==================== design 1
--- config.mk ---
export PLATFORM = sky130hd
export DESIGN_NAME = elastic_pipe_reg
export DESIGN_NICKNAME = d
export VERILOG_FILES = /design/src/rtl/elastic_pipe_reg.sv
export SDC_FILE = /design/constraint.sdc
export NUM_CORES = 1
export LEC_CHECK = 0
export ABC_CLOCK_PERIOD_IN_PS = 2050
export CORE_AREA = 4 4 80 82
export CTS_CLUSTER_DIAMETER = 120
export DETAILED_ROUTE_END_ITERATION = 8
export DIE_AREA = 0 0 84 86
export PLACE_DENSITY = 0.61
export SLEW_MARGIN = 10
export SYNTH_ARGS = -nofsm -noshare
export SYNTH_HDL_FRONTEND = slang
export SYNTH_SLANG_ARGS = --single-unit
--- constraint.sdc ---
create_clock -name clk -period 2.05 [get_ports clk]
set_clock_uncertainty 0.2 [all_clocks]
set_input_delay 0.205 -clock clk [delete_from_list [all_inputs] [get_ports clk]]
set_output_delay 0.205 -clock clk [all_outputs]
set_load 0.01 [all_outputs]
--- src/rtl/elastic_pipe_reg.sv ---
// rtl/elastic_pipe_reg.sv - elastic valid/ready register chain with flush, freeze and occupancy count
// PIPE_SKID_EN selects two-entry slots with registered ready; undefined gives single-entry slots.
module elastic_pipe_reg #(
  parameter int WIDTH  = 32,
  parameter int STAGES = 1
) (
  input  logic             clk,
  input  logic             rst,
  input  logic             flush,
  input  logic             freeze,
  input  logic             in_valid,
  output logic             in_ready,
  input  logic [WIDTH-1:0] in_data,
  output logic             out_valid,
  input  logic             out_ready,
  output logic [WIDTH-1:0] out_data,
  output logic [3:0]       occupancy
);

`ifdef PIPE_SKID_EN
  logic [STAGES-1:0] skid_valid;
  logic [WIDTH-1:0]  skid_data [STAGES];
`endif
  logic [STAGES-1:0] main_valid;
  logic [WIDTH-1:0]  main_data [STAGES];
  logic [WIDTH-1:0]  up_data   [STAGES];
  logic [STAGES:0]   rdy;
  logic [STAGES-1:0] accept;
  logic [STAGES-1:0] take;
  logic              in_xfer;
  logic              out_xfer;

  // rdy[k] is slot k's ready toward its upstream; rdy[STAGES] is the downstream consumer.
  always_comb begin
    rdy         = '0;
    rdy[STAGES] = out_ready;
    for (int k = STAGES - 1; k >= 0; k--) begin
`ifdef PIPE_SKID_EN
      rdy[k] = ~skid_valid[k];
`else
      rdy[k] = ~main_valid[k] | rdy[k+1];
`endif
    end
  end

  always_comb begin
    up_data[0] = in_data;
    for (int k = 1; k < STAGES; k++) up_data[k] = main_data[k-1];
    for (int k = 0; k < STAGES; k++) take[k] = main_valid[k] & rdy[k+1] & ~freeze;
    accept[0] = in_valid & rdy[0] & ~freeze;
    for (int k = 1; k < STAGES; k++) accept[k] = take[k-1];
  end

  assign in_ready  = rdy[0] & ~freeze;
  assign out_valid = main_valid[STAGES-1] & ~freeze;
  assign out_data  = main_data[STAGES-1];
  assign in_xfer   = accept[0];
  assign out_xfer  = take[STAGES-1];

  always_ff @(posedge clk or negedge rst) begin
    if (!rst) begin
      main_valid <= '0;
`ifdef PIPE_SKID_EN
      skid_valid <= '0;
      for (int k = 0; k < STAGES; k++) skid_data[k] <= '0;
`endif
      for (int k = 0; k < STAGES; k++) main_data[k] <= '0;
      occupancy <= '0;
    end else if (flush) begin
      // Only the valid bits are discarded; payload registers keep their contents.
      main_valid <= '0;
`ifdef PIPE_SKID_EN
      skid_valid <= '0;
`endif
      occupancy <= '0;
    end else begin
      for (int k = 0; k < STAGES; k++) begin
`ifdef PIPE_SKID_EN
        if (take[k] && skid_valid[k]) begin
          main_data[k]  <= skid_data[k];
          skid_valid[k] <= 1'b0;
        end else if (accept[k] && main_valid[k] && !take[k]) begin
          skid_data[k]  <= up_data[k];
          skid_valid[k] <= 1'b1;
        end else if (accept[k]) begin
          main_data[k]  <= up_data[k];
          main_valid[k] <= 1'b1;
        end else if (take[k]) begin
          main_valid[k] <= 1'b0;
        end
`else
        if (accept[k]) begin
          main_data[k]  <= up_data[k];
          main_valid[k] <= 1'b1;
        end else if (take[k]) begin
          main_valid[k] <= 1'b0;
        end
`endif
      end
      occupancy <= occupancy + 4'(in_xfer) - 4'(out_xfer);
    end
  end

endmodule

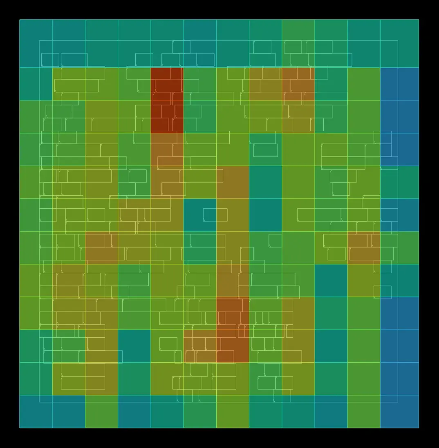
Fig. 1. Track usage over the die (design 1).
met1 usage: 11.6%
met2 GRT Util: 18.6%
GRT busiest layer: met2

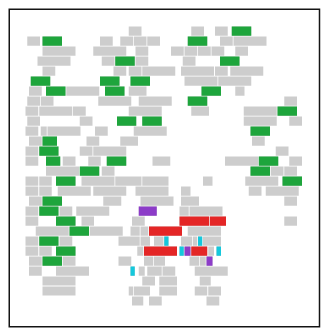
Fig. 2. Selected gate families (design 1).
| family | color | cells |
|---|---|---|
| multiplexers | green | 32 |
| inverters | cyan | 5 |
| adder and majority cells | red | 5 |
| NAND gates | purple | 3 |
top logic cell by instance count in the layout: clkdlybuf4s50_1
logic share of the area: 26.8%
final non-filler cell total: 265

==> results.ini <==
[power_and_ir_drop]
seq_power_share_pct = 42.7
p_leak_nw = 1.17
combinationalPowerShare_pct = 34.6
p_clk_mw = 0.514
p_comb_mw = 0.782
pg_seq_mw = 0.967

[cts]
cts_tree = built
cts_buffers = 5

[logic_synthesis]
synth_warnings = 0
ys_sh_adder_pct = 4.22

[setup_path]
end_kind = flip-flop
worstPathCellList = nor2b_4 > or2_4 > ha_4 > inv_2 > ha_4 > fa_2 > nor2b_4
cp.arrival_ns = 2.14
max_stage_delay_ns = 0.51

[route]
vias = 1095
wl_mm = 3.75

[finish]
seq_cells = 37
largest_reg_flops = 32
fillers = 525
area_delta_synth_final_pct = 63.2

[timing]
fin_crit_ns = 2.13
worst_pin_slew_ns = 0.371
layout_setup_ws_ns = -0.0814
setup_viol = 1

[outcome]
violations = negative setup slack
outcome = finished with violations

[placement]
gp_congestion = 0.747
placed_area_sq_mm = 0.00259
dpl.cell_count = 256

[grt]
track_usage_pct = 10.9

[die]
fp.dieW_um = 84
die_area_sq_mm = 0.00722
ios = 76


==================== design 2
Fig. 3: design 2, the metal 3 layer
Scale bar: 20 um.
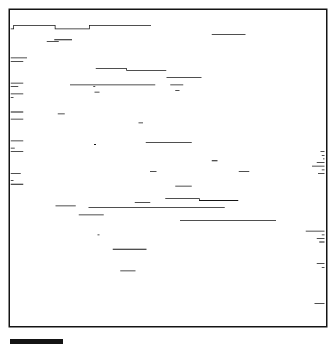
Fig. 4: design 2, selected gate families
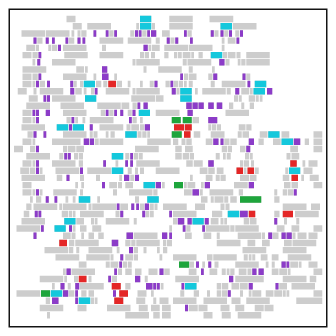
## src/rtl/adc_uart_frame_seq_pkg.sv

```systemverilog
// ============================================================================
// Module      : adc_uart_pkg
// Description : Shared types and constants for the ADC-to-UART frame
//               sequencer: FSM state encoding, ASCII constants, frame-length
//               helper and a nibble-to-ASCII helper.
// Revision    : 1.0 - initial release
// ============================================================================
`default_nettype none

package adc_uart_pkg;

  typedef enum logic [2:0] {
    IDLE    = 3'd0,
    RD      = 3'd1,
    LATCH   = 3'd2,
    CONV    = 3'd3,
    EMIT    = 3'd4,
    WAIT_HI = 3'd5,
    WAIT_LO = 3'd6,
    NEXT    = 3'd7
  } state_t;

  localparam logic [7:0] CR    = 8'h0D;
  localparam logic [7:0] LF    = 8'h0A;
  localparam logic [7:0] ZERO  = 8'h30;
  localparam logic [7:0] HEX_A = 8'h41;

  // Bytes per frame: two channels, each `digits` characters plus CR LF.
  function automatic int frame_len(input int digits);
    return 2 * (digits + 2);
  endfunction

  // Decimal digits never exceed 9, so one mapping serves both BCD and hex.
  function automatic logic [7:0] nib_to_ascii(input logic [3:0] nib);
    if (nib < 4'd10) return ZERO + {4'd0, nib};
    return HEX_A + {4'd0, nib - 4'd10};
  endfunction

endpackage

`default_nettype wire

```

## src/rtl/adc_uart_frame_seq_if.sv

```systemverilog
// ============================================================================
// Module      : adc_uart_frame_seq_if
// Description : FIFO-read and UART-write handshake bundle for the sequencer.
//   fifo_empty  FIFO empty flag            (slave -> master)
//   fifo_rd_en  one-cycle pop strobe       (master -> slave)
//   fifo_dout   FIFO word, valid cycle after fifo_rd_en (slave -> master)
//   tx_data     byte to transmit           (master -> slave)
//   tx_wr       one-cycle write strobe     (master -> slave)
//   tx_busy     UART core busy flag        (slave -> master)
// Revision    : 1.0 - initial release
// ============================================================================
`default_nettype none

interface adc_uart_frame_seq_if #(
  parameter int SAMPLE_W = 8
);
  logic                  fifo_empty;
  logic                  fifo_rd_en;
  logic [2*SAMPLE_W-1:0] fifo_dout;
  logic [7:0]            tx_data;
  logic                  tx_wr;
  logic                  tx_busy;

  modport master (
    input  fifo_empty, fifo_dout, tx_busy,
    output fifo_rd_en, tx_data, tx_wr
  );

  modport slave (
    output fifo_empty, fifo_dout, tx_busy,
    input  fifo_rd_en, tx_data, tx_wr
  );
endinterface

`default_nettype wire

```

## src/rtl/adc_uart_frame_seq_bin2bcd.sv

```systemverilog
// ============================================================================
// Module      : bin2bcd_seq
// Description : Iterative shift-add-3 (double-dabble) binary to BCD
//               converter. A start pulse loads the operand; the result is
//               complete after exactly SAMPLE_W further cycles and held
//               until the next start.
//   clk, rst_n  clock, asynchronous active-low reset
//   start       load operand and begin conversion
//   bin         binary operand (sampled on start)
//   busy        conversion in progress
//   last        final shift step happens this cycle
//   bcd         DIGITS packed BCD digits, MS digit in the top nibble
// Revision    : 1.0 - initial release
// ============================================================================
`default_nettype none

module bin2bcd_seq #(
  parameter int SAMPLE_W = 8,
  parameter int DIGITS   = 4
) (
  input  wire                  clk,
  input  wire                  rst_n,
  input  wire                  start,
  input  wire [SAMPLE_W-1:0]   bin,
  output logic                 busy,
  output logic                 last,
  output logic [4*DIGITS-1:0]  bcd
);

  localparam int CNT_W = $clog2(SAMPLE_W + 1);

  logic [SAMPLE_W-1:0] shreg;
  logic [CNT_W-1:0]    cnt;
  logic [4*DIGITS-1:0] adj;

  // Every digit of 5 or more gets +3 before the shift so it carries
  // correctly into the next decade after doubling.
  for (genvar d = 0; d < DIGITS; d++) begin : g_digit
    assign adj[4*d +: 4] = (bcd[4*d +: 4] >= 4'd5) ? bcd[4*d +: 4] + 4'd3
                                                    : bcd[4*d +: 4];
  end

  always_ff @(posedge clk or negedge rst_n) begin
    if (!rst_n) begin
      shreg <= '0;
      bcd   <= '0;
      cnt   <= '0;
    end else if (start) begin
      shreg <= bin;
      bcd   <= '0;
      cnt   <= CNT_W'(SAMPLE_W);
    end else if (cnt != '0) begin
      {bcd, shreg} <= {adj, shreg} << 1;
      cnt          <= cnt - CNT_W'(1);
    end
  end

  assign busy = (cnt != '0);
  assign last = (cnt == CNT_W'(1));

endmodule

`default_nettype wire

```

## src/rtl/adc_uart_frame_seq.sv

```systemverilog
// ============================================================================
// Module      : adc_uart_frame_seq
// Description : Pops 2-channel sample words from the ADC FIFO, renders each
//               channel as fixed-width ASCII (decimal by default, uppercase
//               hex when HEX_FMT_EN is defined) followed by CR LF, and streams
//               the bytes to a UART core via a write/busy handshake.
//   clk, rst_n  clock, asynchronous active-low reset
//   start       run request, sampled only while idle
//   bus         adc_uart_frame_seq_if.master (FIFO pop + UART write)
//   run         high while a run is in progress
//   done        one-cycle pulse at run completion
//   err         sticky UART acknowledge timeout
//   sample_cnt  samples sent in current/last run, saturating
// Build macro : HEX_FMT_EN - hex rendering, no BCD conversion phase.
// Revision    : 1.0 - initial release
// ============================================================================
`default_nettype none

module adc_uart_frame_seq
  import adc_uart_pkg::*;
#(
  parameter int SAMPLE_W    = 8,
  parameter int DIGITS      = 4,
  parameter int FRAME_MAX   = 0,
  parameter int ACK_TIMEOUT = 16
) (
  input  wire                   clk,
  input  wire                   rst_n,
  input  wire                   start,
  adc_uart_frame_seq_if.master  bus,
  output logic                  run,
  output logic                  done,
  output logic                  err,
  output logic [15:0]           sample_cnt
);

`ifdef HEX_FMT_EN
  localparam int ND = (SAMPLE_W + 3) / 4;
`else
  localparam int ND = DIGITS;
`endif
  localparam int VEC_W     = 4 * ND;
  localparam int CH_LEN    = ND + 2;
  localparam int FRAME_LEN = frame_len(ND);
  localparam int IDX_W     = $clog2(FRAME_LEN);
  localparam int TO_W      = $clog2(ACK_TIMEOUT + 1);

  state_t           state, state_nx;
  logic [IDX_W-1:0] byte_idx, byte_idx_nx;
  logic [TO_W-1:0]  tout, tout_nx;
  logic [15:0]      cnt_nx;
  logic             err_nx, done_nx;
  logic [VEC_W-1:0] dig_lo, dig_hi;
  logic             conv_fin;

`ifdef HEX_FMT_EN
  logic [2*SAMPLE_W-1:0] hold;

  always_ff @(posedge clk or negedge rst_n) begin
    if (!rst_n)              hold <= '0;
    else if (state == LATCH) hold <= bus.fifo_dout;
  end

  assign dig_lo   = VEC_W'(hold[SAMPLE_W-1:0]);
  assign dig_hi   = VEC_W'(hold[2*SAMPLE_W-1:SAMPLE_W]);
  assign conv_fin = 1'b0;
`else
  logic busy_lo, busy_hi, last_lo, last_hi;

  // Converters load straight from the FIFO output in LATCH, so their shift
  // registers act as the holding register for the frame.
  bin2bcd_seq #(.SAMPLE_W(SAMPLE_W), .DIGITS(DIGITS)) u_conv_lo (
    .clk   (clk),
    .rst_n (rst_n),
    .start (state == LATCH),
    .bin   (bus.fifo_dout[SAMPLE_W-1:0]),
    .busy  (busy_lo),
    .last  (last_lo),
    .bcd   (dig_lo)
  );

  bin2bcd_seq #(.SAMPLE_W(SAMPLE_W), .DIGITS(DIGITS)) u_conv_hi (
    .clk   (clk),
    .rst_n (rst_n),
    .start (state == LATCH),
    .bin   (bus.fifo_dout[2*SAMPLE_W-1:SAMPLE_W]),
    .busy  (busy_hi),
    .last  (last_hi),
    .bcd   (dig_hi)
  );

  assign conv_fin = busy_lo & busy_hi & last_lo & last_hi;
`endif

  // Byte selection: index within the channel picks a digit, CR or LF.
  logic             hi_sel;
  logic [IDX_W-1:0] pos;
  logic [VEC_W-1:0] chan;
  logic [3:0]       nib;
  logic [7:0]       ch_byte;

  always_comb begin
    hi_sel = (byte_idx >= IDX_W'(CH_LEN));
    pos    = hi_sel ? byte_idx - IDX_W'(CH_LEN) : byte_idx;
    chan   = hi_sel ? dig_hi : dig_lo;
    nib    = '0;
    for (int d = 0; d < ND; d++) begin
      if (pos == IDX_W'(d)) nib = chan[4*(ND-1-d) +: 4];
    end
    if (pos < IDX_W'(ND))       ch_byte = nib_to_ascii(nib);
    else if (pos == IDX_W'(ND)) ch_byte = CR;
    else                        ch_byte = LF;
  end

  // tx_data is only meaningful during the byte handshake; zero otherwise.
  assign bus.tx_data = (state == EMIT || state == WAIT_HI || state == WAIT_LO)
                       ? ch_byte : 8'h00;
  assign run = (state != IDLE);

  always_ff @(posedge clk or negedge rst_n) begin
    if (!rst_n) begin
      state      <= IDLE;
      byte_idx   <= '0;
      tout       <= '0;
      sample_cnt <= '0;
      err        <= 1'b0;
      done       <= 1'b0;
    end else begin
      state      <= state_nx;
      byte_idx   <= byte_idx_nx;
      tout       <= tout_nx;
      sample_cnt <= cnt_nx;
      err        <= err_nx;
      done       <= done_nx;
    end
  end

  always_comb begin
    state_nx       = state;
    byte_idx_nx    = byte_idx;
    tout_nx        = tout;
    cnt_nx         = sample_cnt;
    err_nx         = err;
    done_nx        = 1'b0;
    bus.fifo_rd_en = 1'b0;
    bus.tx_wr      = 1'b0;

    case (state)
      IDLE: begin
        if (start) begin
          if (!bus.fifo_empty) begin
            state_nx = RD;
            cnt_nx   = '0;
            err_nx   = 1'b0;
          end else begin
            done_nx  = 1'b1;
          end
        end
      end
      RD: begin
        bus.fifo_rd_en = 1'b1;
        state_nx       = LATCH;
      end
      LATCH: begin
        byte_idx_nx = '0;
`ifdef HEX_FMT_EN
        state_nx    = EMIT;
`else
        state_nx    = CONV;
`endif
      end
      CONV: begin
        if (conv_fin) state_nx = EMIT;
      end
      EMIT: begin
        if (!bus.tx_busy) begin
          bus.tx_wr = 1'b1;
          // The strobe cycle counts toward the acknowledge window.
          tout_nx   = TO_W'(1);
          state_nx  = WAIT_HI;
        end
      end
      WAIT_HI: begin
        if (bus.tx_busy) begin
          state_nx = WAIT_LO;
        end else if (tout >= TO_W'(ACK_TIMEOUT - 1)) begin
          err_nx   = 1'b1;
          done_nx  = 1'b1;
          state_nx = IDLE;
        end else begin
          tout_nx  = tout + TO_W'(1);
        end
      end
      WAIT_LO: begin
        if (!bus.tx_busy) begin
          if (byte_idx == IDX_W'(FRAME_LEN - 1)) begin
            state_nx = NEXT;
          end else begin
            byte_idx_nx = byte_idx + IDX_W'(1);
            state_nx    = EMIT;
          end
        end
      end
      NEXT: begin
        cnt_nx = (sample_cnt == 16'hFFFF) ? sample_cnt : sample_cnt + 16'd1;
        if ((FRAME_MAX != 0 && cnt_nx == 16'(FRAME_MAX)) || bus.fifo_empty) begin
          done_nx  = 1'b1;
          state_nx = IDLE;
        end else begin
          state_nx = RD;
        end
      end
      default: state_nx = IDLE;
    endcase
  end

endmodule

`default_nettype wire

```

## src/flat_wrapper.sv

```systemverilog
// flat-port wrapper written by rule: the top's interface ports become plain ports
module adc_uart_frame_seq_flat import adc_uart_pkg::*;
#(
  parameter int SAMPLE_W    = 8,
  parameter int DIGITS      = 4,
  parameter int FRAME_MAX   = 0,
  parameter int ACK_TIMEOUT = 16
)
  (clk, rst_n, start, run, done, err, sample_cnt, bus_fifo_empty, bus_fifo_dout, bus_tx_busy, bus_fifo_rd_en, bus_tx_data, bus_tx_wr);
  adc_uart_frame_seq_if #(.SAMPLE_W(SAMPLE_W)) bus_i ();
  input  wire clk;
  input  wire rst_n;
  input  wire start;
  output logic run;
  output logic done;
  output logic err;
  output logic [15:0] sample_cnt;
  input wire logic [$bits(bus_i.fifo_empty)-1:0] bus_fifo_empty;
  input wire logic [$bits(bus_i.fifo_dout)-1:0] bus_fifo_dout;
  input wire logic [$bits(bus_i.tx_busy)-1:0] bus_tx_busy;
  output wire logic [$bits(bus_i.fifo_rd_en)-1:0] bus_fifo_rd_en;
  output wire logic [$bits(bus_i.tx_data)-1:0] bus_tx_data;
  output wire logic [$bits(bus_i.tx_wr)-1:0] bus_tx_wr;
  assign bus_i.fifo_empty = bus_fifo_empty;
  assign bus_i.fifo_dout = bus_fifo_dout;
  assign bus_i.tx_busy = bus_tx_busy;
  assign bus_fifo_rd_en = bus_i.fifo_rd_en;
  assign bus_tx_data = bus_i.tx_data;
  assign bus_tx_wr = bus_i.tx_wr;
  adc_uart_frame_seq #(.SAMPLE_W(SAMPLE_W), .DIGITS(DIGITS), .FRAME_MAX(FRAME_MAX), .ACK_TIMEOUT(ACK_TIMEOUT)) u_core (.clk(clk), .rst_n(rst_n), .start(start), .bus(bus_i), .run(run), .done(done), .err(err), .sample_cnt(sample_cnt));
endmodule
```

## config.mk

```make
export PLATFORM = sky130hd
export DESIGN_NAME = adc_uart_frame_seq_flat
export DESIGN_NICKNAME = d
export VERILOG_FILES = /design/src/rtl/adc_uart_frame_seq_pkg.sv /design/src/rtl/adc_uart_frame_seq_if.sv /design/src/rtl/adc_uart_frame_seq_bin2bcd.sv /design/src/rtl/adc_uart_frame_seq.sv /design/src/flat_wrapper.sv
export SDC_FILE = /design/constraint.sdc
export NUM_CORES = 1
export LEC_CHECK = 0
export CAP_MARGIN = 20
export CORE_UTILIZATION = 40
export CTS_CLUSTER_DIAMETER = 50
export CTS_CLUSTER_SIZE = 14
export DETAILED_ROUTE_END_ITERATION = 8
export GPL_TIMING_DRIVEN = 0
export PLACE_DENSITY = 0.56
export SLEW_MARGIN = 10
export SYNTH_ARGS = -nofsm -noshare
export SYNTH_HDL_FRONTEND = slang
export SYNTH_SLANG_ARGS = --single-unit
```

## constraint.sdc

```tcl
create_clock -name clk -period 5.2 [get_ports clk]
set_clock_uncertainty 0.2 [all_clocks]
set_input_delay 0.52 -clock clk [delete_from_list [all_inputs] [get_ports clk]]
set_output_delay 0.52 -clock clk [all_outputs]
set_load 0.02 [all_outputs]
```

==> results.ini <==
[setup_path]
critPathBufInv = 2
regToRegStartpoint = u_core.state[2]
crit_family = AND-OR/OR-AND gates
rr_worst_depth = 7
cpMostUsedCell = ha_1

[placement]
gp_congestion = 0.863
hpwlAfterDp_mm = 10.2

[finish]
clkCellAreaFrac_pct = 4.94
layout_top_cells = nand2_1 (99), dfrtp_1 (86), nor2_1 (71), a21oi_1 (51), clkdlybuf4s50_1 (47)
fin_util_pct = 49.1
area_delta_synth_final_pct = 19.3
flop_area_sq_mm = 0.00215
fin_area_sq_mm = 0.00653

[logic_synthesis]
top_cell = nand2_1
synth-seq-area-share_pct = 39.3
topCellsByArea = dfrtp_1 (39%), nand2_1 (6.8%), ha_1 (6.6%)
synth-compound-area-share_pct = 17.7
netlist_area_sq_mm = 0.00547

[grt]
grt_max_degree = 51

[cts]
htreeDepth = 3
cts_buffers = 9
clockRootBuffer = clkbuf_16

[power_and_ir_drop]
power.group.top = combinational logic
switchingPower_mw = 1.56
p_clk_mw = 0.706
netSwitchingFraction_pct = 42.9
ir_drop_v = 0.000266

[die]
fp.dieW_um = 119

[route]
drc = 0

[timing]
fin_crit_sh_pct = 88.7
layout_setup_ws_ns = 0.585
setup_viol = 0

[outcome]
outcome = completed

[hold_path]
hold_end = u_core.err

Notes on Fig. 3 above:
wire length on this layer: 428 um
share of all routed wire: 3.1%
longest straight run: 51.1 um
nets with wire on the layer: 47
met3 usage: 3.50%
via count: 4832
final wirelength: 13.9 mm

Notes on Fig. 4 above:
| family | color | cells |
|---|---|---|
| multiplexers | green | 7 |
| NAND gates | purple | 157 |
| adder and majority cells | cyan | 29 |
| AND-OR and OR-AND gates | red | 15 |
top logic cell by instance count in the layout: nand2_1
logic share of the area: 46.7%
final non-filler cell total: 900


==================== design 3
Fig. 5: design 3, M2 wires
Cells faint in the background.
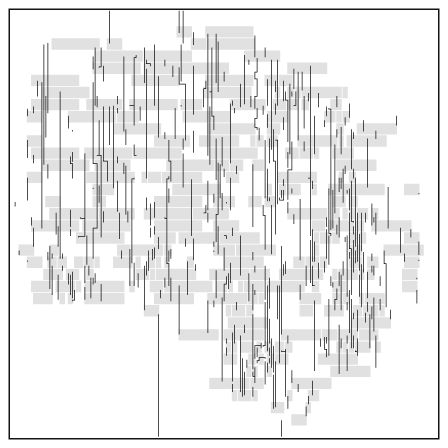
Fig. 6: design 3, where the registers sit
Other sequential cells in the stronger gray, the rest of the logic in the fainter gray.
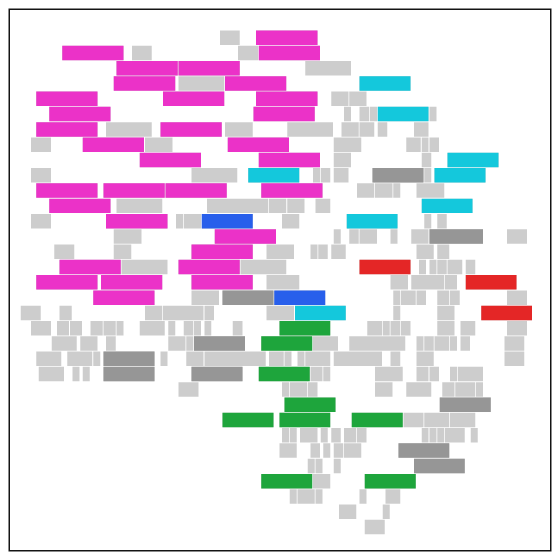
$ cat src/rtl/usart_pkg.sv
// Shared definitions for the USART transmitter: FSM state encoding,
// default bit timing and a parity helper.
package usart_pkg;

   localparam int DEFAULT_CLKS_PER_BIT = 434;

   typedef enum logic [2:0] {
      IDLE   = 3'd0,
      START  = 3'd1,
      DATA   = 3'd2,
      PARITY = 3'd3,
      STOP   = 3'd4
   } state_t;

   // Even parity is the XOR of the data bits; odd parity is its inverse.
   function automatic logic parity_of(input logic [7:0] d, input logic odd);
      return (^d) ^ odd;
   endfunction

endpackage

$ cat src/rtl/usart_fifo.sv
// Synchronous FIFO with first-word-fall-through read data.
// Writes when full and reads when empty are ignored.
module usart_fifo #(
   parameter int WIDTH = 8,
   parameter int DEPTH = 4
) (
   input  logic             clk,
   input  logic             reset,
   input  logic             wr_en,
   input  logic [WIDTH-1:0] wr_data,
   input  logic             rd_en,
   output logic [WIDTH-1:0] rd_data,
   output logic             full,
   output logic             empty
);

   localparam int AW = $clog2(DEPTH);

   logic [WIDTH-1:0] mem [DEPTH];
   logic [AW-1:0]    wr_ptr;
   logic [AW-1:0]    rd_ptr;
   logic [AW:0]      count;
   logic             wr_ok;
   logic             rd_ok;

   assign wr_ok   = wr_en && !full;
   assign rd_ok   = rd_en && !empty;
   assign full    = (count == (AW + 1)'(DEPTH));
   assign empty   = (count == '0);
   assign rd_data = mem[rd_ptr];

   always_ff @(posedge clk or posedge reset) begin
      if (reset) begin
         wr_ptr <= '0;
         rd_ptr <= '0;
         count  <= '0;
      end else begin
         if (wr_ok) wr_ptr <= wr_ptr + 1'b1;
         if (rd_ok) rd_ptr <= rd_ptr + 1'b1;
         // Simultaneous push and pop leaves the occupancy unchanged.
         case ({wr_ok, rd_ok})
            2'b10:   count <= count + 1'b1;
            2'b01:   count <= count - 1'b1;
            default: count <= count;
         endcase
      end
   end

   always_ff @(posedge clk) begin
      if (wr_ok) mem[wr_ptr] <= wr_data;
   end

endmodule

$ cat src/rtl/usart_tx.sv
// Buffered asynchronous serial transmitter: start bit, 8 data bits LSB
// first, optional parity, 1 or 2 stop bits; frames run back to back.
module usart_tx
   import usart_pkg::*;
#(
   parameter int CLKS_PER_BIT = DEFAULT_CLKS_PER_BIT,
   parameter int PARITY_EN    = 0,
   parameter int PARITY_ODD   = 0,
   parameter int STOP_BITS    = 1,
   parameter int FIFO_DEPTH   = 4
) (
   input  logic       clk,
   input  logic       reset,
   input  logic [7:0] tx_data,
   input  logic       tx_valid,
   output logic       tx_ready,
   output logic       tx,
   output logic       busy,
   output logic [2:0] state_dbg
);

   localparam int             BW        = (CLKS_PER_BIT > 1) ? $clog2(CLKS_PER_BIT) : 1;
   localparam logic [BW-1:0]  BAUD_LAST = BW'(CLKS_PER_BIT - 1);
   localparam logic [2:0]     STOP_LAST = 3'(STOP_BITS - 1);
   localparam logic           PAR_ODD   = (PARITY_ODD != 0);

   state_t        state, state_nxt;
   logic [BW-1:0] baud_cnt, baud_nxt;
   logic [2:0]    bit_idx, idx_nxt;
   logic [7:0]    shift_reg, shift_nxt;
   logic          par_reg, par_nxt;
   logic          tx_nxt;
   logic          bit_end;
   logic          push, pop;
   logic          fifo_full, fifo_empty;
   logic [7:0]    fifo_data;

   assign push      = tx_valid && !fifo_full;
   assign tx_ready  = !fifo_full;
   assign busy      = (state != IDLE) || !fifo_empty;
   assign state_dbg = state;
   assign bit_end   = (baud_cnt == BAUD_LAST);

   usart_fifo #(.WIDTH(8), .DEPTH(FIFO_DEPTH)) u_fifo (
      .clk     (clk),
      .reset   (reset),
      .wr_en   (push),
      .wr_data (tx_data),
      .rd_en   (pop),
      .rd_data (fifo_data),
      .full    (fifo_full),
      .empty   (fifo_empty)
   );

   always_ff @(posedge clk or posedge reset) begin
      if (reset) begin
         state     <= IDLE;
         baud_cnt  <= '0;
         bit_idx   <= '0;
         shift_reg <= '0;
         par_reg   <= 1'b0;
         tx        <= 1'b1;
      end else begin
         state     <= state_nxt;
         baud_cnt  <= baud_nxt;
         bit_idx   <= idx_nxt;
         shift_reg <= shift_nxt;
         par_reg   <= par_nxt;
         tx        <= tx_nxt;
      end
   end

   always_comb begin
      state_nxt = state;
      baud_nxt  = bit_end ? '0 : baud_cnt + 1'b1;
      idx_nxt   = bit_idx;
      shift_nxt = shift_reg;
      par_nxt   = par_reg;
      pop       = 1'b0;
      case (state)
         IDLE: begin
            baud_nxt = '0;
            idx_nxt  = '0;
            if (!fifo_empty) begin
               pop       = 1'b1;
               shift_nxt = fifo_data;
               par_nxt   = parity_of(fifo_data, PAR_ODD);
               state_nxt = START;
            end
         end
         START: begin
            if (bit_end) state_nxt = DATA;
         end
         DATA: begin
            if (bit_end) begin
               idx_nxt   = bit_idx + 3'd1;
               shift_nxt = {1'b0, shift_reg[7:1]};
               if (bit_idx == 3'd7) state_nxt = (PARITY_EN != 0) ? PARITY : STOP;
            end
         end
         PARITY: begin
            if (bit_end) state_nxt = STOP;
         end
         STOP: begin
            if (bit_end) begin
               idx_nxt = bit_idx + 3'd1;
               // Last stop bit: chain straight into the next frame if one is waiting.
               if (bit_idx == STOP_LAST) begin
                  idx_nxt = '0;
                  if (!fifo_empty) begin
                     pop       = 1'b1;
                     shift_nxt = fifo_data;
                     par_nxt   = parity_of(fifo_data, PAR_ODD);
                     state_nxt = START;
                  end else begin
                     state_nxt = IDLE;
                  end
               end
            end
         end
         default: begin
            state_nxt = IDLE;
            baud_nxt  = '0;
            idx_nxt   = '0;
         end
      endcase
   end

   // Line level is chosen from the next state so tx is a clean register.
   always_comb begin
      case (state_nxt)
         START:   tx_nxt = 1'b0;
         DATA:    tx_nxt = shift_nxt[0];
         PARITY:  tx_nxt = par_nxt;
         default: tx_nxt = 1'b1;
      endcase
   end

endmodule

$ cat config.mk
export PLATFORM = sky130hd
export DESIGN_NAME = usart_tx
export DESIGN_NICKNAME = d
export VERILOG_FILES = /design/src/rtl/usart_pkg.sv /design/src/rtl/usart_fifo.sv /design/src/rtl/usart_tx.sv
export SDC_FILE = /design/constraint.sdc
export NUM_CORES = 1
export LEC_CHECK = 0
export CORE_MARGIN = 1.5
export CORE_UTILIZATION = 34
export DETAILED_ROUTE_END_ITERATION = 16
export HOLD_SLACK_MARGIN = 0.02
export PLACE_DENSITY = 0.52
export SETUP_SLACK_MARGIN = 0.3
export SLEW_MARGIN = 20
export SYNTH_ARGS = -nofsm -noshare
export SYNTH_HDL_FRONTEND = slang
export SYNTH_SLANG_ARGS = --single-unit
$ cat constraint.sdc
create_clock -name clk -period 5 [get_ports clk]
set_clock_uncertainty 0.15 [all_clocks]
set_input_delay 1 -clock clk [delete_from_list [all_inputs] [get_ports clk]]
set_output_delay 1 -clock clk [all_outputs]
set_load 0.005 [all_outputs]
==> results.ini <==
[placement]
gp_congestion = 0.766

[route]
drc = 0
met2WireLength_mm = 2.21

[finish]
layout.cells.most_common = edfxtp_1
inverters_excl_clock = 21
antennaDiodeCount = 0
layout.nets = 266
nonClkBufAreaFrac_pct = 5.09
area_delta_synth_final_pct = 17.0

[setup_path]
required_ns = 3.85
cp.arrival_ns = 2.02
critPathBufInv = 1
cp-endpoint = busy
startpoint = u_fifo.count[2]
ff2ff_setup_slack_ns = 2.05

[hold_path]
hold_depth = 1

[cts]
htreeDepth = 3
clk_pin_slew_ns = 0.07
cts_resized = 0
clock_latency_ns = 0.34

[logic_synthesis]
synth-compound-area-share_pct = 8.38
yosys_cells = 221
top_cell = edfxtp_1
edf_count = 32

[power_and_ir_drop]
power.group.top = sequential cells
p_clk_mw = 0.502

[outcome]
outcome = completed

Notes on Fig. 5 above:
share of all routed wire: 45%
main direction: vertical
wire length on this layer: 2210 um
final wirelength: 4.88 mm
via count: 1703
met2 GRT Util: 19.7%

Notes on Fig. 6 above:
| signal | color | flops |
|---|---|---|
| `shift_reg` | cyan | 8 |
| `u_fifo.mem` | magenta | 32 |
| `baud_cnt` | green | 9 |
| `state_dbg` | red | 3 |
| `u_fifo.rd_ptr` | blue | 2 |
not colored: 10
flop share of the area: 51.2%
fin util: 41.5%
sequential cell power: 0.821 mW


==================== design 4
<file path="src/rtl/bexkat2_ifetch_if.sv">
// Bexkat2 instruction bus bundle.
// Fetch unit is the master; memory/arbiter side is the slave.
interface bexkat2_ifetch_if;
  logic        ins_cyc_o;
  logic        ins_stb_o;
  logic [29:0] ins_adr_o;
  logic [31:0] ins_dat_i;
  logic        ins_ack_i;
  logic        ins_err_i;

  modport master (
    output ins_cyc_o, ins_stb_o, ins_adr_o,
    input  ins_dat_i, ins_ack_i, ins_err_i
  );

  modport slave (
    input  ins_cyc_o, ins_stb_o, ins_adr_o,
    output ins_dat_i, ins_ack_i, ins_err_i
  );
endinterface

</file>
<file path="src/rtl/bexkat2_ifetch.sv">
// Bexkat2 instruction fetch: single-outstanding bus master feeding
// a DEPTH-entry prefetch queue of {word, pc, fault}.
module bexkat2_ifetch #(
  parameter int          DEPTH     = 4,
  parameter logic [31:0] RESET_VEC = 32'h0000_0000
) (
  input  logic             clk_i,
  input  logic             rst_i,
  bexkat2_ifetch_if.master bus,
  input  logic             redirect_i,
  input  logic [31:0]      redirect_pc_i,
  input  logic             halt_i,
  output logic             ir_valid_o,
  output logic [31:0]      ir_o,
  output logic [31:0]      ir_pc_o,
  output logic             ir_fault_o,
  input  logic             ir_pop_i
);
  localparam int AW = $clog2(DEPTH);
  localparam int CW = AW + 1;

  typedef enum logic [1:0] {
    F_IDLE,
    F_REQ,
    F_DRAIN
  } state_t;

  state_t        state, state_nx;
  logic [31:0]   fetch_pc, fetch_pc_nx;
  logic [29:0]   adr, adr_nx;
  logic          lock, lock_nx;
  logic [CW-1:0] count, count_nx;
  logic [AW-1:0] rd_ptr, wr_ptr;

  logic [31:0]      q_word [DEPTH];
  logic [31:0]      q_pc   [DEPTH];
  logic [DEPTH-1:0] q_fault;

  logic        push, pop, can_issue, resp;
  logic [31:0] push_word;
  logic        push_fault;

  assign resp = bus.ins_ack_i || bus.ins_err_i;

  always_comb begin
    state_nx    = state;
    fetch_pc_nx = fetch_pc;
    adr_nx      = adr;
    lock_nx     = lock;
    push        = 1'b0;
    push_word   = 32'h0;
    push_fault  = 1'b0;
    pop = ir_pop_i && ir_valid_o && !redirect_i;

    unique case (state)
      F_REQ: begin
        if (resp) begin
          state_nx = F_IDLE;
          // A redirect in the response cycle drops the word.
          if (!redirect_i) begin
            push = 1'b1;
            if (bus.ins_err_i) begin
              push_fault = 1'b1;
              lock_nx    = 1'b1;
            end else begin
              push_word   = bus.ins_dat_i;
              fetch_pc_nx = fetch_pc + 32'd4;
            end
          end
        end else if (redirect_i) begin
          state_nx = F_DRAIN;
        end
      end
      F_DRAIN: begin
        if (resp) state_nx = F_IDLE;
      end
      default: ;
    endcase

    if (redirect_i) begin
      count_nx    = '0;
      fetch_pc_nx = redirect_pc_i & ~32'h3;
      lock_nx     = 1'b0;
    end else begin
      count_nx = count + CW'(push) - CW'(pop);
    end

    // Credit check uses post-pop occupancy so a popping consumer
    // sees one word per cycle.
    can_issue = !redirect_i && !halt_i && !lock_nx &&
                (count_nx < CW'(DEPTH)) &&
                (state_nx == F_IDLE) && (state != F_DRAIN);
    if (can_issue) begin
      state_nx = F_REQ;
      adr_nx   = fetch_pc_nx[31:2];
    end
  end

  always_ff @(posedge clk_i or posedge rst_i) begin
    if (rst_i) begin
      state    <= F_IDLE;
      fetch_pc <= RESET_VEC;
      adr      <= '0;
      lock     <= 1'b0;
      count    <= '0;
      rd_ptr   <= '0;
      wr_ptr   <= '0;
    end else begin
      state    <= state_nx;
      fetch_pc <= fetch_pc_nx;
      adr      <= adr_nx;
      lock     <= lock_nx;
      count    <= count_nx;
      if (redirect_i) begin
        rd_ptr <= '0;
        wr_ptr <= '0;
      end else begin
        if (pop)  rd_ptr <= rd_ptr + 1'b1;
        if (push) wr_ptr <= wr_ptr + 1'b1;
      end
    end
  end

  always_ff @(posedge clk_i) begin
    if (push) begin
      q_word[wr_ptr]  <= push_word;
      q_pc[wr_ptr]    <= fetch_pc;
      q_fault[wr_ptr] <= push_fault;
    end
  end

  assign bus.ins_cyc_o = (state != F_IDLE);
  assign bus.ins_stb_o = (state != F_IDLE);
  assign bus.ins_adr_o = adr;

  assign ir_valid_o = (count != '0);
  assign ir_o       = ir_valid_o ? q_word[rd_ptr] : 32'h0;
  assign ir_pc_o    = ir_valid_o ? q_pc[rd_ptr] : 32'h0;
  assign ir_fault_o = ir_valid_o && q_fault[rd_ptr];
endmodule

</file>
<file path="src/flat_wrapper.sv">
// flat-port wrapper written by rule: the top's interface ports become plain ports
module bexkat2_ifetch_flat 
#(
  parameter int          DEPTH     = 4,
  parameter logic [31:0] RESET_VEC = 32'h0000_0000
)
  (clk_i, rst_i, redirect_i, redirect_pc_i, halt_i, ir_valid_o, ir_o, ir_pc_o, ir_fault_o, ir_pop_i, bus_ins_cyc_o, bus_ins_stb_o, bus_ins_adr_o, bus_ins_dat_i, bus_ins_ack_i, bus_ins_err_i);
  bexkat2_ifetch_if bus_i ();
  input  logic clk_i;
  input  logic rst_i;
  input  logic redirect_i;
  input  logic [31:0] redirect_pc_i;
  input  logic halt_i;
  output logic ir_valid_o;
  output logic [31:0] ir_o;
  output logic [31:0] ir_pc_o;
  output logic ir_fault_o;
  input  logic ir_pop_i;
  output wire logic [$bits(bus_i.ins_cyc_o)-1:0] bus_ins_cyc_o;
  output wire logic [$bits(bus_i.ins_stb_o)-1:0] bus_ins_stb_o;
  output wire logic [$bits(bus_i.ins_adr_o)-1:0] bus_ins_adr_o;
  input wire logic [$bits(bus_i.ins_dat_i)-1:0] bus_ins_dat_i;
  input wire logic [$bits(bus_i.ins_ack_i)-1:0] bus_ins_ack_i;
  input wire logic [$bits(bus_i.ins_err_i)-1:0] bus_ins_err_i;
  assign bus_ins_cyc_o = bus_i.ins_cyc_o;
  assign bus_ins_stb_o = bus_i.ins_stb_o;
  assign bus_ins_adr_o = bus_i.ins_adr_o;
  assign bus_i.ins_dat_i = bus_ins_dat_i;
  assign bus_i.ins_ack_i = bus_ins_ack_i;
  assign bus_i.ins_err_i = bus_ins_err_i;
  bexkat2_ifetch #(.DEPTH(DEPTH), .RESET_VEC(RESET_VEC)) u_core (.clk_i(clk_i), .rst_i(rst_i), .bus(bus_i), .redirect_i(redirect_i), .redirect_pc_i(redirect_pc_i), .halt_i(halt_i), .ir_valid_o(ir_valid_o), .ir_o(ir_o), .ir_pc_o(ir_pc_o), .ir_fault_o(ir_fault_o), .ir_pop_i(ir_pop_i));
endmodule
</file>
<file path="config.mk">
export PLATFORM = sky130hd
export DESIGN_NAME = bexkat2_ifetch_flat
export DESIGN_NICKNAME = d
export VERILOG_FILES = /design/src/rtl/bexkat2_ifetch_if.sv /design/src/rtl/bexkat2_ifetch.sv /design/src/flat_wrapper.sv
export SDC_FILE = /design/constraint.sdc
export NUM_CORES = 1
export LEC_CHECK = 0
export CAP_MARGIN = 0
export CORE_AREA = 2 2 159 161
export DETAILED_ROUTE_END_ITERATION = 12
export DIE_AREA = 0 0 161 163
export GPL_TIMING_DRIVEN = 0
export PLACE_DENSITY_LB_ADDON = 0.25
export SLEW_MARGIN = 10
export SYNTH_ARGS = -nofsm -noshare
export SYNTH_HDL_FRONTEND = slang
export SYNTH_SLANG_ARGS = --single-unit
</file>
<file path="constraint.sdc">
create_clock -name clk_i -period 4 [get_ports clk_i]
set_input_delay 0.8 -clock clk_i [delete_from_list [all_inputs] [get_ports clk_i]]
set_output_delay 0.8 -clock clk_i [all_outputs]
set_load 0.01 [all_outputs]
</file>
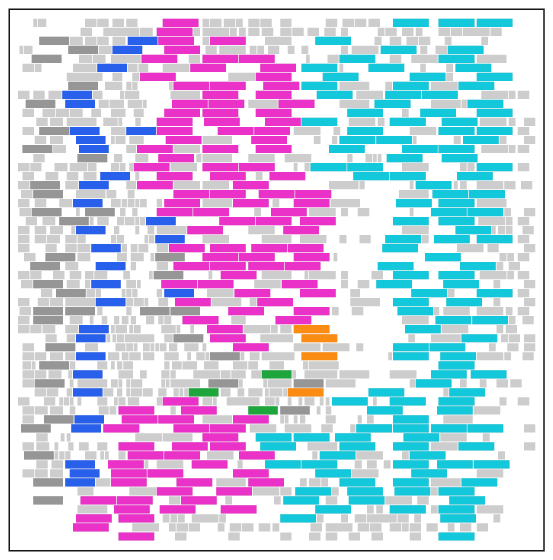
Fig. 7. Where the registers sit (design 4).
Other sequential cells in the stronger gray, the rest of the logic in the fainter gray.
| signal | color | flops |
|---|---|---|
| `u_core.q_fault` | orange | 4 |
| `u_core.count` | green | 3 |
| `u_core.fetch_pc` | blue | 30 |
| `u_core.q_pc` | magenta | 120 |
| `u_core.q_word` | cyan | 128 |
not colored: 37
Seq. cell area: 0.00932 sq mm
flop share of the area: 56.2%
fin util: 67.2%
sequential cell power: 4.19 mW

==> results.ini <==
[die]
ios = 169

[hold_path]
hp-class = reg -> reg

[setup_path]
critPathBufInv = 3
regToRegStartpoint = u_core.count[2]
cp_max_fo = 10

[logic_synthesis]
netlist_top_cells_count = edfxtp_1 (252), and2_1 (100), dfrtp_1 (70)
ys_chip_area_sq_mm = 0.0133
synthFlopType = edfxtp_1
edf_count = 252

[cts]
post_cts_buffers = 0
clk_pin_slew_ns = 0.06
cts.sinks = 322
hold_buffers = 0
htreeDepth = 2

[placement]
placed_area_sq_mm = 0.0155

[outcome]
outcome = completed

[finish]
seq_cells = 322
layout_top_cells = edfxtp_1 (252), clkdlybuf4s50_1 (163), and2_1 (96), dfrtp_1 (70), mux4_2 (63)
inverters_excl_clock = 20
fin_area_sq_mm = 0.0166
fin_cells = 1314
buffers = 204

[route]
dr.pass1.iters = 4
drc = 0
highest_layer = met4

[grt]
grt_pass1_wl_mm = 41.1
grt_antenna_before_repair = 0
grt_pass1_vias = 7466

[timing]
layout_setup_ws_ns = 0.220

[flow_run]
openroad.warnings = 33

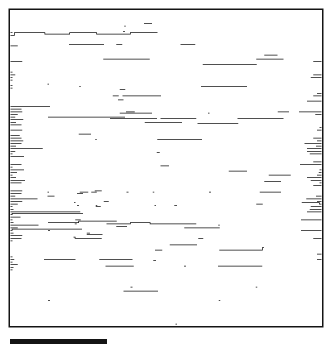
Fig. 8. The metal 3 layer (design 4).
Scale bar: 50 um.
share of all routed wire: 5.0%
main direction: horizontal
final wirelength: 26.2 mm
via count: 7177
met3 usage: 3.69%


==================== design 5
`config.mk`:
```
export PLATFORM = sky130hd
export DESIGN_NAME = load_store_unit
export DESIGN_NICKNAME = d
export VERILOG_FILES = /design/src/rtl/lsu_pkg.sv /design/src/rtl/lsu_load_ext.sv /design/src/rtl/load_store_unit.sv
export SDC_FILE = /design/constraint.sdc
export NUM_CORES = 1
export LEC_CHECK = 0
export ABC_AREA = 1
export CORE_UTILIZATION = 67
export CTS_CLUSTER_DIAMETER = 30
export CTS_CLUSTER_SIZE = 24
export DETAILED_ROUTE_END_ITERATION = 10
export DONT_BUFFER_PORTS = 1
export HOLD_SLACK_MARGIN = 0.03
export PLACE_DENSITY = 0.9
export SYNTH_ARGS = -nofsm -noshare
export SYNTH_HDL_FRONTEND = slang
export SYNTH_SLANG_ARGS = --single-unit
```
`constraint.sdc`:
```
create_clock -name clk -period 2.6 [get_ports clk]
set_clock_uncertainty 0.1 [all_clocks]
set_input_delay 0.52 -clock clk [delete_from_list [all_inputs] [get_ports clk]]
set_output_delay 0.52 -clock clk [all_outputs]
set_load 0.05 [all_outputs]
```
`src/rtl/lsu_pkg.sv`:
```
// Shared definitions for the load/store unit: RISC-V funct3 codes, data_mem
// write_en codes, FSM state encoding and request legality helpers.
package lsu_pkg;

  localparam logic [2:0] F3_B  = 3'b000;
  localparam logic [2:0] F3_H  = 3'b001;
  localparam logic [2:0] F3_W  = 3'b010;
  localparam logic [2:0] F3_BU = 3'b100;
  localparam logic [2:0] F3_HU = 3'b101;

  localparam logic [1:0] WE_SW = 2'b00;
  localparam logic [1:0] WE_SH = 2'b01;
  localparam logic [1:0] WE_SB = 2'b10;
  localparam logic [1:0] WE_RD = 2'b11;

  typedef enum logic [1:0] {
    S_IDLE      = 2'd0,
    S_ISSUE     = 2'd1,
    S_LOAD_WAIT = 2'd2,
    S_RESP      = 2'd3
  } lsu_state_e;

  function automatic logic f3_legal(input logic is_store, input logic [2:0] f3);
    logic common;
    common = (f3 == F3_B) || (f3 == F3_H) || (f3 == F3_W);
    if (is_store) return common;
    return common || (f3 == F3_BU) || (f3 == F3_HU);
  endfunction

  function automatic logic [1:0] store_we(input logic [2:0] f3);
    case (f3)
      F3_B:    return WE_SB;
      F3_H:    return WE_SH;
      default: return WE_SW;
    endcase
  endfunction

endpackage

```
`src/rtl/lsu_load_ext.sv`:
```
// Combinational load formatter: picks byte/halfword/word from the raw
// data_mem word and sign- or zero-extends it according to funct3.
module lsu_load_ext
  import lsu_pkg::*;
#(
  parameter int XLEN = 32
) (
  input  logic [2:0]      i_funct3,
  input  logic [XLEN-1:0] i_raw,
  output logic [XLEN-1:0] o_data
);

  always_comb begin
    o_data = i_raw;
    case (i_funct3)
      F3_B:    o_data = {{(XLEN-8){i_raw[7]}}, i_raw[7:0]};
      F3_BU:   o_data = {{(XLEN-8){1'b0}}, i_raw[7:0]};
      F3_H:    o_data = {{(XLEN-16){i_raw[15]}}, i_raw[15:0]};
      F3_HU:   o_data = {{(XLEN-16){1'b0}}, i_raw[15:0]};
      default: o_data = i_raw;
    endcase
  end

endmodule

```
`src/rtl/load_store_unit.sv`:
```
// Load/store unit between the execute/memory stage and data_mem.
// Optional `MISALIGN_TRAP_EN turns misaligned halfword/word accesses into errors.
module load_store_unit
  import lsu_pkg::*;
#(
  parameter int ADDR_W = 32,
  parameter int XLEN   = 32
) (
  input  logic              clk,
  input  logic              rst_n,
  input  logic              req_valid,
  output logic              req_ready,
  input  logic              req_is_store,
  input  logic [2:0]        req_funct3,
  input  logic [ADDR_W-1:0] req_addr,
  input  logic [XLEN-1:0]   req_wdata,
  output logic              resp_valid,
  output logic [XLEN-1:0]   resp_rdata,
  output logic              resp_err,
  output logic [1:0]        mem_write_en,
  output logic [ADDR_W-1:0] mem_addr,
  output logic [XLEN-1:0]   mem_data_in,
  input  logic [XLEN-1:0]   mem_data_out
);

  lsu_state_e      r_state;
  logic            r_is_store;
  logic            r_err;
  logic [2:0]      r_funct3;
  logic            w_misalign;
  logic            w_req_err;
  logic [XLEN-1:0] w_ext;

`ifdef MISALIGN_TRAP_EN
  assign w_misalign = ((req_funct3[1:0] == 2'b01) && req_addr[0]) ||
                      ((req_funct3[1:0] == 2'b10) && (req_addr[1:0] != 2'b00));
`else
  assign w_misalign = 1'b0;
`endif

  assign w_req_err = !f3_legal(req_is_store, req_funct3) || w_misalign;

  lsu_load_ext #(.XLEN(XLEN)) u_load_ext (
    .i_funct3 (r_funct3),
    .i_raw    (mem_data_out),
    .o_data   (w_ext)
  );

  // mem_write_en is loaded on the accept edge so that the write code is
  // present for exactly the ISSUE cycle and is WE_RD everywhere else.
  always_ff @(posedge clk or negedge rst_n) begin
    if (!rst_n) begin
      r_state      <= S_IDLE;
      r_is_store   <= 1'b0;
      r_err        <= 1'b0;
      r_funct3     <= '0;
      req_ready    <= 1'b1;
      resp_valid   <= 1'b0;
      resp_rdata   <= '0;
      resp_err     <= 1'b0;
      mem_write_en <= WE_RD;
      mem_addr     <= '0;
      mem_data_in  <= '0;
    end else begin
      resp_valid <= 1'b0;
      case (r_state)
        S_IDLE: begin
          if (req_valid) begin
            r_is_store   <= req_is_store;
            r_funct3     <= req_funct3;
            r_err        <= w_req_err;
            mem_addr     <= req_addr;
            mem_data_in  <= req_wdata;
            mem_write_en <= (req_is_store && !w_req_err) ? store_we(req_funct3) : WE_RD;
            req_ready    <= 1'b0;
            r_state      <= S_ISSUE;
          end
        end
        S_ISSUE: begin
          mem_write_en <= WE_RD;
          if (r_err || r_is_store) begin
            resp_valid <= 1'b1;
            resp_rdata <= '0;
            resp_err   <= r_err;
            r_state    <= S_RESP;
          end else begin
            r_state <= S_LOAD_WAIT;
          end
        end
        S_LOAD_WAIT: begin
          resp_valid <= 1'b1;
          resp_rdata <= w_ext;
          resp_err   <= 1'b0;
          r_state    <= S_RESP;
        end
        S_RESP: begin
          req_ready <= 1'b1;
          r_state   <= S_IDLE;
        end
        default: r_state <= S_IDLE;
      endcase
    end
  end

endmodule

```
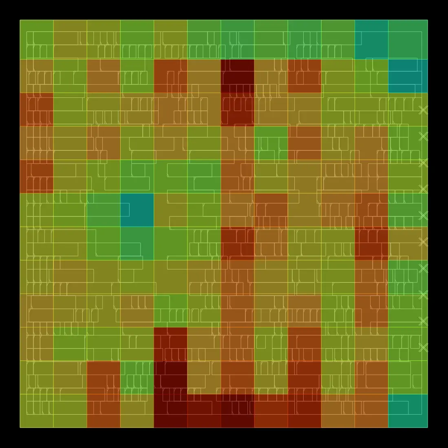
Fig. 9. Track usage over the die (design 5).
met2 GRT Util: 47.6%
fin util: 73.8%
GRT busiest layer: met2

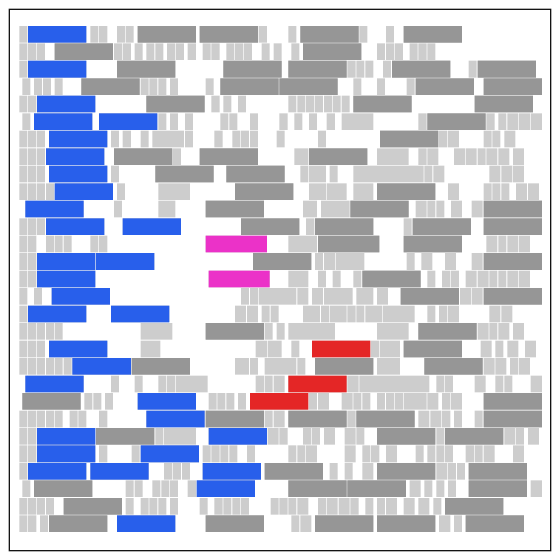
Fig. 10. Where the registers sit (design 5).
Other sequential cells in the stronger gray, the rest of the logic in the fainter gray.
| signal | color | flops |
|---|---|---|
| `mem_write_en` | magenta | 2 |
| `mem_data_in` | blue | 32 |
| `r_funct3` | red | 3 |
not colored: 71
flop share of the area: 57.1%
Seq. cell area: 0.00271 sq mm

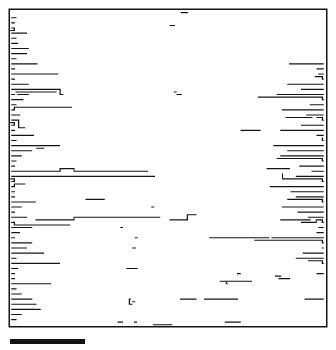
Fig. 11. The metal 3 layer (design 5).
Scale bar: 20 um.
share of all routed wire: 8.0%
wire length on this layer: 767 um
longest straight run: 37.9 um
nets with wire on the layer: 122
via count: 3440
met3 usage: 9.69%
final wirelength: 9.59 mm

==> results.ini <==
[logic_synthesis]
top_cell = nand2_1
syn_area_per_cell_sq_um = 8.52
yosysTopAreaCell = dfrtp_1
synth-compound-area-share_pct = 6.61
synthFlopType = dfrtp_1
logic_family = simple AND/OR/NAND/NOR gates
yosys_cells = 529
ys_ff = 108
netlist_area_sq_mm = 0.00451

[route]
drc = 20
wl_met1_mm = 3.71

[cts]
cts_buffers = 9
clockRootBuffer = clkbuf_8

[setup_path]
cp.arrival_ns = 2.29
startpoint = r_state[0]
cp_max_fo = 19
rr_worst_depth = 6
required_ns = 2.78
cp_slowest_cell = a21oi_2

[outcome]
outcome = finished with violations
violations = design-rule violations, negative hold slack

[grt]
track_usage_pct = 28.1
grt_pass1_wl_mm = 15.4
grt_pass1_vias = 3339

[finish]
buffers = 5
seq_cells = 108
inverters_excl_clock = 12
area_delta_synth_final_pct = 5.25
largest_registers = mem_addr: 32 flops, mem_data_in: 32 flops, resp_rdata: 32 flops
logic_gates = 378
fin_area_sq_mm = 0.00474

[placement]
io_buffers = 0
gp_congestion = 0.794
place_ws_ns = 0.525

[timing]
fin_crit_ns = 2.12
layout_setup_ws_ns = 0.485
fin_crit_sh_pct = 81.4
hold_violations = 108
whs_ns = -0.249

[die]
fp.dieW_um = 84.0

[hold_path]
hp-class = in -> async


==================== design 6
==> src/rtl/prog_ram_loader_if.sv <==
// Bundle of the CPU memory port and the program-load stream.
// The master drives CPU requests and load words; the slave is the RAM/loader.
interface prog_ram_loader_if #(
    parameter int DATA_W = 8,
    parameter int ADDR_W = 5
);
    // CPU port
    logic              we;
    logic [ADDR_W-1:0] address;
    logic [DATA_W-1:0] data_in;
    logic [DATA_W-1:0] data_out;
    logic              rd_valid;
    // Load sequencer port
    logic              load_start;
    logic              load_valid;
    logic [DATA_W-1:0] load_data;
    logic              load_last;
    logic              load_ready;
    logic              busy;
    logic              load_done;
    logic [ADDR_W:0]   load_count;

    modport master (
        output we, address, data_in, load_start, load_valid, load_data, load_last,
        input  data_out, rd_valid, load_ready, busy, load_done, load_count
    );

    modport slave (
        input  we, address, data_in, load_start, load_valid, load_data, load_last,
        output data_out, rd_valid, load_ready, busy, load_done, load_count
    );
endinterface

==> src/rtl/prog_ram_loader.sv <==
// Single-port program/data RAM with a clear-then-load sequencer.
// IDLE serves the CPU; CLEAR wipes every entry; LOAD streams an image from address 0.
module prog_ram_loader #(
    parameter int                 DATA_W    = 8,
    parameter int                 ADDR_W    = 5,
    parameter logic [DATA_W-1:0]  CLEAR_VAL = '0
) (
    input  logic               clock,
    input  logic               resetn,
    prog_ram_loader_if.slave   bus
);
    localparam int DEPTH = 2 ** ADDR_W;

    typedef enum logic [1:0] {
        S_IDLE,
        S_CLEAR,
        S_LOAD
    } state_t;

    state_t            state_q, state_d;
    logic [ADDR_W-1:0] ptr_q, ptr_d;          // clear pointer, then load pointer
    logic [ADDR_W:0]   count_q, count_d;      // wide enough to hold DEPTH
    logic              rdv_q, rdv_d;
    logic              done_q, done_d;
    logic              dout_zero_q, dout_zero_d; // data_out reads 0 until the first read

    // Single memory port: one write or one read per cycle
    logic              mem_we;
    logic [ADDR_W-1:0] mem_addr;
    logic [DATA_W-1:0] mem_wdata;
    logic              rd_en;
    logic [DATA_W-1:0] rd_data_q;
    logic [DATA_W-1:0] mem [DEPTH];

    // Next-state and memory-port control for the sequencer and CPU port
    always_comb begin
        state_d     = state_q;
        ptr_d       = ptr_q;
        count_d     = count_q;
        rdv_d       = 1'b0;
        done_d      = 1'b0;
        dout_zero_d = dout_zero_q;
        mem_we      = 1'b0;
        mem_addr    = bus.address;
        mem_wdata   = bus.data_in;
        rd_en       = 1'b0;
        case (state_q)
            S_IDLE: begin
                // A CPU write on the start edge still lands; the sweep overwrites it.
                mem_we = bus.we;
                if (bus.load_start) begin
                    state_d = S_CLEAR;
                    ptr_d   = '0;
                    count_d = '0;
                end else if (!bus.we) begin
                    rd_en       = 1'b1;
                    rdv_d       = 1'b1;
                    dout_zero_d = 1'b0;
                end
            end
            S_CLEAR: begin
                mem_we    = 1'b1;
                mem_addr  = ptr_q;
                mem_wdata = CLEAR_VAL;
                ptr_d     = ptr_q + 1'b1;   // wraps to 0, ready for LOAD
                if (ptr_q == '1) begin
                    state_d = S_LOAD;
                end
            end
            S_LOAD: begin
                if (bus.load_valid) begin
                    mem_we    = 1'b1;
                    mem_addr  = ptr_q;
                    mem_wdata = bus.load_data;
                    ptr_d     = ptr_q + 1'b1;
                    count_d   = count_q + 1'b1;
                    if (bus.load_last || ptr_q == '1) begin
                        state_d = S_IDLE;
                        done_d  = 1'b1;
                    end
                end
            end
            default: begin
                state_d = S_IDLE;
            end
        endcase
    end

    // Control registers with asynchronous active-low reset
    always_ff @(posedge clock or negedge resetn) begin
        if (!resetn) begin
            state_q     <= S_IDLE;
            ptr_q       <= '0;
            count_q     <= '0;
            rdv_q       <= 1'b0;
            done_q      <= 1'b0;
            dout_zero_q <= 1'b1;
        end else begin
            state_q     <= state_d;
            ptr_q       <= ptr_d;
            count_q     <= count_d;
            rdv_q       <= rdv_d;
            done_q      <= done_d;
            dout_zero_q <= dout_zero_d;
        end
    end

    // RAM array with registered read; contents are deliberately not reset
    always_ff @(posedge clock) begin
        if (mem_we) begin
            mem[mem_addr] <= mem_wdata;
        end
        if (rd_en) begin
            rd_data_q <= mem[bus.address];
        end
    end

    assign bus.data_out   = dout_zero_q ? '0 : rd_data_q;
    assign bus.rd_valid   = rdv_q;
    assign bus.load_ready = (state_q == S_LOAD);
    assign bus.busy       = (state_q != S_IDLE);
    assign bus.load_done  = done_q;
    assign bus.load_count = count_q;
endmodule
==> src/flat_wrapper.sv <==
// flat-port wrapper written by rule: the top's interface ports become plain ports
module prog_ram_loader_flat 
#(
    parameter int                 DATA_W    = 8,
    parameter int                 ADDR_W    = 5,
    parameter logic [DATA_W-1:0]  CLEAR_VAL = '0
)
  (clock, resetn, bus_we, bus_address, bus_data_in, bus_load_start, bus_load_valid, bus_load_data, bus_load_last, bus_data_out, bus_rd_valid, bus_load_ready, bus_busy, bus_load_done, bus_load_count);
  prog_ram_loader_if #(.DATA_W(DATA_W), .ADDR_W(ADDR_W)) bus_i ();
  input  logic clock;
  input  logic resetn;
  input wire logic [$bits(bus_i.we)-1:0] bus_we;
  input wire logic [$bits(bus_i.address)-1:0] bus_address;
  input wire logic [$bits(bus_i.data_in)-1:0] bus_data_in;
  input wire logic [$bits(bus_i.load_start)-1:0] bus_load_start;
  input wire logic [$bits(bus_i.load_valid)-1:0] bus_load_valid;
  input wire logic [$bits(bus_i.load_data)-1:0] bus_load_data;
  input wire logic [$bits(bus_i.load_last)-1:0] bus_load_last;
  output wire logic [$bits(bus_i.data_out)-1:0] bus_data_out;
  output wire logic [$bits(bus_i.rd_valid)-1:0] bus_rd_valid;
  output wire logic [$bits(bus_i.load_ready)-1:0] bus_load_ready;
  output wire logic [$bits(bus_i.busy)-1:0] bus_busy;
  output wire logic [$bits(bus_i.load_done)-1:0] bus_load_done;
  output wire logic [$bits(bus_i.load_count)-1:0] bus_load_count;
  assign bus_i.we = bus_we;
  assign bus_i.address = bus_address;
  assign bus_i.data_in = bus_data_in;
  assign bus_i.load_start = bus_load_start;
  assign bus_i.load_valid = bus_load_valid;
  assign bus_i.load_data = bus_load_data;
  assign bus_i.load_last = bus_load_last;
  assign bus_data_out = bus_i.data_out;
  assign bus_rd_valid = bus_i.rd_valid;
  assign bus_load_ready = bus_i.load_ready;
  assign bus_busy = bus_i.busy;
  assign bus_load_done = bus_i.load_done;
  assign bus_load_count = bus_i.load_count;
  prog_ram_loader #(.DATA_W(DATA_W), .ADDR_W(ADDR_W), .CLEAR_VAL(CLEAR_VAL)) u_core (.clock(clock), .resetn(resetn), .bus(bus_i));
endmodule
==> config.mk <==
export PLATFORM = sky130hd
export DESIGN_NAME = prog_ram_loader_flat
export DESIGN_NICKNAME = d
export VERILOG_FILES = /design/src/rtl/prog_ram_loader_if.sv /design/src/rtl/prog_ram_loader.sv /design/src/flat_wrapper.sv
export SDC_FILE = /design/constraint.sdc
export NUM_CORES = 1
export LEC_CHECK = 0
export ABC_AREA = 1
export CORE_MARGIN = 3
export CORE_UTILIZATION = 50
export DETAILED_ROUTE_END_ITERATION = 8
export PLACE_DENSITY = 0.69
export SLEW_MARGIN = 20
export SYNTH_ARGS = -nofsm -noshare
export SYNTH_HDL_FRONTEND = slang
export SYNTH_SLANG_ARGS = --single-unit
==> constraint.sdc <==
create_clock -name clock -period 5 [get_ports clock]
set_input_delay 0.75 -clock clock [delete_from_list [all_inputs] [get_ports clock]]
set_output_delay 0.75 -clock clock [all_outputs]
set_load 0.01 [all_outputs]
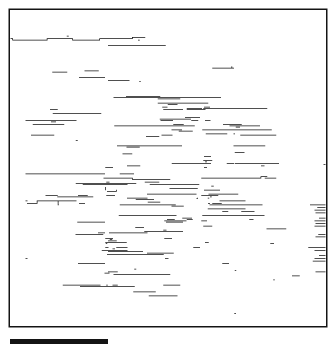
Fig. 12. The metal 3 layer (design 6).
Scale bar: 50 um.
nets with wire on the layer: 102
wire length on this layer: 1730 um
main direction: horizontal
longest straight run: 54.3 um
final wirelength: 26.8 mm
via count: 7901

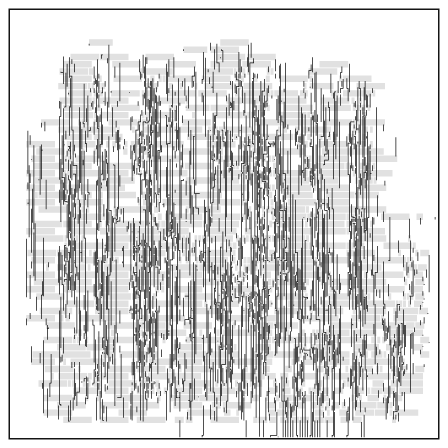
Fig. 13. M2 wires (design 6).
Cells faint in the background.
main direction: vertical
wire length on this layer: 12900 um
nets with wire on the layer: 828
longest straight run: 73.8 um
share of all routed wire: 48%
met2 GRT Util: 33.8%

==> results.ini <==
[cts]
hold_buffers = 0

[setup_path]
cp.arrival_ns = 3.51
end_kind = flip-flop
worstPathCellList = buf_4 > clkinv_2 > o21ai_4 > nand3_2 > nor2_1

[placement]
io_buffers = 44
placed_area_sq_mm = 0.0126

[finish]
fin_util_pct = 58.3
clock_buffers = 33
antennaDiodeCount = 0
area_delta_synth_final_pct = 12.8

[outcome]
outcome = completed

[die]
ios = 45
num_rows = 55

[power_and_ir_drop]
power_density_mw_per_mm2 = 484
ir_drop_v = 0.000305

[logic_synthesis]
edf_count = 264
ys_ff = 280


==================== design 7
Fig. 14: design 7, M2 wires
Cells faint in the background.
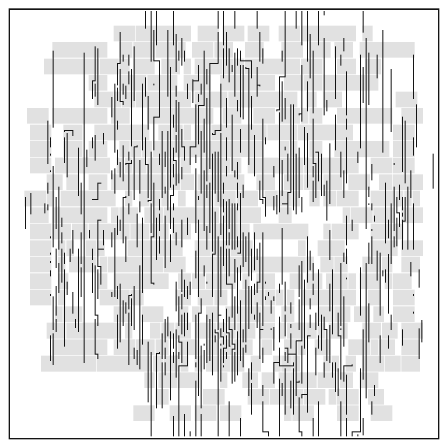
Fig. 15: design 7, the metal 3 layer
Scale bar: 20 um.
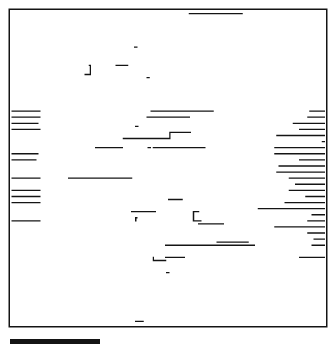
Fig. 16: design 7, where the registers sit
Other cells in gray.
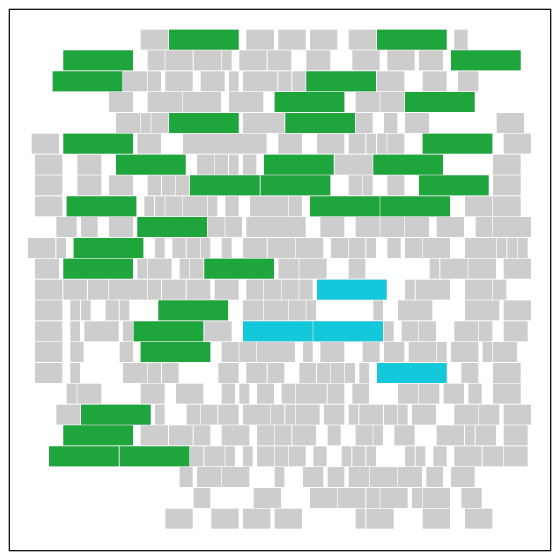
===== src/rtl/mips_mc_pkg.sv =====
// rtl/mips_mc_pkg.sv - shared opcode, funct, state, aluop and alucontrol encodings
package mips_mc_pkg;

   localparam logic [5:0] OP_RTYPE = 6'b000000;
   localparam logic [5:0] OP_LW    = 6'b100011;
   localparam logic [5:0] OP_SW    = 6'b101011;
   localparam logic [5:0] OP_BEQ   = 6'b000100;
   localparam logic [5:0] OP_BNE   = 6'b000101;
   localparam logic [5:0] OP_ADDI  = 6'b001000;
   localparam logic [5:0] OP_J     = 6'b000010;

   localparam logic [5:0] FN_ADD = 6'b100000;
   localparam logic [5:0] FN_SUB = 6'b100010;
   localparam logic [5:0] FN_AND = 6'b100100;
   localparam logic [5:0] FN_OR  = 6'b100101;
   localparam logic [5:0] FN_SLT = 6'b101010;

   localparam logic [2:0] ALU_ADD = 3'b010;
   localparam logic [2:0] ALU_SUB = 3'b110;
   localparam logic [2:0] ALU_AND = 3'b000;
   localparam logic [2:0] ALU_OR  = 3'b001;
   localparam logic [2:0] ALU_SLT = 3'b111;

   localparam logic [1:0] ALUOP_ADD   = 2'b00;
   localparam logic [1:0] ALUOP_SUB   = 2'b01;
   localparam logic [1:0] ALUOP_FUNCT = 2'b10;

   typedef enum logic [3:0] {
      S_FETCH   = 4'd0,
      S_DECODE  = 4'd1,
      S_MEMADR  = 4'd2,
      S_MEMRD   = 4'd3,
      S_MEMWB   = 4'd4,
      S_MEMWR   = 4'd5,
      S_RTYPEEX = 4'd6,
      S_RTYPEWB = 4'd7,
      S_BEQEX   = 4'd8,
      S_ADDIEX  = 4'd9,
      S_ADDIWB  = 4'd10,
      S_JEX     = 4'd11,
      S_BNEEX   = 4'd12,
      S_HALT    = 4'd15
   } state_t;

endpackage


===== src/rtl/mips_mc_aludec.sv =====
// rtl/mips_mc_aludec.sv - combinational aluop/funct to alucontrol decoder
module mips_mc_aludec
   import mips_mc_pkg::*;
(
   input  logic [1:0] aluop,
   input  logic [5:0] funct,
   output logic [2:0] alucontrol
);

   always_comb begin
      alucontrol = ALU_ADD;
      case (aluop)
         ALUOP_SUB: alucontrol = ALU_SUB;
         ALUOP_FUNCT: begin
            // unknown funct still adds so the R-type retires harmlessly
            case (funct)
               FN_SUB:  alucontrol = ALU_SUB;
               FN_AND:  alucontrol = ALU_AND;
               FN_OR:   alucontrol = ALU_OR;
               FN_SLT:  alucontrol = ALU_SLT;
               default: alucontrol = ALU_ADD;
            endcase
         end
         default: alucontrol = ALU_ADD;
      endcase
   end

endmodule


===== src/rtl/mips_multicycle_ctrl.sv =====
// rtl/mips_multicycle_ctrl.sv - multicycle MIPS main control FSM with wait states and retire counter
// Optional bne support when MIPS_MC_BNE_EN is defined.
module mips_multicycle_ctrl
   import mips_mc_pkg::*;
#(
   parameter int ICOUNT_W     = 32,
   parameter bit ILLEGAL_HALT = 1'b1
) (
   input  logic                clk,
   input  logic                reset,
   input  logic [5:0]          op,
   input  logic [5:0]          funct,
   input  logic                zero,
   input  logic                mem_ready,
   output logic                pcen,
   output logic                irwrite,
   output logic                regwrite,
   output logic                memwrite,
   output logic                iord,
   output logic                alusrca,
   output logic [1:0]          alusrcb,
   output logic                memtoreg,
   output logic                regdst,
   output logic [1:0]          pcsrc,
   output logic [2:0]          alucontrol,
   output logic                instr_done,
   output logic [ICOUNT_W-1:0] icount,
   output logic                halted,
   output logic [3:0]          state_dbg
);

   state_t     state, state_next;
   logic       pcwrite, branch, branch_ne;
   logic       irwrite_s, regwrite_s, memwrite_s;
   logic [1:0] aluop;

   always_ff @(posedge clk or negedge reset) begin
      if (!reset) begin
         state  <= S_FETCH;
         icount <= '0;
      end else begin
         state <= state_next;
         if (instr_done) icount <= icount + ICOUNT_W'(1);
      end
   end

   always_comb begin
      state_next = state;
      pcwrite    = 1'b0;
      branch     = 1'b0;
      branch_ne  = 1'b0;
      irwrite_s  = 1'b0;
      regwrite_s = 1'b0;
      memwrite_s = 1'b0;
      iord       = 1'b0;
      alusrca    = 1'b0;
      alusrcb    = 2'b00;
      memtoreg   = 1'b0;
      regdst     = 1'b0;
      pcsrc      = 2'b00;
      aluop      = ALUOP_ADD;
      instr_done = 1'b0;
      case (state)
         S_FETCH: begin
            alusrcb   = 2'b01;
            pcwrite   = mem_ready;
            irwrite_s = mem_ready;
            if (mem_ready) state_next = S_DECODE;
         end
         S_DECODE: begin
            alusrcb = 2'b11;
            case (op)
               OP_LW, OP_SW: state_next = S_MEMADR;
               OP_RTYPE:     state_next = S_RTYPEEX;
               OP_BEQ:       state_next = S_BEQEX;
               OP_ADDI:      state_next = S_ADDIEX;
               OP_J:         state_next = S_JEX;
`ifdef MIPS_MC_BNE_EN
               OP_BNE:       state_next = S_BNEEX;
`endif
               default:      state_next = ILLEGAL_HALT ? S_HALT : S_FETCH;
            endcase
         end
         S_MEMADR: begin
            alusrca    = 1'b1;
            alusrcb    = 2'b10;
            state_next = (op == OP_SW) ? S_MEMWR : S_MEMRD;
         end
         S_MEMRD: begin
            iord = 1'b1;
            if (mem_ready) state_next = S_MEMWB;
         end
         S_MEMWB: begin
            regwrite_s = 1'b1;
            memtoreg   = 1'b1;
            instr_done = 1'b1;
            state_next = S_FETCH;
         end
         S_MEMWR: begin
            iord       = 1'b1;
            memwrite_s = 1'b1;
            if (mem_ready) begin
               instr_done = 1'b1;
               state_next = S_FETCH;
            end
         end
         S_RTYPEEX: begin
            alusrca    = 1'b1;
            aluop      = ALUOP_FUNCT;
            state_next = S_RTYPEWB;
         end
         S_RTYPEWB: begin
            regwrite_s = 1'b1;
            regdst     = 1'b1;
            instr_done = 1'b1;
            state_next = S_FETCH;
         end
         S_BEQEX, S_BNEEX: begin
            alusrca    = 1'b1;
            aluop      = ALUOP_SUB;
            pcsrc      = 2'b01;
            branch     = (state == S_BEQEX);
            branch_ne  = (state == S_BNEEX);
            instr_done = 1'b1;
            state_next = S_FETCH;
         end
         S_ADDIEX: begin
            alusrca    = 1'b1;
            alusrcb    = 2'b10;
            state_next = S_ADDIWB;
         end
         S_ADDIWB: begin
            regwrite_s = 1'b1;
            instr_done = 1'b1;
            state_next = S_FETCH;
         end
         S_JEX: begin
            pcsrc      = 2'b10;
            pcwrite    = 1'b1;
            instr_done = 1'b1;
            state_next = S_FETCH;
         end
         S_HALT:  state_next = S_HALT;
         default: state_next = S_FETCH;
      endcase
   end

   mips_mc_aludec u_aludec (
      .aluop      (aluop),
      .funct      (funct),
      .alucontrol (alucontrol)
   );

   // enables are gated by reset itself so a write aborts without waiting for an edge
   assign pcen      = reset & (pcwrite | (branch & zero) | (branch_ne & ~zero));
   assign irwrite   = reset & irwrite_s;
   assign regwrite  = reset & regwrite_s;
   assign memwrite  = reset & memwrite_s;
   assign halted    = (state == S_HALT);
   assign state_dbg = state;

endmodule


===== config.mk =====
export PLATFORM = sky130hd
export DESIGN_NAME = mips_multicycle_ctrl
export DESIGN_NICKNAME = d
export VERILOG_FILES = /design/src/rtl/mips_mc_pkg.sv /design/src/rtl/mips_mc_aludec.sv /design/src/rtl/mips_multicycle_ctrl.sv
export SDC_FILE = /design/constraint.sdc
export NUM_CORES = 1
export LEC_CHECK = 0
export CAP_MARGIN = 20
export CORE_MARGIN = 2
export CORE_UTILIZATION = 50
export CTS_CLUSTER_DIAMETER = 200
export DETAILED_ROUTE_END_ITERATION = 6
export HOLD_SLACK_MARGIN = 0.1
export PLACE_DENSITY = 0.85
export SLEW_MARGIN = 10
export SYNTH_ARGS = -nofsm -noshare
export SYNTH_HDL_FRONTEND = slang
export SYNTH_SLANG_ARGS = --single-unit

===== constraint.sdc =====
create_clock -name clk -period 3.4 [get_ports clk]
set_clock_uncertainty 0.05 [all_clocks]
set_input_delay 1.02 -clock clk [delete_from_list [all_inputs] [get_ports clk]]
set_output_delay 1.02 -clock clk [all_outputs]
set_load 0.005 [all_outputs]

==> results.ini <==
[outcome]
outcome = completed

[logic_synthesis]
top_area_share_pct = 40.7
netlist_area_sq_mm = 0.00221
ys_chip_area_sq_mm = 0.00221
synth_cell_types = 45
ys_ff = 36
top_cell = dfrtp_1
yosysTopAreaCell = dfrtp_1
synthArstFlopShare_pct = 100
yosys_cells = 247
syn_inst = 247

[setup_path]
critPathBufInv = 2
regToRegStartpoint = state_dbg[3]
ff2ff_setup_slack_ns = 1.19
reg2reg_to = icount[16]
cp_slowest_cell = clkdlybuf4s50_1
startpoint = funct[5]

[power_and_ir_drop]
power.group.top = combinational logic
ir_drop_v = 0.000434
p_leak_nw = 1.38
p_clk_mw = 0.375
combinationalPowerShare_pct = 46.4

[die]
die_y_um = 70.5

[finish]
area_delta_synth_final_pct = 41.5
logic_gates = 193
buffers = 80
fin_cells = 377
comb_area_share_pct = 40.5
clkCellAreaFrac_pct = 3.56
layout_top_cells = clkdlybuf4s50_1 (61), dfrtp_1 (36), nand2_1 (23), xor2_1 (23), nor2_1 (22)
top_register = icount
clock_buffers = 5

[grt]
grt_antenna_before_repair = 0
met1_usage_pct = 31.0

[timing]
whs_ns = 0.418
hold_violations = 0
maxSlewHeadroom_pct = 72.0

[cts]
max-clock-path-buffers = 2
clk_pin_slew_ns = 0.07
cts_buffers = 5
clock_latency_ns = 0.29

[flow_run]
openroad.warnings = 27

[hold_path]
hold_depth = 1
hp-class = reg -> reg

Notes on Fig. 14 above:
longest straight run: 51.0 um
main direction: vertical
share of all routed wire: 47%
nets with wire on the layer: 300
final wirelength: 5.64 mm
via count: 2149
met2 GRT Util: 37.9%

Notes on Fig. 15 above:
main direction: horizontal
longest straight run: 19.8 um
nets with wire on the layer: 51
share of all routed wire: 6.6%
met3 usage: 5.05%

Notes on Fig. 16 above:
| signal | color | flops |
|---|---|---|
| `state_dbg` | cyan | 4 |
| `icount` | green | 32 |
sequential cell power: 0.567 mW
flop share of the area: 28.8%
Seq. cell area: 901 sq um


==================== design 8
--- src/rtl/radius_scale_pipe.sv ---
// Three-stage shift-add constant multiplier for the CORDIC radius correction.
// It has per-lane round-half-up and saturation, a bypass mode, and drain-before-switch reconfiguration.
module radius_scale_pipe #(
   parameter int WIDTH  = 16,
   parameter int LANES  = 2,
   parameter int NTERMS = 4,
   parameter int GUARD  = 4,
   parameter int SHW    = $clog2(WIDTH)
) (
   input  logic                   clk,
   input  logic                   rst_n,
   input  logic                   cfg_load,
   input  logic                   cfg_bypass,
   input  logic [NTERMS-1:0]      cfg_en,
   input  logic [NTERMS-1:0]      cfg_neg,
   input  logic [NTERMS*SHW-1:0]  cfg_shift,
   output logic                   cfg_busy,
   input  logic                   in_valid,
   output logic                   in_ready,
   input  logic [LANES*WIDTH-1:0] in_data,
   output logic                   out_valid,
   input  logic                   out_ready,
   output logic [LANES*WIDTH-1:0] out_data,
   output logic [LANES-1:0]       out_sat
);
   localparam int XW = WIDTH + GUARD;
   localparam int SW = WIDTH + GUARD + $clog2(NTERMS) + 1;
   localparam int CW = 1 + 2*NTERMS + NTERMS*SHW;
   localparam logic [CW-1:0] CFG_RST =
      {1'b0, NTERMS'(1'b1), {NTERMS{1'b0}}, {(NTERMS*SHW){1'b0}}};
   localparam logic signed [SW-1:0] HALF = SW'(1'b1) << (GUARD-1);
   localparam logic signed [SW-1:0] MAXV = {{(SW-WIDTH+1){1'b0}}, {(WIDTH-1){1'b1}}};
   localparam logic signed [SW-1:0] MINV = {{(SW-WIDTH+1){1'b1}}, {(WIDTH-1){1'b0}}};
   localparam logic [WIDTH-1:0] SAT_HI = {1'b0, {(WIDTH-1){1'b1}}};
   localparam logic [WIDTH-1:0] SAT_LO = {1'b1, {(WIDTH-1){1'b0}}};

   logic [CW-1:0]          act_q, act_d, shd_q, shd_d, cfg_in_s;
   logic                   cfg_busy_q, cfg_busy_d;
   logic                   s1_v_q, s1_v_d, s2_v_q, s2_v_d, s3_v_q, s3_v_d;
   logic [LANES*XW-1:0]    s1_x_q, s1_x_d;
   logic [LANES*SW-1:0]    s2_sum_q, s2_sum_d;
   logic [LANES*WIDTH-1:0] s3_data_q, s3_data_d;
   logic [LANES-1:0]       s3_sat_q, s3_sat_d;
   logic                   act_bypass_s;
   logic [NTERMS-1:0]      act_en_s, act_neg_s;
   logic [NTERMS*SHW-1:0]  act_shift_s;
   logic                   stall_s, empty_s, accept_s;
   logic                   s1_free_s, s2_free_s, s3_free_s;
   logic signed [SW-1:0]   s2_xs_s, s2_acc_s, s2_term_s, s3_sum_s, s3_r_s;

   assign cfg_in_s = {cfg_bypass, cfg_en, cfg_neg, cfg_shift};
   assign {act_bypass_s, act_en_s, act_neg_s, act_shift_s} = act_q;

   // Handshake and stage occupancy; a stage moves on when its successor is empty or moving.
   always_comb begin
      stall_s   = s3_v_q & ~out_ready;
      empty_s   = ~(s1_v_q | s2_v_q | s3_v_q);
      s3_free_s = ~s3_v_q | out_ready;
      s2_free_s = ~s2_v_q | s3_free_s;
      s1_free_s = ~s1_v_q | s2_free_s;
      in_ready  = ~stall_s & ~cfg_busy_q & ~(cfg_load & empty_s);
      accept_s  = in_valid & in_ready;
      s1_v_d    = s1_free_s ? accept_s : s1_v_q;
      s2_v_d    = s2_free_s ? s1_v_q : s2_v_q;
      s3_v_d    = s3_free_s ? s2_v_q : s3_v_q;
   end

   // Config only changes while nothing is in flight, so a beat never needs its own copy.
   always_comb begin
      act_d      = act_q;
      shd_d      = shd_q;
      cfg_busy_d = cfg_busy_q;
      if (cfg_busy_q) begin
         if (empty_s) begin
            act_d      = cfg_load ? cfg_in_s : shd_q;
            cfg_busy_d = 1'b0;
         end else if (cfg_load) begin
            shd_d = cfg_in_s;
         end else begin
            shd_d = shd_q;
         end
      end else if (cfg_load) begin
         if (empty_s) begin
            act_d = cfg_in_s;
         end else begin
            shd_d      = cfg_in_s;
            cfg_busy_d = 1'b1;
         end
      end else begin
         act_d = act_q;
      end
   end

   // S1: capture each lane with GUARD fractional zero bits appended.
   always_comb begin
      s1_x_d = s1_x_q;
      if (accept_s) begin
         for (int j = 0; j < LANES; j++) begin
            s1_x_d[j*XW +: XW] = {in_data[j*WIDTH +: WIDTH], {GUARD{1'b0}}};
         end
      end else begin
         s1_x_d = s1_x_q;
      end
   end

   // S2: full-precision signed sum of the enabled shifted terms.
   always_comb begin
      s2_sum_d  = s2_sum_q;
      s2_xs_s   = {SW{1'b0}};
      s2_acc_s  = {SW{1'b0}};
      s2_term_s = {SW{1'b0}};
      if (s2_free_s && s1_v_q) begin
         for (int j = 0; j < LANES; j++) begin
            s2_xs_s  = {{(SW-XW){s1_x_q[j*XW+XW-1]}}, s1_x_q[j*XW +: XW]};
            s2_acc_s = {SW{1'b0}};
            if (act_bypass_s) begin
               s2_acc_s = s2_xs_s;
            end else begin
               for (int i = 0; i < NTERMS; i++) begin
                  s2_term_s = s2_xs_s >>> act_shift_s[i*SHW +: SHW];
                  if (act_en_s[i]) begin
                     s2_acc_s = act_neg_s[i] ? s2_acc_s - s2_term_s : s2_acc_s + s2_term_s;
                  end else begin
                     s2_acc_s = s2_acc_s;
                  end
               end
            end
            s2_sum_d[j*SW +: SW] = s2_acc_s;
         end
      end else begin
         s2_sum_d = s2_sum_q;
      end
   end

   // S3: drop guard bits with round-half-up, then clamp to the sample range.
   always_comb begin
      s3_data_d = s3_data_q;
      s3_sat_d  = s3_sat_q;
      s3_sum_s  = {SW{1'b0}};
      s3_r_s    = {SW{1'b0}};
      if (s3_free_s && s2_v_q) begin
         for (int j = 0; j < LANES; j++) begin
            s3_sum_s = s2_sum_q[j*SW +: SW];
            s3_r_s   = (s3_sum_s + HALF) >>> GUARD;
            if (s3_r_s > MAXV) begin
               s3_data_d[j*WIDTH +: WIDTH] = SAT_HI;
               s3_sat_d[j]                 = 1'b1;
            end else if (s3_r_s < MINV) begin
               s3_data_d[j*WIDTH +: WIDTH] = SAT_LO;
               s3_sat_d[j]                 = 1'b1;
            end else begin
               s3_data_d[j*WIDTH +: WIDTH] = s3_r_s[WIDTH-1:0];
               s3_sat_d[j]                 = 1'b0;
            end
         end
      end else begin
         s3_data_d = s3_data_q;
      end
   end

   // State registers.
   always_ff @(posedge clk or negedge rst_n) begin
      if (!rst_n) begin
         act_q      <= CFG_RST;
         shd_q      <= {CW{1'b0}};
         cfg_busy_q <= 1'b0;
         s1_v_q     <= 1'b0;
         s2_v_q     <= 1'b0;
         s3_v_q     <= 1'b0;
         s1_x_q     <= {(LANES*XW){1'b0}};
         s2_sum_q   <= {(LANES*SW){1'b0}};
         s3_data_q  <= {(LANES*WIDTH){1'b0}};
         s3_sat_q   <= {LANES{1'b0}};
      end else begin
         act_q      <= act_d;
         shd_q      <= shd_d;
         cfg_busy_q <= cfg_busy_d;
         s1_v_q     <= s1_v_d;
         s2_v_q     <= s2_v_d;
         s3_v_q     <= s3_v_d;
         s1_x_q     <= s1_x_d;
         s2_sum_q   <= s2_sum_d;
         s3_data_q  <= s3_data_d;
         s3_sat_q   <= s3_sat_d;
      end
   end

   assign cfg_busy  = cfg_busy_q;
   assign out_valid = s3_v_q;
   assign out_data  = s3_data_q;
   assign out_sat   = s3_sat_q;
endmodule

--- config.mk ---
export PLATFORM = sky130hd
export DESIGN_NAME = radius_scale_pipe
export DESIGN_NICKNAME = d
export VERILOG_FILES = /design/src/rtl/radius_scale_pipe.sv
export SDC_FILE = /design/constraint.sdc
export NUM_CORES = 1
export LEC_CHECK = 0
export ABC_AREA = 0
export ABC_CLOCK_PERIOD_IN_PS = 16700
export CORE_ASPECT_RATIO = 1.2
export CORE_MARGIN = 3
export CORE_UTILIZATION = 35
export CTS_CLUSTER_SIZE = 12
export DETAILED_ROUTE_END_ITERATION = 8
export GPL_TIMING_DRIVEN = 0
export PLACE_DENSITY = 0.51
export SLEW_MARGIN = 20
export SYNTH_ARGS = -nofsm -noshare
export SYNTH_HDL_FRONTEND = slang
export SYNTH_SLANG_ARGS = --single-unit
--- constraint.sdc ---
create_clock -name clk -period 16.7 [get_ports clk]
set_input_delay 4.175 -clock clk [delete_from_list [all_inputs] [get_ports clk]]
set_output_delay 4.175 -clock clk [all_outputs]
set_load 0.005 [all_outputs]
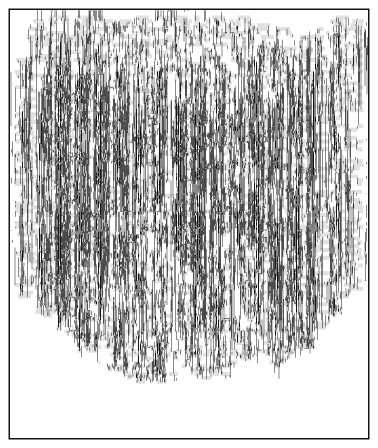
Fig. 17. M2 wires (design 8).
Cells faint in the background.
share of all routed wire: 49%
longest straight run: 125 um
via count: 25431
final wirelength: 106 mm
met2 GRT Util: 48.8%

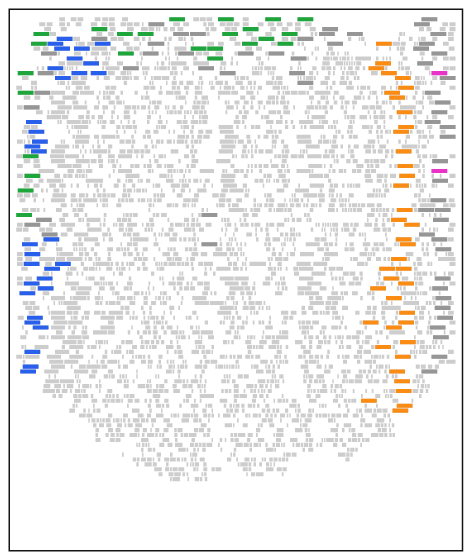
Fig. 18. Where the registers sit (design 8).
Other sequential cells in the stronger gray, the rest of the logic in the fainter gray.
| signal | color | flops |
|---|---|---|
| `s2_sum_q` | orange | 40 |
| `s1_x_q` | blue | 32 |
| `out_sat` | magenta | 2 |
| `shd_q` | green | 25 |
not colored: 61
flop share of the area: 14.3%
Seq. cell area: 0.00401 sq mm
fin util: 39.3%

==> results.ini <==
[logic_synthesis]
synth.net_count = 3342
ys_ff = 160
synth-compound-area-share_pct = 21.8
topCellsByArea = dfrtp_1 (16%), mux4_2 (11%), ha_1 (6.9%)
syn_inst = 3136
ys_chip_area_sq_mm = 0.0253
edf_count = 0

[hold_path]
hp-class = reg -> reg
hold_end = out_data[5]

[setup_path]
reg2reg_to = s2_sum_q[45]
cp-start-kind = flip-flop
crit_cells = 45
rr_worst_depth = 45
critPathBufInv = 8
startpoint = act_q[7]

[cts]
cts_resized = 0
clk_pin_slew_ns = 0.07
post_cts_buffers = 0

[die]
ios = 99

[flow_run]
openroad.warnings = 26
max_cap_violations = 0

[timing]
fin_worst_skew_ns = 0.0182
fmax_ghz = 0.0928

[grt]
grt_use_met3_pct = 3.46
grt_pass1_vias = 24816

[finish]
fillers = 7554
logic_area_sq_mm = 0.0199
top_register = s2_sum_q

[route]
dr.pass1.iters = 6
wl_met1_mm = 41.9

[outcome]
outcome = completed


==================== design 9
Fig. 19: design 9, track usage over the die
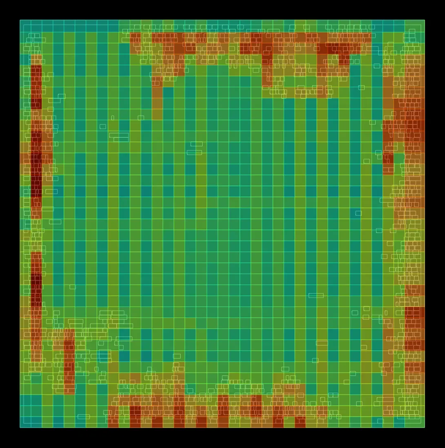
Fig. 20: design 9, where the registers sit
Other sequential cells in the stronger gray, the rest of the logic in the fainter gray.
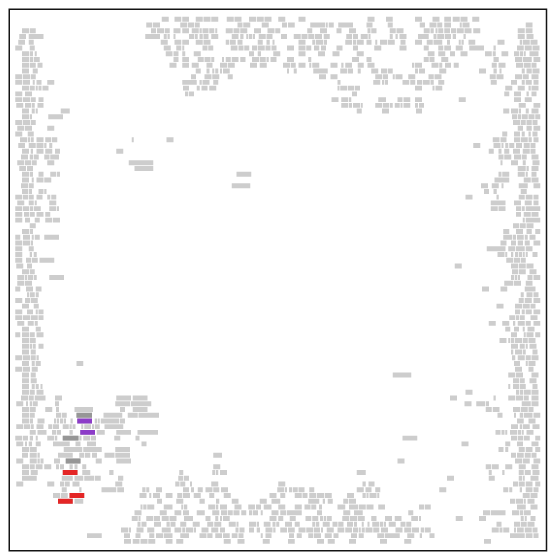
Fig. 21: design 9, M2 wires
Cells faint in the background.
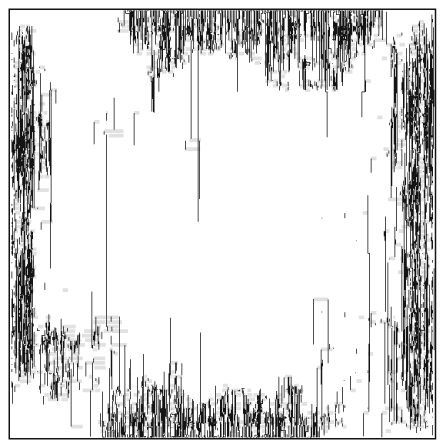
<file path="config.mk">
export PLATFORM = sky130hd
export DESIGN_NAME = fifo_wr_arbiter
export DESIGN_NICKNAME = d
export VERILOG_FILES = /design/src/rtl/fifo_arb_pkg.sv /design/src/rtl/fifo_wr_arbiter_rr_picker.sv /design/src/rtl/fifo_wr_arbiter.sv
export SDC_FILE = /design/constraint.sdc
export NUM_CORES = 1
export LEC_CHECK = 0
export CORE_AREA = 2 2 252 254
export CTS_CLUSTER_DIAMETER = 200
export DETAILED_ROUTE_END_ITERATION = 8
export DIE_AREA = 0 0 254 256
export SYNTH_ARGS = -nofsm -noshare
export SYNTH_HDL_FRONTEND = slang
export SYNTH_SLANG_ARGS = --single-unit
</file>
<file path="constraint.sdc">
create_clock -name clk -period 2.6 [get_ports clk]
set_input_delay 0.52 -clock clk [delete_from_list [all_inputs] [get_ports clk]]
set_output_delay 0.52 -clock clk [all_outputs]
set_load 0.03 [all_outputs]
</file>
<file path="src/rtl/fifo_arb_pkg.sv">
// Shared types and default sizing for the FIFO write-side arbiter family.
// Latency: none (declarations only).
// Backpressure: n/a.
package fifo_arb_pkg;

  // Arbiter FSM states: arbitrating, or a producer currently holds the write port
  typedef enum logic {
    ARB_IDLE  = 1'b0,
    ARB_BURST = 1'b1
  } arb_state_e;

  // Default parameter values shared by the arbiter and its picker
  localparam int DEF_NREQ   = 4;
  localparam int DEF_DATA_W = 128;
  localparam int DEF_BURST  = 4;

endpackage

</file>
<file path="src/rtl/fifo_wr_arbiter_rr_picker.sv">
// Round-robin search: first asserted request at or after ptr, modulo NREQ.
// Latency: purely combinational.
// Backpressure: none; caller decides whether to act on the pick.
module rr_picker
  import fifo_arb_pkg::*;
#(
  parameter int NREQ = DEF_NREQ,
  parameter int ID_W = $clog2(NREQ)
) (
  input  logic [NREQ-1:0] req,
  input  logic [ID_W-1:0] ptr,
  output logic            found,
  output logic [ID_W-1:0] idx
);

  logic [ID_W-1:0] cand;

  // Walk ptr, ptr+1, ... wrapping at NREQ; keep the first hit
  always_comb begin
    found = 1'b0;
    idx   = '0;
    cand  = '0;
    for (int i = 0; i < NREQ; i++) begin
      cand = ID_W'((int'(ptr) + i) % NREQ);
      if (!found && req[cand]) begin
        found = 1'b1;
        idx   = cand;
      end
    end
  end

endmodule

</file>
<file path="src/rtl/fifo_wr_arbiter.sv">
// Round-robin arbiter sharing one FIFO write port among NREQ valid/ready producers.
// Latency: one cycle from valid in IDLE to first beat; beats then pass through combinationally.
// Backpressure: fifo_alm_full blocks new grants; fifo_full stalls the active burst (req_ready low).
module fifo_wr_arbiter
  import fifo_arb_pkg::*;
#(
  parameter  int NREQ   = DEF_NREQ,
  parameter  int DATA_W = DEF_DATA_W,
  parameter  int BURST  = DEF_BURST,
  localparam int ID_W   = $clog2(NREQ)
) (
  input  logic                   clk,
  input  logic                   rstn,
  input  logic [NREQ-1:0]        req_valid,
  input  logic [NREQ*DATA_W-1:0] req_data,
  output logic [NREQ-1:0]        req_ready,
  input  logic                   fifo_full,
  input  logic                   fifo_alm_full,
  output logic                   fifo_wren,
  output logic [DATA_W-1:0]      fifo_wrdata,
  output logic [ID_W-1:0]        grant_id,
  output logic                   busy
);

  localparam int CNT_W = $clog2(BURST + 1);

  arb_state_e      state_q;
  logic [ID_W-1:0] rr_ptr_q;
  logic [ID_W-1:0] grant_id_q;
  logic [CNT_W-1:0] beat_cnt_q;

  logic [ID_W-1:0]   rr_ptr_d;
  logic [CNT_W-1:0]  beat_cnt_d;
  logic              pick_found;
  logic [ID_W-1:0]   pick_idx;
  logic              in_burst;
  logic              gnt_vld;
  logic              beat;
  logic              last_beat;
  logic [DATA_W-1:0] sel_data;

  rr_picker #(
    .NREQ (NREQ),
    .ID_W (ID_W)
  ) u_picker (
    .req   (req_valid),
    .ptr   (rr_ptr_q),
    .found (pick_found),
    .idx   (pick_idx)
  );

  assign in_burst = (state_q == ARB_BURST);
  assign gnt_vld  = req_valid[grant_id_q];
  // A reset cycle never counts as a handshake, even if the FSM still shows BURST
  assign beat      = in_burst && !rstn && gnt_vld && !fifo_full;
  assign last_beat = (beat_cnt_q == CNT_W'(BURST - 1));

  // Pointer moves just past the producer whose burst is ending
  assign rr_ptr_d   = (grant_id_q == ID_W'(NREQ - 1)) ? '0 : grant_id_q + ID_W'(1);
  assign beat_cnt_d = beat_cnt_q + CNT_W'(1);

  // Data mux: select the granted producer's lane
  always_comb begin
    sel_data = '0;
    for (int k = 0; k < NREQ; k++) begin
      if (grant_id_q == ID_W'(k)) begin
        sel_data = req_data[k*DATA_W +: DATA_W];
      end
    end
  end

  // Handshake outputs: only the granted producer may see ready, and only when the FIFO has room
  always_comb begin
    req_ready   = '0;
    fifo_wren   = 1'b0;
    fifo_wrdata = '0;
    if (in_burst) begin
      fifo_wrdata = sel_data;
      if (!rstn) begin
        req_ready[grant_id_q] = !fifo_full;
        fifo_wren             = beat;
      end
    end
  end

  // Arbitration FSM: grant in IDLE, count beats in BURST, rotate pointer on every burst end
  always_ff @(posedge clk) begin
    if (rstn) begin
      state_q    <= ARB_IDLE;
      rr_ptr_q   <= '0;
      grant_id_q <= '0;
      beat_cnt_q <= '0;
    end else begin
      case (state_q)
        ARB_IDLE: begin
          if (pick_found && !fifo_alm_full) begin
            state_q    <= ARB_BURST;
            grant_id_q <= pick_idx;
            beat_cnt_q <= '0;
          end
        end
        ARB_BURST: begin
          if (!gnt_vld) begin
            // Producer went away; give up the port without a beat
            state_q  <= ARB_IDLE;
            rr_ptr_q <= rr_ptr_d;
          end else if (beat) begin
            if (last_beat) begin
              state_q  <= ARB_IDLE;
              rr_ptr_q <= rr_ptr_d;
            end else begin
              beat_cnt_q <= beat_cnt_d;
            end
          end
        end
        default: begin
          state_q <= ARB_IDLE;
        end
      endcase
    end
  end

  assign grant_id = grant_id_q;
  assign busy     = in_burst;

endmodule

</file>
==> results.ini <==
[finish]
largest_class = non-clock buffers
fin_cells = 2155
fin_area_sq_mm = 0.0125
clkCellAreaFrac_pct = 0.601
inverters_excl_clock = 4
nonClkBufAreaFrac_pct = 59.0

[setup_path]
cp-endpoint = fifo_wrdata[8]
rr_worst_depth = 6
cp-start-kind = flip-flop
max_stage_delay_ns = 0.33
critPathKind = reg -> out
end_kind = output pin
cp.arrival_ns = 2.05

[power_and_ir_drop]
p_leak_nw = 4.76
combinationalPowerShare_pct = 87.0
power.group.top = combinational logic
p_clk_mw = 0.256

[grt]
grt_pass1_wl_mm = 53.6
grt_antenna_before_repair = 18

[cts]
cts.sinks = 8
hold_buffers = 0

[placement]
io_buffers = 655
hpwlAfterDp_mm = 33.8
dpl.cell_count = 2136

[logic_synthesis]
synth-compound-area-share_pct = 67.7
synthArstFlopShare_pct = 0
synth.net_count = 1188
syn_inst = 662
ys_sh_simple_pct = 16.4
netlist_area_sq_mm = 0.00412
ys_sh_adder_pct = 1.82
yosys_cells = 662
yosysTopAreaCell = a22o_1
ys_chip_area_sq_mm = 0.00412

[outcome]
outcome = completed

[route]
dr.first_iter.drc_count = 578

[timing]
whs_ns = 0.469
rsz0062_at_grt = true

[hold_path]
hold_depth = 1

Notes on Fig. 19 above:
routed wire length per instance: 19.5 um
fin util: 20.0%
GRT busiest layer: met2

Notes on Fig. 20 above:
| signal | color | flops |
|---|---|---|
| `beat_cnt_q` | red | 3 |
| `rr_ptr_q` | purple | 2 |
not colored: 3
flop share of the area: 1.30%
Seq. cell area: 163 sq um
sequential cell power: 0.135 mW

Notes on Fig. 21 above:
longest straight run: 115 um
nets with wire on the layer: 1564
share of all routed wire: 46%
wire length on this layer: 19400 um
main direction: vertical
via count: 8311
final wirelength: 42.0 mm
met2 GRT Util: 19.4%


==================== design 10
Fig. 22: design 10, the metal 3 layer
Scale bar: 20 um.
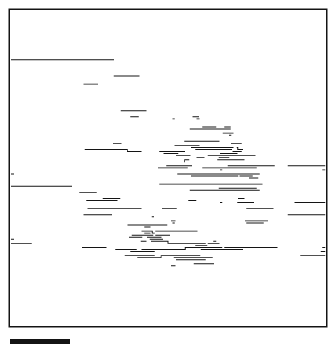
File: src/rtl/microwave_cook_ctrl.sv
// Cook-cycle sequencer for the microwave oven.
// Takes debounced button pulses and the door switch, tracks remaining cook
// time in seconds and counts it down once per tick. All outputs are registered.
//
// Inputs btn_* are one-cycle pulses and need no handshake. door_open is a level.
// Only the highest-priority event in a cycle acts: btn_stop > door_open > btn_start > add.
// door_open acts only in COOK, where it pauses, and in DONE, where its rising edge ends the beep.
// In every other state an open door simply blocks btn_start.
// An ignored btn_start still masks a same-cycle add.
module microwave_cook_ctrl #(
  parameter int TICK_DIV  = 100_000_000,
  parameter int MAX_SEC   = 5999,
  parameter int QUICK_SEC = 30,
  parameter int BEEP_SEC  = 3
) (
  input  logic        clk,
  input  logic        reset,
  input  logic        btn_start,
  input  logic        btn_stop,
  input  logic        btn_add_min,
  input  logic        btn_add_10s,
  input  logic        door_open,
  output logic        motor_enable,
  output logic        heater_on,
  output logic        done_beep,
  output logic [12:0] remain_sec,
  output logic [2:0]  state
);

  typedef enum logic [2:0] {
    ST_IDLE  = 3'd0,
    ST_SET   = 3'd1,
    ST_COOK  = 3'd2,
    ST_PAUSE = 3'd3,
    ST_DONE  = 3'd4
  } state_t;

  localparam int TW = (TICK_DIV > 1) ? $clog2(TICK_DIV) : 1;
  localparam int BW = (BEEP_SEC > 1) ? $clog2(BEEP_SEC) : 1;
  localparam logic [TW-1:0] TICK_LAST = TW'(TICK_DIV - 1);
  localparam logic [BW-1:0] BEEP_LAST = BW'(BEEP_SEC - 1);
  localparam logic [12:0]   MAX_V     = 13'(MAX_SEC);
  localparam logic [12:0]   QUICK_V   = 13'(QUICK_SEC);

  state_t          state_q, state_d;
  logic [12:0]     remain_d;
  logic [12:0]     cook_val;
  logic [TW-1:0]   tick_cnt;
  logic [BW-1:0]   beep_cnt;
  logic            door_q;
  logic            tick;
  logic            add_any;
  logic            any_btn;
  logic            door_rise;
  logic [6:0]      add_amt;
  logic [13:0]     add_sum;
  logic [12:0]     add_sat;

  // Event decode and the saturating add shared by all states that accept adds
  always_comb begin
    tick      = (tick_cnt == TICK_LAST);
    add_any   = btn_add_min | btn_add_10s;
    any_btn   = btn_start | btn_stop | add_any;
    door_rise = door_open & ~door_q;
    add_amt   = (btn_add_min ? 7'd60 : 7'd0) + (btn_add_10s ? 7'd10 : 7'd0);
    add_sum   = {1'b0, remain_sec} + 14'(add_amt);
    add_sat   = (add_sum > 14'(MAX_SEC)) ? MAX_V : add_sum[12:0];
  end

  // Next-state and next remaining-time logic
  always_comb begin
    state_d  = state_q;
    remain_d = remain_sec;
    cook_val = remain_sec;
    unique case (state_q)
      ST_IDLE: begin
        if (btn_stop) begin
          remain_d = '0;
        end else if (btn_start) begin
          if (!door_open) begin
            remain_d = QUICK_V;
            state_d  = ST_COOK;
          end
        end else if (add_any) begin
          remain_d = add_sat;
          state_d  = ST_SET;
        end
      end
      ST_SET, ST_PAUSE: begin
        if (btn_stop) begin
          remain_d = '0;
          state_d  = ST_IDLE;
        end else if (btn_start) begin
          if (!door_open) state_d = ST_COOK;
        end else if (add_any) begin
          remain_d = add_sat;
        end
      end
      ST_COOK: begin
        if (btn_stop || door_open) begin
          state_d = ST_PAUSE;
        end else begin
          // An add landing on a tick is applied before the decrement
          if (!btn_start && add_any) cook_val = add_sat;
          remain_d = cook_val;
          if (tick && cook_val != 13'd0) begin
            remain_d = cook_val - 13'd1;
            if (cook_val == 13'd1) state_d = ST_DONE;
          end
        end
      end
      ST_DONE: begin
        remain_d = '0;
        if (any_btn || door_rise) state_d = ST_IDLE;
        else if (tick && beep_cnt == BEEP_LAST) state_d = ST_IDLE;
      end
      default: begin
        state_d  = ST_IDLE;
        remain_d = '0;
      end
    endcase
  end

  // State register and registered outputs; reset drops everything at once
  always_ff @(posedge clk or negedge reset) begin
    if (!reset) begin
      state_q      <= ST_IDLE;
      remain_sec   <= '0;
      motor_enable <= 1'b0;
      heater_on    <= 1'b0;
      done_beep    <= 1'b0;
      door_q       <= 1'b0;
    end else begin
      state_q      <= state_d;
      remain_sec   <= remain_d;
      motor_enable <= (state_d == ST_COOK);
      heater_on    <= (state_d == ST_COOK);
      done_beep    <= (state_d == ST_DONE);
      door_q       <= door_open;
    end
  end

  // Tick prescaler: restarts on every state change so a paused partial tick is lost
  always_ff @(posedge clk or negedge reset) begin
    if (!reset) begin
      tick_cnt <= '0;
    end else if (state_d != state_q) begin
      tick_cnt <= '0;
    end else if (state_q == ST_COOK || state_q == ST_DONE) begin
      tick_cnt <= tick ? '0 : tick_cnt + 1'b1;
    end else begin
      tick_cnt <= '0;
    end
  end

  // Beep duration counter, in ticks spent in DONE
  always_ff @(posedge clk or negedge reset) begin
    if (!reset) begin
      beep_cnt <= '0;
    end else if (state_d != state_q) begin
      beep_cnt <= '0;
    end else if (state_q == ST_DONE && tick) begin
      beep_cnt <= beep_cnt + 1'b1;
    end
  end

  assign state = state_q;

endmodule

File: config.mk
export PLATFORM = sky130hd
export DESIGN_NAME = microwave_cook_ctrl
export DESIGN_NICKNAME = d
export VERILOG_FILES = /design/src/rtl/microwave_cook_ctrl.sv
export SDC_FILE = /design/constraint.sdc
export NUM_CORES = 1
export LEC_CHECK = 0
export CAP_MARGIN = 30
export CORE_MARGIN = 10
export CORE_UTILIZATION = 55
export CTS_CLUSTER_DIAMETER = 30
export DETAILED_ROUTE_END_ITERATION = 16
export PLACE_DENSITY = 0.86
export SLEW_MARGIN = 10
export SYNTH_ARGS = -nofsm -noshare
export SYNTH_HDL_FRONTEND = slang
export SYNTH_SLANG_ARGS = --single-unit
File: constraint.sdc
create_clock -name clk -period 9.9 [get_ports clk]
set_clock_uncertainty 0.2 [all_clocks]
set_input_delay 1.98 -clock clk [delete_from_list [all_inputs] [get_ports clk]]
set_output_delay 1.98 -clock clk [all_outputs]
set_load 0.02 [all_outputs]
==> results.ini <==
[power_and_ir_drop]
combinationalPowerShare_pct = 55.3
pg_seq_mw = 0.270
p_comb_mw = 0.538

[outcome]
outcome = completed

[logic_synthesis]
synthArstFlopShare_pct = 100
ys_sh_mux_pct = 1.53
ys_ff = 48
synth-compound-area-share_pct = 23.5
synth-seq-area-share_pct = 30.0

[flow_run]
openroad.warnings = 27

[finish]
layout.nets = 521
seq_cells = 48

[cts]
max-clock-path-buffers = 2
post_cts_buffers = 0
cts.sinks = 48

[route]
drc = 0
highest_layer = met4

[setup_path]
max_stage_delay_ns = 0.57
rr_worst_depth = 15
crit_cells = 16

[grt]
grt_pass1_wl_mm = 18.5

[timing]
fin_crit_sh_pct = 69.6
hold_violations = 0

[die]
n_tap_cell = 99

[placement]
place_ws_ns = 2.20

Notes on Fig. 22 above:
share of all routed wire: 7.2%
longest straight run: 34.0 um
nets with wire on the layer: 75
via count: 3952
final wirelength: 10.8 mm
met3 usage: 2.80%


==================== design 11
--- src/rtl/adler32_stream.sv ---
`timescale 1ns/1ps
// adler32_stream: multi-byte-per-beat Adler-32 engine with keep mask,
// registered ready, optional seeding and per-message byte count.
module adler32_stream #(
  parameter int unsigned BYTES = 4
) (
  input  logic               clock,
  input  logic               rst,
  input  logic               data_valid,
  input  logic [8*BYTES-1:0] data,
  input  logic [BYTES-1:0]   data_keep,
  input  logic               last_data,
  input  logic               seed_load,
  input  logic [31:0]        seed,
  output logic               data_ready,
  output logic               checksum_valid,
  output logic [31:0]        checksum,
  output logic [31:0]        byte_count
);

  localparam logic [18:0] MOD    = 19'd65521;
  localparam logic [15:0] MOD16  = 16'd65521;

  typedef enum logic [1:0] {IDLE, ACCUM, DONE} state_t;

  state_t      state_q, state_d;
  logic [15:0] a_q, a_d;
  logic [15:0] b_q, b_d;
  logic [31:0] cnt_q, cnt_d;
  logic        ready_q, ready_d;
  logic        valid_q, valid_d;
  logic [31:0] ck_q, ck_d;
  logic [31:0] bc_q, bc_d;

  logic        accept;
  logic [15:0] a_start, b_start;
  logic [15:0] a_beat, b_beat;
  logic [31:0] cnt_beat;

  // (x + y) mod 65521 for x < 65521 and y < 65521; 19-bit intermediate sum
  function automatic logic [15:0] add_mod(input logic [15:0] x, input logic [15:0] y);
    logic [18:0] s;
    s = {3'b000, x} + {3'b000, y};
    return (s >= MOD) ? 16'(s - MOD) : 16'(s);
  endfunction

  // A seed half may be up to 0xFFFF; one subtraction brings it into range
  function automatic logic [15:0] fold_seed(input logic [15:0] v);
    return (v >= MOD16) ? v - MOD16 : v;
  endfunction

  assign accept = data_valid && ready_q;

  // Start values for the current beat: the seed overrides A/B only in IDLE
  always_comb begin
    a_start = a_q;
    b_start = b_q;
    if (state_q == IDLE && seed_load) begin
      a_start = fold_seed(seed[15:0]);
      b_start = fold_seed(seed[31:16]);
    end
  end

  // Fold all kept lanes of the beat in lane order, bit-exact to serial bytes
  always_comb begin
    a_beat   = a_start;
    b_beat   = b_start;
    cnt_beat = cnt_q;
    for (int unsigned i = 0; i < BYTES; i++) begin
      if (data_keep[i]) begin
        a_beat   = add_mod(a_beat, {8'h00, data[8*i +: 8]});
        b_beat   = add_mod(b_beat, a_beat);
        cnt_beat = cnt_beat + 32'd1;
      end
    end
  end

  // Next-state and datapath register updates
  always_comb begin
    state_d = state_q;
    a_d     = a_q;
    b_d     = b_q;
    cnt_d   = cnt_q;
    ck_d    = ck_q;
    bc_d    = bc_q;
    valid_d = 1'b0;
    case (state_q)
      IDLE, ACCUM: begin
        // A seed loaded in IDLE without a beat is kept for the next beat
        if (state_q == IDLE && seed_load) begin
          a_d = a_start;
          b_d = b_start;
        end
        if (accept) begin
          if (last_data) begin
            ck_d    = {b_beat, a_beat};
            bc_d    = cnt_beat;
            valid_d = 1'b1;
            a_d     = 16'd1;
            b_d     = '0;
            cnt_d   = '0;
            state_d = DONE;
          end else begin
            a_d     = a_beat;
            b_d     = b_beat;
            cnt_d   = cnt_beat;
            state_d = ACCUM;
          end
        end
      end
      DONE:    state_d = IDLE;
      default: state_d = IDLE;
    endcase
    ready_d = (state_d != DONE);
  end

  // State and output registers
  always_ff @(posedge clock or posedge rst) begin
    if (rst) begin
      state_q <= IDLE;
      a_q     <= 16'd1;
      b_q     <= '0;
      cnt_q   <= '0;
      ready_q <= 1'b0;
      valid_q <= 1'b0;
      ck_q    <= '0;
      bc_q    <= '0;
    end else begin
      state_q <= state_d;
      a_q     <= a_d;
      b_q     <= b_d;
      cnt_q   <= cnt_d;
      ready_q <= ready_d;
      valid_q <= valid_d;
      ck_q    <= ck_d;
      bc_q    <= bc_d;
    end
  end

  assign data_ready     = ready_q;
  assign checksum_valid = valid_q;
  assign checksum       = ck_q;
  assign byte_count     = bc_q;

endmodule
--- config.mk ---
export PLATFORM = sky130hd
export DESIGN_NAME = adler32_stream
export DESIGN_NICKNAME = d
export VERILOG_FILES = /design/src/rtl/adler32_stream.sv
export SDC_FILE = /design/constraint.sdc
export NUM_CORES = 1
export LEC_CHECK = 0
export CORE_ASPECT_RATIO = 0.6
export CORE_MARGIN = 2
export CORE_UTILIZATION = 50
export CTS_CLUSTER_DIAMETER = 80
export DETAILED_ROUTE_END_ITERATION = 16
export PLACE_DENSITY = 0.73
export SLEW_MARGIN = 20
export SYNTH_ARGS = -nofsm -noshare
export SYNTH_HDL_FRONTEND = slang
export SYNTH_SLANG_ARGS = --single-unit
--- constraint.sdc ---
create_clock -name clock -period 24.5 [get_ports clock]
set_input_delay 4.9 -clock clock [delete_from_list [all_inputs] [get_ports clock]]
set_output_delay 4.9 -clock clock [all_outputs]
set_load 0.01 [all_outputs]
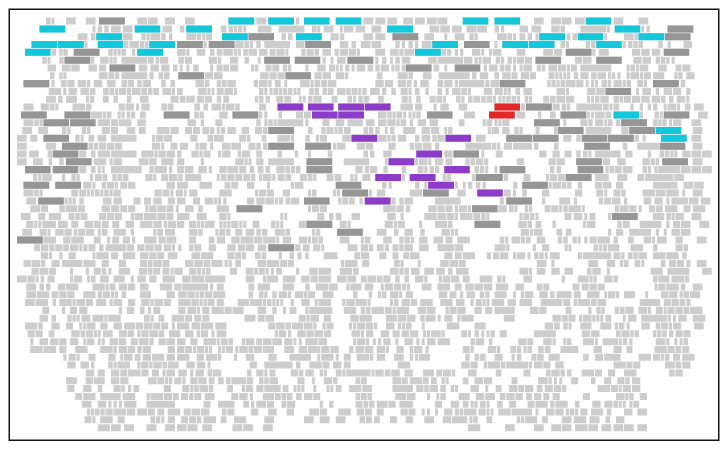
Fig. 23. Where the registers sit (design 11).
Other sequential cells in the stronger gray, the rest of the logic in the fainter gray.
| signal | color | flops |
|---|---|---|
| `byte_count` | cyan | 32 |
| `b_q` | purple | 16 |
| `state_q` | red | 2 |
not colored: 82
Seq. cell area: 0.00330 sq mm
fin util: 63.2%
flop share of the area: 15.0%

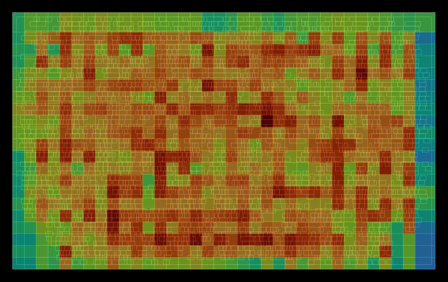
Fig. 24. Track usage over the die (design 11).
GRT busiest layer: met1
met2 GRT Util: 48.1%
met1 usage: 54.4%
met3 usage: 11.5%
routed wire length per instance: 21.6 um

==> results.ini <==
[outcome]
outcome = completed

[cts]
cts.sinks = 132

[logic_synthesis]
ys_sh_xor_pct = 15.9
ys_ff = 132
ys_sh_simple_pct = 24.3
syn_area_per_cell_sq_um = 7.54
top_area_share_pct = 18.6

[placement]
dpl.cell_count = 3080

[route]
vias = 18886

[hold_path]
hold_depth = 2

[die]
n_tap_cell = 467

[setup_path]
cp-start-kind = input port

[finish]
post_route_cells_drive_above_1_share_pct = 17.2


==================== design 12
File: src/rtl/text_grid_pkg.sv
// text_grid_pkg: video stream layout shared by the text grid pipeline.
package text_grid_pkg;
  localparam int STREAM_W = 26;
  localparam int ACTIVE_BIT = 0;
  localparam int VS_BIT = 1;
  localparam int HS_BIT = 2;
  localparam int Y_LSB = 3;
  localparam int Y_MSB = 12;
  localparam int X_LSB = 13;
  localparam int X_MSB = 22;
  localparam int RGB_LSB = 23;
  localparam int RGB_MSB = 25;
  localparam int XY_W = 10;
  typedef struct packed {
    logic [RGB_MSB-RGB_LSB:0] rgb;
    logic [X_MSB-X_LSB:0]     x;
    logic [Y_MSB-Y_LSB:0]     y;
    logic                     hs;
    logic                     vs;
    logic                     active;
  } stream_t;
endpackage

File: src/rtl/text_blink_timer.sv
// text_blink_timer: VS rising-edge detect and cursor blink phase.
// Blink counter only exists when TEXT_GRID_CURSOR_BLINK_EN is defined.
module text_blink_timer #(
  parameter int BLINK_FRAMES = 30
) (
  input  logic px_clk,
  input  logic reset,
  input  logic vs,
  output logic vs_rise,
  output logic blink_phase
);
  logic vs_q;
  always_ff @(posedge px_clk or posedge reset)
    if (reset) vs_q <= 1'b0;
    else vs_q <= vs;
  assign vs_rise = vs & ~vs_q;
`ifdef TEXT_GRID_CURSOR_BLINK_EN
  localparam int BW = BLINK_FRAMES > 1 ? $clog2(BLINK_FRAMES) : 1;
  logic [BW-1:0] cnt;
  logic phase;
  always_ff @(posedge px_clk or posedge reset)
    if (reset) begin
      cnt <= '0;
      phase <= 1'b1;
    end else if (vs_rise) begin
      cnt <= (cnt == BW'(BLINK_FRAMES-1)) ? '0 : cnt + 1'b1;
      phase <= (cnt == BW'(BLINK_FRAMES-1)) ? ~phase : phase;
    end
  assign blink_phase = phase;
`else
  assign blink_phase = 1'b1;
`endif
endmodule

File: src/rtl/text_grid_pipe.sv
// text_grid_pipe: maps a pixel stream onto a scrolled text grid (VRAM address, glyph coords, cursor).
// Optional cursor blink via macro TEXT_GRID_CURSOR_BLINK_EN (steady cursor when undefined).
module text_grid_pipe
  import text_grid_pkg::*;
#(
  parameter int GLYPH_W = 8,
  parameter int GLYPH_H = 16,
  parameter int COLS = 80,
  parameter int ROWS = 30,
  parameter int BLINK_FRAMES = 30
) (
  input  logic                          px_clk,
  input  logic                          reset,
  input  logic [STREAM_W-1:0]           RGBStr_i,
  output logic [STREAM_W-1:0]           RGBStr_o,
  input  logic [$clog2(ROWS)-1:0]       row_offset,
  input  logic [$clog2(COLS)-1:0]       cursor_col,
  input  logic [$clog2(ROWS)-1:0]       cursor_row,
  output logic [$clog2(COLS*ROWS)-1:0]  addr_vram,
  output logic [$clog2(GLYPH_W)-1:0]    glyph_x,
  output logic [$clog2(GLYPH_H)-1:0]    glyph_y,
  output logic [XY_W-1:0]               pos_x,
  output logic [XY_W-1:0]               pos_y,
  output logic                          in_text,
  output logic                          cursor_on
);
  localparam int CW = $clog2(COLS);
  localparam int RW = $clog2(ROWS);
  localparam int AW = $clog2(COLS*ROWS);
  localparam int GXW = $clog2(GLYPH_W);
  localparam int GYW = $clog2(GLYPH_H);
  localparam int XCW = XY_W - GXW;
  localparam int YRW = XY_W - GYW;
  localparam logic [XCW-1:0] COLS_X = XCW'(COLS);
  localparam logic [YRW-1:0] ROWS_Y = YRW'(ROWS);
  localparam logic [RW:0] ROWS_W = (RW+1)'(ROWS);
  stream_t s1, s2, s3;
  logic [RW-1:0] row_off_q;
  logic vs_rise, blink_phase;
  logic [XCW-1:0] col_f;
  logic [YRW-1:0] row_f;
  logic [RW:0] row_sum;
  logic [RW-1:0] row_scr;
  logic hit, cur_hit;
  logic t_in, t_cur;
  logic [CW-1:0] t_col;
  logic [RW-1:0] t_row;
  logic [GXW-1:0] t_gx;
  logic [GYW-1:0] t_gy;
  logic [XY_W-1:0] t_px, t_py;
  text_blink_timer #(.BLINK_FRAMES(BLINK_FRAMES)) u_blink (
    .px_clk     (px_clk),
    .reset      (reset),
    .vs         (RGBStr_i[VS_BIT]),
    .vs_rise    (vs_rise),
    .blink_phase(blink_phase)
  );
  always_comb begin
    col_f = s1.x[XY_W-1:GXW];
    row_f = s1.y[XY_W-1:GYW];
    hit = s1.active && (col_f < COLS_X) && (row_f < ROWS_Y);
    row_sum = {1'b0, row_f[RW-1:0]} + {1'b0, row_off_q};
    row_scr = (row_sum >= ROWS_W) ? RW'(row_sum - ROWS_W) : row_sum[RW-1:0];
    cur_hit = hit && blink_phase && (col_f == XCW'(cursor_col)) && (row_f == YRW'(cursor_row));
  end
  always_ff @(posedge px_clk or posedge reset)
    if (reset) begin
      row_off_q <= '0;
      s1 <= '0;
      s2 <= '0;
      s3 <= '0;
      RGBStr_o <= '0;
      {t_in, t_cur, t_col, t_row, t_gx, t_gy, t_px, t_py} <= '0;
      {in_text, cursor_on, addr_vram, glyph_x, glyph_y, pos_x, pos_y} <= '0;
    end else begin
      // out-of-range scroll requests keep the previous offset
      if (vs_rise && ({1'b0, row_offset} < ROWS_W)) row_off_q <= row_offset;
      s1 <= RGBStr_i;
      s2 <= s1;
      s3 <= s2;
      RGBStr_o <= s3;
      t_in <= hit;
      t_cur <= cur_hit;
      t_col <= col_f[CW-1:0];
      t_row <= row_scr;
      t_gx <= s1.x[GXW-1:0];
      t_gy <= s1.y[GYW-1:0];
      t_px <= {s1.x[XY_W-1:GXW], {GXW{1'b0}}};
      t_py <= {s1.y[XY_W-1:GYW], {GYW{1'b0}}};
      in_text <= t_in;
      cursor_on <= t_cur;
      addr_vram <= t_in ? AW'(t_row) * AW'(COLS) + AW'(t_col) : '0;
      glyph_x <= t_gx;
      glyph_y <= t_gy;
      pos_x <= t_px;
      pos_y <= t_py;
    end
endmodule
File: config.mk
export PLATFORM = sky130hd
export DESIGN_NAME = text_grid_pipe
export DESIGN_NICKNAME = d
export VERILOG_FILES = /design/src/rtl/text_grid_pkg.sv /design/src/rtl/text_blink_timer.sv /design/src/rtl/text_grid_pipe.sv
export SDC_FILE = /design/constraint.sdc
export NUM_CORES = 1
export LEC_CHECK = 0
export CORE_UTILIZATION = 40
export CTS_BUF_LIST = sky130_fd_sc_hd__clkbuf_8
export CTS_CLUSTER_DIAMETER = 80
export DETAILED_ROUTE_END_ITERATION = 8
export PLACE_DENSITY = 0.74
export SETUP_SLACK_MARGIN = 0.15
export SYNTH_ARGS = -nofsm -noshare
export SYNTH_HDL_FRONTEND = slang
export SYNTH_SLANG_ARGS = --single-unit
File: constraint.sdc
create_clock -name px_clk -period 5.2 [get_ports px_clk]
set_input_delay 1.3 -clock px_clk [delete_from_list [all_inputs] [get_ports px_clk]]
set_output_delay 1.3 -clock px_clk [all_outputs]
set_load 0.02 [all_outputs]
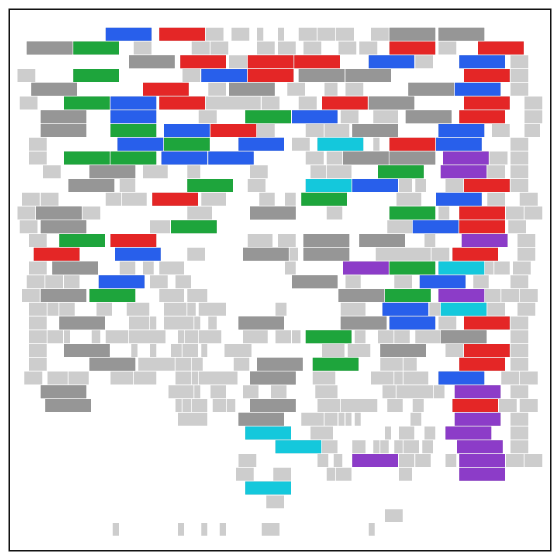
Fig. 25. Where the registers sit (design 12).
Other sequential cells in the stronger gray, the rest of the logic in the fainter gray.
| signal | color | flops |
|---|---|---|
| `addr_vram` | purple | 12 |
| `col_f` | cyan | 7 |
| `RGBStr_o` | red | 26 |
| `s3` | blue | 24 |
| `s2` | green | 19 |
flop share of the area: 55.8%
sequential cell power: 1.13 mW

==> results.ini <==
[timing]
fmax_ghz = 0.369
final.setup.tns_ns = 0
worst_pin_slew_ns = 1.07
fin_crit_ns = 2.71
whs_ns = 0.348

[outcome]
outcome = completed

[setup_path]
cp.arrival_ns = 1.41
cp-endpoint = pos_y[8]
critPathBufInv = 1
startpoint = s3[11]
rr_worst_depth = 8
worstPathCellList = clkdlybuf4s50_1
reg2reg_to = t_row[2]

[cts]
htreeDepth = 4
cts_tree = built
cts_buffers = 17
cts_resized = 0

[power_and_ir_drop]
p_comb_mw = 0.583
clockPowerShare_pct = 33.0
p_int_mw = 1.82

[grt]
met1_usage_pct = 17.5
grt_pass1_wl_mm = 11.5
grt_util_met2_pct = 20.9

[logic_synthesis]
top_area_share_pct = 74.1
yosys_cells = 269
synthArstFlopShare_pct = 100
synth_cell_types = 38
synth_warnings = 0
syn_area_per_cell_sq_um = 16.3

[finish]
seq_cells = 130
clkCellAreaFrac_pct = 6.93
fin_util_pct = 55.7
layout.nets = 433
comb_area_share_pct = 15.7
inverters_excl_clock = 11
largest_registers = RGBStr_o: 26 flops, s3: 24 flops, s2: 19 flops

[die]
fp.dieW_um = 107

[route]
ant_nets = 0
wl_met3_um = 437
met2WireLength_mm = 3.41
highest_layer = met4

[placement]
dpl.cell_count = 487


==================== design 13
===== src/rtl/fifo_reader_pkg.sv =====
// Shared types and sizing for the FIFO read-side stream adapter.
// The issue check projects next-cycle buffer usage before a new pop is requested.
package fifo_reader_pkg;

    typedef enum logic [1:0] {
        IDLE  = 2'd0,
        RUN   = 2'd1,
        DRAIN = 2'd2
    } rd_state_t;

    localparam int unsigned BUF_DEPTH   = 2;
    localparam int unsigned OCC_WIDTH   = 2;
    localparam int unsigned PROJ_WIDTH  = 3;

    // A new pop is safe when current words, the word landing now, and the new one fit.
    function automatic logic issue_fits(
        input logic [OCC_WIDTH-1:0] occ,
        input logic                 inflight,
        input logic                 pop
    );
        logic [PROJ_WIDTH-1:0] proj;
        proj = PROJ_WIDTH'(occ) + PROJ_WIDTH'(inflight) + PROJ_WIDTH'(1) - PROJ_WIDTH'(pop);
        return proj <= PROJ_WIDTH'(BUF_DEPTH);
    endfunction

endpackage


===== src/rtl/fifo_rd_skid.sv =====
// Two-entry ordered buffer: head drives the stream, tail catches the word behind it.
// Head data only changes on a pop or when filling an empty head, so it holds under backpressure.
module fifo_rd_skid
    import fifo_reader_pkg::*;
#(
    parameter int unsigned WIDTH = 16
) (
    input  logic                 clk,
    input  logic                 rst_n,
    input  logic                 wr,
    input  logic [WIDTH-1:0]     wr_data,
    input  logic                 pop,
    output logic [WIDTH-1:0]     head_data,
    output logic                 head_valid,
    output logic [OCC_WIDTH-1:0] occ_c
);

    logic [WIDTH-1:0] tail_data;
    logic             tail_valid;

    logic [WIDTH-1:0] head_data_next;
    logic             head_valid_next;
    logic [WIDTH-1:0] tail_data_next;
    logic             tail_valid_next;
    logic             pop_ok;

    assign pop_ok = pop && head_valid;
    assign occ_c  = OCC_WIDTH'(head_valid) + OCC_WIDTH'(tail_valid);

    always_comb begin
        head_data_next  = head_data;
        head_valid_next = head_valid;
        tail_data_next  = tail_data;
        tail_valid_next = tail_valid;

        case ({wr, pop_ok})
            2'b10: begin
                if (!head_valid) begin
                    head_data_next  = wr_data;
                    head_valid_next = 1'b1;
                end else if (!tail_valid) begin
                    tail_data_next  = wr_data;
                    tail_valid_next = 1'b1;
                end
            end
            2'b01: begin
                if (tail_valid) begin
                    head_data_next = tail_data;
                end
                head_valid_next = tail_valid;
                tail_valid_next = 1'b0;
            end
            2'b11: begin
                // Tail advances to head and the new word takes the tail slot.
                if (tail_valid) begin
                    head_data_next = tail_data;
                    tail_data_next = wr_data;
                end else begin
                    head_data_next = wr_data;
                end
            end
            default: begin
            end
        endcase
    end

    always_ff @(posedge clk) begin
        if (!rst_n) begin
            head_data  <= '0;
            head_valid <= 1'b0;
            tail_data  <= '0;
            tail_valid <= 1'b0;
        end else begin
            head_data  <= head_data_next;
            head_valid <= head_valid_next;
            tail_data  <= tail_data_next;
            tail_valid <= tail_valid_next;
        end
    end

endmodule


===== src/rtl/fifo_stream_reader.sv =====
// Read-side consumer of the synchronous FIFO: pops when space allows, captures the
// registered read data one cycle later and presents it on a valid/ready stream.
module fifo_stream_reader
    import fifo_reader_pkg::*;
#(
    parameter int unsigned FIFO_WIDTH = 16,
    parameter int unsigned FIFO_DEPTH = 8,
    parameter int unsigned CNT_WIDTH  = 16
) (
    input  logic                  clk,
    input  logic                  rst_n,
    input  logic                  enable,
    input  logic                  fifo_empty,
    input  logic                  fifo_underflow,
    input  logic [FIFO_WIDTH-1:0] fifo_data_out,
    output logic                  fifo_rd_en,
    output logic [FIFO_WIDTH-1:0] m_data,
    output logic                  m_valid,
    input  logic                  m_ready,
    output logic [CNT_WIDTH-1:0]  words_read,
    output logic                  err_underflow,
    output logic                  busy
);

    if (FIFO_WIDTH == 0 || FIFO_DEPTH == 0 || CNT_WIDTH == 0) begin : g_param_check
        $error("fifo_stream_reader: FIFO_WIDTH, FIFO_DEPTH and CNT_WIDTH must be non-zero");
    end

    rd_state_t              state;
    rd_state_t              state_next;
    logic                   inflight;
    logic                   pop;
    logic [OCC_WIDTH-1:0]   occ;
    logic                   drained;

    assign pop     = m_valid && m_ready;
    assign drained = (occ == '0) && !inflight;

    // Pop only when running, data exists, and the projected buffer usage fits.
    assign fifo_rd_en = (state == RUN) && !fifo_empty && issue_fits(occ, inflight, pop);

    fifo_rd_skid #(
        .WIDTH (FIFO_WIDTH)
    ) u_skid (
        .clk        (clk),
        .rst_n      (rst_n),
        .wr         (inflight),
        .wr_data    (fifo_data_out),
        .pop        (pop),
        .head_data  (m_data),
        .head_valid (m_valid),
        .occ_c      (occ)
    );

    always_comb begin
        state_next = state;
        case (state)
            IDLE: begin
                if (enable) begin
                    state_next = RUN;
                end
            end
            RUN: begin
                if (!enable) begin
                    state_next = DRAIN;
                end
            end
            DRAIN: begin
                if (enable) begin
                    state_next = RUN;
                end else if (drained) begin
                    state_next = IDLE;
                end
            end
            default: begin
                state_next = IDLE;
            end
        endcase
    end

    always_ff @(posedge clk) begin
        if (!rst_n) begin
            state    <= IDLE;
            busy     <= 1'b0;
            inflight <= 1'b0;
        end else begin
            state    <= state_next;
            busy     <= (state_next != IDLE);
            inflight <= fifo_rd_en;
        end
    end

    // Delivered-word counter saturates; underflow flag is sticky until reset.
    always_ff @(posedge clk) begin
        if (!rst_n) begin
            words_read    <= '0;
            err_underflow <= 1'b0;
        end else begin
            if (pop && (words_read != '1)) begin
                words_read <= words_read + CNT_WIDTH'(1);
            end
            if (fifo_underflow) begin
                err_underflow <= 1'b1;
            end
        end
    end

    a_no_pop_when_empty : assert property (@(posedge clk) disable iff (!rst_n)
        fifo_rd_en |-> !fifo_empty);

    a_no_buffer_overrun : assert property (@(posedge clk) disable iff (!rst_n)
        inflight && !pop |-> (occ < OCC_WIDTH'(BUF_DEPTH)));

endmodule


===== config.mk =====
export PLATFORM = sky130hd
export DESIGN_NAME = fifo_stream_reader
export DESIGN_NICKNAME = d
export VERILOG_FILES = /design/src/rtl/fifo_reader_pkg.sv /design/src/rtl/fifo_rd_skid.sv /design/src/rtl/fifo_stream_reader.sv
export SDC_FILE = /design/constraint.sdc
export NUM_CORES = 1
export LEC_CHECK = 0
export CAP_MARGIN = 10
export CORE_MARGIN = 4
export CORE_UTILIZATION = 30
export DETAILED_ROUTE_END_ITERATION = 8
export PLACE_DENSITY = 0.64
export SYNTH_ARGS = -nofsm -noshare
export SYNTH_HDL_FRONTEND = slang
export SYNTH_SLANG_ARGS = --single-unit

===== constraint.sdc =====
create_clock -name clk -period 4.2 [get_ports clk]
set_input_delay 0.42 -clock clk [delete_from_list [all_inputs] [get_ports clk]]
set_output_delay 0.42 -clock clk [all_outputs]
set_load 0.01 [all_outputs]

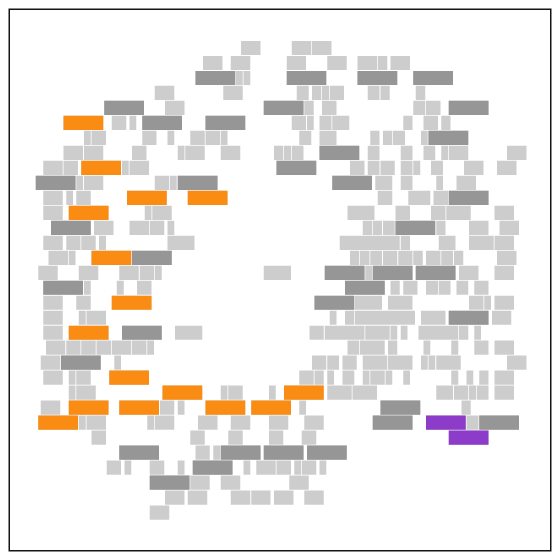
Fig. 26. Where the registers sit (design 13).
Other sequential cells in the stronger gray, the rest of the logic in the fainter gray.
| signal | color | flops |
|---|---|---|
| `u_skid.tail_data` | orange | 16 |
| `state` | purple | 2 |
not colored: 37
fin util: 41.7%
Seq. cell area: 0.00110 sq mm

==> results.ini <==
[setup_path]
cp_slowest_cell = clkdlybuf4s50_1
worstPathCellList = inv_1 > ha_1 > fa_1 > ha_1 > nor2_1 > a21oi_1 > nor3_1 > clkdlybuf4s50_1

[finish]
largest_registers = u_skid.head_data: 16 flops, u_skid.tail_data: 16 flops, words_read: 16 flops
area_delta_synth_final_pct = 33.9
fin_cells = 422
inverters_excl_clock = 9
largest_class = combinational gates
comb_area_share_pct = 38.4

[outcome]
outcome = completed

[timing]
rsz0062_at_grt = false
whs_ns = 0.468
setup_viol = 0
worst_pin_slew_ns = 0.738
layout_setup_ws_ns = 0.940
drv_slew = 0

[logic_synthesis]
ys_ff = 55
synth_cell_types = 39
top_cell = dfxtp_1
synth_warnings = 0

[placement]
io_buffers = 57
gp_congestion = 0.746

[hold_path]
hold_end = state[0]
hp-class = reg -> reg

[cts]
max-clock-path-buffers = 2
cts_resized = 0

[power_and_ir_drop]
power.group.top = sequential cells

[grt]
grt_busiest_layer = met2

[route]
highest_layer = met4
wl_met1_mm = 2.74
vias = 2114

[die]
ios = 58


==================== design 14
## config.mk

```make
export PLATFORM = sky130hd
export DESIGN_NAME = rv32_mem_bus
export DESIGN_NICKNAME = d
export VERILOG_FILES = /design/src/rtl/rv32_mem_bus.sv
export SDC_FILE = /design/constraint.sdc
export NUM_CORES = 1
export LEC_CHECK = 0
export CORE_ASPECT_RATIO = 0.8
export CORE_MARGIN = 1.5
export CORE_UTILIZATION = 49
export CTS_CLUSTER_DIAMETER = 30
export DETAILED_ROUTE_END_ITERATION = 8
export MAX_ROUTING_LAYER = met4
export PLACE_DENSITY = 0.93
export SYNTH_ARGS = -nofsm -noshare
export SYNTH_HDL_FRONTEND = slang
export SYNTH_SLANG_ARGS = --single-unit
export TNS_END_PERCENT = 10
```

## constraint.sdc

```tcl
create_clock -name clk -period 14.25 [get_ports clk]
set_clock_uncertainty 0.15 [all_clocks]
set_input_delay 2.85 -clock clk [delete_from_list [all_inputs] [get_ports clk]]
set_output_delay 2.85 -clock clk [all_outputs]
set_load 0.01 [all_outputs]
```

## src/rtl/rv32_mem_bus.sv

```systemverilog
// rv32 MEM stage over an external valid/ready word bus: stalls the pipeline while a
// load/store is outstanding, reports misaligned, illegal-width or timed-out accesses as faults.
module rv32_mem_bus #(
    parameter int ADDR_WIDTH = 32,
    parameter int TIMEOUT    = 255
) (
    input  logic                  clk,
    input  logic                  reset,
    input  logic                  valid_in,
    input  logic                  read_en_in,
    input  logic                  write_en_in,
    input  logic [1:0]            width_in,
    input  logic                  zero_extend_in,
    input  logic [4:0]            rd_in,
    input  logic                  rd_writeback_in,
    input  logic [ADDR_WIDTH-1:0] result_in,
    input  logic [31:0]           rs2_value_in,
    output logic                  stall_out,
    output logic                  fault_out,
    output logic [ADDR_WIDTH-1:0] fault_addr_out,
    output logic [4:0]            rd_out,
    output logic                  rd_writeback_out,
    output logic [31:0]           rd_value_out,
    output logic                  mem_valid_out,
    output logic                  mem_write_out,
    output logic [ADDR_WIDTH-3:0] mem_addr_out,
    output logic [3:0]            mem_wmask_out,
    output logic [31:0]           mem_wdata_out,
    input  logic                  mem_ready_in,
    input  logic [31:0]           mem_rdata_in
);

    localparam logic [1:0] WIDTH_BYTE = 2'b00;
    localparam logic [1:0] WIDTH_HALF = 2'b01;
    localparam logic [1:0] WIDTH_WORD = 2'b10;

    localparam bit TIMEOUT_EN = (TIMEOUT != 0);
    localparam int CNT_W      = (TIMEOUT > 1) ? $clog2(TIMEOUT) : 1;
    localparam logic [CNT_W-1:0] CNT_LAST = CNT_W'((TIMEOUT > 0) ? TIMEOUT - 1 : 0);

    typedef enum logic {
        IDLE,
        BUSY
    } state_t;

    state_t state_q, state_d;

    logic [CNT_W-1:0]      cnt_q, cnt_d;
    logic                  mem_valid_q, mem_valid_d;
    logic                  mem_write_q, mem_write_d;
    logic [ADDR_WIDTH-3:0] mem_addr_q, mem_addr_d;
    logic [3:0]            mem_wmask_q, mem_wmask_d;
    logic [31:0]           mem_wdata_q, mem_wdata_d;
    logic                  fault_q, fault_d;
    logic [ADDR_WIDTH-1:0] fault_addr_q, fault_addr_d;
    logic [4:0]            rd_q, rd_d;
    logic                  rd_wb_q, rd_wb_d;
    logic [31:0]           rd_value_q, rd_value_d;

    logic [1:0]  offset;
    logic        is_mem_req;
    logic        legal_width;
    logic        aligned;
    logic        mem_op;
    logic        bad_access;
    logic        timeout_hit;
    logic [3:0]  st_mask;
    logic [31:0] st_data;
    logic [31:0] ld_data;
    logic [31:0] result_word;

    assign offset      = result_in[1:0];
    assign result_word = 32'(result_in);
    assign is_mem_req  = valid_in && (read_en_in || write_en_in);
    assign legal_width = (width_in == WIDTH_BYTE) || (width_in == WIDTH_HALF)
                      || (width_in == WIDTH_WORD);
    assign mem_op      = is_mem_req && legal_width && aligned;
    assign bad_access  = is_mem_req && !(legal_width && aligned);
    assign timeout_hit = TIMEOUT_EN && (state_q == BUSY) && !mem_ready_in
                      && (cnt_q == CNT_LAST);

    always_comb begin
        // NOTE: every combinational output gets a default first so no path infers a latch.
        aligned = 1'b0;
        case (width_in)
            WIDTH_BYTE: aligned = 1'b1;
            WIDTH_HALF: aligned = !offset[0];
            WIDTH_WORD: aligned = (offset == 2'b00);
            default:    aligned = 1'b0;
        endcase
    end

    // Big-endian lanes: byte offset 0 is [31:24]; unselected lanes are driven to zero.
    always_comb begin
        st_mask = 4'b0000;
        st_data = 32'h0;
        case (width_in)
            WIDTH_BYTE: begin
                case (offset)
                    2'd0: begin st_mask = 4'b1000; st_data = {rs2_value_in[7:0], 24'h0}; end
                    2'd1: begin st_mask = 4'b0100; st_data = {8'h0, rs2_value_in[7:0], 16'h0}; end
                    2'd2: begin st_mask = 4'b0010; st_data = {16'h0, rs2_value_in[7:0], 8'h0}; end
                    default: begin st_mask = 4'b0001; st_data = {24'h0, rs2_value_in[7:0]}; end
                endcase
            end
            WIDTH_HALF: begin
                if (offset[1]) begin
                    st_mask = 4'b0011;
                    st_data = {16'h0, rs2_value_in[15:0]};
                end else begin
                    st_mask = 4'b1100;
                    st_data = {rs2_value_in[15:0], 16'h0};
                end
            end
            WIDTH_WORD: begin
                st_mask = 4'b1111;
                st_data = rs2_value_in;
            end
            default: ;
        endcase
    end

    // The pipeline holds its inputs during the transaction, so the live offset and width still apply.
    always_comb begin
        logic [7:0]  lane_b;
        logic [15:0] lane_h;
        lane_b  = 8'h0;
        lane_h  = 16'h0;
        ld_data = mem_rdata_in;
        case (offset)
            2'd0:    lane_b = mem_rdata_in[31:24];
            2'd1:    lane_b = mem_rdata_in[23:16];
            2'd2:    lane_b = mem_rdata_in[15:8];
            default: lane_b = mem_rdata_in[7:0];
        endcase
        lane_h = offset[1] ? mem_rdata_in[15:0] : mem_rdata_in[31:16];
        case (width_in)
            WIDTH_BYTE: ld_data = zero_extend_in ? {24'h0, lane_b} : {{24{lane_b[7]}}, lane_b};
            WIDTH_HALF: ld_data = zero_extend_in ? {16'h0, lane_h} : {{16{lane_h[15]}}, lane_h};
            default:    ld_data = mem_rdata_in;
        endcase
    end

    always_ff @(posedge clk or posedge reset) begin
        if (reset) begin
            state_q <= IDLE;
        end else begin
            state_q <= state_d;
        end
    end

    always_comb begin
        state_d = state_q;
        case (state_q)
            IDLE:    if (mem_op) state_d = BUSY;
            BUSY:    if (mem_ready_in || timeout_hit) state_d = IDLE;
            default: state_d = IDLE;
        endcase
    end

    always_comb begin
        cnt_d        = cnt_q;
        mem_valid_d  = mem_valid_q;
        mem_write_d  = mem_write_q;
        mem_addr_d   = mem_addr_q;
        mem_wmask_d  = mem_wmask_q;
        mem_wdata_d  = mem_wdata_q;
        fault_d      = 1'b0;
        fault_addr_d = fault_addr_q;
        rd_d         = rd_q;
        rd_wb_d      = rd_wb_q;
        rd_value_d   = rd_value_q;
        case (state_q)
            IDLE: begin
                if (mem_op) begin
                    mem_valid_d = 1'b1;
                    mem_write_d = write_en_in;
                    mem_addr_d  = result_in[ADDR_WIDTH-1:2];
                    mem_wmask_d = write_en_in ? st_mask : 4'b0000;
                    mem_wdata_d = write_en_in ? st_data : 32'h0;
                    cnt_d       = '0;
                    rd_wb_d     = 1'b0;
                end else begin
                    rd_d       = rd_in;
                    rd_value_d = result_word;
                    rd_wb_d    = valid_in && rd_writeback_in && !bad_access;
                    if (bad_access) begin
                        fault_d      = 1'b1;
                        fault_addr_d = result_in;
                    end
                end
            end
            BUSY: begin
                if (mem_ready_in) begin
                    mem_valid_d = 1'b0;
                    rd_d        = rd_in;
                    rd_wb_d     = rd_writeback_in;
                    rd_value_d  = mem_write_q ? result_word : ld_data;
                end else if (timeout_hit) begin
                    mem_valid_d  = 1'b0;
                    fault_d      = 1'b1;
                    fault_addr_d = result_in;
                    rd_wb_d      = 1'b0;
                end else begin
                    if (TIMEOUT_EN) cnt_d = cnt_q + 1'b1;
                    rd_wb_d = 1'b0;
                end
            end
            default: ;
        endcase
    end

    always_ff @(posedge clk or posedge reset) begin
        if (reset) begin
            cnt_q        <= '0;
            mem_valid_q  <= 1'b0;
            mem_write_q  <= 1'b0;
            mem_addr_q   <= '0;
            mem_wmask_q  <= 4'b0000;
            mem_wdata_q  <= 32'h0;
            fault_q      <= 1'b0;
            fault_addr_q <= '0;
            rd_q         <= 5'd0;
            rd_wb_q      <= 1'b0;
            rd_value_q   <= 32'h0;
        end else begin
            // NOTE: state uses non-blocking assignments so every flop samples pre-edge values.
            cnt_q        <= cnt_d;
            mem_valid_q  <= mem_valid_d;
            mem_write_q  <= mem_write_d;
            mem_addr_q   <= mem_addr_d;
            mem_wmask_q  <= mem_wmask_d;
            mem_wdata_q  <= mem_wdata_d;
            fault_q      <= fault_d;
            fault_addr_q <= fault_addr_d;
            rd_q         <= rd_d;
            rd_wb_q      <= rd_wb_d;
            rd_value_q   <= rd_value_d;
        end
    end

    // Gated by reset so the stall is low during reset even if a memory op is presented.
    assign stall_out = !reset && (((state_q == IDLE) && mem_op)
                    || ((state_q == BUSY) && !mem_ready_in && !timeout_hit));

    assign fault_out        = fault_q;
    assign fault_addr_out   = fault_addr_q;
    assign rd_out           = rd_q;
    assign rd_writeback_out = rd_wb_q;
    assign rd_value_out     = rd_value_q;
    assign mem_valid_out    = mem_valid_q;
    assign mem_write_out    = mem_write_q;
    assign mem_addr_out     = mem_addr_q;
    assign mem_wmask_out    = mem_wmask_q;
    assign mem_wdata_out    = mem_wdata_q;

endmodule
```

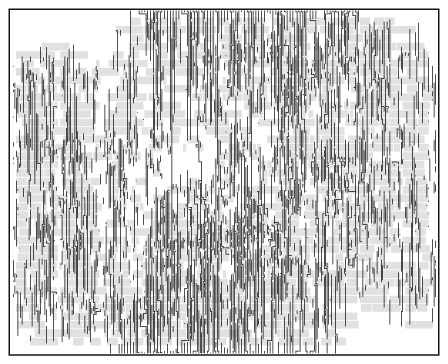
Fig. 27. M2 wires (design 14).
Cells faint in the background.
nets with wire on the layer: 911
longest straight run: 81.3 um
share of all routed wire: 48%
wire length on this layer: 11000 um
main direction: vertical
met2 GRT Util: 49.6%
final wirelength: 23.1 mm
via count: 6777

==> results.ini <==
[route]
wl_met1_mm = 9.65
drc = 0

[setup_path]
startpoint = result_in[1]
regToRegStartpoint = state_q
required_ns = 11.25
cp_max_fo = 32
end_kind = output pin

[power_and_ir_drop]
seq_power_share_pct = 37.3
p_leak_nw = 4.31
combinationalPowerShare_pct = 28.9
p_clk_mw = 0.508

[finish]
antennaDiodeCount = 0
clkCellAreaFrac_pct = 6.54
logic_area_sq_mm = 0.00319
fillers = 1049

[logic_synthesis]
ys_sh_mux_pct = 6.10
synth-seq-area-share_pct = 51.7
yosys_cells = 746

[die]
fp.dieW_um = 138
core_area_sq_mm = 0.0143
die_area_sq_mm = 0.0153
ios = 251

[timing]
worst_pin_slew_ns = 1.12
fin_crit_ns = 8.42
rsz0062_at_grt = false
hold_violations = 0

[outcome]
outcome = completed

[cts]
cts_buffers = 17
cts_tree = built


==================== design 15
[config.mk]
export PLATFORM = sky130hd
export DESIGN_NAME = sap1_uart_loader
export DESIGN_NICKNAME = d
export VERILOG_FILES = /design/src/rtl/sap1_uart_loader.sv
export SDC_FILE = /design/constraint.sdc
export NUM_CORES = 1
export LEC_CHECK = 0
export CAP_MARGIN = 20
export CORE_MARGIN = 2
export CORE_UTILIZATION = 51
export DETAILED_ROUTE_END_ITERATION = 6
export PLACE_DENSITY = 0.73
export SETUP_SLACK_MARGIN = 0.5
export SKIP_LAST_GASP = 1
export SYNTH_ARGS = -nofsm -noshare
export SYNTH_HDL_FRONTEND = slang
export SYNTH_SLANG_ARGS = --single-unit
[constraint.sdc]
create_clock -name clk -period 2.8 [get_ports clk]
set_input_delay 0.56 -clock clk [delete_from_list [all_inputs] [get_ports clk]]
set_output_delay 0.56 -clock clk [all_outputs]
set_load 0.1 [all_outputs]
[src/rtl/sap1_uart_loader.sv]
// SAP-1 serial program loader: receives an 8N1 frame (sync, 16 data bytes, checksum),
// writes RAM 0..15 through the manual-load port, then hands the CPU over to execute mode.
module sap1_uart_loader #(
   parameter int unsigned CLKS_PER_BIT = 16,
   parameter logic [7:0]  SYNC_BYTE    = 8'hA5
) (
   input  logic       clk,
   input  logic       n_clr,
   input  logic       rx,
   output logic       ch_s2,
   output logic       ch_s4,
   output logic [3:0] a,
   output logic [7:0] d,
   output logic       wr_n,
   output logic       cpu_n_clr,
   output logic       busy,
   output logic       done,
   output logic       err
);

   localparam int unsigned CNT_W = (CLKS_PER_BIT > 1) ? $clog2(CLKS_PER_BIT) : 1;
   localparam int unsigned HALF  = CLKS_PER_BIT / 2;

   typedef enum logic [1:0] {RX_IDLE, RX_START, RX_DATA, RX_STOP} rx_state_e;
   typedef enum logic [1:0] {HUNT, DATA, CHECK, RUN} ld_state_e;

   logic             rx_meta_q, rx_sync_q, rx_prev_q;
   rx_state_e        rx_state_q, rx_state_d;
   logic [CNT_W-1:0] cnt_q, cnt_d;
   logic [2:0]       bit_q, bit_d;
   logic [7:0]       shreg_q, shreg_d;
   logic             byte_valid_q, byte_valid_d;
   logic             ferr_q, ferr_d;

   ld_state_e        state_q, state_d;
   logic [3:0]       idx_q, idx_d;
   logic [7:0]       sum_q, sum_d;
   logic [3:0]       a_q, a_d;
   logic [7:0]       d_q, d_d;
   logic             wr_n_q, wr_n_d;
   logic             err_q, err_d;
   logic             run_q, run_d;
   logic             busy_q, busy_d;

   // UART receiver: edge-triggered start, mid-bit sampling, re-arms at mid-stop
   always_comb begin
      rx_state_d   = rx_state_q;
      cnt_d        = cnt_q + CNT_W'(1);
      bit_d        = bit_q;
      shreg_d      = shreg_q;
      byte_valid_d = 1'b0;
      ferr_d       = 1'b0;
      unique case (rx_state_q)
         RX_IDLE: begin
            cnt_d = '0;
            if (rx_prev_q && !rx_sync_q) rx_state_d = RX_START;
         end
         RX_START: begin
            if (cnt_q == CNT_W'(HALF - 1)) begin
               cnt_d      = '0;
               bit_d      = 3'd0;
               rx_state_d = rx_sync_q ? RX_IDLE : RX_DATA;
            end
         end
         RX_DATA: begin
            if (cnt_q == CNT_W'(CLKS_PER_BIT - 1)) begin
               cnt_d   = '0;
               shreg_d = {rx_sync_q, shreg_q[7:1]};
               bit_d   = bit_q + 3'd1;
               if (bit_q == 3'd7) rx_state_d = RX_STOP;
            end
         end
         RX_STOP: begin
            if (cnt_q == CNT_W'(CLKS_PER_BIT - 1)) begin
               cnt_d        = '0;
               byte_valid_d = rx_sync_q;
               ferr_d       = !rx_sync_q;
               rx_state_d   = RX_IDLE;
            end
         end
         default: rx_state_d = RX_IDLE;
      endcase
   end

   // Loader FSM; acts on the registered receiver pulses
   always_comb begin
      state_d = state_q;
      idx_d   = idx_q;
      sum_d   = sum_q;
      a_d     = a_q;
      d_d     = d_q;
      wr_n_d  = 1'b1;
      err_d   = err_q;
      if (ferr_q) begin
         state_d = HUNT;
         err_d   = 1'b1;
      end else if (byte_valid_q) begin
         unique case (state_q)
            HUNT, RUN: begin
               if (shreg_q == SYNC_BYTE) begin
                  state_d = DATA;
                  idx_d   = 4'd0;
                  sum_d   = 8'd0;
                  err_d   = 1'b0;
               end
            end
            DATA: begin
               a_d    = idx_q;
               d_d    = shreg_q;
               wr_n_d = 1'b0;
               sum_d  = sum_q + shreg_q;
               idx_d  = idx_q + 4'd1;
               if (idx_q == 4'd15) state_d = CHECK;
            end
            CHECK: begin
               if (shreg_q == sum_q) begin
                  state_d = RUN;
               end else begin
                  state_d = HUNT;
                  err_d   = 1'b1;
               end
            end
            default: state_d = HUNT;
         endcase
      end
      run_d  = (state_d == RUN);
      busy_d = (state_d == DATA) || (state_d == CHECK);
   end

   always_ff @(posedge clk or negedge n_clr) begin
      if (!n_clr) begin
         rx_meta_q    <= 1'b1;
         rx_sync_q    <= 1'b1;
         rx_prev_q    <= 1'b1;
         rx_state_q   <= RX_IDLE;
         cnt_q        <= '0;
         bit_q        <= 3'd0;
         shreg_q      <= 8'd0;
         byte_valid_q <= 1'b0;
         ferr_q       <= 1'b0;
         state_q      <= HUNT;
         idx_q        <= 4'd0;
         sum_q        <= 8'd0;
         a_q          <= 4'd0;
         d_q          <= 8'd0;
         wr_n_q       <= 1'b1;
         err_q        <= 1'b0;
         run_q        <= 1'b0;
         busy_q       <= 1'b0;
      end else begin
         rx_meta_q    <= rx;
         rx_sync_q    <= rx_meta_q;
         rx_prev_q    <= rx_sync_q;
         rx_state_q   <= rx_state_d;
         cnt_q        <= cnt_d;
         bit_q        <= bit_d;
         shreg_q      <= shreg_d;
         byte_valid_q <= byte_valid_d;
         ferr_q       <= ferr_d;
         state_q      <= state_d;
         idx_q        <= idx_d;
         sum_q        <= sum_d;
         a_q          <= a_d;
         d_q          <= d_d;
         wr_n_q       <= wr_n_d;
         err_q        <= err_d;
         run_q        <= run_d;
         busy_q       <= busy_d;
      end
   end

   assign ch_s2     = run_q;
   assign ch_s4     = run_q;
   assign cpu_n_clr = run_q;
   assign done      = run_q;
   assign busy      = busy_q;
   assign a         = a_q;
   assign d         = d_q;
   assign wr_n      = wr_n_q;
   assign err       = err_q;

endmodule

==> results.ini <==
[finish]
clock_buffers = 6
post_route_cells_drive_above_1_share_pct = 25.1
logic_area_sq_mm = 0.00120
buffers = 23
comb_area_share_pct = 41.4
seq_cells = 52

[power_and_ir_drop]
clockPowerShare_pct = 32.2
p_leak_nw = 1.40
ir_drop_v = 0.000452
p_int_mw = 1.15

[route]
wl_mm = 4.29
dr.pass1.iters = 4
dr.first_iter.drc_count = 99
vias = 1687

[die]
fp-utilization_pct = 53.6

[logic_synthesis]
synth_cell_types = 52
ys_sh_xor_pct = 2.38
topCellsByArea = dfrtp_1 (47%), mux2_2 (8.7%), ha_1 (7.3%)
syn_inst = 225
top_area_share_pct = 46.5

[cts]
cts_resized = 0
hold_buffers = 0
cts.sinks = 52

[placement]
io_buffers = 21

[outcome]
outcome = completed

[setup_path]
critPathBufInv = 0

[grt]
grt_util_met2_pct = 27.3

[timing]
setup_viol = 0

[flow_run]
openroad.warnings = 28

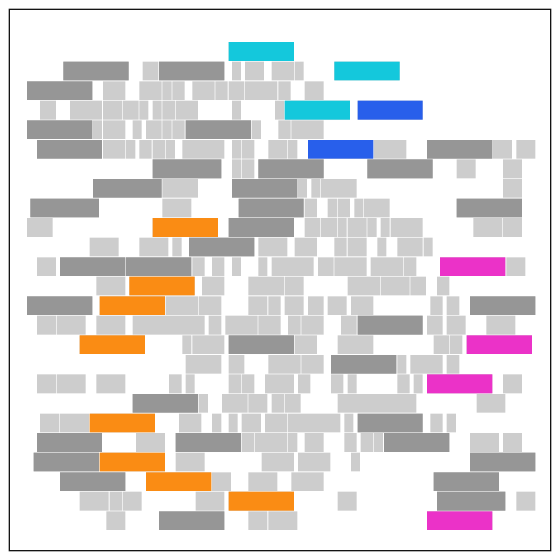
Fig. 28. Where the registers sit (design 15).
Other sequential cells in the stronger gray, the rest of the logic in the fainter gray.
| signal | color | flops |
|---|---|---|
| `bit_q` | cyan | 3 |
| `idx_q` | magenta | 4 |
| `state_q` | blue | 2 |
| `shreg_q` | orange | 8 |
not colored: 35
Seq. cell area: 0.00131 sq mm
sequential cell power: 0.864 mW
fin util: 60.1%
flop share of the area: 45.1%

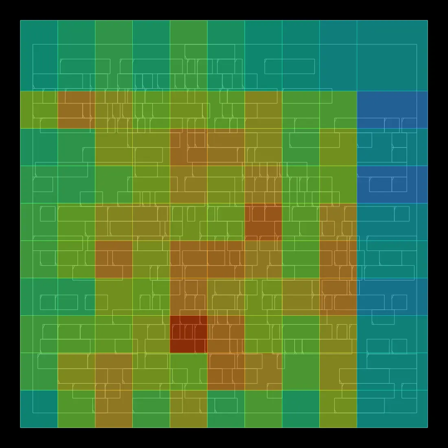
Fig. 29. Track usage over the die (design 15).
routed wire length per instance: 13.6 um
total global-route track usage: 17.5%
met3 usage: 3.61%
met1 usage: 24.8%


==================== design 16
Fig. 30: design 16, selected gate families
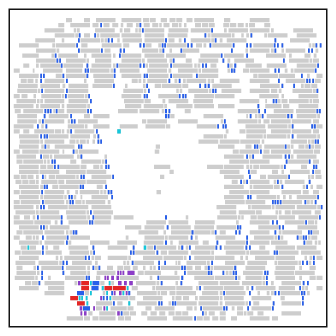
Fig. 31: design 16, where the registers sit
Other sequential cells in the stronger gray, the rest of the logic in the fainter gray.
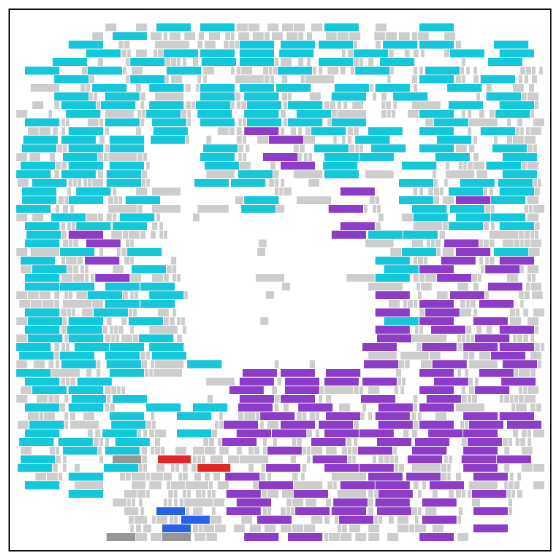
### src/rtl/decode_queue.sv
// decode_queue: in-order instruction queue between decode and issue.
// It holds DEPTH entries of (instruction pack, PC) and uses valid/ready on
// both sides. A redirect flush empties the queue in one cycle.
// Optional build macro: DECODE_QUEUE_BYPASS_EN. When it is defined, an
// entry offered to an empty queue is presented on the dequeue side in the
// same cycle.

package com_pkg;

    typedef enum logic [2:0] {
        ALU     = 3'd0,
        BRANCH  = 3'd1,
        LOAD    = 3'd2,
        STORE   = 3'd3,
        ILLEGAL = 3'd7
    } inst_class_t;

    typedef enum logic [3:0] {
        ADD = 4'd0,
        SUB = 4'd1,
        AND = 4'd2,
        OR  = 4'd3,
        BEQ = 4'd4,
        LW  = 4'd5,
        SW  = 4'd6,
        IL  = 4'd15
    } func_t;

    typedef struct packed {
        logic        illegal;
        inst_class_t inst_class;
        func_t       func;
        logic [4:0]  rd;
        logic [4:0]  rs1;
        logic [4:0]  rs2;
        logic [31:0] imm;
    } instruction_pack_t;

    typedef struct packed {
        logic        valid;
        logic [31:0] redirect;
        logic        jump;
        logic        taken;
    } flush_t;

endpackage

module decode_queue #(
    parameter int DEPTH     = 4,
    parameter int AFULL_LVL = DEPTH - 1
) (
    input  logic                          clk,
    input  logic                          rst_n,
    input  com_pkg::flush_t               flush_i,
    input  logic                          enq_valid_i,
    output logic                          enq_ready_o,
    input  com_pkg::instruction_pack_t    enq_pack_i,
    input  logic [31:0]                   enq_pc_i,
    output logic                          deq_valid_o,
    input  logic                          deq_ready_i,
    output com_pkg::instruction_pack_t    deq_pack_o,
    output logic [31:0]                   deq_pc_o,
    output logic [$clog2(DEPTH+1)-1:0]    count_o,
    output logic                          almost_full_o
);

    localparam int AW = $clog2(DEPTH);
    localparam int CW = $clog2(DEPTH + 1);
    localparam logic [CW-1:0] DEPTH_C = CW'(DEPTH);
    localparam logic [CW-1:0] AFULL_C = CW'(AFULL_LVL);

    // Storage: deliberately not reset, only the pointers and the count are.
    com_pkg::instruction_pack_t pack_mem_q [DEPTH];
    logic [31:0]                pc_mem_q   [DEPTH];

    logic [AW-1:0] wptr_q, wptr_d;
    logic [AW-1:0] rptr_q, rptr_d;
    logic [CW-1:0] count_q, count_d;
    logic          afull_q, afull_d;

    logic flush_s;
    logic empty_s;
    logic enq_fire_s;
    logic deq_fire_s;
    logic byp_take_s;
    logic wr_s;
    logic rd_s;

    assign flush_s    = flush_i.valid;
    assign empty_s    = (count_q == {CW{1'b0}});
    assign enq_ready_o = (count_q < DEPTH_C) && !flush_s;
    assign enq_fire_s = enq_valid_i && enq_ready_o;
    assign deq_fire_s = deq_valid_o && deq_ready_i;

`ifdef DECODE_QUEUE_BYPASS_EN
    // Bypass build: an empty queue forwards the producer straight through.
    always_comb begin
        if (empty_s) begin
            deq_valid_o = enq_valid_i && !flush_s;
        end else begin
            deq_valid_o = !flush_s;
        end
    end
    // An entry consumed in the same cycle it arrives is never written.
    assign byp_take_s = empty_s && enq_fire_s && deq_ready_i;
`else
    // Default build: the head is only ever taken from storage.
    always_comb begin
        deq_valid_o = !empty_s && !flush_s;
    end
    assign byp_take_s = 1'b0;
`endif

    assign wr_s = enq_fire_s && !byp_take_s;
    assign rd_s = deq_fire_s && !byp_take_s;

    // Head selection: forwarded entry when empty, stored head otherwise, zero when idle.
    always_comb begin
        deq_pack_o = '0;
        deq_pc_o   = 32'h0000_0000;
        if (deq_valid_o) begin
            if (empty_s) begin
                deq_pack_o = enq_pack_i;
                deq_pc_o   = enq_pc_i;
            end else begin
                deq_pack_o = pack_mem_q[rptr_q];
                deq_pc_o   = pc_mem_q[rptr_q];
            end
        end else begin
            deq_pack_o = '0;
            deq_pc_o   = 32'h0000_0000;
        end
    end

    // Next-state for pointers, occupancy and the almost-full flag.
    always_comb begin
        wptr_d  = wptr_q;
        rptr_d  = rptr_q;
        count_d = count_q;
        if (flush_s) begin
            wptr_d  = {AW{1'b0}};
            rptr_d  = {AW{1'b0}};
            count_d = {CW{1'b0}};
        end else begin
            if (wr_s) begin
                wptr_d = wptr_q + AW'(1);
            end else begin
                wptr_d = wptr_q;
            end
            if (rd_s) begin
                rptr_d = rptr_q + AW'(1);
            end else begin
                rptr_d = rptr_q;
            end
            case ({wr_s, rd_s})
                2'b10:   count_d = count_q + CW'(1);
                2'b01:   count_d = count_q - CW'(1);
                default: count_d = count_q;
            endcase
        end
        afull_d = (count_d >= AFULL_C);
    end

    // Control state registers with asynchronous clear.
    always_ff @(posedge clk or negedge rst_n) begin
        if (!rst_n) begin
            wptr_q  <= {AW{1'b0}};
            rptr_q  <= {AW{1'b0}};
            count_q <= {CW{1'b0}};
            afull_q <= 1'b0;
        end else begin
            wptr_q  <= wptr_d;
            rptr_q  <= rptr_d;
            count_q <= count_d;
            afull_q <= afull_d;
        end
    end

    // Entry storage write on an accepted, non-bypassed enqueue.
    always_ff @(posedge clk) begin
        if (wr_s) begin
            pack_mem_q[wptr_q] <= enq_pack_i;
            pc_mem_q[wptr_q]   <= enq_pc_i;
        end
    end

    assign count_o       = count_q;
    assign almost_full_o = afull_q;

endmodule

### config.mk
export PLATFORM = sky130hd
export DESIGN_NAME = decode_queue
export DESIGN_NICKNAME = d
export VERILOG_FILES = /design/src/rtl/decode_queue.sv
export SDC_FILE = /design/constraint.sdc
export NUM_CORES = 1
export LEC_CHECK = 0
export ABC_AREA = 1
export ABC_CLOCK_PERIOD_IN_PS = 8700
export CAP_MARGIN = 20
export CORE_MARGIN = 1.5
export CORE_UTILIZATION = 50
export CTS_BUF_LIST = sky130_fd_sc_hd__clkbuf_16
export DETAILED_ROUTE_END_ITERATION = 16
export HOLD_SLACK_MARGIN = 0.03
export PLACE_DENSITY = 0.8
export SYNTH_ARGS = -nofsm -noshare
export SYNTH_HDL_FRONTEND = slang
export SYNTH_SLANG_ARGS = --single-unit
### constraint.sdc
create_clock -name clk -period 8.7 [get_ports clk]
set_clock_uncertainty 0.15 [all_clocks]
set_input_delay 1.305 -clock clk [delete_from_list [all_inputs] [get_ports clk]]
set_output_delay 1.305 -clock clk [all_outputs]
set_load 0.1 [all_outputs]
==> results.ini <==
[outcome]
outcome = completed

[setup_path]
cp_slowest_cell = clkdlybuf4s50_1
rr_worst_depth = 5
max_stage_delay_ns = 1.18
cpMostUsedCell = nor2_1
worstPathCellList = buf_4 > nor2_1 > nor2_1 > o21ai_0 > a21oi_1 > clkdlybuf4s50_1

[grt]
grt_overflow = 0
grt_pass1_vias = 9191
grt_pass1_wl_mm = 47.2
met1_usage_pct = 24.8
track_usage_pct = 21.3

[power_and_ir_drop]
power.group.top = sequential cells
clockPowerShare_pct = 36.4
p_comb_mw = 0.848
combinationalPowerShare_pct = 19.0
seq_power_share_pct = 44.6

[finish]
antennaDiodeCount = 0
logic_area_sq_mm = 0.00289
layout.nets = 1394
buffers = 198
flop_area_sq_mm = 0.0107
layout_top_cells = nor2_1 (354), edfxtp_1 (348), clkdlybuf4s50_1 (184), o21ai_1 (101), a21oi_1 (87)
nonClkBufAreaFrac_pct = 11.3
post_route_cells_drive_above_1_share_pct = 6.59

[cts]
post_cts_buffers = 0
cts_tree = built

[placement]
dpl.cell_count = 1593
hpwlAfterDp_mm = 16.0
place_ws_ns = 2.95

[route]
wl_met1_mm = 12.2
met2WireLength_mm = 15.9
drc = 0
dr.pass1.iters = 5
dr.first_iter.drc_count = 615

[logic_synthesis]
synth-compound-area-share_pct = 9.47
ys_chip_area_sq_mm = 0.0140
synth_cell_types = 20
ys_sh_xor_pct = 0.0628
netlist_area_sq_mm = 0.0140
ys_sh_adder_pct = 0.592

[hold_path]
hold_depth = 1

[timing]
fin_crit_ns = 5.85
fin_crit_sh_pct = 67.3

[die]
core_area_sq_mm = 0.0272

About Fig. 30:
| family | color | cells |
|---|---|---|
| NOR gates | blue | 358 |
| NAND gates | purple | 22 |
| inverters | cyan | 17 |
| adder and majority cells | red | 6 |
top logic cell by instance count in the layout: nor2_1
final non-filler cell total: 1662
logic share of the area: 16.7%

About Fig. 31:
| signal | color | flops |
|---|---|---|
| `count_o` | blue | 3 |
| `rptr_q` | red | 2 |
| `pack_mem_q` | cyan | 220 |
| `pc_mem_q` | purple | 128 |
not colored: 3
flop share of the area: 61.5%
fin util: 63.8%


==================== design 17
<file path="src/rtl/wdt_pkg.sv">
// wdt_pkg: watchdog register map, control bit positions and sequencer state encoding
package wdt_pkg;
  localparam logic [2:0] WD_STATUS = 3'd0;
  localparam logic [2:0] WD_CONTROL = 3'd1;
  localparam logic [2:0] WD_PERIOD_L = 3'd2;
  localparam logic [2:0] WD_PERIOD_H = 3'd3;
  localparam int ITO = 0;
  localparam int CONT = 1;
  localparam int START = 2;
  localparam int STOP = 3;
  typedef enum logic [2:0] {IDLE, CFG, RUN, KICK, IRQ_RD, IRQ_CAP, IRQ_CLR} state_t;
endpackage

</file>
<file path="src/rtl/wdt_heartbeat_sequencer_bus_driver.sv">
// wdt_bus_driver: registers one single-cycle Avalon-MM read or write per request
module wdt_bus_driver (
  input  logic        clk,
  input  logic        reset,
  input  logic        req_valid,
  input  logic        req_write,
  input  logic [2:0]  req_address,
  input  logic [15:0] req_writedata,
  output logic [2:0]  wd_address,
  output logic        wd_chipselect,
  output logic        wd_write_n,
  output logic [15:0] wd_writedata
);
  always_ff @(posedge clk)
    if (reset) begin
      wd_chipselect <= 1'b0;
      wd_write_n <= 1'b1;
      wd_address <= '0;
      wd_writedata <= '0;
    end else begin
      wd_chipselect <= req_valid;
      wd_write_n <= !(req_valid && req_write);
      wd_address <= req_valid ? req_address : '0;
      wd_writedata <= (req_valid && req_write) ? req_writedata : '0;
    end
endmodule

</file>
<file path="src/rtl/wdt_heartbeat_sequencer.sv">
// wdt_heartbeat_sequencer: arms the watchdog, kicks it once every client has checked in, services its IRQ
module wdt_heartbeat_sequencer import wdt_pkg::*; #(
  parameter int NUM_CLIENTS = 4,
  parameter logic [15:0] CTRL_WORD = 16'h0005,
  parameter int MIN_KICK_GAP = 64,
  parameter int GAP_W = 7
) (
  input  logic                   clk,
  input  logic                   reset,
  input  logic                   arm,
  input  logic [NUM_CLIENTS-1:0] hb,
  input  logic                   force_kick,
  output logic [2:0]             wd_address,
  output logic                   wd_chipselect,
  output logic                   wd_write_n,
  output logic [15:0]            wd_writedata,
  input  logic [15:0]            wd_readdata,
  input  logic                   wd_irq,
  output logic                   armed,
  output logic [NUM_CLIENTS-1:0] pending_mask,
  output logic                   timeout_pulse,
  output logic [7:0]             timeout_count,
  output logic [1:0]             last_status
);
  state_t state, next_state;
  logic force_latched;
  logic [GAP_W-1:0] gap;
  logic kick_req;
  logic req_valid, req_write;
  logic [2:0] req_address;
  logic [15:0] req_writedata;
  logic unused_readdata;
  assign unused_readdata = ^wd_readdata[15:2];
  // a heartbeat landing this cycle already counts toward completing the mask
  assign kick_req = ((pending_mask & ~hb) == '0) || force_latched;
  always_ff @(posedge clk)
    state <= reset ? IDLE : next_state;
  always_comb begin
    next_state = state;
    unique case (state)
      IDLE:    next_state = arm ? CFG : IDLE;
      CFG:     next_state = RUN;
      RUN:     next_state = wd_irq ? IRQ_RD : (kick_req && gap == '0) ? KICK : RUN;
      KICK:    next_state = RUN;
      IRQ_RD:  next_state = IRQ_CAP;
      IRQ_CAP: next_state = IRQ_CLR;
      IRQ_CLR: next_state = RUN;
      default: next_state = IDLE;
    endcase
  end
  // bus requests decode the upcoming state so the registered bus lines up with it
  always_comb begin
    req_valid = next_state inside {CFG, KICK, IRQ_RD, IRQ_CLR};
    req_write = next_state inside {CFG, KICK, IRQ_CLR};
    req_address = next_state == CFG ? WD_CONTROL : next_state == KICK ? WD_PERIOD_L : WD_STATUS;
    req_writedata = next_state == CFG ? CTRL_WORD : '0;
  end
  always_ff @(posedge clk)
    if (reset) begin
      armed <= 1'b0;
      pending_mask <= '1;
      force_latched <= 1'b0;
      gap <= '0;
      timeout_pulse <= 1'b0;
      timeout_count <= '0;
      last_status <= '0;
    end else begin
      armed <= armed || state == CFG;
      pending_mask <= state == IDLE ? pending_mask : (state == KICK ? '1 : pending_mask) & ~hb;
      force_latched <= state != IDLE && (force_kick || (force_latched && state != KICK));
      gap <= state == KICK ? GAP_W'(MIN_KICK_GAP) : gap - GAP_W'(gap != '0);
      timeout_pulse <= next_state == IRQ_CLR;
      timeout_count <= timeout_count + 8'(next_state == IRQ_CLR && timeout_count != 8'hFF);
      if (state == IRQ_CAP) last_status <= wd_readdata[1:0];
    end
  wdt_bus_driver u_bus (
    .clk(clk),
    .reset(reset),
    .req_valid(req_valid),
    .req_write(req_write),
    .req_address(req_address),
    .req_writedata(req_writedata),
    .wd_address(wd_address),
    .wd_chipselect(wd_chipselect),
    .wd_write_n(wd_write_n),
    .wd_writedata(wd_writedata)
  );
endmodule

</file>
<file path="config.mk">
export PLATFORM = sky130hd
export DESIGN_NAME = wdt_heartbeat_sequencer
export DESIGN_NICKNAME = d
export VERILOG_FILES = /design/src/rtl/wdt_pkg.sv /design/src/rtl/wdt_heartbeat_sequencer_bus_driver.sv /design/src/rtl/wdt_heartbeat_sequencer.sv
export SDC_FILE = /design/constraint.sdc
export NUM_CORES = 1
export LEC_CHECK = 0
export CAP_MARGIN = 20
export CORE_AREA = 8 8 89 51
export DETAILED_ROUTE_END_ITERATION = 8
export DIE_AREA = 0 0 97 59
export HOLD_SLACK_MARGIN = 0.08
export PLACE_DENSITY_LB_ADDON = 0.1
export SETUP_SLACK_MARGIN = 0.4
export SYNTH_ARGS = -nofsm -noshare
export SYNTH_HDL_FRONTEND = slang
export SYNTH_SLANG_ARGS = --single-unit
export TNS_END_PERCENT = 1
</file>
<file path="constraint.sdc">
create_clock -name clk -period 5.7 [get_ports clk]
set_clock_uncertainty 0.1 [all_clocks]
set_input_delay 0.57 -clock clk [delete_from_list [all_inputs] [get_ports clk]]
set_output_delay 0.57 -clock clk [all_outputs]
set_load 0.005 [all_outputs]
</file>
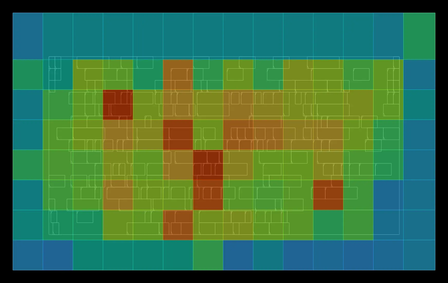
Fig. 32. Track usage over the die (design 17).
routed wire length per instance: 14.1 um
total global-route track usage: 11.8%

==> results.ini <==
[outcome]
outcome = completed

[logic_synthesis]
top_cell = dfxtp_1
synth_warnings = 0
syn_inst = 158
ys_ff = 32
topCellsByArea = dfxtp_1 (45%), buf_4 (8.4%), nor2_1 (7.1%)
netlist_top_cells_count = dfxtp_1 (32), nor2_1 (27), buf_4 (16)
ys_sh_mux_pct = 1.40
synth-compound-area-share_pct = 9.56
ys_sh_xor_pct = 5.53

[timing]
drv_slew = 0
hold_violations = 0
whs_ns = 0.404

[grt]
grt_overflow = 0
grt_busiest_layer = met2

[setup_path]
critPathBufInv = 1
crit_cells = 8
end_kind = flip-flop
cp-start-kind = flip-flop
crit_family = simple AND/OR/NAND/NOR gates
ff2ff_setup_slack_ns = 3.37

[cts]
cts_tree = built
max-clock-path-buffers = 2
cts_resized = 0
clockRootBuffer = clkbuf_8
post_cts_buffers = 0
cts.sinks = 32
hold_buffers = 0

[die]
core_area_sq_mm = 0.00328

[finish]
clock_buffers = 7
largest_class = combinational gates
inverters_excl_clock = 3
top_register = timeout_count

[power_and_ir_drop]
p_clk_mw = 0.184
power_density_mw_per_mm2 = 350
netSwitchingFraction_pct = 28.2

[placement]
placed_area_sq_mm = 0.00171
io_buffers = 32
hpwlAfterDp_mm = 2.54

[hold_path]
min_from = timeout_count[7]

[route]
vias = 1132
vias_per_cell = 4.88
ant_nets = 0
dr.first_iter.drc_count = 44


==================== design 18
## src/rtl/serial_frame_generator_pkg.sv

```systemverilog
// Shared definitions for the serial frame generator and its matching detector.
package serial_frame_pkg;

  typedef enum logic [2:0] {
    IDLE,
    PRE,
    DATA,
    PAR,
    GAP
  } state_t;

  // Framing constants shared with the far-end detector.
  localparam int unsigned DEF_PRE_W = 3;
  localparam logic [DEF_PRE_W-1:0] DEF_PREAMBLE = 3'b100;
  localparam int unsigned DEF_GAP_W = 2;

  // Bit counter width: enough to hold the longest phase length minus one.
  function automatic int unsigned cnt_width(input int unsigned pre_w,
                                            input int unsigned data_w,
                                            input int unsigned gap_w);
    int unsigned m;
    m = pre_w;
    if (data_w > m) m = data_w;
    if (gap_w > m) m = gap_w;
    return (m < 2) ? 1 : $clog2(m);
  endfunction

endpackage

```

## src/rtl/serial_frame_generator_if.sv

```systemverilog
// Word-source handshake into the serial frame generator.
interface serial_frame_generator_if #(
  parameter int unsigned DATA_W = 8
);
  logic              in_valid;
  logic [DATA_W-1:0] in_data;
  logic              in_ready;

  modport master (output in_valid, output in_data, input in_ready);
  modport slave  (input in_valid, input in_data, output in_ready);
endinterface

```

## src/rtl/serial_frame_generator.sv

```systemverilog
// Serialises one accepted word per frame: preamble, payload MSB-first,
// optional even parity, then a guard gap of zeros.
module serial_frame_generator
  import serial_frame_pkg::*;
#(
  parameter int unsigned        PRE_W     = DEF_PRE_W,
  parameter logic [PRE_W-1:0]   PREAMBLE  = DEF_PREAMBLE,
  parameter int unsigned        DATA_W    = 8,
  parameter bit                 PARITY_EN = 1'b0,
  parameter int unsigned        GAP_W     = DEF_GAP_W
) (
  input  logic                     clk,
  input  logic                     rst,
  serial_frame_generator_if.slave  src,
  output logic                     sout,
  output logic                     busy,
  output logic                     frame_done
);

  localparam int unsigned SW = PRE_W + DATA_W;
  localparam int unsigned CW = cnt_width(PRE_W, DATA_W, GAP_W);

  state_t          state;
  logic [SW-1:0]   sr;
  logic [CW-1:0]   cnt;
  logic            par;
  logic [SW-1:0]   load;
  logic            accept;

  assign load         = {PREAMBLE, src.in_data};
  assign src.in_ready = (state == IDLE) & ~rst;
  assign accept       = src.in_valid & src.in_ready;
  assign busy         = (state != IDLE);

  // Frame FSM, shift register and bit counter. sout is registered one step
  // ahead: each transition drives the bit that belongs to the state being
  // entered, so the first preamble bit is loaded straight into sout on accept
  // and the shift register keeps the remaining bits.
  always_ff @(posedge clk or posedge rst) begin
    if (rst) begin
      state      <= IDLE;
      sr         <= '0;
      cnt        <= '0;
      par        <= 1'b0;
      sout       <= 1'b0;
      frame_done <= 1'b0;
    end else begin
      frame_done <= 1'b0;
      unique case (state)
        IDLE: begin
          sout <= 1'b0;
          if (accept) begin
            sout  <= PREAMBLE[PRE_W-1];
            sr    <= load << 1;
            par   <= ^src.in_data;
            cnt   <= CW'(PRE_W - 1);
            state <= PRE;
          end
        end
        PRE: begin
          sout <= sr[SW-1];
          sr   <= {sr[SW-2:0], 1'b0};
          if (cnt == '0) begin
            cnt   <= CW'(DATA_W - 1);
            state <= DATA;
          end else begin
            cnt <= cnt - CW'(1);
          end
        end
        DATA: begin
          if (cnt == '0) begin
            if (PARITY_EN) begin
              sout  <= par;
              state <= PAR;
            end else begin
              sout       <= 1'b0;
              frame_done <= 1'b1;
              cnt        <= CW'(GAP_W - 1);
              state      <= GAP;
            end
          end else begin
            sout <= sr[SW-1];
            sr   <= {sr[SW-2:0], 1'b0};
            cnt  <= cnt - CW'(1);
          end
        end
        PAR: begin
          sout       <= 1'b0;
          frame_done <= 1'b1;
          cnt        <= CW'(GAP_W - 1);
          state      <= GAP;
        end
        GAP: begin
          sout <= 1'b0;
          if (cnt == '0) begin
            state <= IDLE;
          end else begin
            cnt <= cnt - CW'(1);
          end
        end
        default: begin
          sout  <= 1'b0;
          state <= IDLE;
        end
      endcase
    end
  end

endmodule

```

## src/flat_wrapper.sv

```systemverilog
// flat-port wrapper written by rule: the top's interface ports become plain ports
module serial_frame_generator_flat import serial_frame_pkg::*;
#(
  parameter int unsigned        PRE_W     = DEF_PRE_W,
  parameter logic [PRE_W-1:0]   PREAMBLE  = DEF_PREAMBLE,
  parameter int unsigned        DATA_W    = 8,
  parameter bit                 PARITY_EN = 1'b0,
  parameter int unsigned        GAP_W     = DEF_GAP_W
)
  (clk, rst, sout, busy, frame_done, src_in_valid, src_in_data, src_in_ready);
  serial_frame_generator_if #(.DATA_W(DATA_W)) src_i ();
  input  logic clk;
  input  logic rst;
  output logic sout;
  output logic busy;
  output logic frame_done;
  input wire logic [$bits(src_i.in_valid)-1:0] src_in_valid;
  input wire logic [$bits(src_i.in_data)-1:0] src_in_data;
  output wire logic [$bits(src_i.in_ready)-1:0] src_in_ready;
  assign src_i.in_valid = src_in_valid;
  assign src_i.in_data = src_in_data;
  assign src_in_ready = src_i.in_ready;
  serial_frame_generator #(.PRE_W(PRE_W), .PREAMBLE(PREAMBLE), .DATA_W(DATA_W), .PARITY_EN(PARITY_EN), .GAP_W(GAP_W)) u_core (.clk(clk), .rst(rst), .src(src_i), .sout(sout), .busy(busy), .frame_done(frame_done));
endmodule
```

## config.mk

```make
export PLATFORM = sky130hd
export DESIGN_NAME = serial_frame_generator_flat
export DESIGN_NICKNAME = d
export VERILOG_FILES = /design/src/rtl/serial_frame_generator_pkg.sv /design/src/rtl/serial_frame_generator_if.sv /design/src/rtl/serial_frame_generator.sv /design/src/flat_wrapper.sv
export SDC_FILE = /design/constraint.sdc
export NUM_CORES = 1
export LEC_CHECK = 0
export CAP_MARGIN = 25
export CORE_ASPECT_RATIO = 1.5
export CORE_MARGIN = 4
export CORE_UTILIZATION = 35
export DETAILED_ROUTE_END_ITERATION = 8
export PLACE_DENSITY = 0.64
export SYNTH_ARGS = -nofsm -noshare
export SYNTH_HDL_FRONTEND = slang
export SYNTH_SLANG_ARGS = --single-unit
```

## constraint.sdc

```tcl
create_clock -name clk -period 1.7 [get_ports clk]
set_input_delay 0.255 -clock clk [delete_from_list [all_inputs] [get_ports clk]]
set_output_delay 0.255 -clock clk [all_outputs]
set_load 0.01 [all_outputs]
```

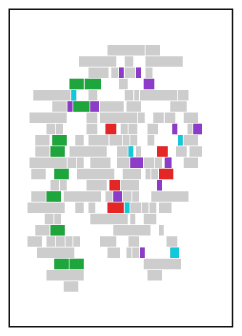
Fig. 33. Selected gate families (design 18).
| family | color | cells |
|---|---|---|
| NAND gates | purple | 12 |
| multiplexers | green | 10 |
| inverters | cyan | 5 |
| AND-OR and OR-AND gates | red | 5 |
logic share of the area: 41.8%
final non-filler cell total: 173
top logic cell by instance count in the layout: dfrtp_1

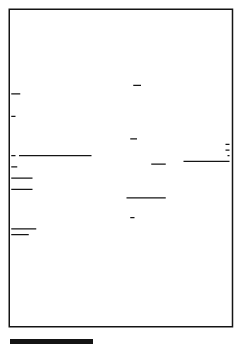
Fig. 34. The metal 3 layer (design 18).
Scale bar: 20 um.
longest straight run: 17.2 um
main direction: horizontal
share of all routed wire: 3.1%
via count: 926
final wirelength: 2.26 mm
met3 usage: 1.76%

==> results.ini <==
[die]
fp.dieW_um = 53.6
n_tap_cell = 39
core_area_sq_mm = 0.00294

[logic_synthesis]
netlist_area_sq_mm = 0.00109
top_area_share_pct = 41.3
ys_ff = 18
synthArstFlopShare_pct = 100
yosys_cells = 115
top_cell = dfrtp_1

[placement]
placed_area_sq_mm = 0.00129

[flow_run]
max_cap_violations = 0

[grt]
grt_busiest_layer = met2
track_usage_pct = 12.4

[route]
highest_layer = met4
dr.pass1.iters = 4
wl_per_cell_um = 13.1
vias_per_cell = 5.35
wl_met3_um = 69

[setup_path]
reg2reg_to = u_core.state[2]
ff2ff_setup_slack_ns = 0.09
startpoint = u_core.cnt[0]

[cts]
cts.sinks = 18
htreeDepth = 1

[outcome]
outcome = completed

[finish]
largest_reg_flops = 10
clkCellAreaFrac_pct = 4.06

[timing]
fin_worst_skew_ns = 0.00164
hold_violations = 0
whs_ns = 0.374

[power_and_ir_drop]
finalPower_mw = 2.82


==================== design 19
Fig. 35: design 19, the metal 3 layer
Scale bar: 50 um.
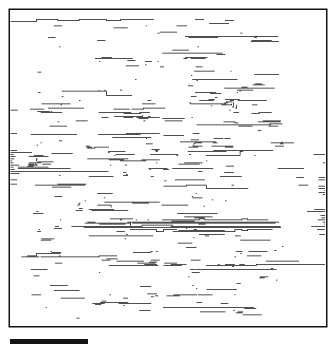
Fig. 36: design 19, M2 wires
Cells faint in the background.
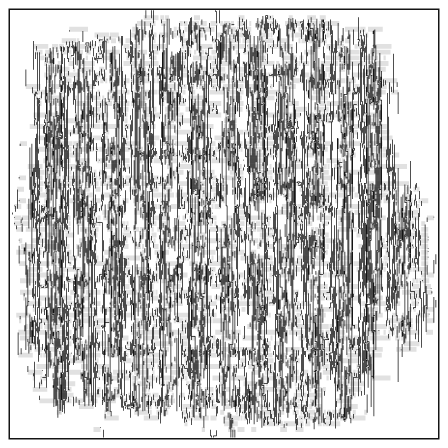
Fig. 37: design 19, track usage over the die
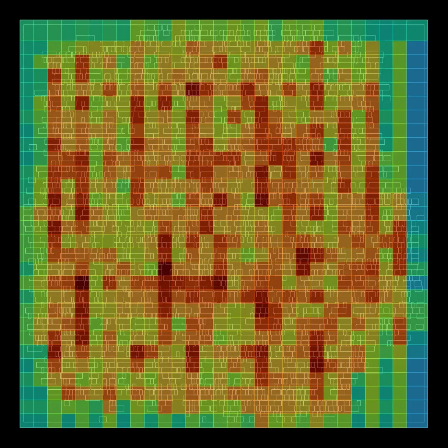
--- config.mk ---
export PLATFORM = sky130hd
export DESIGN_NAME = ternary_mac_array
export DESIGN_NICKNAME = d
export VERILOG_FILES = /design/src/rtl/tmac_pkg.sv /design/src/rtl/tmac_cell.sv /design/src/rtl/ternary_mac_array.sv
export SDC_FILE = /design/constraint.sdc
export NUM_CORES = 1
export LEC_CHECK = 0
export ABC_AREA = 0
export CORE_MARGIN = 1.5
export CORE_UTILIZATION = 50
export CTS_BUF_LIST = sky130_fd_sc_hd__clkbuf_16
export CTS_CLUSTER_SIZE = 20
export DETAILED_ROUTE_END_ITERATION = 7
export PLACE_DENSITY = 0.67
export SETUP_SLACK_MARGIN = 0.02
export SKIP_CTS_REPAIR_TIMING = 1
export SLEW_MARGIN = 15
export SYNTH_ARGS = -nofsm -noshare
export SYNTH_HDL_FRONTEND = slang
export SYNTH_SLANG_ARGS = --single-unit
--- constraint.sdc ---
create_clock -name clk -period 8 [get_ports clk]
set_clock_uncertainty 0.05 [all_clocks]
set_input_delay 1.6 -clock clk [delete_from_list [all_inputs] [get_ports clk]]
set_output_delay 1.6 -clock clk [all_outputs]
set_load 0.02 [all_outputs]
--- src/rtl/tmac_pkg.sv ---
// Shared definitions for the ternary MAC array.
// Contents:
//   TRN_ZERO / TRN_POS / TRN_NEG  ternary weight encodings (2'b11 also decodes as -1)
//   trn_t, trn_decode             weight code -> {zero, sign}
//   drn_state_e                   drain FSM states
//   sat8                          signed clamp to one byte
package tmac_pkg;

  localparam logic [1:0] TRN_ZERO = 2'b00;
  localparam logic [1:0] TRN_POS  = 2'b01;
  localparam logic [1:0] TRN_NEG  = 2'b10;

  typedef struct packed {
    logic zero;
    logic sign;
  } trn_t;

  typedef enum logic {
    DRN_IDLE  = 1'b0,
    DRN_DRAIN = 1'b1
  } drn_state_e;

  // The upper bit is the sign, so both 10 and 11 mean -1.
  function automatic trn_t trn_decode(input logic [1:0] w);
    trn_t r;
    r.zero = (w == TRN_ZERO);
    r.sign = w[1];
    return r;
  endfunction

  function automatic logic [7:0] sat8(input logic signed [31:0] v);
    logic [7:0] r;
    if (v < -32'sd128)     r = 8'h80;
    else if (v > 32'sd127) r = 8'h7F;
    else                   r = v[7:0];
    return r;
  endfunction

endpackage

--- src/rtl/tmac_cell.sv ---
// One accumulator of the ternary MAC array.
// Ports:
//   clk, rst_n  clock, synchronous active-low reset
//   en          beat accepted this cycle
//   clr         accepted beat closes the tile; accumulator returns to 0
//   zero, sign  decoded ternary weight (hold / subtract / add)
//   act         signed 8-bit activation
//   acc_next    accumulator value including this beat (snapshot source)
//   acc         current accumulator value
module tmac_cell
  import tmac_pkg::*;
#(
  parameter int ACC_W = 17
) (
  input  logic                    clk,
  input  logic                    rst_n,
  input  logic                    en,
  input  logic                    clr,
  input  logic                    zero,
  input  logic                    sign,
  input  logic signed [7:0]       act,
  output logic signed [ACC_W-1:0] acc_next,
  output logic signed [ACC_W-1:0] acc
);

  logic signed [ACC_W-1:0] acc_q, acc_d, act_ext;

  always_comb begin
    act_ext = {{(ACC_W-8){act[7]}}, act};
    // Wraps on overflow by construction; no saturation in the accumulator.
    if (zero)      acc_next = acc_q;
    else if (sign) acc_next = acc_q - act_ext;
    else           acc_next = acc_q + act_ext;
    acc_d = acc_q;
    if (en) acc_d = clr ? '0 : acc_next;
  end

  always_ff @(posedge clk) begin
    if (!rst_n) acc_q <= '0;
    else        acc_q <= acc_d;
  end

  assign acc = acc_q;

endmodule

--- src/rtl/ternary_mac_array.sv ---
// H x W array of ternary-weight x signed 8-bit activation accumulators with a
// snapshot queue drained one saturated, shifted byte per handshake.
// Ports:
//   clk, rst_n               clock, synchronous active-low reset
//   in_valid/in_ready        input beat handshake
//   in_weights [2H]          ternary weight per row
//   in_act [8W]              signed activation per column
//   in_last                  final beat of the tile (snapshot + clear)
//   cfg_shift [SH_W]         readout arithmetic right shift, latched at tile end
//   out_valid/out_ready      output element handshake
//   out_data [8]             shifted, saturated result
//   out_index                element index i*W+j
//   out_last                 final element of the snapshot
// Build option: define TMAC_RELU_EN to clamp negative results to 0 before saturation.
module ternary_mac_array
  import tmac_pkg::*;
#(
  parameter  int H     = 4,
  parameter  int W     = 2,
  parameter  int ACC_W = 17,
  parameter  int SH_W  = 4,
  localparam int N     = H * W,
  localparam int IDX_W = (N > 1) ? $clog2(N) : 1
) (
  input  logic              clk,
  input  logic              rst_n,
  input  logic              in_valid,
  output logic              in_ready,
  input  logic [2*H-1:0]    in_weights,
  input  logic [8*W-1:0]    in_act,
  input  logic              in_last,
  input  logic [SH_W-1:0]   cfg_shift,
  output logic              out_valid,
  input  logic              out_ready,
  output logic [7:0]        out_data,
  output logic [IDX_W-1:0]  out_index,
  output logic              out_last
);

  drn_state_e              state_q, state_d;
  logic [IDX_W-1:0]        cnt_q, cnt_d;
  logic [SH_W-1:0]         sh_q, sh_d;
  logic signed [ACC_W-1:0] queue_q [N];
  logic signed [ACC_W-1:0] queue_d [N];
  logic signed [ACC_W-1:0] acc_next_w [N];
  logic signed [ACC_W-1:0] acc_w [N];

  logic accept, snap, fin_hs;
  logic signed [ACC_W-1:0] v_sh;
  logic signed [31:0]      v_ext;

  assign out_valid = (state_q == DRN_DRAIN);
  assign out_last  = out_valid && (cnt_q == IDX_W'(N-1));
  assign out_index = cnt_q;
  assign fin_hs    = out_valid && out_ready && out_last;
  // A new snapshot may only land when the queue is free or being vacated this cycle.
  assign in_ready  = (state_q == DRN_IDLE) || !in_last || fin_hs;
  assign accept    = in_valid && in_ready;
  assign snap      = accept && in_last;

  for (genvar i = 0; i < H; i++) begin : g_row
    trn_t dec;
    assign dec = trn_decode(in_weights[2*i +: 2]);
    for (genvar j = 0; j < W; j++) begin : g_col
      tmac_cell #(.ACC_W(ACC_W)) u_cell (
        .clk      (clk),
        .rst_n    (rst_n),
        .en       (accept),
        .clr      (snap),
        .zero     (dec.zero),
        .sign     (dec.sign),
        .act      (in_act[8*j +: 8]),
        .acc_next (acc_next_w[i*W+j]),
        .acc      (acc_w[i*W+j])
      );
    end
  end

  always_comb begin
    state_d = state_q;
    cnt_d   = cnt_q;
    sh_d    = sh_q;
    queue_d = queue_q;
    if (out_valid && out_ready) begin
      if (out_last) begin
        state_d = DRN_IDLE;
        cnt_d   = '0;
      end else begin
        cnt_d = cnt_q + 1'b1;
      end
    end
    // A snapshot overrides the final handshake so back-to-back tiles have no bubble.
    if (snap) begin
      state_d = DRN_DRAIN;
      cnt_d   = '0;
      sh_d    = cfg_shift;
      for (int n = 0; n < N; n++) queue_d[n] = acc_next_w[n];
    end
  end

  always_ff @(posedge clk) begin
    if (!rst_n) begin
      state_q <= DRN_IDLE;
      cnt_q   <= '0;
      sh_q    <= '0;
      for (int n = 0; n < N; n++) queue_q[n] <= '0;
    end else begin
      state_q <= state_d;
      cnt_q   <= cnt_d;
      sh_q    <= sh_d;
      queue_q <= queue_d;
    end
  end

  always_comb begin
    v_sh  = queue_q[cnt_q] >>> sh_q;
    v_ext = 32'(v_sh);
`ifdef TMAC_RELU_EN
    if (v_ext < 0) v_ext = '0;
`endif
    out_data = out_valid ? sat8(v_ext) : 8'h00;
  end

endmodule
==> results.ini <==
[logic_synthesis]
netlist_area_sq_mm = 0.0201
top_cell = nor2_1
ys_sh_adder_pct = 9.25
ys_ff = 280

[timing]
drv_slew = 0
hold_violations = 0
fin_crit_sh_pct = 78.7

[cts]
htreeDepth = 2

[power_and_ir_drop]
p_clk_mw = 1.52
switchingPower_mw = 1.40

[finish]
flop_area_sq_mm = 0.00561
logic_area_sq_mm = 0.0137
fin_area_sq_mm = 0.0219
buffers = 76
layout.cells.most_common = nor2_1
layout_top_cells = nor2_1 (381), a21oi_1 (322), dfxtp_1 (278), nand2_1 (221), o21ai_0 (213)
comb_area_share_pct = 62.7
post_route_cells_drive_above_1_share_pct = 6.77
inverters_excl_clock = 40

[grt]
grt_overflow = 0
grt_antenna_before_repair = 2

[placement]
dpl.cell_count = 3004

[route]
dr.first_iter.drc_count = 1498
drc = 0

[setup_path]
startpoint = out_index[1]
worstPathCellList = buf_4 > mux4_2 > mux2i_1 > o22ai_1 > a211oi_1 > mux2_2 > nand4_1 > o311ai_4 > a21oi_1 > clkdlybuf4s50_1
crit_cells = 10
max_stage_delay_ns = 0.77

[outcome]
outcome = completed

Notes on Fig. 35 above:
wire length on this layer: 3960 um
longest straight run: 127 um
main direction: horizontal
nets with wire on the layer: 222
via count: 18956
final wirelength: 62.7 mm
met3 usage: 4.54%

Notes on Fig. 36 above:
longest straight run: 89.1 um
nets with wire on the layer: 2194
main direction: vertical
met2 GRT Util: 48.2%

Notes on Fig. 37 above:
routed wire length per instance: 20.5 um
fin util: 55.1%
total global-route track usage: 30.0%
GRT busiest layer: met2
met1 usage: 39.5%


==================== design 20
## src/rtl/fifo_pkg.sv

```systemverilog
// Shared types and sizing helpers for the replay FIFO family.
package fifo_pkg;

  typedef struct packed {
    logic empty;
    logic almostEmpty;
    logic full;
    logic almostFull;
  } fill_status_t;

  // Width needed to hold a fill count of 0..depth.
  function automatic int fill_bits(input int depth);
    return $clog2(depth + 1);
  endfunction

  // Width of a modulo-depth pointer; never narrower than one bit.
  function automatic int ptr_bits(input int depth);
    return ($clog2(depth) < 1) ? 1 : $clog2(depth);
  endfunction

endpackage

```

## src/rtl/fifo_ptr_wrap.sv

```systemverilog
// Modulo-DEPTH pointer register: increments wrap DEPTH-1 -> 0 explicitly,
// so non-power-of-two depths never alias. load has priority over inc.
module fifo_ptr_wrap
  import fifo_pkg::*;
#(
  parameter int DEPTH = 32,
  parameter int PW    = ptr_bits(DEPTH)
) (
  input  logic          clk,
  input  logic          reset,
  input  logic          inc,
  input  logic          load,
  input  logic [PW-1:0] load_val,
  output logic [PW-1:0] ptr,
  output logic [PW-1:0] nxt
);

  logic [PW-1:0] plus;

  // Next pointer value: load wins, otherwise wrap-aware increment.
  always_comb begin
    plus = (ptr == PW'(DEPTH - 1)) ? '0 : ptr + PW'(1);
    nxt  = ptr;
    if (load)
      nxt = load_val;
    else if (inc)
      nxt = plus;
  end

  // Pointer register.
  always_ff @(posedge clk or negedge reset) begin
    if (!reset)
      ptr <= '0;
    else
      ptr <= nxt;
  end

endmodule

```

## src/rtl/fifo_replay.sv

```systemverilog
// Parametrised FIFO with registered show-ahead output and a circular
// replay mode in which reads walk the stored words without consuming them.
// Optional sticky overflow/underflow flags: define FIFO_STICKY_ERR_EN.
module fifo_replay
  import fifo_pkg::*;
#(
  parameter int WIDTH       = 32,
  parameter int DEPTH       = 32,
  parameter int ALMOSTFULL  = 1,
  parameter int ALMOSTEMPTY = 1
) (
  input  logic                       clk,
  input  logic                       reset,
  input  logic                       flush,
  input  logic                       circular,
  input  logic                       rewind,
  input  logic [WIDTH-1:0]           inData,
  input  logic                       inValid,
  output logic                       inReady,
  output logic [WIDTH-1:0]           outData,
  output logic                       outValid,
  input  logic                       outReady,
  output logic [fill_bits(DEPTH)-1:0] fillLevel,
  output logic                       empty,
  output logic                       almostEmpty,
  output logic                       full,
  output logic                       almostFull,
  output logic                       overflow,
  output logic                       underflow,
  input  logic                       clearErrors
);

  localparam int PW = ptr_bits(DEPTH);
  localparam int FW = fill_bits(DEPTH);

  function automatic fill_status_t status_of(input logic [FW-1:0] f);
    fill_status_t s;
    s.empty       = (f == '0);
    s.almostEmpty = (int'(f) <= ALMOSTEMPTY);
    s.full        = (int'(f) == DEPTH);
    s.almostFull  = ((DEPTH - int'(f)) <= ALMOSTFULL);
    return s;
  endfunction

  logic [WIDTH-1:0] mem [DEPTH];

  logic [PW-1:0]    wr_ptr, begin_ptr, rd_ptr;
  logic [PW-1:0]    begin_nxt, rd_nxt, rd_plus;
  logic [PW-1:0]    unused_wr_nxt;
  logic             mode_q;
  logic             wr_acc, rd_acc, pop, adv, leave, rd_load;
  logic [FW-1:0]    fill_q, fill_nxt;
  fill_status_t     st_q, st_nxt;
  logic             ov_nxt;
  logic [WIDTH-1:0] od_nxt;

  assign inReady     = !st_q.full;
  assign empty       = st_q.empty;
  assign almostEmpty = st_q.almostEmpty;
  assign full        = st_q.full;
  assign almostFull  = st_q.almostFull;
  assign fillLevel   = fill_q;

  // Handshake decode. In the cycle circular drops (mode_q still 1) the
  // presented word is a replay word, so a read there is discarded.
  always_comb begin
    wr_acc  = inValid && inReady;
    rd_acc  = outValid && outReady;
    leave   = mode_q && !circular;
    pop     = rd_acc && !circular && !mode_q;
    adv     = rd_acc && circular && !rewind;
    rd_plus = (rd_ptr == PW'(DEPTH - 1)) ? '0 : rd_ptr + PW'(1);
    rd_load = flush || !circular || rewind || (adv && (rd_plus == wr_ptr));
  end

  fifo_ptr_wrap #(.DEPTH(DEPTH), .PW(PW)) u_wr (
    .clk(clk), .reset(reset), .inc(wr_acc), .load(flush),
    .load_val('0), .ptr(wr_ptr), .nxt(unused_wr_nxt)
  );

  fifo_ptr_wrap #(.DEPTH(DEPTH), .PW(PW)) u_begin (
    .clk(clk), .reset(reset), .inc(pop), .load(flush),
    .load_val('0), .ptr(begin_ptr), .nxt(begin_nxt)
  );

  // Read pointer follows the head in normal mode, reloads on rewind/leave,
  // and wraps back to the oldest entry when it would reach the write pointer.
  fifo_ptr_wrap #(.DEPTH(DEPTH), .PW(PW)) u_rd (
    .clk(clk), .reset(reset), .inc(adv), .load(rd_load),
    .load_val(begin_nxt), .ptr(rd_ptr), .nxt(rd_nxt)
  );

  // Next fill, status and show-ahead word (bypass when the word is being written now).
  always_comb begin
    fill_nxt = fill_q;
    if (flush)
      fill_nxt = '0;
    else if (wr_acc && !pop)
      fill_nxt = fill_q + FW'(1);
    else if (pop && !wr_acc)
      fill_nxt = fill_q - FW'(1);
    st_nxt = status_of(fill_nxt);
    ov_nxt = !flush && !leave && (fill_nxt != '0);
    if (flush)
      od_nxt = '0;
    else if (wr_acc && (rd_nxt == wr_ptr))
      od_nxt = inData;
    else
      od_nxt = mem[rd_nxt];
  end

  // Storage write; contents are not cleared by reset or flush.
  always_ff @(posedge clk) begin
    if (wr_acc && !flush)
      mem[wr_ptr] <= inData;
  end

  // Fill, status, output stage and mode history.
  always_ff @(posedge clk or negedge reset) begin
    if (!reset) begin
      fill_q   <= '0;
      st_q     <= status_of('0);
      outValid <= 1'b0;
      outData  <= '0;
      mode_q   <= 1'b0;
    end else begin
      fill_q   <= fill_nxt;
      st_q     <= st_nxt;
      outValid <= ov_nxt;
      outData  <= od_nxt;
      mode_q   <= circular;
    end
  end

`ifdef FIFO_STICKY_ERR_EN
  logic ovf_q, udf_q;

  // Sticky error flags, cleared by clearErrors, flush or reset.
  always_ff @(posedge clk or negedge reset) begin
    if (!reset) begin
      ovf_q <= 1'b0;
      udf_q <= 1'b0;
    end else if (flush || clearErrors) begin
      ovf_q <= 1'b0;
      udf_q <= 1'b0;
    end else begin
      if (inValid && !inReady)
        ovf_q <= 1'b1;
      if (outReady && !outValid && !circular)
        udf_q <= 1'b1;
    end
  end

  assign overflow  = ovf_q;
  assign underflow = udf_q;
`else
  logic unused_clear;
  assign unused_clear = clearErrors;
  assign overflow     = 1'b0;
  assign underflow    = 1'b0;
`endif

endmodule
```

## config.mk

```make
export PLATFORM = sky130hd
export DESIGN_NAME = fifo_replay
export DESIGN_NICKNAME = d
export VERILOG_FILES = /design/src/rtl/fifo_pkg.sv /design/src/rtl/fifo_ptr_wrap.sv /design/src/rtl/fifo_replay.sv
export SDC_FILE = /design/constraint.sdc
export NUM_CORES = 1
export LEC_CHECK = 0
export CAP_MARGIN = 20
export CORE_MARGIN = 2
export CORE_UTILIZATION = 62
export CTS_CLUSTER_SIZE = 28
export DETAILED_ROUTE_END_ITERATION = 8
export MAX_ROUTING_LAYER = met4
export PLACE_DENSITY = 0.82
export RECOVER_POWER = 100
export SETUP_SLACK_MARGIN = 0.3
export SYNTH_ARGS = -nofsm -noshare
export SYNTH_HDL_FRONTEND = slang
export SYNTH_SLANG_ARGS = --single-unit
```

## constraint.sdc

```tcl
create_clock -name clk -period 4.65 [get_ports clk]
set_input_delay 0.93 -clock clk [delete_from_list [all_inputs] [get_ports clk]]
set_output_delay 0.93 -clock clk [all_outputs]
set_load 0.05 [all_outputs]
```

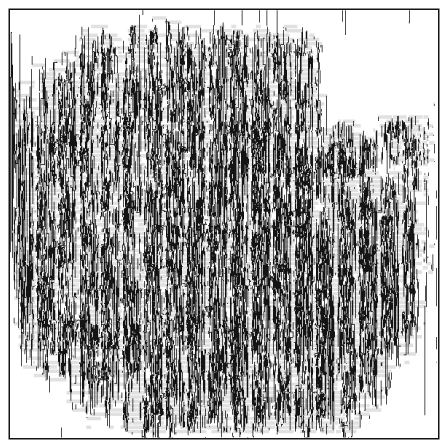
Fig. 38. M2 wires (design 20).
Cells faint in the background.
main direction: vertical
share of all routed wire: 46%
nets with wire on the layer: 2576
wire length on this layer: 57.9 mm
via count: 28702
met2 GRT Util: 52.3%
final wirelength: 126 mm

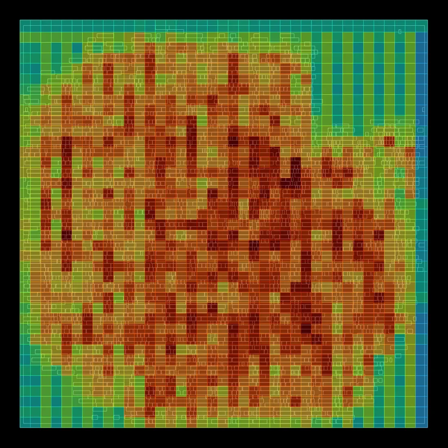
Fig. 39. Track usage over the die (design 20).
total global-route track usage: 34.9%
met1 usage: 45.7%
routed wire length per instance: 31.9 um

==> results.ini <==
[outcome]
outcome = finished with violations
violations = max-capacitance violations, max-slew violations

[finish]
top_register = mem
comb_area_share_pct = 21.3
post_route_cells_drive_above_1_share_pct = 13.1
sh_seq_area_pct = 64.4
seq_cells = 1083
largest_class = registers
logic_area_sq_mm = 0.0107
largest_reg_flops = 1024
antennaDiodeCount = 10
fin_area_sq_mm = 0.0501
inverters_excl_clock = 14
fin_cells = 3944

[setup_path]
regToRegStartpoint = u_rd.ptr[0]
crit_family = buffers and inverters
critPathBufInv = 4
ff2ff_setup_slack_ns = 0.22

[route]
met2WireLength_mm = 57.9
wl_met3_mm = 18.3

[grt]
grt_overflow = 0

[die]
ios = 86
die_area_sq_mm = 0.0730

[logic_synthesis]
top_cell = edfxtp_1
yosys_cells = 2791
synthFlopType = edfxtp_1
topCellsByArea = edfxtp_1 (70%), a211oi_1 (8.2%), and3_1 (7.4%)
netlist_area_sq_mm = 0.0439
netlist_top_cells_count = edfxtp_1 (1024), and3_1 (519), a211oi_1 (482)
top_area_share_pct = 70.0

[power_and_ir_drop]
pg_seq_mw = 10.8
clockPowerShare_pct = 41.4
p_clk_mw = 8.39

[timing]
worst_pin_slew_ns = 2.07
drv_slew = 168

[cts]
cts.sinks = 1083
clockRootBuffer = clkbuf_16
post_cts_buffers = 3

[flow_run]
max_cap_violations = 8

[placement]
io_buffers = 82

[hold_path]
min_from = mode_q

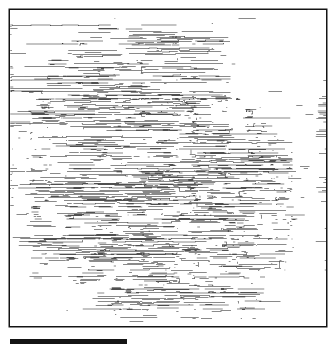
Fig. 40. The metal 3 layer (design 20).
Scale bar: 100 um.
nets with wire on the layer: 445
wire length on this layer: 18300 um
longest straight run: 128 um
met3 usage: 7.58%


==================== design 21
`src/rtl/cond_unit_pkg.sv`:
```
// Shared condition-code encodings and NZCV bit positions for the execute-stage
// conditional-execution logic.
package cond_unit_pkg;

    typedef enum logic [3:0] {
        COND_EQ = 4'b0000,
        COND_NE = 4'b0001,
        COND_CS = 4'b0010,
        COND_CC = 4'b0011,
        COND_MI = 4'b0100,
        COND_PL = 4'b0101,
        COND_VS = 4'b0110,
        COND_VC = 4'b0111,
        COND_HI = 4'b1000,
        COND_LS = 4'b1001,
        COND_GE = 4'b1010,
        COND_LT = 4'b1011,
        COND_GT = 4'b1100,
        COND_LE = 4'b1101,
        COND_AL = 4'b1110,
        COND_NV = 4'b1111
    } cond_code_t;

    localparam int unsigned FLAG_N = 3;
    localparam int unsigned FLAG_Z = 2;
    localparam int unsigned FLAG_C = 1;
    localparam int unsigned FLAG_V = 0;

    // Bit positions within flag_w_e
    localparam int unsigned FW_NZ = 1;
    localparam int unsigned FW_CV = 0;

endpackage

```
`src/rtl/cond_eval.sv`:
```
// Combinational evaluation of a 4-bit condition field against NZCV flags.
module cond_eval
    import cond_unit_pkg::*;
(
    input  logic [3:0] cond,
    input  logic [3:0] flags,
    output logic       pass
);

    logic n, z, c, v;

    assign n = flags[FLAG_N];
    assign z = flags[FLAG_Z];
    assign c = flags[FLAG_C];
    assign v = flags[FLAG_V];

    always_comb begin
        pass = 1'b0;
        unique case (cond_code_t'(cond))
            COND_EQ: pass = z;
            COND_NE: pass = ~z;
            COND_CS: pass = c;
            COND_CC: pass = ~c;
            COND_MI: pass = n;
            COND_PL: pass = ~n;
            COND_VS: pass = v;
            COND_VC: pass = ~v;
            COND_HI: pass = ~z & c;
            COND_LS: pass = z | ~c;
            COND_GE: pass = (n == v);
            COND_LT: pass = (n != v);
            COND_GT: pass = ~z & (n == v);
            COND_LE: pass = z | (n != v);
            COND_AL: pass = 1'b1;
            COND_NV: pass = 1'b0;
        endcase
    end

endmodule

```
`src/rtl/cond_unit.sv`:
```
// Execute-stage conditional-execution unit: NZCV flags register, control gating,
// E/M pipeline register for gated controls, and saturating retire counters.
module cond_unit
    import cond_unit_pkg::*;
#(
    parameter int unsigned CNT_W = 16
) (
    input  logic             clk,
    input  logic             rst_n,
    input  logic             valid_e,
    input  logic             stall_e,
    input  logic             flush_e,
    input  logic [3:0]       cond_e,
    input  logic [1:0]       flag_w_e,
    input  logic [3:0]       alu_flags_e,
    input  logic             pcs_e,
    input  logic             reg_w_e,
    input  logic             mem_w_e,
    input  logic             no_write_e,
    input  logic             clr_cnt,
    output logic             cond_ex_e,
    output logic             pc_src_e,
    output logic [3:0]       flags,
    output logic             pc_src_m,
    output logic             reg_write_m,
    output logic             mem_write_m,
    output logic [CNT_W-1:0] exec_cnt,
    output logic [CNT_W-1:0] squash_cnt
);

    localparam logic [CNT_W-1:0] CntMax = '1;
    localparam logic [CNT_W-1:0] CntOne = {{(CNT_W-1){1'b0}}, 1'b1};

    logic [3:0]       flags_d, flags_q;
    logic             pc_src_m_d, pc_src_m_q;
    logic             reg_write_m_d, reg_write_m_q;
    logic             mem_write_m_d, mem_write_m_q;
    logic [CNT_W-1:0] exec_cnt_d, exec_cnt_q;
    logic [CNT_W-1:0] squash_cnt_d, squash_cnt_q;
    logic             retire;

    // Evaluated against the architectural flags only; no forwarding from the ALU.
    cond_eval u_cond_eval (
        .cond  (cond_e),
        .flags (flags_q),
        .pass  (cond_ex_e)
    );

    assign retire   = valid_e & ~stall_e & ~flush_e;
    assign pc_src_e = pcs_e & cond_ex_e & valid_e & ~flush_e;

    always_comb begin
        flags_d = flags_q;
        if (retire && cond_ex_e) begin
            if (flag_w_e[FW_NZ]) begin
                flags_d[FLAG_N] = alu_flags_e[FLAG_N];
                flags_d[FLAG_Z] = alu_flags_e[FLAG_Z];
            end
            if (flag_w_e[FW_CV]) begin
                flags_d[FLAG_C] = alu_flags_e[FLAG_C];
                flags_d[FLAG_V] = alu_flags_e[FLAG_V];
            end
        end
    end

    // Anything that does not retire enters M as a bubble.
    always_comb begin
        pc_src_m_d    = retire & pcs_e & cond_ex_e;
        reg_write_m_d = retire & reg_w_e & ~no_write_e & cond_ex_e;
        mem_write_m_d = retire & mem_w_e & cond_ex_e;
    end

    always_comb begin
        exec_cnt_d   = exec_cnt_q;
        squash_cnt_d = squash_cnt_q;
        if (clr_cnt) begin
            exec_cnt_d   = '0;
            squash_cnt_d = '0;
        end else if (retire) begin
            if (cond_ex_e) begin
                if (exec_cnt_q != CntMax) exec_cnt_d = exec_cnt_q + CntOne;
            end else begin
                if (squash_cnt_q != CntMax) squash_cnt_d = squash_cnt_q + CntOne;
            end
        end
    end

    always_ff @(posedge clk or negedge rst_n) begin
        if (!rst_n) begin
            flags_q       <= 4'b0000;
            pc_src_m_q    <= 1'b0;
            reg_write_m_q <= 1'b0;
            mem_write_m_q <= 1'b0;
            exec_cnt_q    <= '0;
            squash_cnt_q  <= '0;
        end else begin
            flags_q       <= flags_d;
            pc_src_m_q    <= pc_src_m_d;
            reg_write_m_q <= reg_write_m_d;
            mem_write_m_q <= mem_write_m_d;
            exec_cnt_q    <= exec_cnt_d;
            squash_cnt_q  <= squash_cnt_d;
        end
    end

    assign flags       = flags_q;
    assign pc_src_m    = pc_src_m_q;
    assign reg_write_m = reg_write_m_q;
    assign mem_write_m = mem_write_m_q;
    assign exec_cnt    = exec_cnt_q;
    assign squash_cnt  = squash_cnt_q;

endmodule

```
`config.mk`:
```
export PLATFORM = sky130hd
export DESIGN_NAME = cond_unit
export DESIGN_NICKNAME = d
export VERILOG_FILES = /design/src/rtl/cond_unit_pkg.sv /design/src/rtl/cond_eval.sv /design/src/rtl/cond_unit.sv
export SDC_FILE = /design/constraint.sdc
export NUM_CORES = 1
export LEC_CHECK = 0
export CAP_MARGIN = 20
export CORE_ASPECT_RATIO = 2
export CORE_MARGIN = 4
export CORE_UTILIZATION = 45
export CTS_BUF_LIST = sky130_fd_sc_hd__clkbuf_16
export DETAILED_ROUTE_END_ITERATION = 16
export PLACE_DENSITY = 0.75
export REMOVE_ABC_BUFFERS = 1
export SLEW_MARGIN = 20
export SYNTH_ARGS = -nofsm -noshare
export SYNTH_HDL_FRONTEND = slang
export SYNTH_SLANG_ARGS = --single-unit
```
`constraint.sdc`:
```
create_clock -name clk -period 7.38 [get_ports clk]
set_clock_uncertainty 0.15 [all_clocks]
set_input_delay 1.476 -clock clk [delete_from_list [all_inputs] [get_ports clk]]
set_output_delay 1.476 -clock clk [all_outputs]
set_load 0.005 [all_outputs]
```
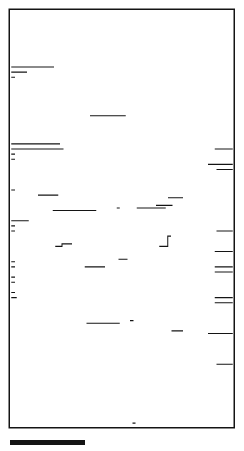
Fig. 41. The metal 3 layer (design 21).
Scale bar: 20 um.
main direction: horizontal
share of all routed wire: 2.9%
met3 usage: 2.91%
final wirelength: 6.14 mm
via count: 2212

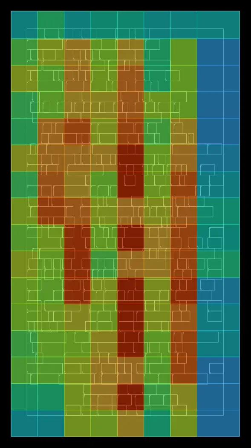
Fig. 42. Track usage over the die (design 21).
GRT busiest layer: met2
met2 GRT Util: 39.2%
met1 usage: 23.0%
fin util: 61.2%

==> results.ini <==
[power_and_ir_drop]
finalPower_mw = 0.587
netSwitchingFraction_pct = 26.1
clockPowerShare_pct = 41.7

[logic_synthesis]
logic_family = simple AND/OR/NAND/NOR gates
synth-compound-area-share_pct = 15.0
synth_cell_types = 50
syn_area_per_cell_sq_um = 9.41
yosysTopAreaCell = dfrtp_1
yosys_cells = 252
top_area_share_pct = 41.1
ys_chip_area_sq_mm = 0.00237
topCellsByArea = dfrtp_1 (41%), mux2_2 (7.1%), nor2_1 (3.8%)
ys_sh_simple_pct = 29.0
synth-seq-area-share_pct = 41.1

[setup_path]
cp-start-kind = input port
cpMostUsedCell = clkdlybuf4s50_1
worstPathCellList = clkdlybuf4s50_1 > xor2_1 > a221o_1 > a31o_2 > o21ai_2 > and4b_1 > clkdlybuf4s50_1
crit_cells = 7
end_kind = output pin
crit_family = buffers and inverters
startpoint = cond_e[1]
cp_max_fo = 16

[cts]
cts.sinks = 39
cts_resized = 0
hold_buffers = 0

[finish]
sh_seq_area_pct = 31.1
fillers = 431
nonClkBufAreaFrac_pct = 19.2
layout_top_cells = clkdlybuf4s50_1 (59), dfrtp_1 (39), nor2_1 (24), a21oi_1 (17), mux2_2 (15)
buffers = 61

[placement]
dpl.cell_count = 357
hpwlAfterDp_mm = 4.55

[timing]
worst_pin_slew_ns = 0.946
drv_slew = 0

[route]
dr.first_iter.drc_count = 65

[die]
n_tap_cell = 58
ios = 61
fp-utilization_pct = 46.2

[grt]
grt_overflow = 0

[outcome]
outcome = completed


==================== design 22
<file path="config.mk">
export PLATFORM = sky130hd
export DESIGN_NAME = fetch_pc_gen
export DESIGN_NICKNAME = d
export VERILOG_FILES = /design/src/rtl/fetch_pc_gen.sv
export SDC_FILE = /design/constraint.sdc
export NUM_CORES = 1
export LEC_CHECK = 0
export CORE_UTILIZATION = 30
export CTS_CLUSTER_SIZE = 30
export DETAILED_ROUTE_END_ITERATION = 16
export PLACE_DENSITY = 0.71
export SETUP_SLACK_MARGIN = 0.2
export SLEW_MARGIN = 20
export SYNTH_ARGS = -nofsm -noshare
export SYNTH_HDL_FRONTEND = slang
export SYNTH_SLANG_ARGS = --single-unit
export TNS_END_PERCENT = 100
</file>
<file path="constraint.sdc">
create_clock -name clk -period 5.2 [get_ports clk]
set_clock_uncertainty 0.1 [all_clocks]
set_input_delay 1.04 -clock clk [delete_from_list [all_inputs] [get_ports clk]]
set_output_delay 1.04 -clock clk [all_outputs]
set_load 0.01 [all_outputs]
</file>
<file path="src/rtl/fetch_pc_gen.sv">
// Fetch-stage program counter: produces fetch-block addresses under valid/ready with redirect, stall and halt.
// Define FETCH_PC_GEN_EPOCH_EN to add the redirect epoch counter and its output port.
module fetch_pc_gen #(
   parameter int PC_WIDTH    = 32,
   parameter int INC_AMOUNT  = 4,
   parameter int FETCH_BYTES = 8,
   parameter int EPOCH_WIDTH = 2,
   localparam int CNT_WIDTH  = $clog2(FETCH_BYTES / INC_AMOUNT) + 1
) (
   input  logic                  clk,
   input  logic                  rst_n,
   input  logic [PC_WIDTH-1:0]   reset_vector,
   input  logic                  redirect_valid,
   input  logic [PC_WIDTH-1:0]   redirect_pc,
   input  logic                  stall,
   input  logic                  halt_req,
   output logic [PC_WIDTH-1:0]   pc_out,
   output logic                  pc_out_valid,
   input  logic                  pc_out_ready,
   output logic [CNT_WIDTH-1:0]  pc_out_cnt,
   output logic                  halted,
   output logic                  misalign
`ifdef FETCH_PC_GEN_EPOCH_EN
   ,
   output logic [EPOCH_WIDTH-1:0] epoch
`endif
);

   localparam int INC_BITS = $clog2(INC_AMOUNT);
   localparam logic [PC_WIDTH-1:0] INC_MASK   = ~(PC_WIDTH'(INC_AMOUNT - 1));
   localparam logic [PC_WIDTH-1:0] BLK_MASK   = ~(PC_WIDTH'(FETCH_BYTES - 1));
   localparam logic [PC_WIDTH-1:0] FETCH_STEP = PC_WIDTH'(FETCH_BYTES);

   if (INC_AMOUNT > FETCH_BYTES || EPOCH_WIDTH < 1) begin : g_param_check
      $error("fetch_pc_gen: invalid parameter combination");
   end

   typedef enum logic [1:0] {
      BOOT   = 2'd0,
      RUN    = 2'd1,
      HALTED = 2'd2
   } state_t;

   state_t              state, state_d;
   logic [PC_WIDTH-1:0] pc_q, pc_d;
   logic                misalign_d;
   logic                redirect_take;
   logic                accept;
   logic [PC_WIDTH-1:0] next_blk;
   logic [PC_WIDTH-1:0] blk_rem;

   assign pc_out       = pc_q;
   assign pc_out_valid = (state == RUN) && !stall;
   assign accept       = pc_out_valid && pc_out_ready;
   assign halted       = (state == HALTED);

   // Carry out of the top bit is dropped, so the last block wraps to address 0.
   assign next_blk   = (pc_q & BLK_MASK) + FETCH_STEP;
   assign blk_rem    = FETCH_STEP - (pc_q & ~BLK_MASK);
   assign pc_out_cnt = CNT_WIDTH'(blk_rem >> INC_BITS);

   always_ff @(posedge clk or negedge rst_n) begin
      if (!rst_n) begin
         state    <= BOOT;
         pc_q     <= '0;
         misalign <= 1'b0;
      end else begin
         state    <= state_d;
         pc_q     <= pc_d;
         misalign <= misalign_d;
      end
   end

   // Redirect beats accept and halt; BOOT ignores everything but the reset vector.
   always_comb begin
      state_d       = state;
      pc_d          = pc_q;
      misalign_d    = 1'b0;
      redirect_take = 1'b0;
      case (state)
         BOOT: begin
            state_d = RUN;
            pc_d    = reset_vector & INC_MASK;
         end
         RUN: begin
            if (redirect_valid) begin
               redirect_take = 1'b1;
            end else begin
               if (accept) begin
                  pc_d = next_blk;
               end
               if (halt_req) begin
                  state_d = HALTED;
               end
            end
         end
         HALTED: begin
            if (redirect_valid) begin
               redirect_take = 1'b1;
            end
         end
         default: begin
            state_d = BOOT;
         end
      endcase
      if (redirect_take) begin
         state_d    = RUN;
         pc_d       = redirect_pc & INC_MASK;
         misalign_d = |(redirect_pc & ~INC_MASK);
      end
   end

`ifdef FETCH_PC_GEN_EPOCH_EN
   always_ff @(posedge clk or negedge rst_n) begin
      if (!rst_n) begin
         epoch <= '0;
      end else if (redirect_take) begin
         epoch <= epoch + 1'b1;
      end
   end
`endif

endmodule

</file>
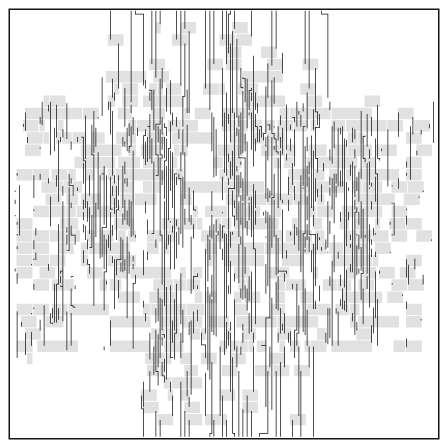
Fig. 43. M2 wires (design 22).
Cells faint in the background.
wire length on this layer: 3990 um
share of all routed wire: 48%
main direction: vertical
final wirelength: 8.37 mm
via count: 2728
met2 GRT Util: 32.0%

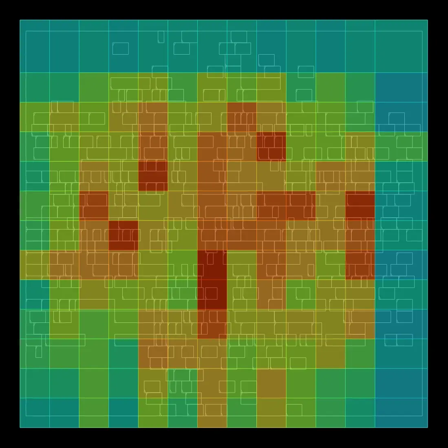
Fig. 44. Track usage over the die (design 22).
GRT busiest layer: met2
fin util: 44.9%
met3 usage: 3.59%

==> results.ini <==
[finish]
clkCellAreaFrac_pct = 2.72
fillers = 822
sh_seq_area_pct = 22.2

[timing]
fmax_ghz = 0.308
rsz0062_at_grt = false
drv_slew = 0

[setup_path]
critPathKind = in -> out

[die]
ios = 107

[logic_synthesis]
synthFlopType = dfrtp_1
ys_sh_mux_pct = 1.93
ys_ff = 33

[cts]
clockRootBuffer = clkbuf_8

[placement]
hpwlAfterDp_mm = 6.06

[power_and_ir_drop]
pg_seq_mw = 0.596

[outcome]
outcome = completed


==================== design 23
===== src/rtl/peak_sorter_pkg.sv =====
// Package for the peak sorter.
// Holds the default parameter constants, the packed table-entry type, the
// slot-mux select encodings, and the signed modular window test that the
// code/frequency merge check uses.
package peak_sorter_pkg;

  localparam int PS_PEAK_NUM = 4;
  localparam int PS_AMP_W    = 8;
  localparam int PS_EXP_W    = 4;
  localparam int PS_COR_W    = 15;
  localparam int PS_FREQ_W   = 9;
  localparam int PS_COR_WIN  = 1;
  localparam int PS_FREQ_WIN = 1;

  // One table entry at the default widths.
  typedef struct packed {
    logic                   vld;
    logic [PS_AMP_W-1:0]    amp;
    logic [PS_COR_W-1:0]    cor;
    logic [PS_FREQ_W-1:0]   freq;
  } peak_entry_t;

  // Slot-mux selects for the insertion network.
  localparam logic [1:0] SEL_KEEP = 2'd0;
  localparam logic [1:0] SEL_PREV = 2'd1;
  localparam logic [1:0] SEL_NEW  = 2'd2;

  // True when (a - b) mod 2^w, read as a signed w-bit value, lies in
  // [-win, +win]. Wrap-around at 0 / full scale falls out of the modulo.
  function automatic logic win_match(input logic [31:0] a,
                                     input logic [31:0] b,
                                     input int          w,
                                     input int          win);
    logic [32:0] full;
    logic [32:0] diff;
    logic [32:0] mag;
    full = 33'd1 << w;
    diff = ({1'b0, a} - {1'b0, b}) & (full - 33'd1);
    if (((diff >> (w - 1)) & 33'd1) != 33'd0) mag = full - diff;
    else                                       mag = diff;
    return mag <= 33'(win);
  endfunction

endpackage


===== src/rtl/peak_sorter_n_bfp_rshift.sv =====
// bfp_rshift: saturating right shift of a block-floating-point mantissa.
// Ports:
//   amp_in  - AMP_W mantissa
//   sh_amt  - EXP_W shift amount (exponent difference)
//   amp_out - amp_in >> sh_amt, forced to 0 when sh_amt >= AMP_W
module bfp_rshift #(
  parameter int AMP_W = 8,
  parameter int EXP_W = 4
) (
  input  logic [AMP_W-1:0] amp_in,
  input  logic [EXP_W-1:0] sh_amt,
  output logic [AMP_W-1:0] amp_out
);

  always_comb begin
    if (32'(sh_amt) >= 32'(AMP_W)) amp_out = '0;
    else                           amp_out = amp_in >> sh_amt;
  end

endmodule


===== src/rtl/peak_sorter_n.sv =====
// peak_sorter_n: keeps the PEAK_NUM largest block-floating-point peaks in
// descending order, merging results that land within a code/frequency window
// of an existing peak.
// Ports:
//   clk, rst_b        - clock, asynchronous active-low reset
//   clear             - synchronous clear of table, exponent and stage 1
//   in_valid          - sample strobe (amp/exp/cor/freq)
//   peak_amp/cor/freq - packed table, entry i at [i*W +: W], entry 0 largest
//   peak_vld          - per-entry valid flags
//   peak_exp          - exponent shared by every table entry
//   busy              - stage 1 holds a sample not yet folded into the table
// Pipeline: stage 1 registers the sample; stage 2 aligns exponents, finds the
// merge candidate and rank, and writes the whole table in one edge, so the
// next sample always sees the fully updated table.
module peak_sorter_n
  import peak_sorter_pkg::*;
#(
  parameter int PEAK_NUM = PS_PEAK_NUM,
  parameter int AMP_W    = PS_AMP_W,
  parameter int EXP_W    = PS_EXP_W,
  parameter int COR_W    = PS_COR_W,
  parameter int FREQ_W   = PS_FREQ_W,
  parameter int COR_WIN  = PS_COR_WIN,
  parameter int FREQ_WIN = PS_FREQ_WIN
) (
  input  logic                       clk,
  input  logic                       rst_b,
  input  logic                       clear,
  input  logic                       in_valid,
  input  logic [AMP_W-1:0]           in_amp,
  input  logic [EXP_W-1:0]           in_exp,
  input  logic [COR_W-1:0]           in_cor,
  input  logic [FREQ_W-1:0]          in_freq,
  output logic [PEAK_NUM*AMP_W-1:0]  peak_amp,
  output logic [PEAK_NUM*COR_W-1:0]  peak_cor,
  output logic [PEAK_NUM*FREQ_W-1:0] peak_freq,
  output logic [PEAK_NUM-1:0]        peak_vld,
  output logic [EXP_W-1:0]           peak_exp,
  output logic                       busy
);

  // Wide enough to hold a rank equal to PEAK_NUM ("below every entry").
  localparam int IDX_W = $clog2(PEAK_NUM + 1);

  // Stage 1 registers
  logic              s1_vld_q, s1_vld_d;
  logic [AMP_W-1:0]  s1_amp_q, s1_amp_d;
  logic [EXP_W-1:0]  s1_exp_q, s1_exp_d;
  logic [COR_W-1:0]  s1_cor_q, s1_cor_d;
  logic [FREQ_W-1:0] s1_freq_q, s1_freq_d;

  // Peak table
  logic [AMP_W-1:0]  amp_q  [PEAK_NUM];
  logic [AMP_W-1:0]  amp_d  [PEAK_NUM];
  logic [COR_W-1:0]  cor_q  [PEAK_NUM];
  logic [COR_W-1:0]  cor_d  [PEAK_NUM];
  logic [FREQ_W-1:0] freq_q [PEAK_NUM];
  logic [FREQ_W-1:0] freq_d [PEAK_NUM];
  logic [PEAK_NUM-1:0] vld_q, vld_d;
  logic [EXP_W-1:0]  exp_q, exp_d;

  // Stage 2 combinational signals
  logic              up_exp;
  logic [EXP_W-1:0]  tbl_sh, in_sh;
  logic [AMP_W-1:0]  in_aligned;
  logic [AMP_W-1:0]  tbl_amp [PEAK_NUM];
  logic [PEAK_NUM-1:0] hit;
  logic              match, drop;
  logic [IDX_W-1:0]  m_idx, k_idx, hi_idx;
  logic [AMP_W-1:0]  m_amp;
  logic [AMP_W-1:0]  slot_amp  [PEAK_NUM];
  logic [COR_W-1:0]  slot_cor  [PEAK_NUM];
  logic [FREQ_W-1:0] slot_freq [PEAK_NUM];
  logic [PEAK_NUM-1:0] slot_vld;

  // ---------------------------------------------------------------- stage 1
  always_comb begin
    // clear kills a same-cycle strobe; data registers just follow in_valid.
    s1_vld_d  = in_valid && !clear;
    s1_amp_d  = in_valid ? in_amp  : s1_amp_q;
    s1_exp_d  = in_valid ? in_exp  : s1_exp_q;
    s1_cor_d  = in_valid ? in_cor  : s1_cor_q;
    s1_freq_d = in_valid ? in_freq : s1_freq_q;
  end

  // ------------------------------------------------------ exponent alignment
  // Whichever side has the smaller exponent is shifted down; the other side
  // is used as-is.
  always_comb begin
    up_exp = s1_exp_q > exp_q;
    tbl_sh = '0;
    in_sh  = '0;
    if (up_exp) tbl_sh = s1_exp_q - exp_q;
    else        in_sh  = exp_q - s1_exp_q;
  end

  bfp_rshift #(.AMP_W(AMP_W), .EXP_W(EXP_W)) u_in_shift (
    .amp_in  (s1_amp_q),
    .sh_amt  (in_sh),
    .amp_out (in_aligned)
  );

  for (genvar i = 0; i < PEAK_NUM; i++) begin : g_tbl
    bfp_rshift #(.AMP_W(AMP_W), .EXP_W(EXP_W)) u_tbl_shift (
      .amp_in  (amp_q[i]),
      .sh_amt  (tbl_sh),
      .amp_out (tbl_amp[i])
    );

    assign hit[i] = vld_q[i]
                 && win_match(32'(s1_cor_q),  32'(cor_q[i]),  COR_W,  COR_WIN)
                 && win_match(32'(s1_freq_q), 32'(freq_q[i]), FREQ_W, FREQ_WIN);
  end

  // ------------------------------------------------------- match and rank
  always_comb begin
    match = 1'b0;
    m_idx = '0;
    m_amp = '0;
    k_idx = '0;
    // Descending scan so the lowest matching index wins.
    for (int i = PEAK_NUM - 1; i >= 0; i--) begin
      if (hit[i]) begin
        match = 1'b1;
        m_idx = IDX_W'(i);
        m_amp = tbl_amp[i];
      end
    end
    // Entries equal to the new amplitude count as above it (older wins ties).
    for (int i = 0; i < PEAK_NUM; i++) begin
      if (vld_q[i] && (tbl_amp[i] >= in_aligned)) k_idx = k_idx + IDX_W'(1);
    end
    // hi_idx is the last slot that shifts down: the merged slot is consumed
    // in place, otherwise the bottom entry falls off.
    if (match) begin
      drop   = m_amp >= in_aligned;
      hi_idx = m_idx;
    end else begin
      drop   = k_idx == IDX_W'(PEAK_NUM);
      hi_idx = IDX_W'(PEAK_NUM - 1);
    end
  end

  // ---------------------------------------------------- insertion network
  // Slot k takes the new sample, slots k+1..hi take their upper neighbour,
  // all others keep their (aligned) contents. Slot 0 never takes PREV.
  for (genvar i = 0; i < PEAK_NUM; i++) begin : g_slot
    localparam int PI = (i == 0) ? 0 : i - 1;
    logic [1:0] sel;

    always_comb begin
      sel = SEL_KEEP;
      if (!drop) begin
        if (IDX_W'(i) == k_idx)                            sel = SEL_NEW;
        else if ((IDX_W'(i) > k_idx) && (IDX_W'(i) <= hi_idx)) sel = SEL_PREV;
      end
    end

    assign slot_amp[i]  = (sel == SEL_NEW)  ? in_aligned :
                          (sel == SEL_PREV) ? tbl_amp[PI] : tbl_amp[i];
    assign slot_cor[i]  = (sel == SEL_NEW)  ? s1_cor_q :
                          (sel == SEL_PREV) ? cor_q[PI] : cor_q[i];
    assign slot_freq[i] = (sel == SEL_NEW)  ? s1_freq_q :
                          (sel == SEL_PREV) ? freq_q[PI] : freq_q[i];
    assign slot_vld[i]  = (sel == SEL_NEW)  ? 1'b1 :
                          (sel == SEL_PREV) ? vld_q[PI] : vld_q[i];
  end

  // ---------------------------------------------------- table next state
  always_comb begin
    for (int i = 0; i < PEAK_NUM; i++) begin
      amp_d[i]  = amp_q[i];
      cor_d[i]  = cor_q[i];
      freq_d[i] = freq_q[i];
    end
    vld_d = vld_q;
    exp_d = exp_q;
    if (clear) begin
      for (int i = 0; i < PEAK_NUM; i++) begin
        amp_d[i]  = '0;
        cor_d[i]  = '0;
        freq_d[i] = '0;
      end
      vld_d = '0;
      exp_d = '0;
    end else if (s1_vld_q) begin
      // Even a dropped sample applies the alignment shift (KEEP slots carry
      // the shifted amplitudes).
      for (int i = 0; i < PEAK_NUM; i++) begin
        amp_d[i]  = slot_amp[i];
        cor_d[i]  = slot_cor[i];
        freq_d[i] = slot_freq[i];
      end
      vld_d = slot_vld;
      if (up_exp) exp_d = s1_exp_q;
    end
  end

  // ---------------------------------------------------------- registers
  always_ff @(posedge clk or negedge rst_b) begin
    if (!rst_b) begin
      s1_vld_q  <= 1'b0;
      s1_amp_q  <= '0;
      s1_exp_q  <= '0;
      s1_cor_q  <= '0;
      s1_freq_q <= '0;
      for (int i = 0; i < PEAK_NUM; i++) begin
        amp_q[i]  <= '0;
        cor_q[i]  <= '0;
        freq_q[i] <= '0;
      end
      vld_q <= '0;
      exp_q <= '0;
    end else begin
      s1_vld_q  <= s1_vld_d;
      s1_amp_q  <= s1_amp_d;
      s1_exp_q  <= s1_exp_d;
      s1_cor_q  <= s1_cor_d;
      s1_freq_q <= s1_freq_d;
      for (int i = 0; i < PEAK_NUM; i++) begin
        amp_q[i]  <= amp_d[i];
        cor_q[i]  <= cor_d[i];
        freq_q[i] <= freq_d[i];
      end
      vld_q <= vld_d;
      exp_q <= exp_d;
    end
  end

  // ------------------------------------------------------------ outputs
  for (genvar i = 0; i < PEAK_NUM; i++) begin : g_out
    assign peak_amp[i*AMP_W +: AMP_W]    = amp_q[i];
    assign peak_cor[i*COR_W +: COR_W]    = cor_q[i];
    assign peak_freq[i*FREQ_W +: FREQ_W] = freq_q[i];
  end
  assign peak_vld = vld_q;
  assign peak_exp = exp_q;
  assign busy     = s1_vld_q;

endmodule


===== config.mk =====
export PLATFORM = sky130hd
export DESIGN_NAME = peak_sorter_n
export DESIGN_NICKNAME = d
export VERILOG_FILES = /design/src/rtl/peak_sorter_pkg.sv /design/src/rtl/peak_sorter_n_bfp_rshift.sv /design/src/rtl/peak_sorter_n.sv
export SDC_FILE = /design/constraint.sdc
export NUM_CORES = 1
export LEC_CHECK = 0
export CORE_UTILIZATION = 50
export CTS_CLUSTER_DIAMETER = 60
export DETAILED_ROUTE_END_ITERATION = 16
export GPL_TIMING_DRIVEN = 1
export PLACE_DENSITY = 0.71
export SYNTH_ARGS = -nofsm -noshare
export SYNTH_HDL_FRONTEND = slang
export SYNTH_HIERARCHICAL = 1
export SYNTH_SLANG_ARGS = --single-unit

===== constraint.sdc =====
create_clock -name clk -period 18.6 [get_ports clk]
set_input_delay 2.79 -clock clk [delete_from_list [all_inputs] [get_ports clk]]
set_output_delay 2.79 -clock clk [all_outputs]
set_load 0.01 [all_outputs]

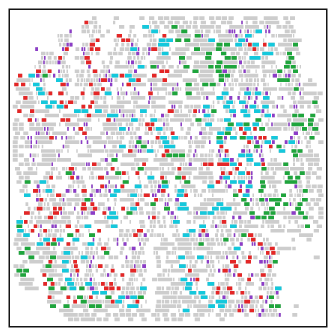
Fig. 45. Selected gate families (design 23).
| family | color | cells | where |
|---|---|---|---|
| adder and majority cells | cyan | 156 | all over the die |
| NAND gates | purple | 267 | all over the die |
| multiplexers | green | 148 | all over the die |
| AND-OR and OR-AND gates | red | 186 | all over the die |
final non-filler cell total: 2795
logic share of the area: 61.6%

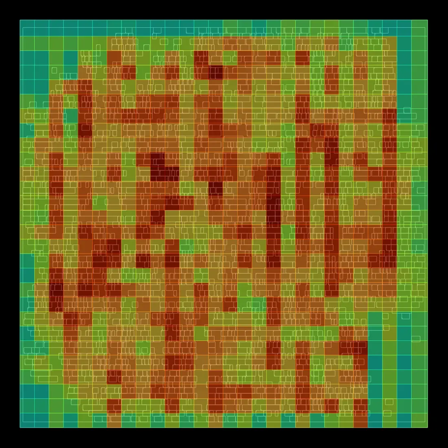
Fig. 46. Track usage over the die (design 23).
total global-route track usage: 31.8%
routed wire length per instance: 21.6 um

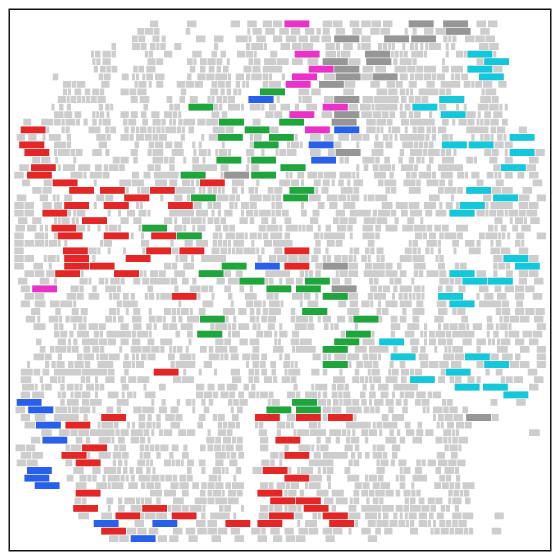
Fig. 47. Where the registers sit (design 23).
Other sequential cells in the stronger gray, the rest of the logic in the fainter gray.
| signal | color | flops |
|---|---|---|
| `s1_freq_q` | magenta | 9 |
| `s1_cor_q` | blue | 15 |
| `peak_cor` | red | 60 |
| `peak_freq` | green | 36 |
| `peak_amp` | cyan | 32 |
Seq. cell area: 0.00433 sq mm
fin util: 58.6%
flop share of the area: 20.6%
sequential cell power: 0.471 mW

==> results.ini <==
[outcome]
outcome = completed

[timing]
fin_crit_sh_pct = 49.0
fin_crit_ns = 9.11
setup_viol = 0
fmax_ghz = 0.110

[power_and_ir_drop]
power_density_mw_per_mm2 = 90.6
switchingPower_mw = 0.896
ir_drop_v = 0.0000763
netSwitchingFraction_pct = 47.0
combinationalPowerShare_pct = 55.8
power.group.top = combinational logic

[setup_path]
crit_family = AND-OR/OR-AND gates
rr_worst_depth = 34
reg2reg_to = peak_cor[56]
cp.arrival_ns = 9.41
cp-endpoint = peak_cor[56]
end_kind = flip-flop
startpoint = s1_exp_q[0]

[finish]
inverters_excl_clock = 169
post_route_cells_drive_above_1_share_pct = 9.25
clock_buffers = 17
clkCellAreaFrac_pct = 2.82
buffers = 201
layout_top_cells = dfrtp_1 (173), clkdlybuf4s50_1 (173), inv_1 (169), nand2_1 (150), nor2_1 (149)
fin_area_sq_mm = 0.0210

[logic_synthesis]
netlist_area_sq_mm = 0.0184
ys_sh_simple_pct = 18.9
ys_sh_mux_pct = 8.94
synth_warnings = 6
synth_cell_types = 96

[cts]
max-clock-path-buffers = 2
cts_tree = built
htreeDepth = 4
cts_buffers = 17
clock_latency_ns = 0.46

[die]
die_y_um = 194
num_rows = 69

[grt]
grt_max_degree = 71
grt_util_met2_pct = 52.2

[route]
dr.first_iter.drc_count = 1665

[flow_run]
max_cap_violations = 0


==================== design 24
<file path="src/rtl/oam_dma_if.sv">
// rtl/oam_dma_if.sv - CPU/memory-side bus bundle for the OAM sprite DMA sequencer
interface oam_dma_if #(
    parameter int ADDR_WIDTH = 16,
    parameter int DATA_WIDTH = 8
);
    logic [ADDR_WIDTH-1:0] cpu_addr;
    logic [DATA_WIDTH-1:0] cpu_dout;
    logic                  cpu_r_w_n;
    logic [DATA_WIDTH-1:0] mem_din;
    logic                  rdy;
    logic                  bus_grant;
    logic [ADDR_WIDTH-1:0] dma_addr;
    logic [DATA_WIDTH-1:0] dma_dout;
    logic                  dma_r_w_n;
    logic                  dma_busy;

    modport master (
        input  cpu_addr, cpu_dout, cpu_r_w_n, mem_din,
        output rdy, bus_grant, dma_addr, dma_dout, dma_r_w_n, dma_busy
    );

    modport slave (
        output cpu_addr, cpu_dout, cpu_r_w_n, mem_din,
        input  rdy, bus_grant, dma_addr, dma_dout, dma_r_w_n, dma_busy
    );
endinterface

</file>
<file path="src/rtl/oam_dma_ctrl.sv">
// rtl/oam_dma_ctrl.sv - sprite DMA sequencer / 6502 bus arbiter (DMA_ALIGN_EN adds the odd-cycle ALIGN state)
module oam_dma_ctrl #(
    parameter int                    ADDR_WIDTH    = 16,
    parameter int                    DATA_WIDTH    = 8,
    parameter logic [ADDR_WIDTH-1:0] TRIGGER_ADDR  = 16'h4014,
    parameter logic [ADDR_WIDTH-1:0] OAM_PORT_ADDR = 16'h2004,
    parameter int                    XFER_LEN      = 256
) (
    input  logic     clk,
    input  logic     reset_n,
    oam_dma_if.master bus
);
    typedef enum logic [2:0] {
        S_IDLE  = 3'd0,
        S_HALT  = 3'd1,
`ifdef DMA_ALIGN_EN
        S_ALIGN = 3'd2,
`endif
        S_READ  = 3'd3,
        S_WRITE = 3'd4,
        S_DONE  = 3'd5
    } state_t;

    state_t                state_q, state_d;
    logic [8:0]            idx_q, idx_d;
    logic [7:0]            page_q, page_d;
    logic [DATA_WIDTH-1:0] data_q, data_d;
    logic                  rdy_q, rdy_d;
    logic                  grant_q, grant_d;
    logic                  busy_q, busy_d;
    logic                  r_w_n_q, r_w_n_d;
    logic [ADDR_WIDTH-1:0] addr_q, addr_d;
    logic                  trigger;
    logic                  last_byte;

    assign trigger   = !bus.cpu_r_w_n && (bus.cpu_addr == TRIGGER_ADDR);
    assign last_byte = (idx_q == 9'(XFER_LEN - 1));

`ifdef DMA_ALIGN_EN
    logic parity_q, parity_d;
    assign parity_d = ~parity_q;

    always_ff @(posedge clk or negedge reset_n) begin
        if (!reset_n) parity_q <= 1'b0;
        else          parity_q <= parity_d;
    end
`endif

    always_ff @(posedge clk or negedge reset_n) begin
        if (!reset_n) state_q <= S_IDLE;
        else          state_q <= state_d;
    end

    // The 6502 only honours rdy on read cycles, so HALT waits out any write burst.
    always_comb begin
        state_d = state_q;
        case (state_q)
            S_IDLE:  if (trigger) state_d = S_HALT;
            S_HALT:  if (bus.cpu_r_w_n) begin
`ifdef DMA_ALIGN_EN
                         state_d = parity_q ? S_ALIGN : S_READ;
`else
                         state_d = S_READ;
`endif
                     end
`ifdef DMA_ALIGN_EN
            S_ALIGN: state_d = S_READ;
`endif
            S_READ:  state_d = S_WRITE;
            S_WRITE: state_d = last_byte ? S_DONE : S_READ;
            S_DONE:  state_d = S_IDLE;
            default: state_d = S_IDLE;
        endcase
    end

    // Outputs are decoded from the next state so every port comes straight off a flop.
    always_comb begin
        idx_d  = idx_q;
        page_d = page_q;
        data_d = data_q;
        if (state_q == S_IDLE && trigger) page_d = bus.cpu_dout[7:0];
        if (state_q == S_READ)            data_d = bus.mem_din;
        if (state_q == S_WRITE)           idx_d  = last_byte ? 9'd0 : idx_q + 9'd1;

        rdy_d   = (state_d == S_IDLE);
        busy_d  = (state_d != S_IDLE);
        grant_d = (state_d == S_READ) || (state_d == S_WRITE);
        r_w_n_d = (state_d != S_WRITE);
        addr_d  = '0;
        if (state_d == S_READ)       addr_d = ADDR_WIDTH'({page_d, idx_d[7:0]});
        else if (state_d == S_WRITE) addr_d = OAM_PORT_ADDR;
    end

    always_ff @(posedge clk or negedge reset_n) begin
        if (!reset_n) begin
            idx_q   <= '0;
            page_q  <= '0;
            data_q  <= '0;
            rdy_q   <= 1'b1;
            grant_q <= 1'b0;
            busy_q  <= 1'b0;
            r_w_n_q <= 1'b1;
            addr_q  <= '0;
        end else begin
            idx_q   <= idx_d;
            page_q  <= page_d;
            data_q  <= data_d;
            rdy_q   <= rdy_d;
            grant_q <= grant_d;
            busy_q  <= busy_d;
            r_w_n_q <= r_w_n_d;
            addr_q  <= addr_d;
        end
    end

    assign bus.rdy       = rdy_q;
    assign bus.bus_grant = grant_q;
    assign bus.dma_busy  = busy_q;
    assign bus.dma_r_w_n = r_w_n_q;
    assign bus.dma_addr  = addr_q;
    assign bus.dma_dout  = data_q;
endmodule

</file>
<file path="src/flat_wrapper.sv">
// flat-port wrapper written by rule: the top's interface ports become plain ports
module oam_dma_ctrl_flat 
#(
    parameter int                    ADDR_WIDTH    = 16,
    parameter int                    DATA_WIDTH    = 8,
    parameter logic [ADDR_WIDTH-1:0] TRIGGER_ADDR  = 16'h4014,
    parameter logic [ADDR_WIDTH-1:0] OAM_PORT_ADDR = 16'h2004,
    parameter int                    XFER_LEN      = 256
)
  (clk, reset_n, bus_cpu_addr, bus_cpu_dout, bus_cpu_r_w_n, bus_mem_din, bus_rdy, bus_bus_grant, bus_dma_addr, bus_dma_dout, bus_dma_r_w_n, bus_dma_busy);
  oam_dma_if #(.ADDR_WIDTH(ADDR_WIDTH), .DATA_WIDTH(DATA_WIDTH)) bus_i ();
  input  logic clk;
  input  logic reset_n;
  input wire logic [$bits(bus_i.cpu_addr)-1:0] bus_cpu_addr;
  input wire logic [$bits(bus_i.cpu_dout)-1:0] bus_cpu_dout;
  input wire logic [$bits(bus_i.cpu_r_w_n)-1:0] bus_cpu_r_w_n;
  input wire logic [$bits(bus_i.mem_din)-1:0] bus_mem_din;
  output wire logic [$bits(bus_i.rdy)-1:0] bus_rdy;
  output wire logic [$bits(bus_i.bus_grant)-1:0] bus_bus_grant;
  output wire logic [$bits(bus_i.dma_addr)-1:0] bus_dma_addr;
  output wire logic [$bits(bus_i.dma_dout)-1:0] bus_dma_dout;
  output wire logic [$bits(bus_i.dma_r_w_n)-1:0] bus_dma_r_w_n;
  output wire logic [$bits(bus_i.dma_busy)-1:0] bus_dma_busy;
  assign bus_i.cpu_addr = bus_cpu_addr;
  assign bus_i.cpu_dout = bus_cpu_dout;
  assign bus_i.cpu_r_w_n = bus_cpu_r_w_n;
  assign bus_i.mem_din = bus_mem_din;
  assign bus_rdy = bus_i.rdy;
  assign bus_bus_grant = bus_i.bus_grant;
  assign bus_dma_addr = bus_i.dma_addr;
  assign bus_dma_dout = bus_i.dma_dout;
  assign bus_dma_r_w_n = bus_i.dma_r_w_n;
  assign bus_dma_busy = bus_i.dma_busy;
  oam_dma_ctrl #(.ADDR_WIDTH(ADDR_WIDTH), .DATA_WIDTH(DATA_WIDTH), .TRIGGER_ADDR(TRIGGER_ADDR), .OAM_PORT_ADDR(OAM_PORT_ADDR), .XFER_LEN(XFER_LEN)) u_core (.clk(clk), .reset_n(reset_n), .bus(bus_i));
endmodule
</file>
<file path="config.mk">
export PLATFORM = sky130hd
export DESIGN_NAME = oam_dma_ctrl_flat
export DESIGN_NICKNAME = d
export VERILOG_FILES = /design/src/rtl/oam_dma_if.sv /design/src/rtl/oam_dma_ctrl.sv /design/src/flat_wrapper.sv
export SDC_FILE = /design/constraint.sdc
export NUM_CORES = 1
export LEC_CHECK = 0
export ABC_CLOCK_PERIOD_IN_PS = 1670
export CAP_MARGIN = 10
export CORE_MARGIN = 2
export CORE_UTILIZATION = 32
export CTS_CLUSTER_SIZE = 25
export DETAILED_ROUTE_END_ITERATION = 16
export GPL_TIMING_DRIVEN = 0
export SLEW_MARGIN = 15
export SYNTH_ARGS = -nofsm -noshare
export SYNTH_HDL_FRONTEND = slang
export SYNTH_SLANG_ARGS = --single-unit
</file>
<file path="constraint.sdc">
create_clock -name clk -period 1.67 [get_ports clk]
set_input_delay 0.2505 -clock clk [delete_from_list [all_inputs] [get_ports clk]]
set_output_delay 0.2505 -clock clk [all_outputs]
set_load 0.02 [all_outputs]
</file>
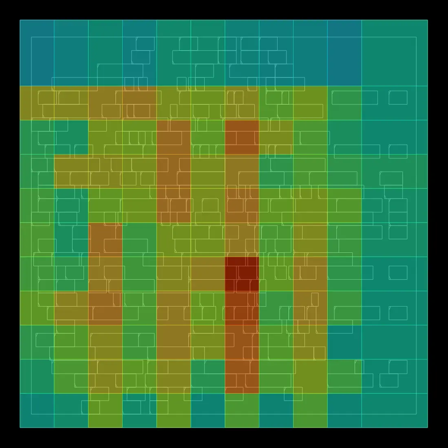
Fig. 48. Track usage over the die (design 24).
fin util: 51.2%
total global-route track usage: 13.4%
GRT busiest layer: met2

==> results.ini <==
[timing]
setup_viol = 11
layout_setup_ws_ns = -0.0501

[logic_synthesis]
edf_count = 0
ys_ff = 48
logic_family = simple AND/OR/NAND/NOR gates
ys_sh_adder_pct = 0.637

[outcome]
outcome = finished with violations
violations = negative setup slack

[finish]
sh_seq_area_pct = 39.8
fin_area_sq_mm = 0.00303
clkCellAreaFrac_pct = 3.55

[grt]
met1_usage_pct = 18.0

[setup_path]
cp_max_fo = 5

[route]
vias_per_cell = 4.74
drc = 0

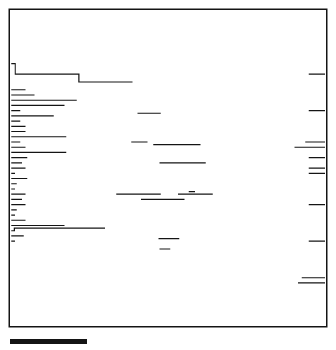
Fig. 49. The metal 3 layer (design 24).
Scale bar: 20 um.
nets with wire on the layer: 48
longest straight run: 23.5 um
share of all routed wire: 7.6%
wire length on this layer: 330 um
main direction: horizontal
via count: 1484
met3 usage: 4.78%
final wirelength: 4.33 mm


==================== design 25
Fig. 50: design 25, track usage over the die
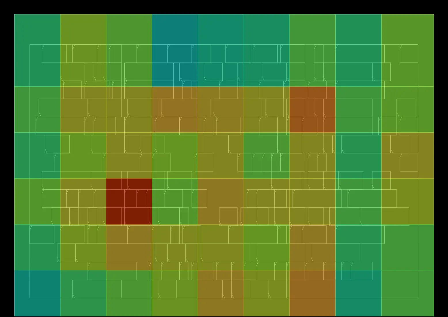
Fig. 51: design 25, selected gate families
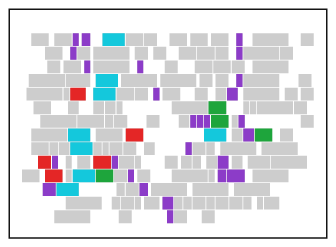
$ cat src/rtl/seg_bus_arbiter_pkg.sv
// Shared encodings for the segment bus arbiter: FSM states, blank pattern
// and active-low digit enable codes.
package seg_bus_arbiter_pkg;

  localparam logic [1:0] ST_IDLE = 2'd0;
  localparam logic [1:0] ST_G0   = 2'd1;
  localparam logic [1:0] ST_G1   = 2'd2;

  localparam logic [6:0] BLANK   = 7'h7F;

  localparam logic [1:0] AN_NONE = 2'b11;
  localparam logic [1:0] AN_D0   = 2'b10;
  localparam logic [1:0] AN_D1   = 2'b01;

endpackage

$ cat src/rtl/seg_bus_arbiter_dwell.sv
// Dwell slot counter: counts cycles within one grant slot and flags the
// final cycle of the slot. Saturates at the last cycle, never wraps.
module seg_dwell_counter #(
  parameter int P_DWELL = 1000,
  parameter int P_CNT_W = 10
) (
  input  logic               clk,
  input  logic               rst,
  input  logic               clr,
  input  logic               en,
  output logic [P_CNT_W-1:0] cnt,
  output logic               last_cycle
);

  localparam logic [P_CNT_W-1:0] CNT_LAST = P_CNT_W'(P_DWELL - 1);

  logic [P_CNT_W-1:0] cnt_reg;

  always_ff @(posedge clk) begin
    if (rst || clr) begin
      cnt_reg <= '0;
    end else if (en && (cnt_reg != CNT_LAST)) begin
      cnt_reg <= cnt_reg + 1'b1;
    end
  end

  assign cnt        = cnt_reg;
  assign last_cycle = (cnt_reg == CNT_LAST);

endmodule

$ cat src/rtl/seg_bus_arbiter.sv
// Round-robin arbiter sharing one registered segment bus between two
// requesters, each grant bounded by a dwell slot.
module seg_bus_arbiter
  import seg_bus_arbiter_pkg::*;
#(
  parameter int P_DATA  = 7,
  parameter int P_DWELL = 1000,
  parameter int P_CNT_W = 10
) (
  input  logic              clk,
  input  logic              rst,
  input  logic              req0,
  input  logic              req1,
  input  logic [P_DATA-1:0] ent0,
  input  logic [P_DATA-1:0] ent1,
  output logic              sel,
  output logic              gnt0,
  output logic              gnt1,
  output logic [P_DATA-1:0] out,
  output logic [1:0]        an,
  output logic              busy
);

  localparam logic [P_DATA-1:0] OUT_BLANK = {P_DATA{1'b1}};

  logic [1:0]        state_reg, state_next;
  logic              last_reg, last_next;
  logic              sel_reg, gnt0_reg, gnt1_reg, busy_reg;
  logic [1:0]        an_reg, an_next;
  logic [P_DATA-1:0] out_reg, out_next;
  logic              cnt_clr, cnt_en, slot_end;
  logic [P_CNT_W-1:0] cnt;

  seg_dwell_counter #(
    .P_DWELL (P_DWELL),
    .P_CNT_W (P_CNT_W)
  ) u_dwell (
    .clk        (clk),
    .rst        (rst),
    .clr        (cnt_clr),
    .en         (cnt_en),
    .cnt        (cnt),
    .last_cycle (slot_end)
  );

  always_comb begin
    state_next = state_reg;
    cnt_clr    = 1'b1;
    cnt_en     = 1'b0;
    case (state_reg)
      ST_IDLE: begin
        if (req0 && req1)  state_next = last_reg ? ST_G0 : ST_G1;
        else if (req0)     state_next = ST_G0;
        else if (req1)     state_next = ST_G1;
      end
      ST_G0: begin
        if (req0) begin
          if (!slot_end) begin
            cnt_en  = 1'b1;
            cnt_clr = 1'b0;
          end else if (req1) begin
            state_next = ST_G1;
          end
        end else begin
          state_next = req1 ? ST_G1 : ST_IDLE;
        end
      end
      ST_G1: begin
        if (req1) begin
          if (!slot_end) begin
            cnt_en  = 1'b1;
            cnt_clr = 1'b0;
          end else if (req0) begin
            state_next = ST_G0;
          end
        end else begin
          state_next = req0 ? ST_G0 : ST_IDLE;
        end
      end
      default: state_next = ST_IDLE;
    endcase
  end

  // Outputs are decoded from the next state so a new grant and its data
  // appear on the same edge, with no blank cycle between G0 and G1.
  always_comb begin
    last_next = last_reg;
    an_next   = AN_NONE;
    out_next  = OUT_BLANK;
    case (state_next)
      ST_G0: begin
        last_next = 1'b0;
        an_next   = AN_D0;
        out_next  = ent0;
      end
      ST_G1: begin
        last_next = 1'b1;
        an_next   = AN_D1;
        out_next  = ent1;
      end
      default: ;
    endcase
  end

  always_ff @(posedge clk) begin
    if (rst) begin
      state_reg <= ST_IDLE;
      last_reg  <= 1'b1;
      sel_reg   <= 1'b0;
      gnt0_reg  <= 1'b0;
      gnt1_reg  <= 1'b0;
      busy_reg  <= 1'b0;
      an_reg    <= AN_NONE;
      out_reg   <= OUT_BLANK;
    end else begin
      state_reg <= state_next;
      last_reg  <= last_next;
      sel_reg   <= (state_next == ST_G1);
      gnt0_reg  <= (state_next == ST_G0);
      gnt1_reg  <= (state_next == ST_G1);
      busy_reg  <= (state_next != ST_IDLE);
      an_reg    <= an_next;
      out_reg   <= out_next;
    end
  end

  assign sel  = sel_reg;
  assign gnt0 = gnt0_reg;
  assign gnt1 = gnt1_reg;
  assign busy = busy_reg;
  assign an   = an_reg;
  assign out  = out_reg;

endmodule

$ cat config.mk
export PLATFORM = sky130hd
export DESIGN_NAME = seg_bus_arbiter
export DESIGN_NICKNAME = d
export VERILOG_FILES = /design/src/rtl/seg_bus_arbiter_pkg.sv /design/src/rtl/seg_bus_arbiter_dwell.sv /design/src/rtl/seg_bus_arbiter.sv
export SDC_FILE = /design/constraint.sdc
export NUM_CORES = 1
export LEC_CHECK = 0
export CORE_ASPECT_RATIO = 0.7
export CORE_MARGIN = 2
export CORE_UTILIZATION = 50
export CTS_BUF_LIST = sky130_fd_sc_hd__clkbuf_2 sky130_fd_sc_hd__clkbuf_4 sky130_fd_sc_hd__clkbuf_8
export CTS_CLUSTER_SIZE = 30
export DETAILED_ROUTE_END_ITERATION = 16
export PLACE_DENSITY = 0.81
export REMOVE_ABC_BUFFERS = 1
export SETUP_SLACK_MARGIN = 0.2
export SLEW_MARGIN = 20
export SYNTH_ARGS = -nofsm -noshare
export SYNTH_HDL_FRONTEND = slang
export SYNTH_HIERARCHICAL = 1
export SYNTH_SLANG_ARGS = --single-unit
$ cat constraint.sdc
create_clock -name clk -period 2.9 [get_ports clk]
set_input_delay 0.29 -clock clk [delete_from_list [all_inputs] [get_ports clk]]
set_output_delay 0.29 -clock clk [all_outputs]
set_load 0.1 [all_outputs]
==> results.ini <==
[placement]
place_ws_ns = 0.228
io_buffers = 30
gp_congestion = 0.822
placed_area_sq_mm = 0.00151

[logic_synthesis]
top_area_share_pct = 41.0
netlist_top_cells_count = dfxtp_1 (25), nand2_1 (17), ha_1 (8)
edf_count = 0
netlist_area_sq_mm = 0.00122

[timing]
maxSlewHeadroom_pct = 72.4
fin_crit_ns = 2.46

[cts]
max-clock-path-buffers = 2
htreeDepth = 1

[power_and_ir_drop]
power_density_mw_per_mm2 = 985
seq_power_share_pct = 29.6
p_clk_mw = 0.159
ir_drop_v = 0.000581

[finish]
seq_cells = 25
antennaDiodeCount = 0
fin_area_sq_mm = 0.00155
clock_buffers = 3
logic_gates = 96
sh_seq_area_pct = 32.3

[setup_path]
cp_max_fo = 7
required_ns = 3.12

[die]
ios = 31
die_area_sq_mm = 0.00286

[outcome]
outcome = completed

[route]
highest_layer = met4

[grt]
grt_pass1_wl_mm = 4.16

[flow_run]
max_cap_violations = 0

About Fig. 50:
total global-route track usage: 19.1%
GRT busiest layer: met2

About Fig. 51:
| family | color | cells |
|---|---|---|
| NAND gates | purple | 26 |
| multiplexers | green | 4 |
| AND-OR and OR-AND gates | red | 5 |
| adder and majority cells | cyan | 8 |
top logic cell by instance count in the layout: dfxtp_1
logic share of the area: 43.7%
final non-filler cell total: 195


==================== design 26
Fig. 52: design 26, where the registers sit
Other sequential cells in the stronger gray, the rest of the logic in the fainter gray.
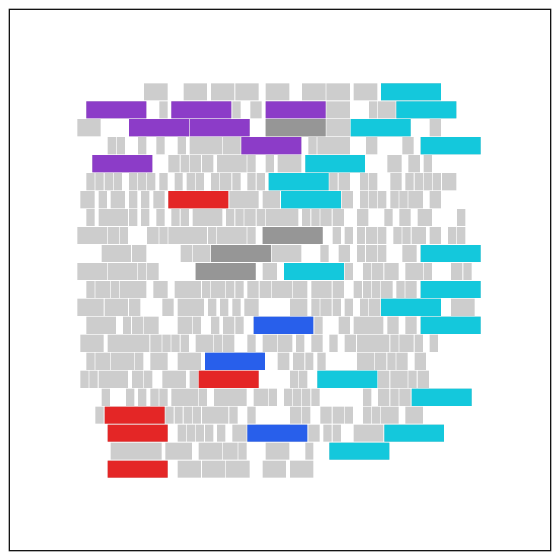
Fig. 53: design 26, the metal 3 layer
Scale bar: 20 um.
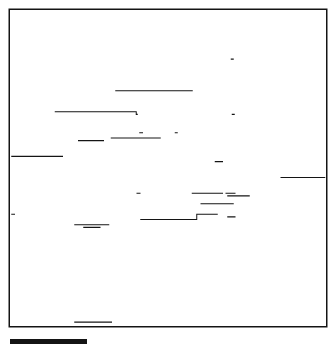
Fig. 54: design 26, track usage over the die
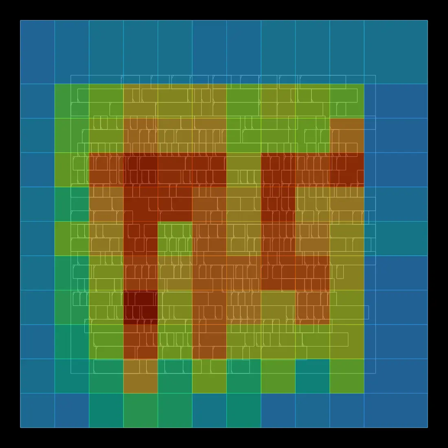
--- src/rtl/calc_result_display_if.sv ---
// Capture/display bundle between the calculator and its 7-segment result display.
// Master drives the capture strobe and operands; slave returns the display outputs.
interface calc_result_display_if;
   logic       start;
   logic [4:0] answer;
   logic [2:0] remainder;
   logic [6:0] seg;
   logic       dp;
   logic [2:0] phase;

   modport master (
      output start, answer, remainder,
      input  seg, dp, phase
   );

   modport slave (
      input  start, answer, remainder,
      output seg, dp, phase
   );
endinterface

--- src/rtl/calc_result_display.sv ---
// Captures a signed calculator result and remainder, then cycles sign, tens, units,
// remainder and a blank gap onto one 7-segment display, DWELL cycles per phase.
module calc_result_display #(
   parameter int unsigned DWELL = 1000
) (
   input logic                  clk,
   input logic                  reset,
   calc_result_display_if.slave bus
);

   typedef enum logic [2:0] {
      StIdle  = 3'd0,
      StSign  = 3'd1,
      StTens  = 3'd2,
      StUnits = 3'd3,
      StRem   = 3'd4,
      StGap   = 3'd5
   } state_t;

   localparam logic [15:0] LAST = 16'(DWELL - 1);

   state_t      state, nxt_state;
   logic [15:0] cnt, nxt_cnt;
   logic [4:0]  ans_q, nxt_ans;
   logic [2:0]  rem_q, nxt_rem;
   logic [6:0]  seg_q, nxt_seg;
   logic        dp_q;
   logic [5:0]  mag;
   logic        tens;
   logic [3:0]  units;

   function automatic logic [6:0] seg_of(input logic [3:0] d);
      case (d)
         4'd0:    seg_of = 7'h3F;
         4'd1:    seg_of = 7'h06;
         4'd2:    seg_of = 7'h5B;
         4'd3:    seg_of = 7'h4F;
         4'd4:    seg_of = 7'h66;
         4'd5:    seg_of = 7'h6D;
         4'd6:    seg_of = 7'h7D;
         4'd7:    seg_of = 7'h07;
         4'd8:    seg_of = 7'h7F;
         4'd9:    seg_of = 7'h6F;
         default: seg_of = 7'h00;
      endcase
   endfunction

   // Capture overrides any phase advance, so a strobe always restarts at SIGN.
   always_comb begin
      nxt_state = state;
      nxt_cnt   = cnt;
      nxt_ans   = ans_q;
      nxt_rem   = rem_q;
      if (bus.start) begin
         nxt_state = StSign;
         nxt_cnt   = '0;
         nxt_ans   = bus.answer;
         nxt_rem   = bus.remainder;
      end else if (state != StIdle) begin
         if (cnt == LAST) begin
            nxt_cnt = '0;
            case (state)
               StSign:  nxt_state = StTens;
               StTens:  nxt_state = StUnits;
               StUnits: nxt_state = StRem;
               StRem:   nxt_state = StGap;
               StGap:   nxt_state = StSign;
               default: nxt_state = StIdle;
            endcase
         end else begin
            nxt_cnt = cnt + 16'd1;
         end
      end
   end

   // Negation is 6 bits wide so that -16 gives a magnitude of 16.
   always_comb begin
      mag   = nxt_ans[4] ? (6'd0 - {1'b1, nxt_ans}) : {1'b0, nxt_ans};
      tens  = (mag >= 6'd10);
      units = tens ? 4'(mag - 6'd10) : mag[3:0];
      case (nxt_state)
         StSign:  nxt_seg = nxt_ans[4] ? 7'h40 : 7'h00;
         StTens:  nxt_seg = tens ? 7'h06 : 7'h00;
         StUnits: nxt_seg = seg_of(units);
         StRem:   nxt_seg = seg_of({1'b0, nxt_rem});
         default: nxt_seg = 7'h00;
      endcase
   end

   always_ff @(posedge clk or posedge reset) begin
      if (reset) begin
         state <= StIdle;
         cnt   <= '0;
         ans_q <= '0;
         rem_q <= '0;
         seg_q <= '0;
         dp_q  <= 1'b0;
      end else begin
         state <= nxt_state;
         cnt   <= nxt_cnt;
         ans_q <= nxt_ans;
         rem_q <= nxt_rem;
         seg_q <= nxt_seg;
         dp_q  <= (nxt_state == StRem);
      end
   end

   assign bus.seg   = seg_q;
   assign bus.dp    = dp_q;
   assign bus.phase = state;

endmodule

--- src/flat_wrapper.sv ---
// flat-port wrapper written by rule: the top's interface ports become plain ports
module calc_result_display_flat 
#(
   parameter int unsigned DWELL = 1000
)
  (clk, reset, bus_start, bus_answer, bus_remainder, bus_seg, bus_dp, bus_phase);
  calc_result_display_if bus_i ();
  input logic clk;
  input logic reset;
  input wire logic [$bits(bus_i.start)-1:0] bus_start;
  input wire logic [$bits(bus_i.answer)-1:0] bus_answer;
  input wire logic [$bits(bus_i.remainder)-1:0] bus_remainder;
  output wire logic [$bits(bus_i.seg)-1:0] bus_seg;
  output wire logic [$bits(bus_i.dp)-1:0] bus_dp;
  output wire logic [$bits(bus_i.phase)-1:0] bus_phase;
  assign bus_i.start = bus_start;
  assign bus_i.answer = bus_answer;
  assign bus_i.remainder = bus_remainder;
  assign bus_seg = bus_i.seg;
  assign bus_dp = bus_i.dp;
  assign bus_phase = bus_i.phase;
  calc_result_display #(.DWELL(DWELL)) u_core (.clk(clk), .reset(reset), .bus(bus_i));
endmodule
--- config.mk ---
export PLATFORM = sky130hd
export DESIGN_NAME = calc_result_display_flat
export DESIGN_NICKNAME = d
export VERILOG_FILES = /design/src/rtl/calc_result_display_if.sv /design/src/rtl/calc_result_display.sv /design/src/flat_wrapper.sv
export SDC_FILE = /design/constraint.sdc
export NUM_CORES = 1
export LEC_CHECK = 0
export ABC_AREA = 1
export CAP_MARGIN = 10
export CORE_MARGIN = 10
export CORE_UTILIZATION = 62
export CTS_CLUSTER_SIZE = 40
export DETAILED_ROUTE_END_ITERATION = 10
export PLACE_DENSITY = 0.88
export SKIP_CTS_REPAIR_TIMING = 1
export SYNTH_ARGS = -nofsm -noshare
export SYNTH_HDL_FRONTEND = slang
export SYNTH_SLANG_ARGS = --single-unit
--- constraint.sdc ---
create_clock -name clk -period 6.98 [get_ports clk]
set_clock_uncertainty 0.2 [all_clocks]
set_input_delay 1.047 -clock clk [delete_from_list [all_inputs] [get_ports clk]]
set_output_delay 1.047 -clock clk [all_outputs]
set_load 0.02 [all_outputs]
==> results.ini <==
[outcome]
outcome = completed

[logic_synthesis]
top_area_share_pct = 37.1
logic_family = simple AND/OR/NAND/NOR gates
topCellsByArea = dfrtp_1 (37%), nand2_1 (13%), inv_1 (7.0%)
synth.net_count = 338
ys_sh_simple_pct = 38.1
syn_area_per_cell_sq_um = 7.53
synth_warnings = 0
ys_chip_area_sq_mm = 0.00236

[power_and_ir_drop]
p_int_mw = 0.317
ir_drop_v = 0.000123

[route]
vias_per_cell = 5.43
wl_met1_mm = 2.11
dr.pass1.iters = 4
dr.first_iter.drc_count = 94

[finish]
fin_cells = 389
clock_buffers = 5
layout.nets = 364
layout_top_cells = nand2_1 (83), inv_1 (44), dfrtp_1 (35), nand3_1 (25), clkdlybuf4s50_1 (21)
antennaDiodeCount = 0

[timing]
worst_pin_slew_ns = 0.839

[die]
die_y_um = 81.7
n_tap_cell = 48

[setup_path]
cp_max_fo = 14

About Fig. 52:
| signal | color | flops |
|---|---|---|
| `u_core.bus.phase` | blue | 3 |
| `u_core.ans_q` | red | 5 |
| `u_core.bus.seg` | purple | 7 |
| `u_core.cnt` | cyan | 16 |
not colored: 4
fin util: 73.9%
flop share of the area: 32.4%
Seq. cell area: 876 sq um
sequential cell power: 0.212 mW

About Fig. 53:
main direction: horizontal
share of all routed wire: 3.1%
met3 usage: 3.38%
final wirelength: 5.19 mm
via count: 2111

About Fig. 54:
met1 usage: 18.0%
routed wire length per instance: 13.3 um



==> layout pictures side by side <==
Where the registers sit.
Other sequential cells in the stronger gray, the rest of the logic in the fainter gray.
image #1
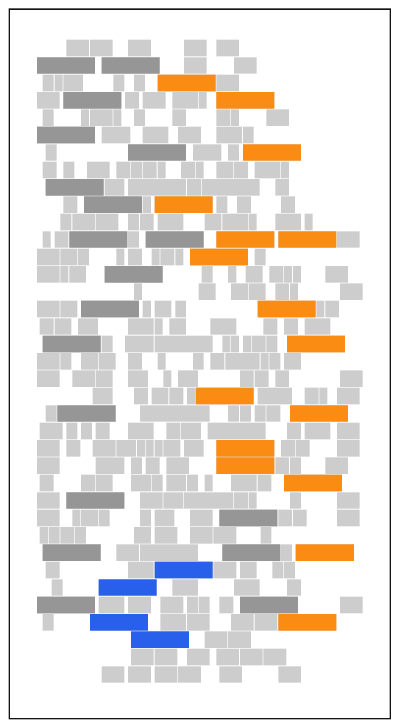
image #2
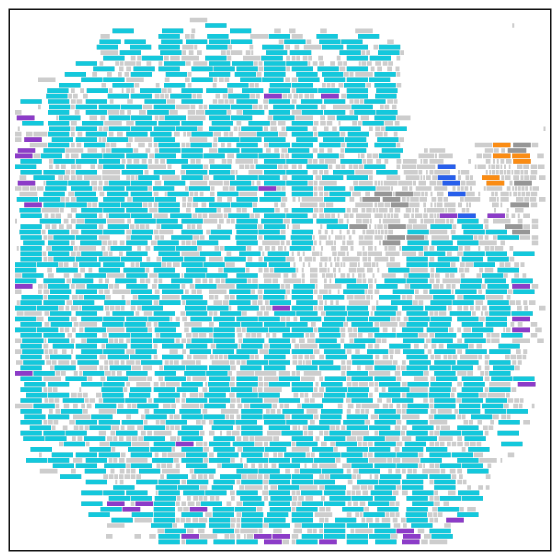
image #3
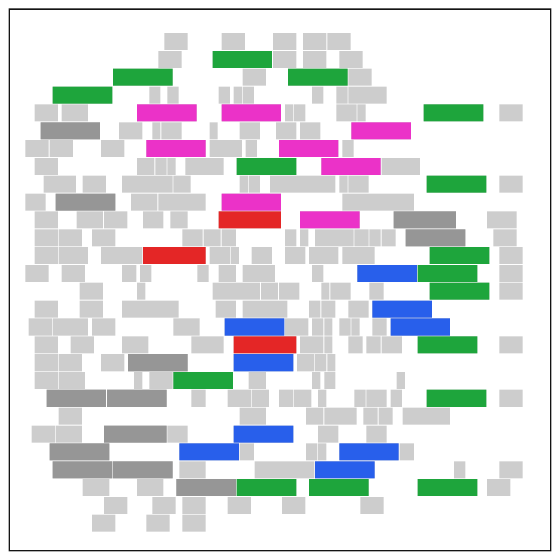
image #4
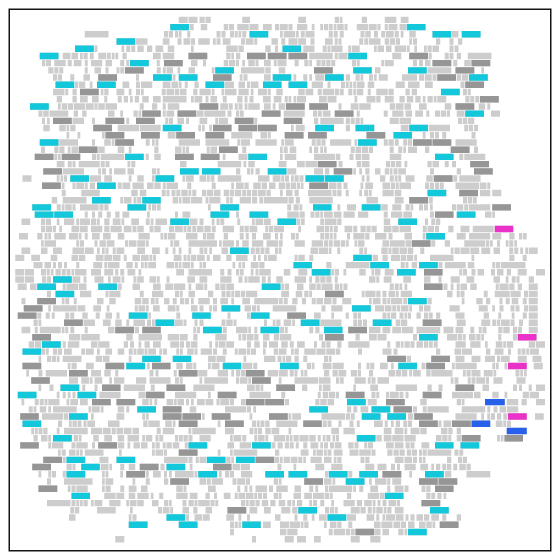
image #5
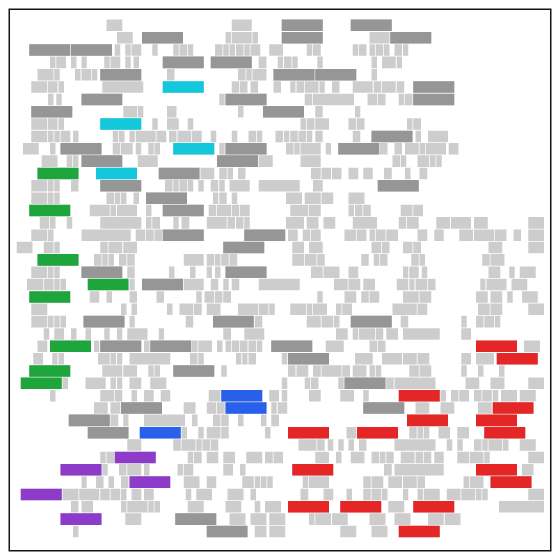
image #6
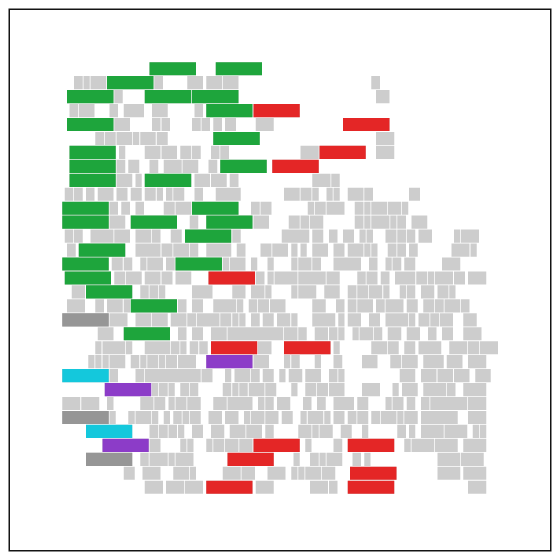
design 10: image #6
design 24: image #3
design 21: image #1
design 20: image #2
design 2: image #5
design 19: image #4
Of these, most sequential cells: image #2
Of these, fewest sequential cells: image #1

Key to image #4:
| signal | color | flops |
|---|---|---|
| `g_row.g_col.u_cell.acc` | cyan | 136 |
| `out_index` | blue | 3 |
| `sh_q` | magenta | 4 |
not colored: 137


==> notes/layouts.md <==
Pictures saved along the way, in no particular order.

Selected gate families.
Plate I
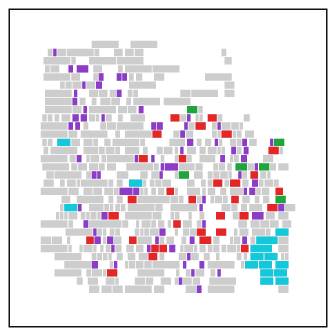
Plate II
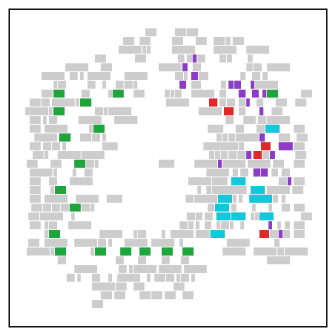
Plate III
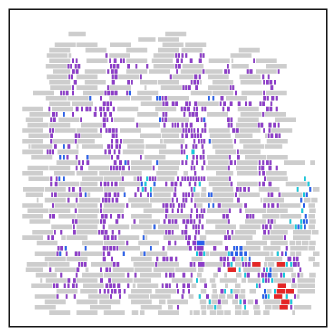
Plate IV
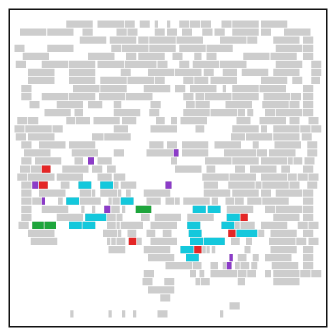
Plate V
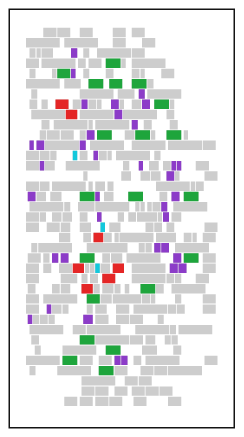
Plate VI
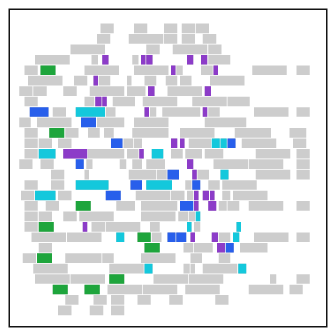
| from | picture |
|---|---|
| design 12 | Plate IV |
| design 21 | Plate V |
| design 13 | Plate II |
| design 24 | Plate VI |
| design 10 | Plate I |
| design 6 | Plate III |
Of these, fewest cells: Plate VI
Of these, most cells: Plate III

Power figures rest on the tool's default switching activity, not on a simulated workload.
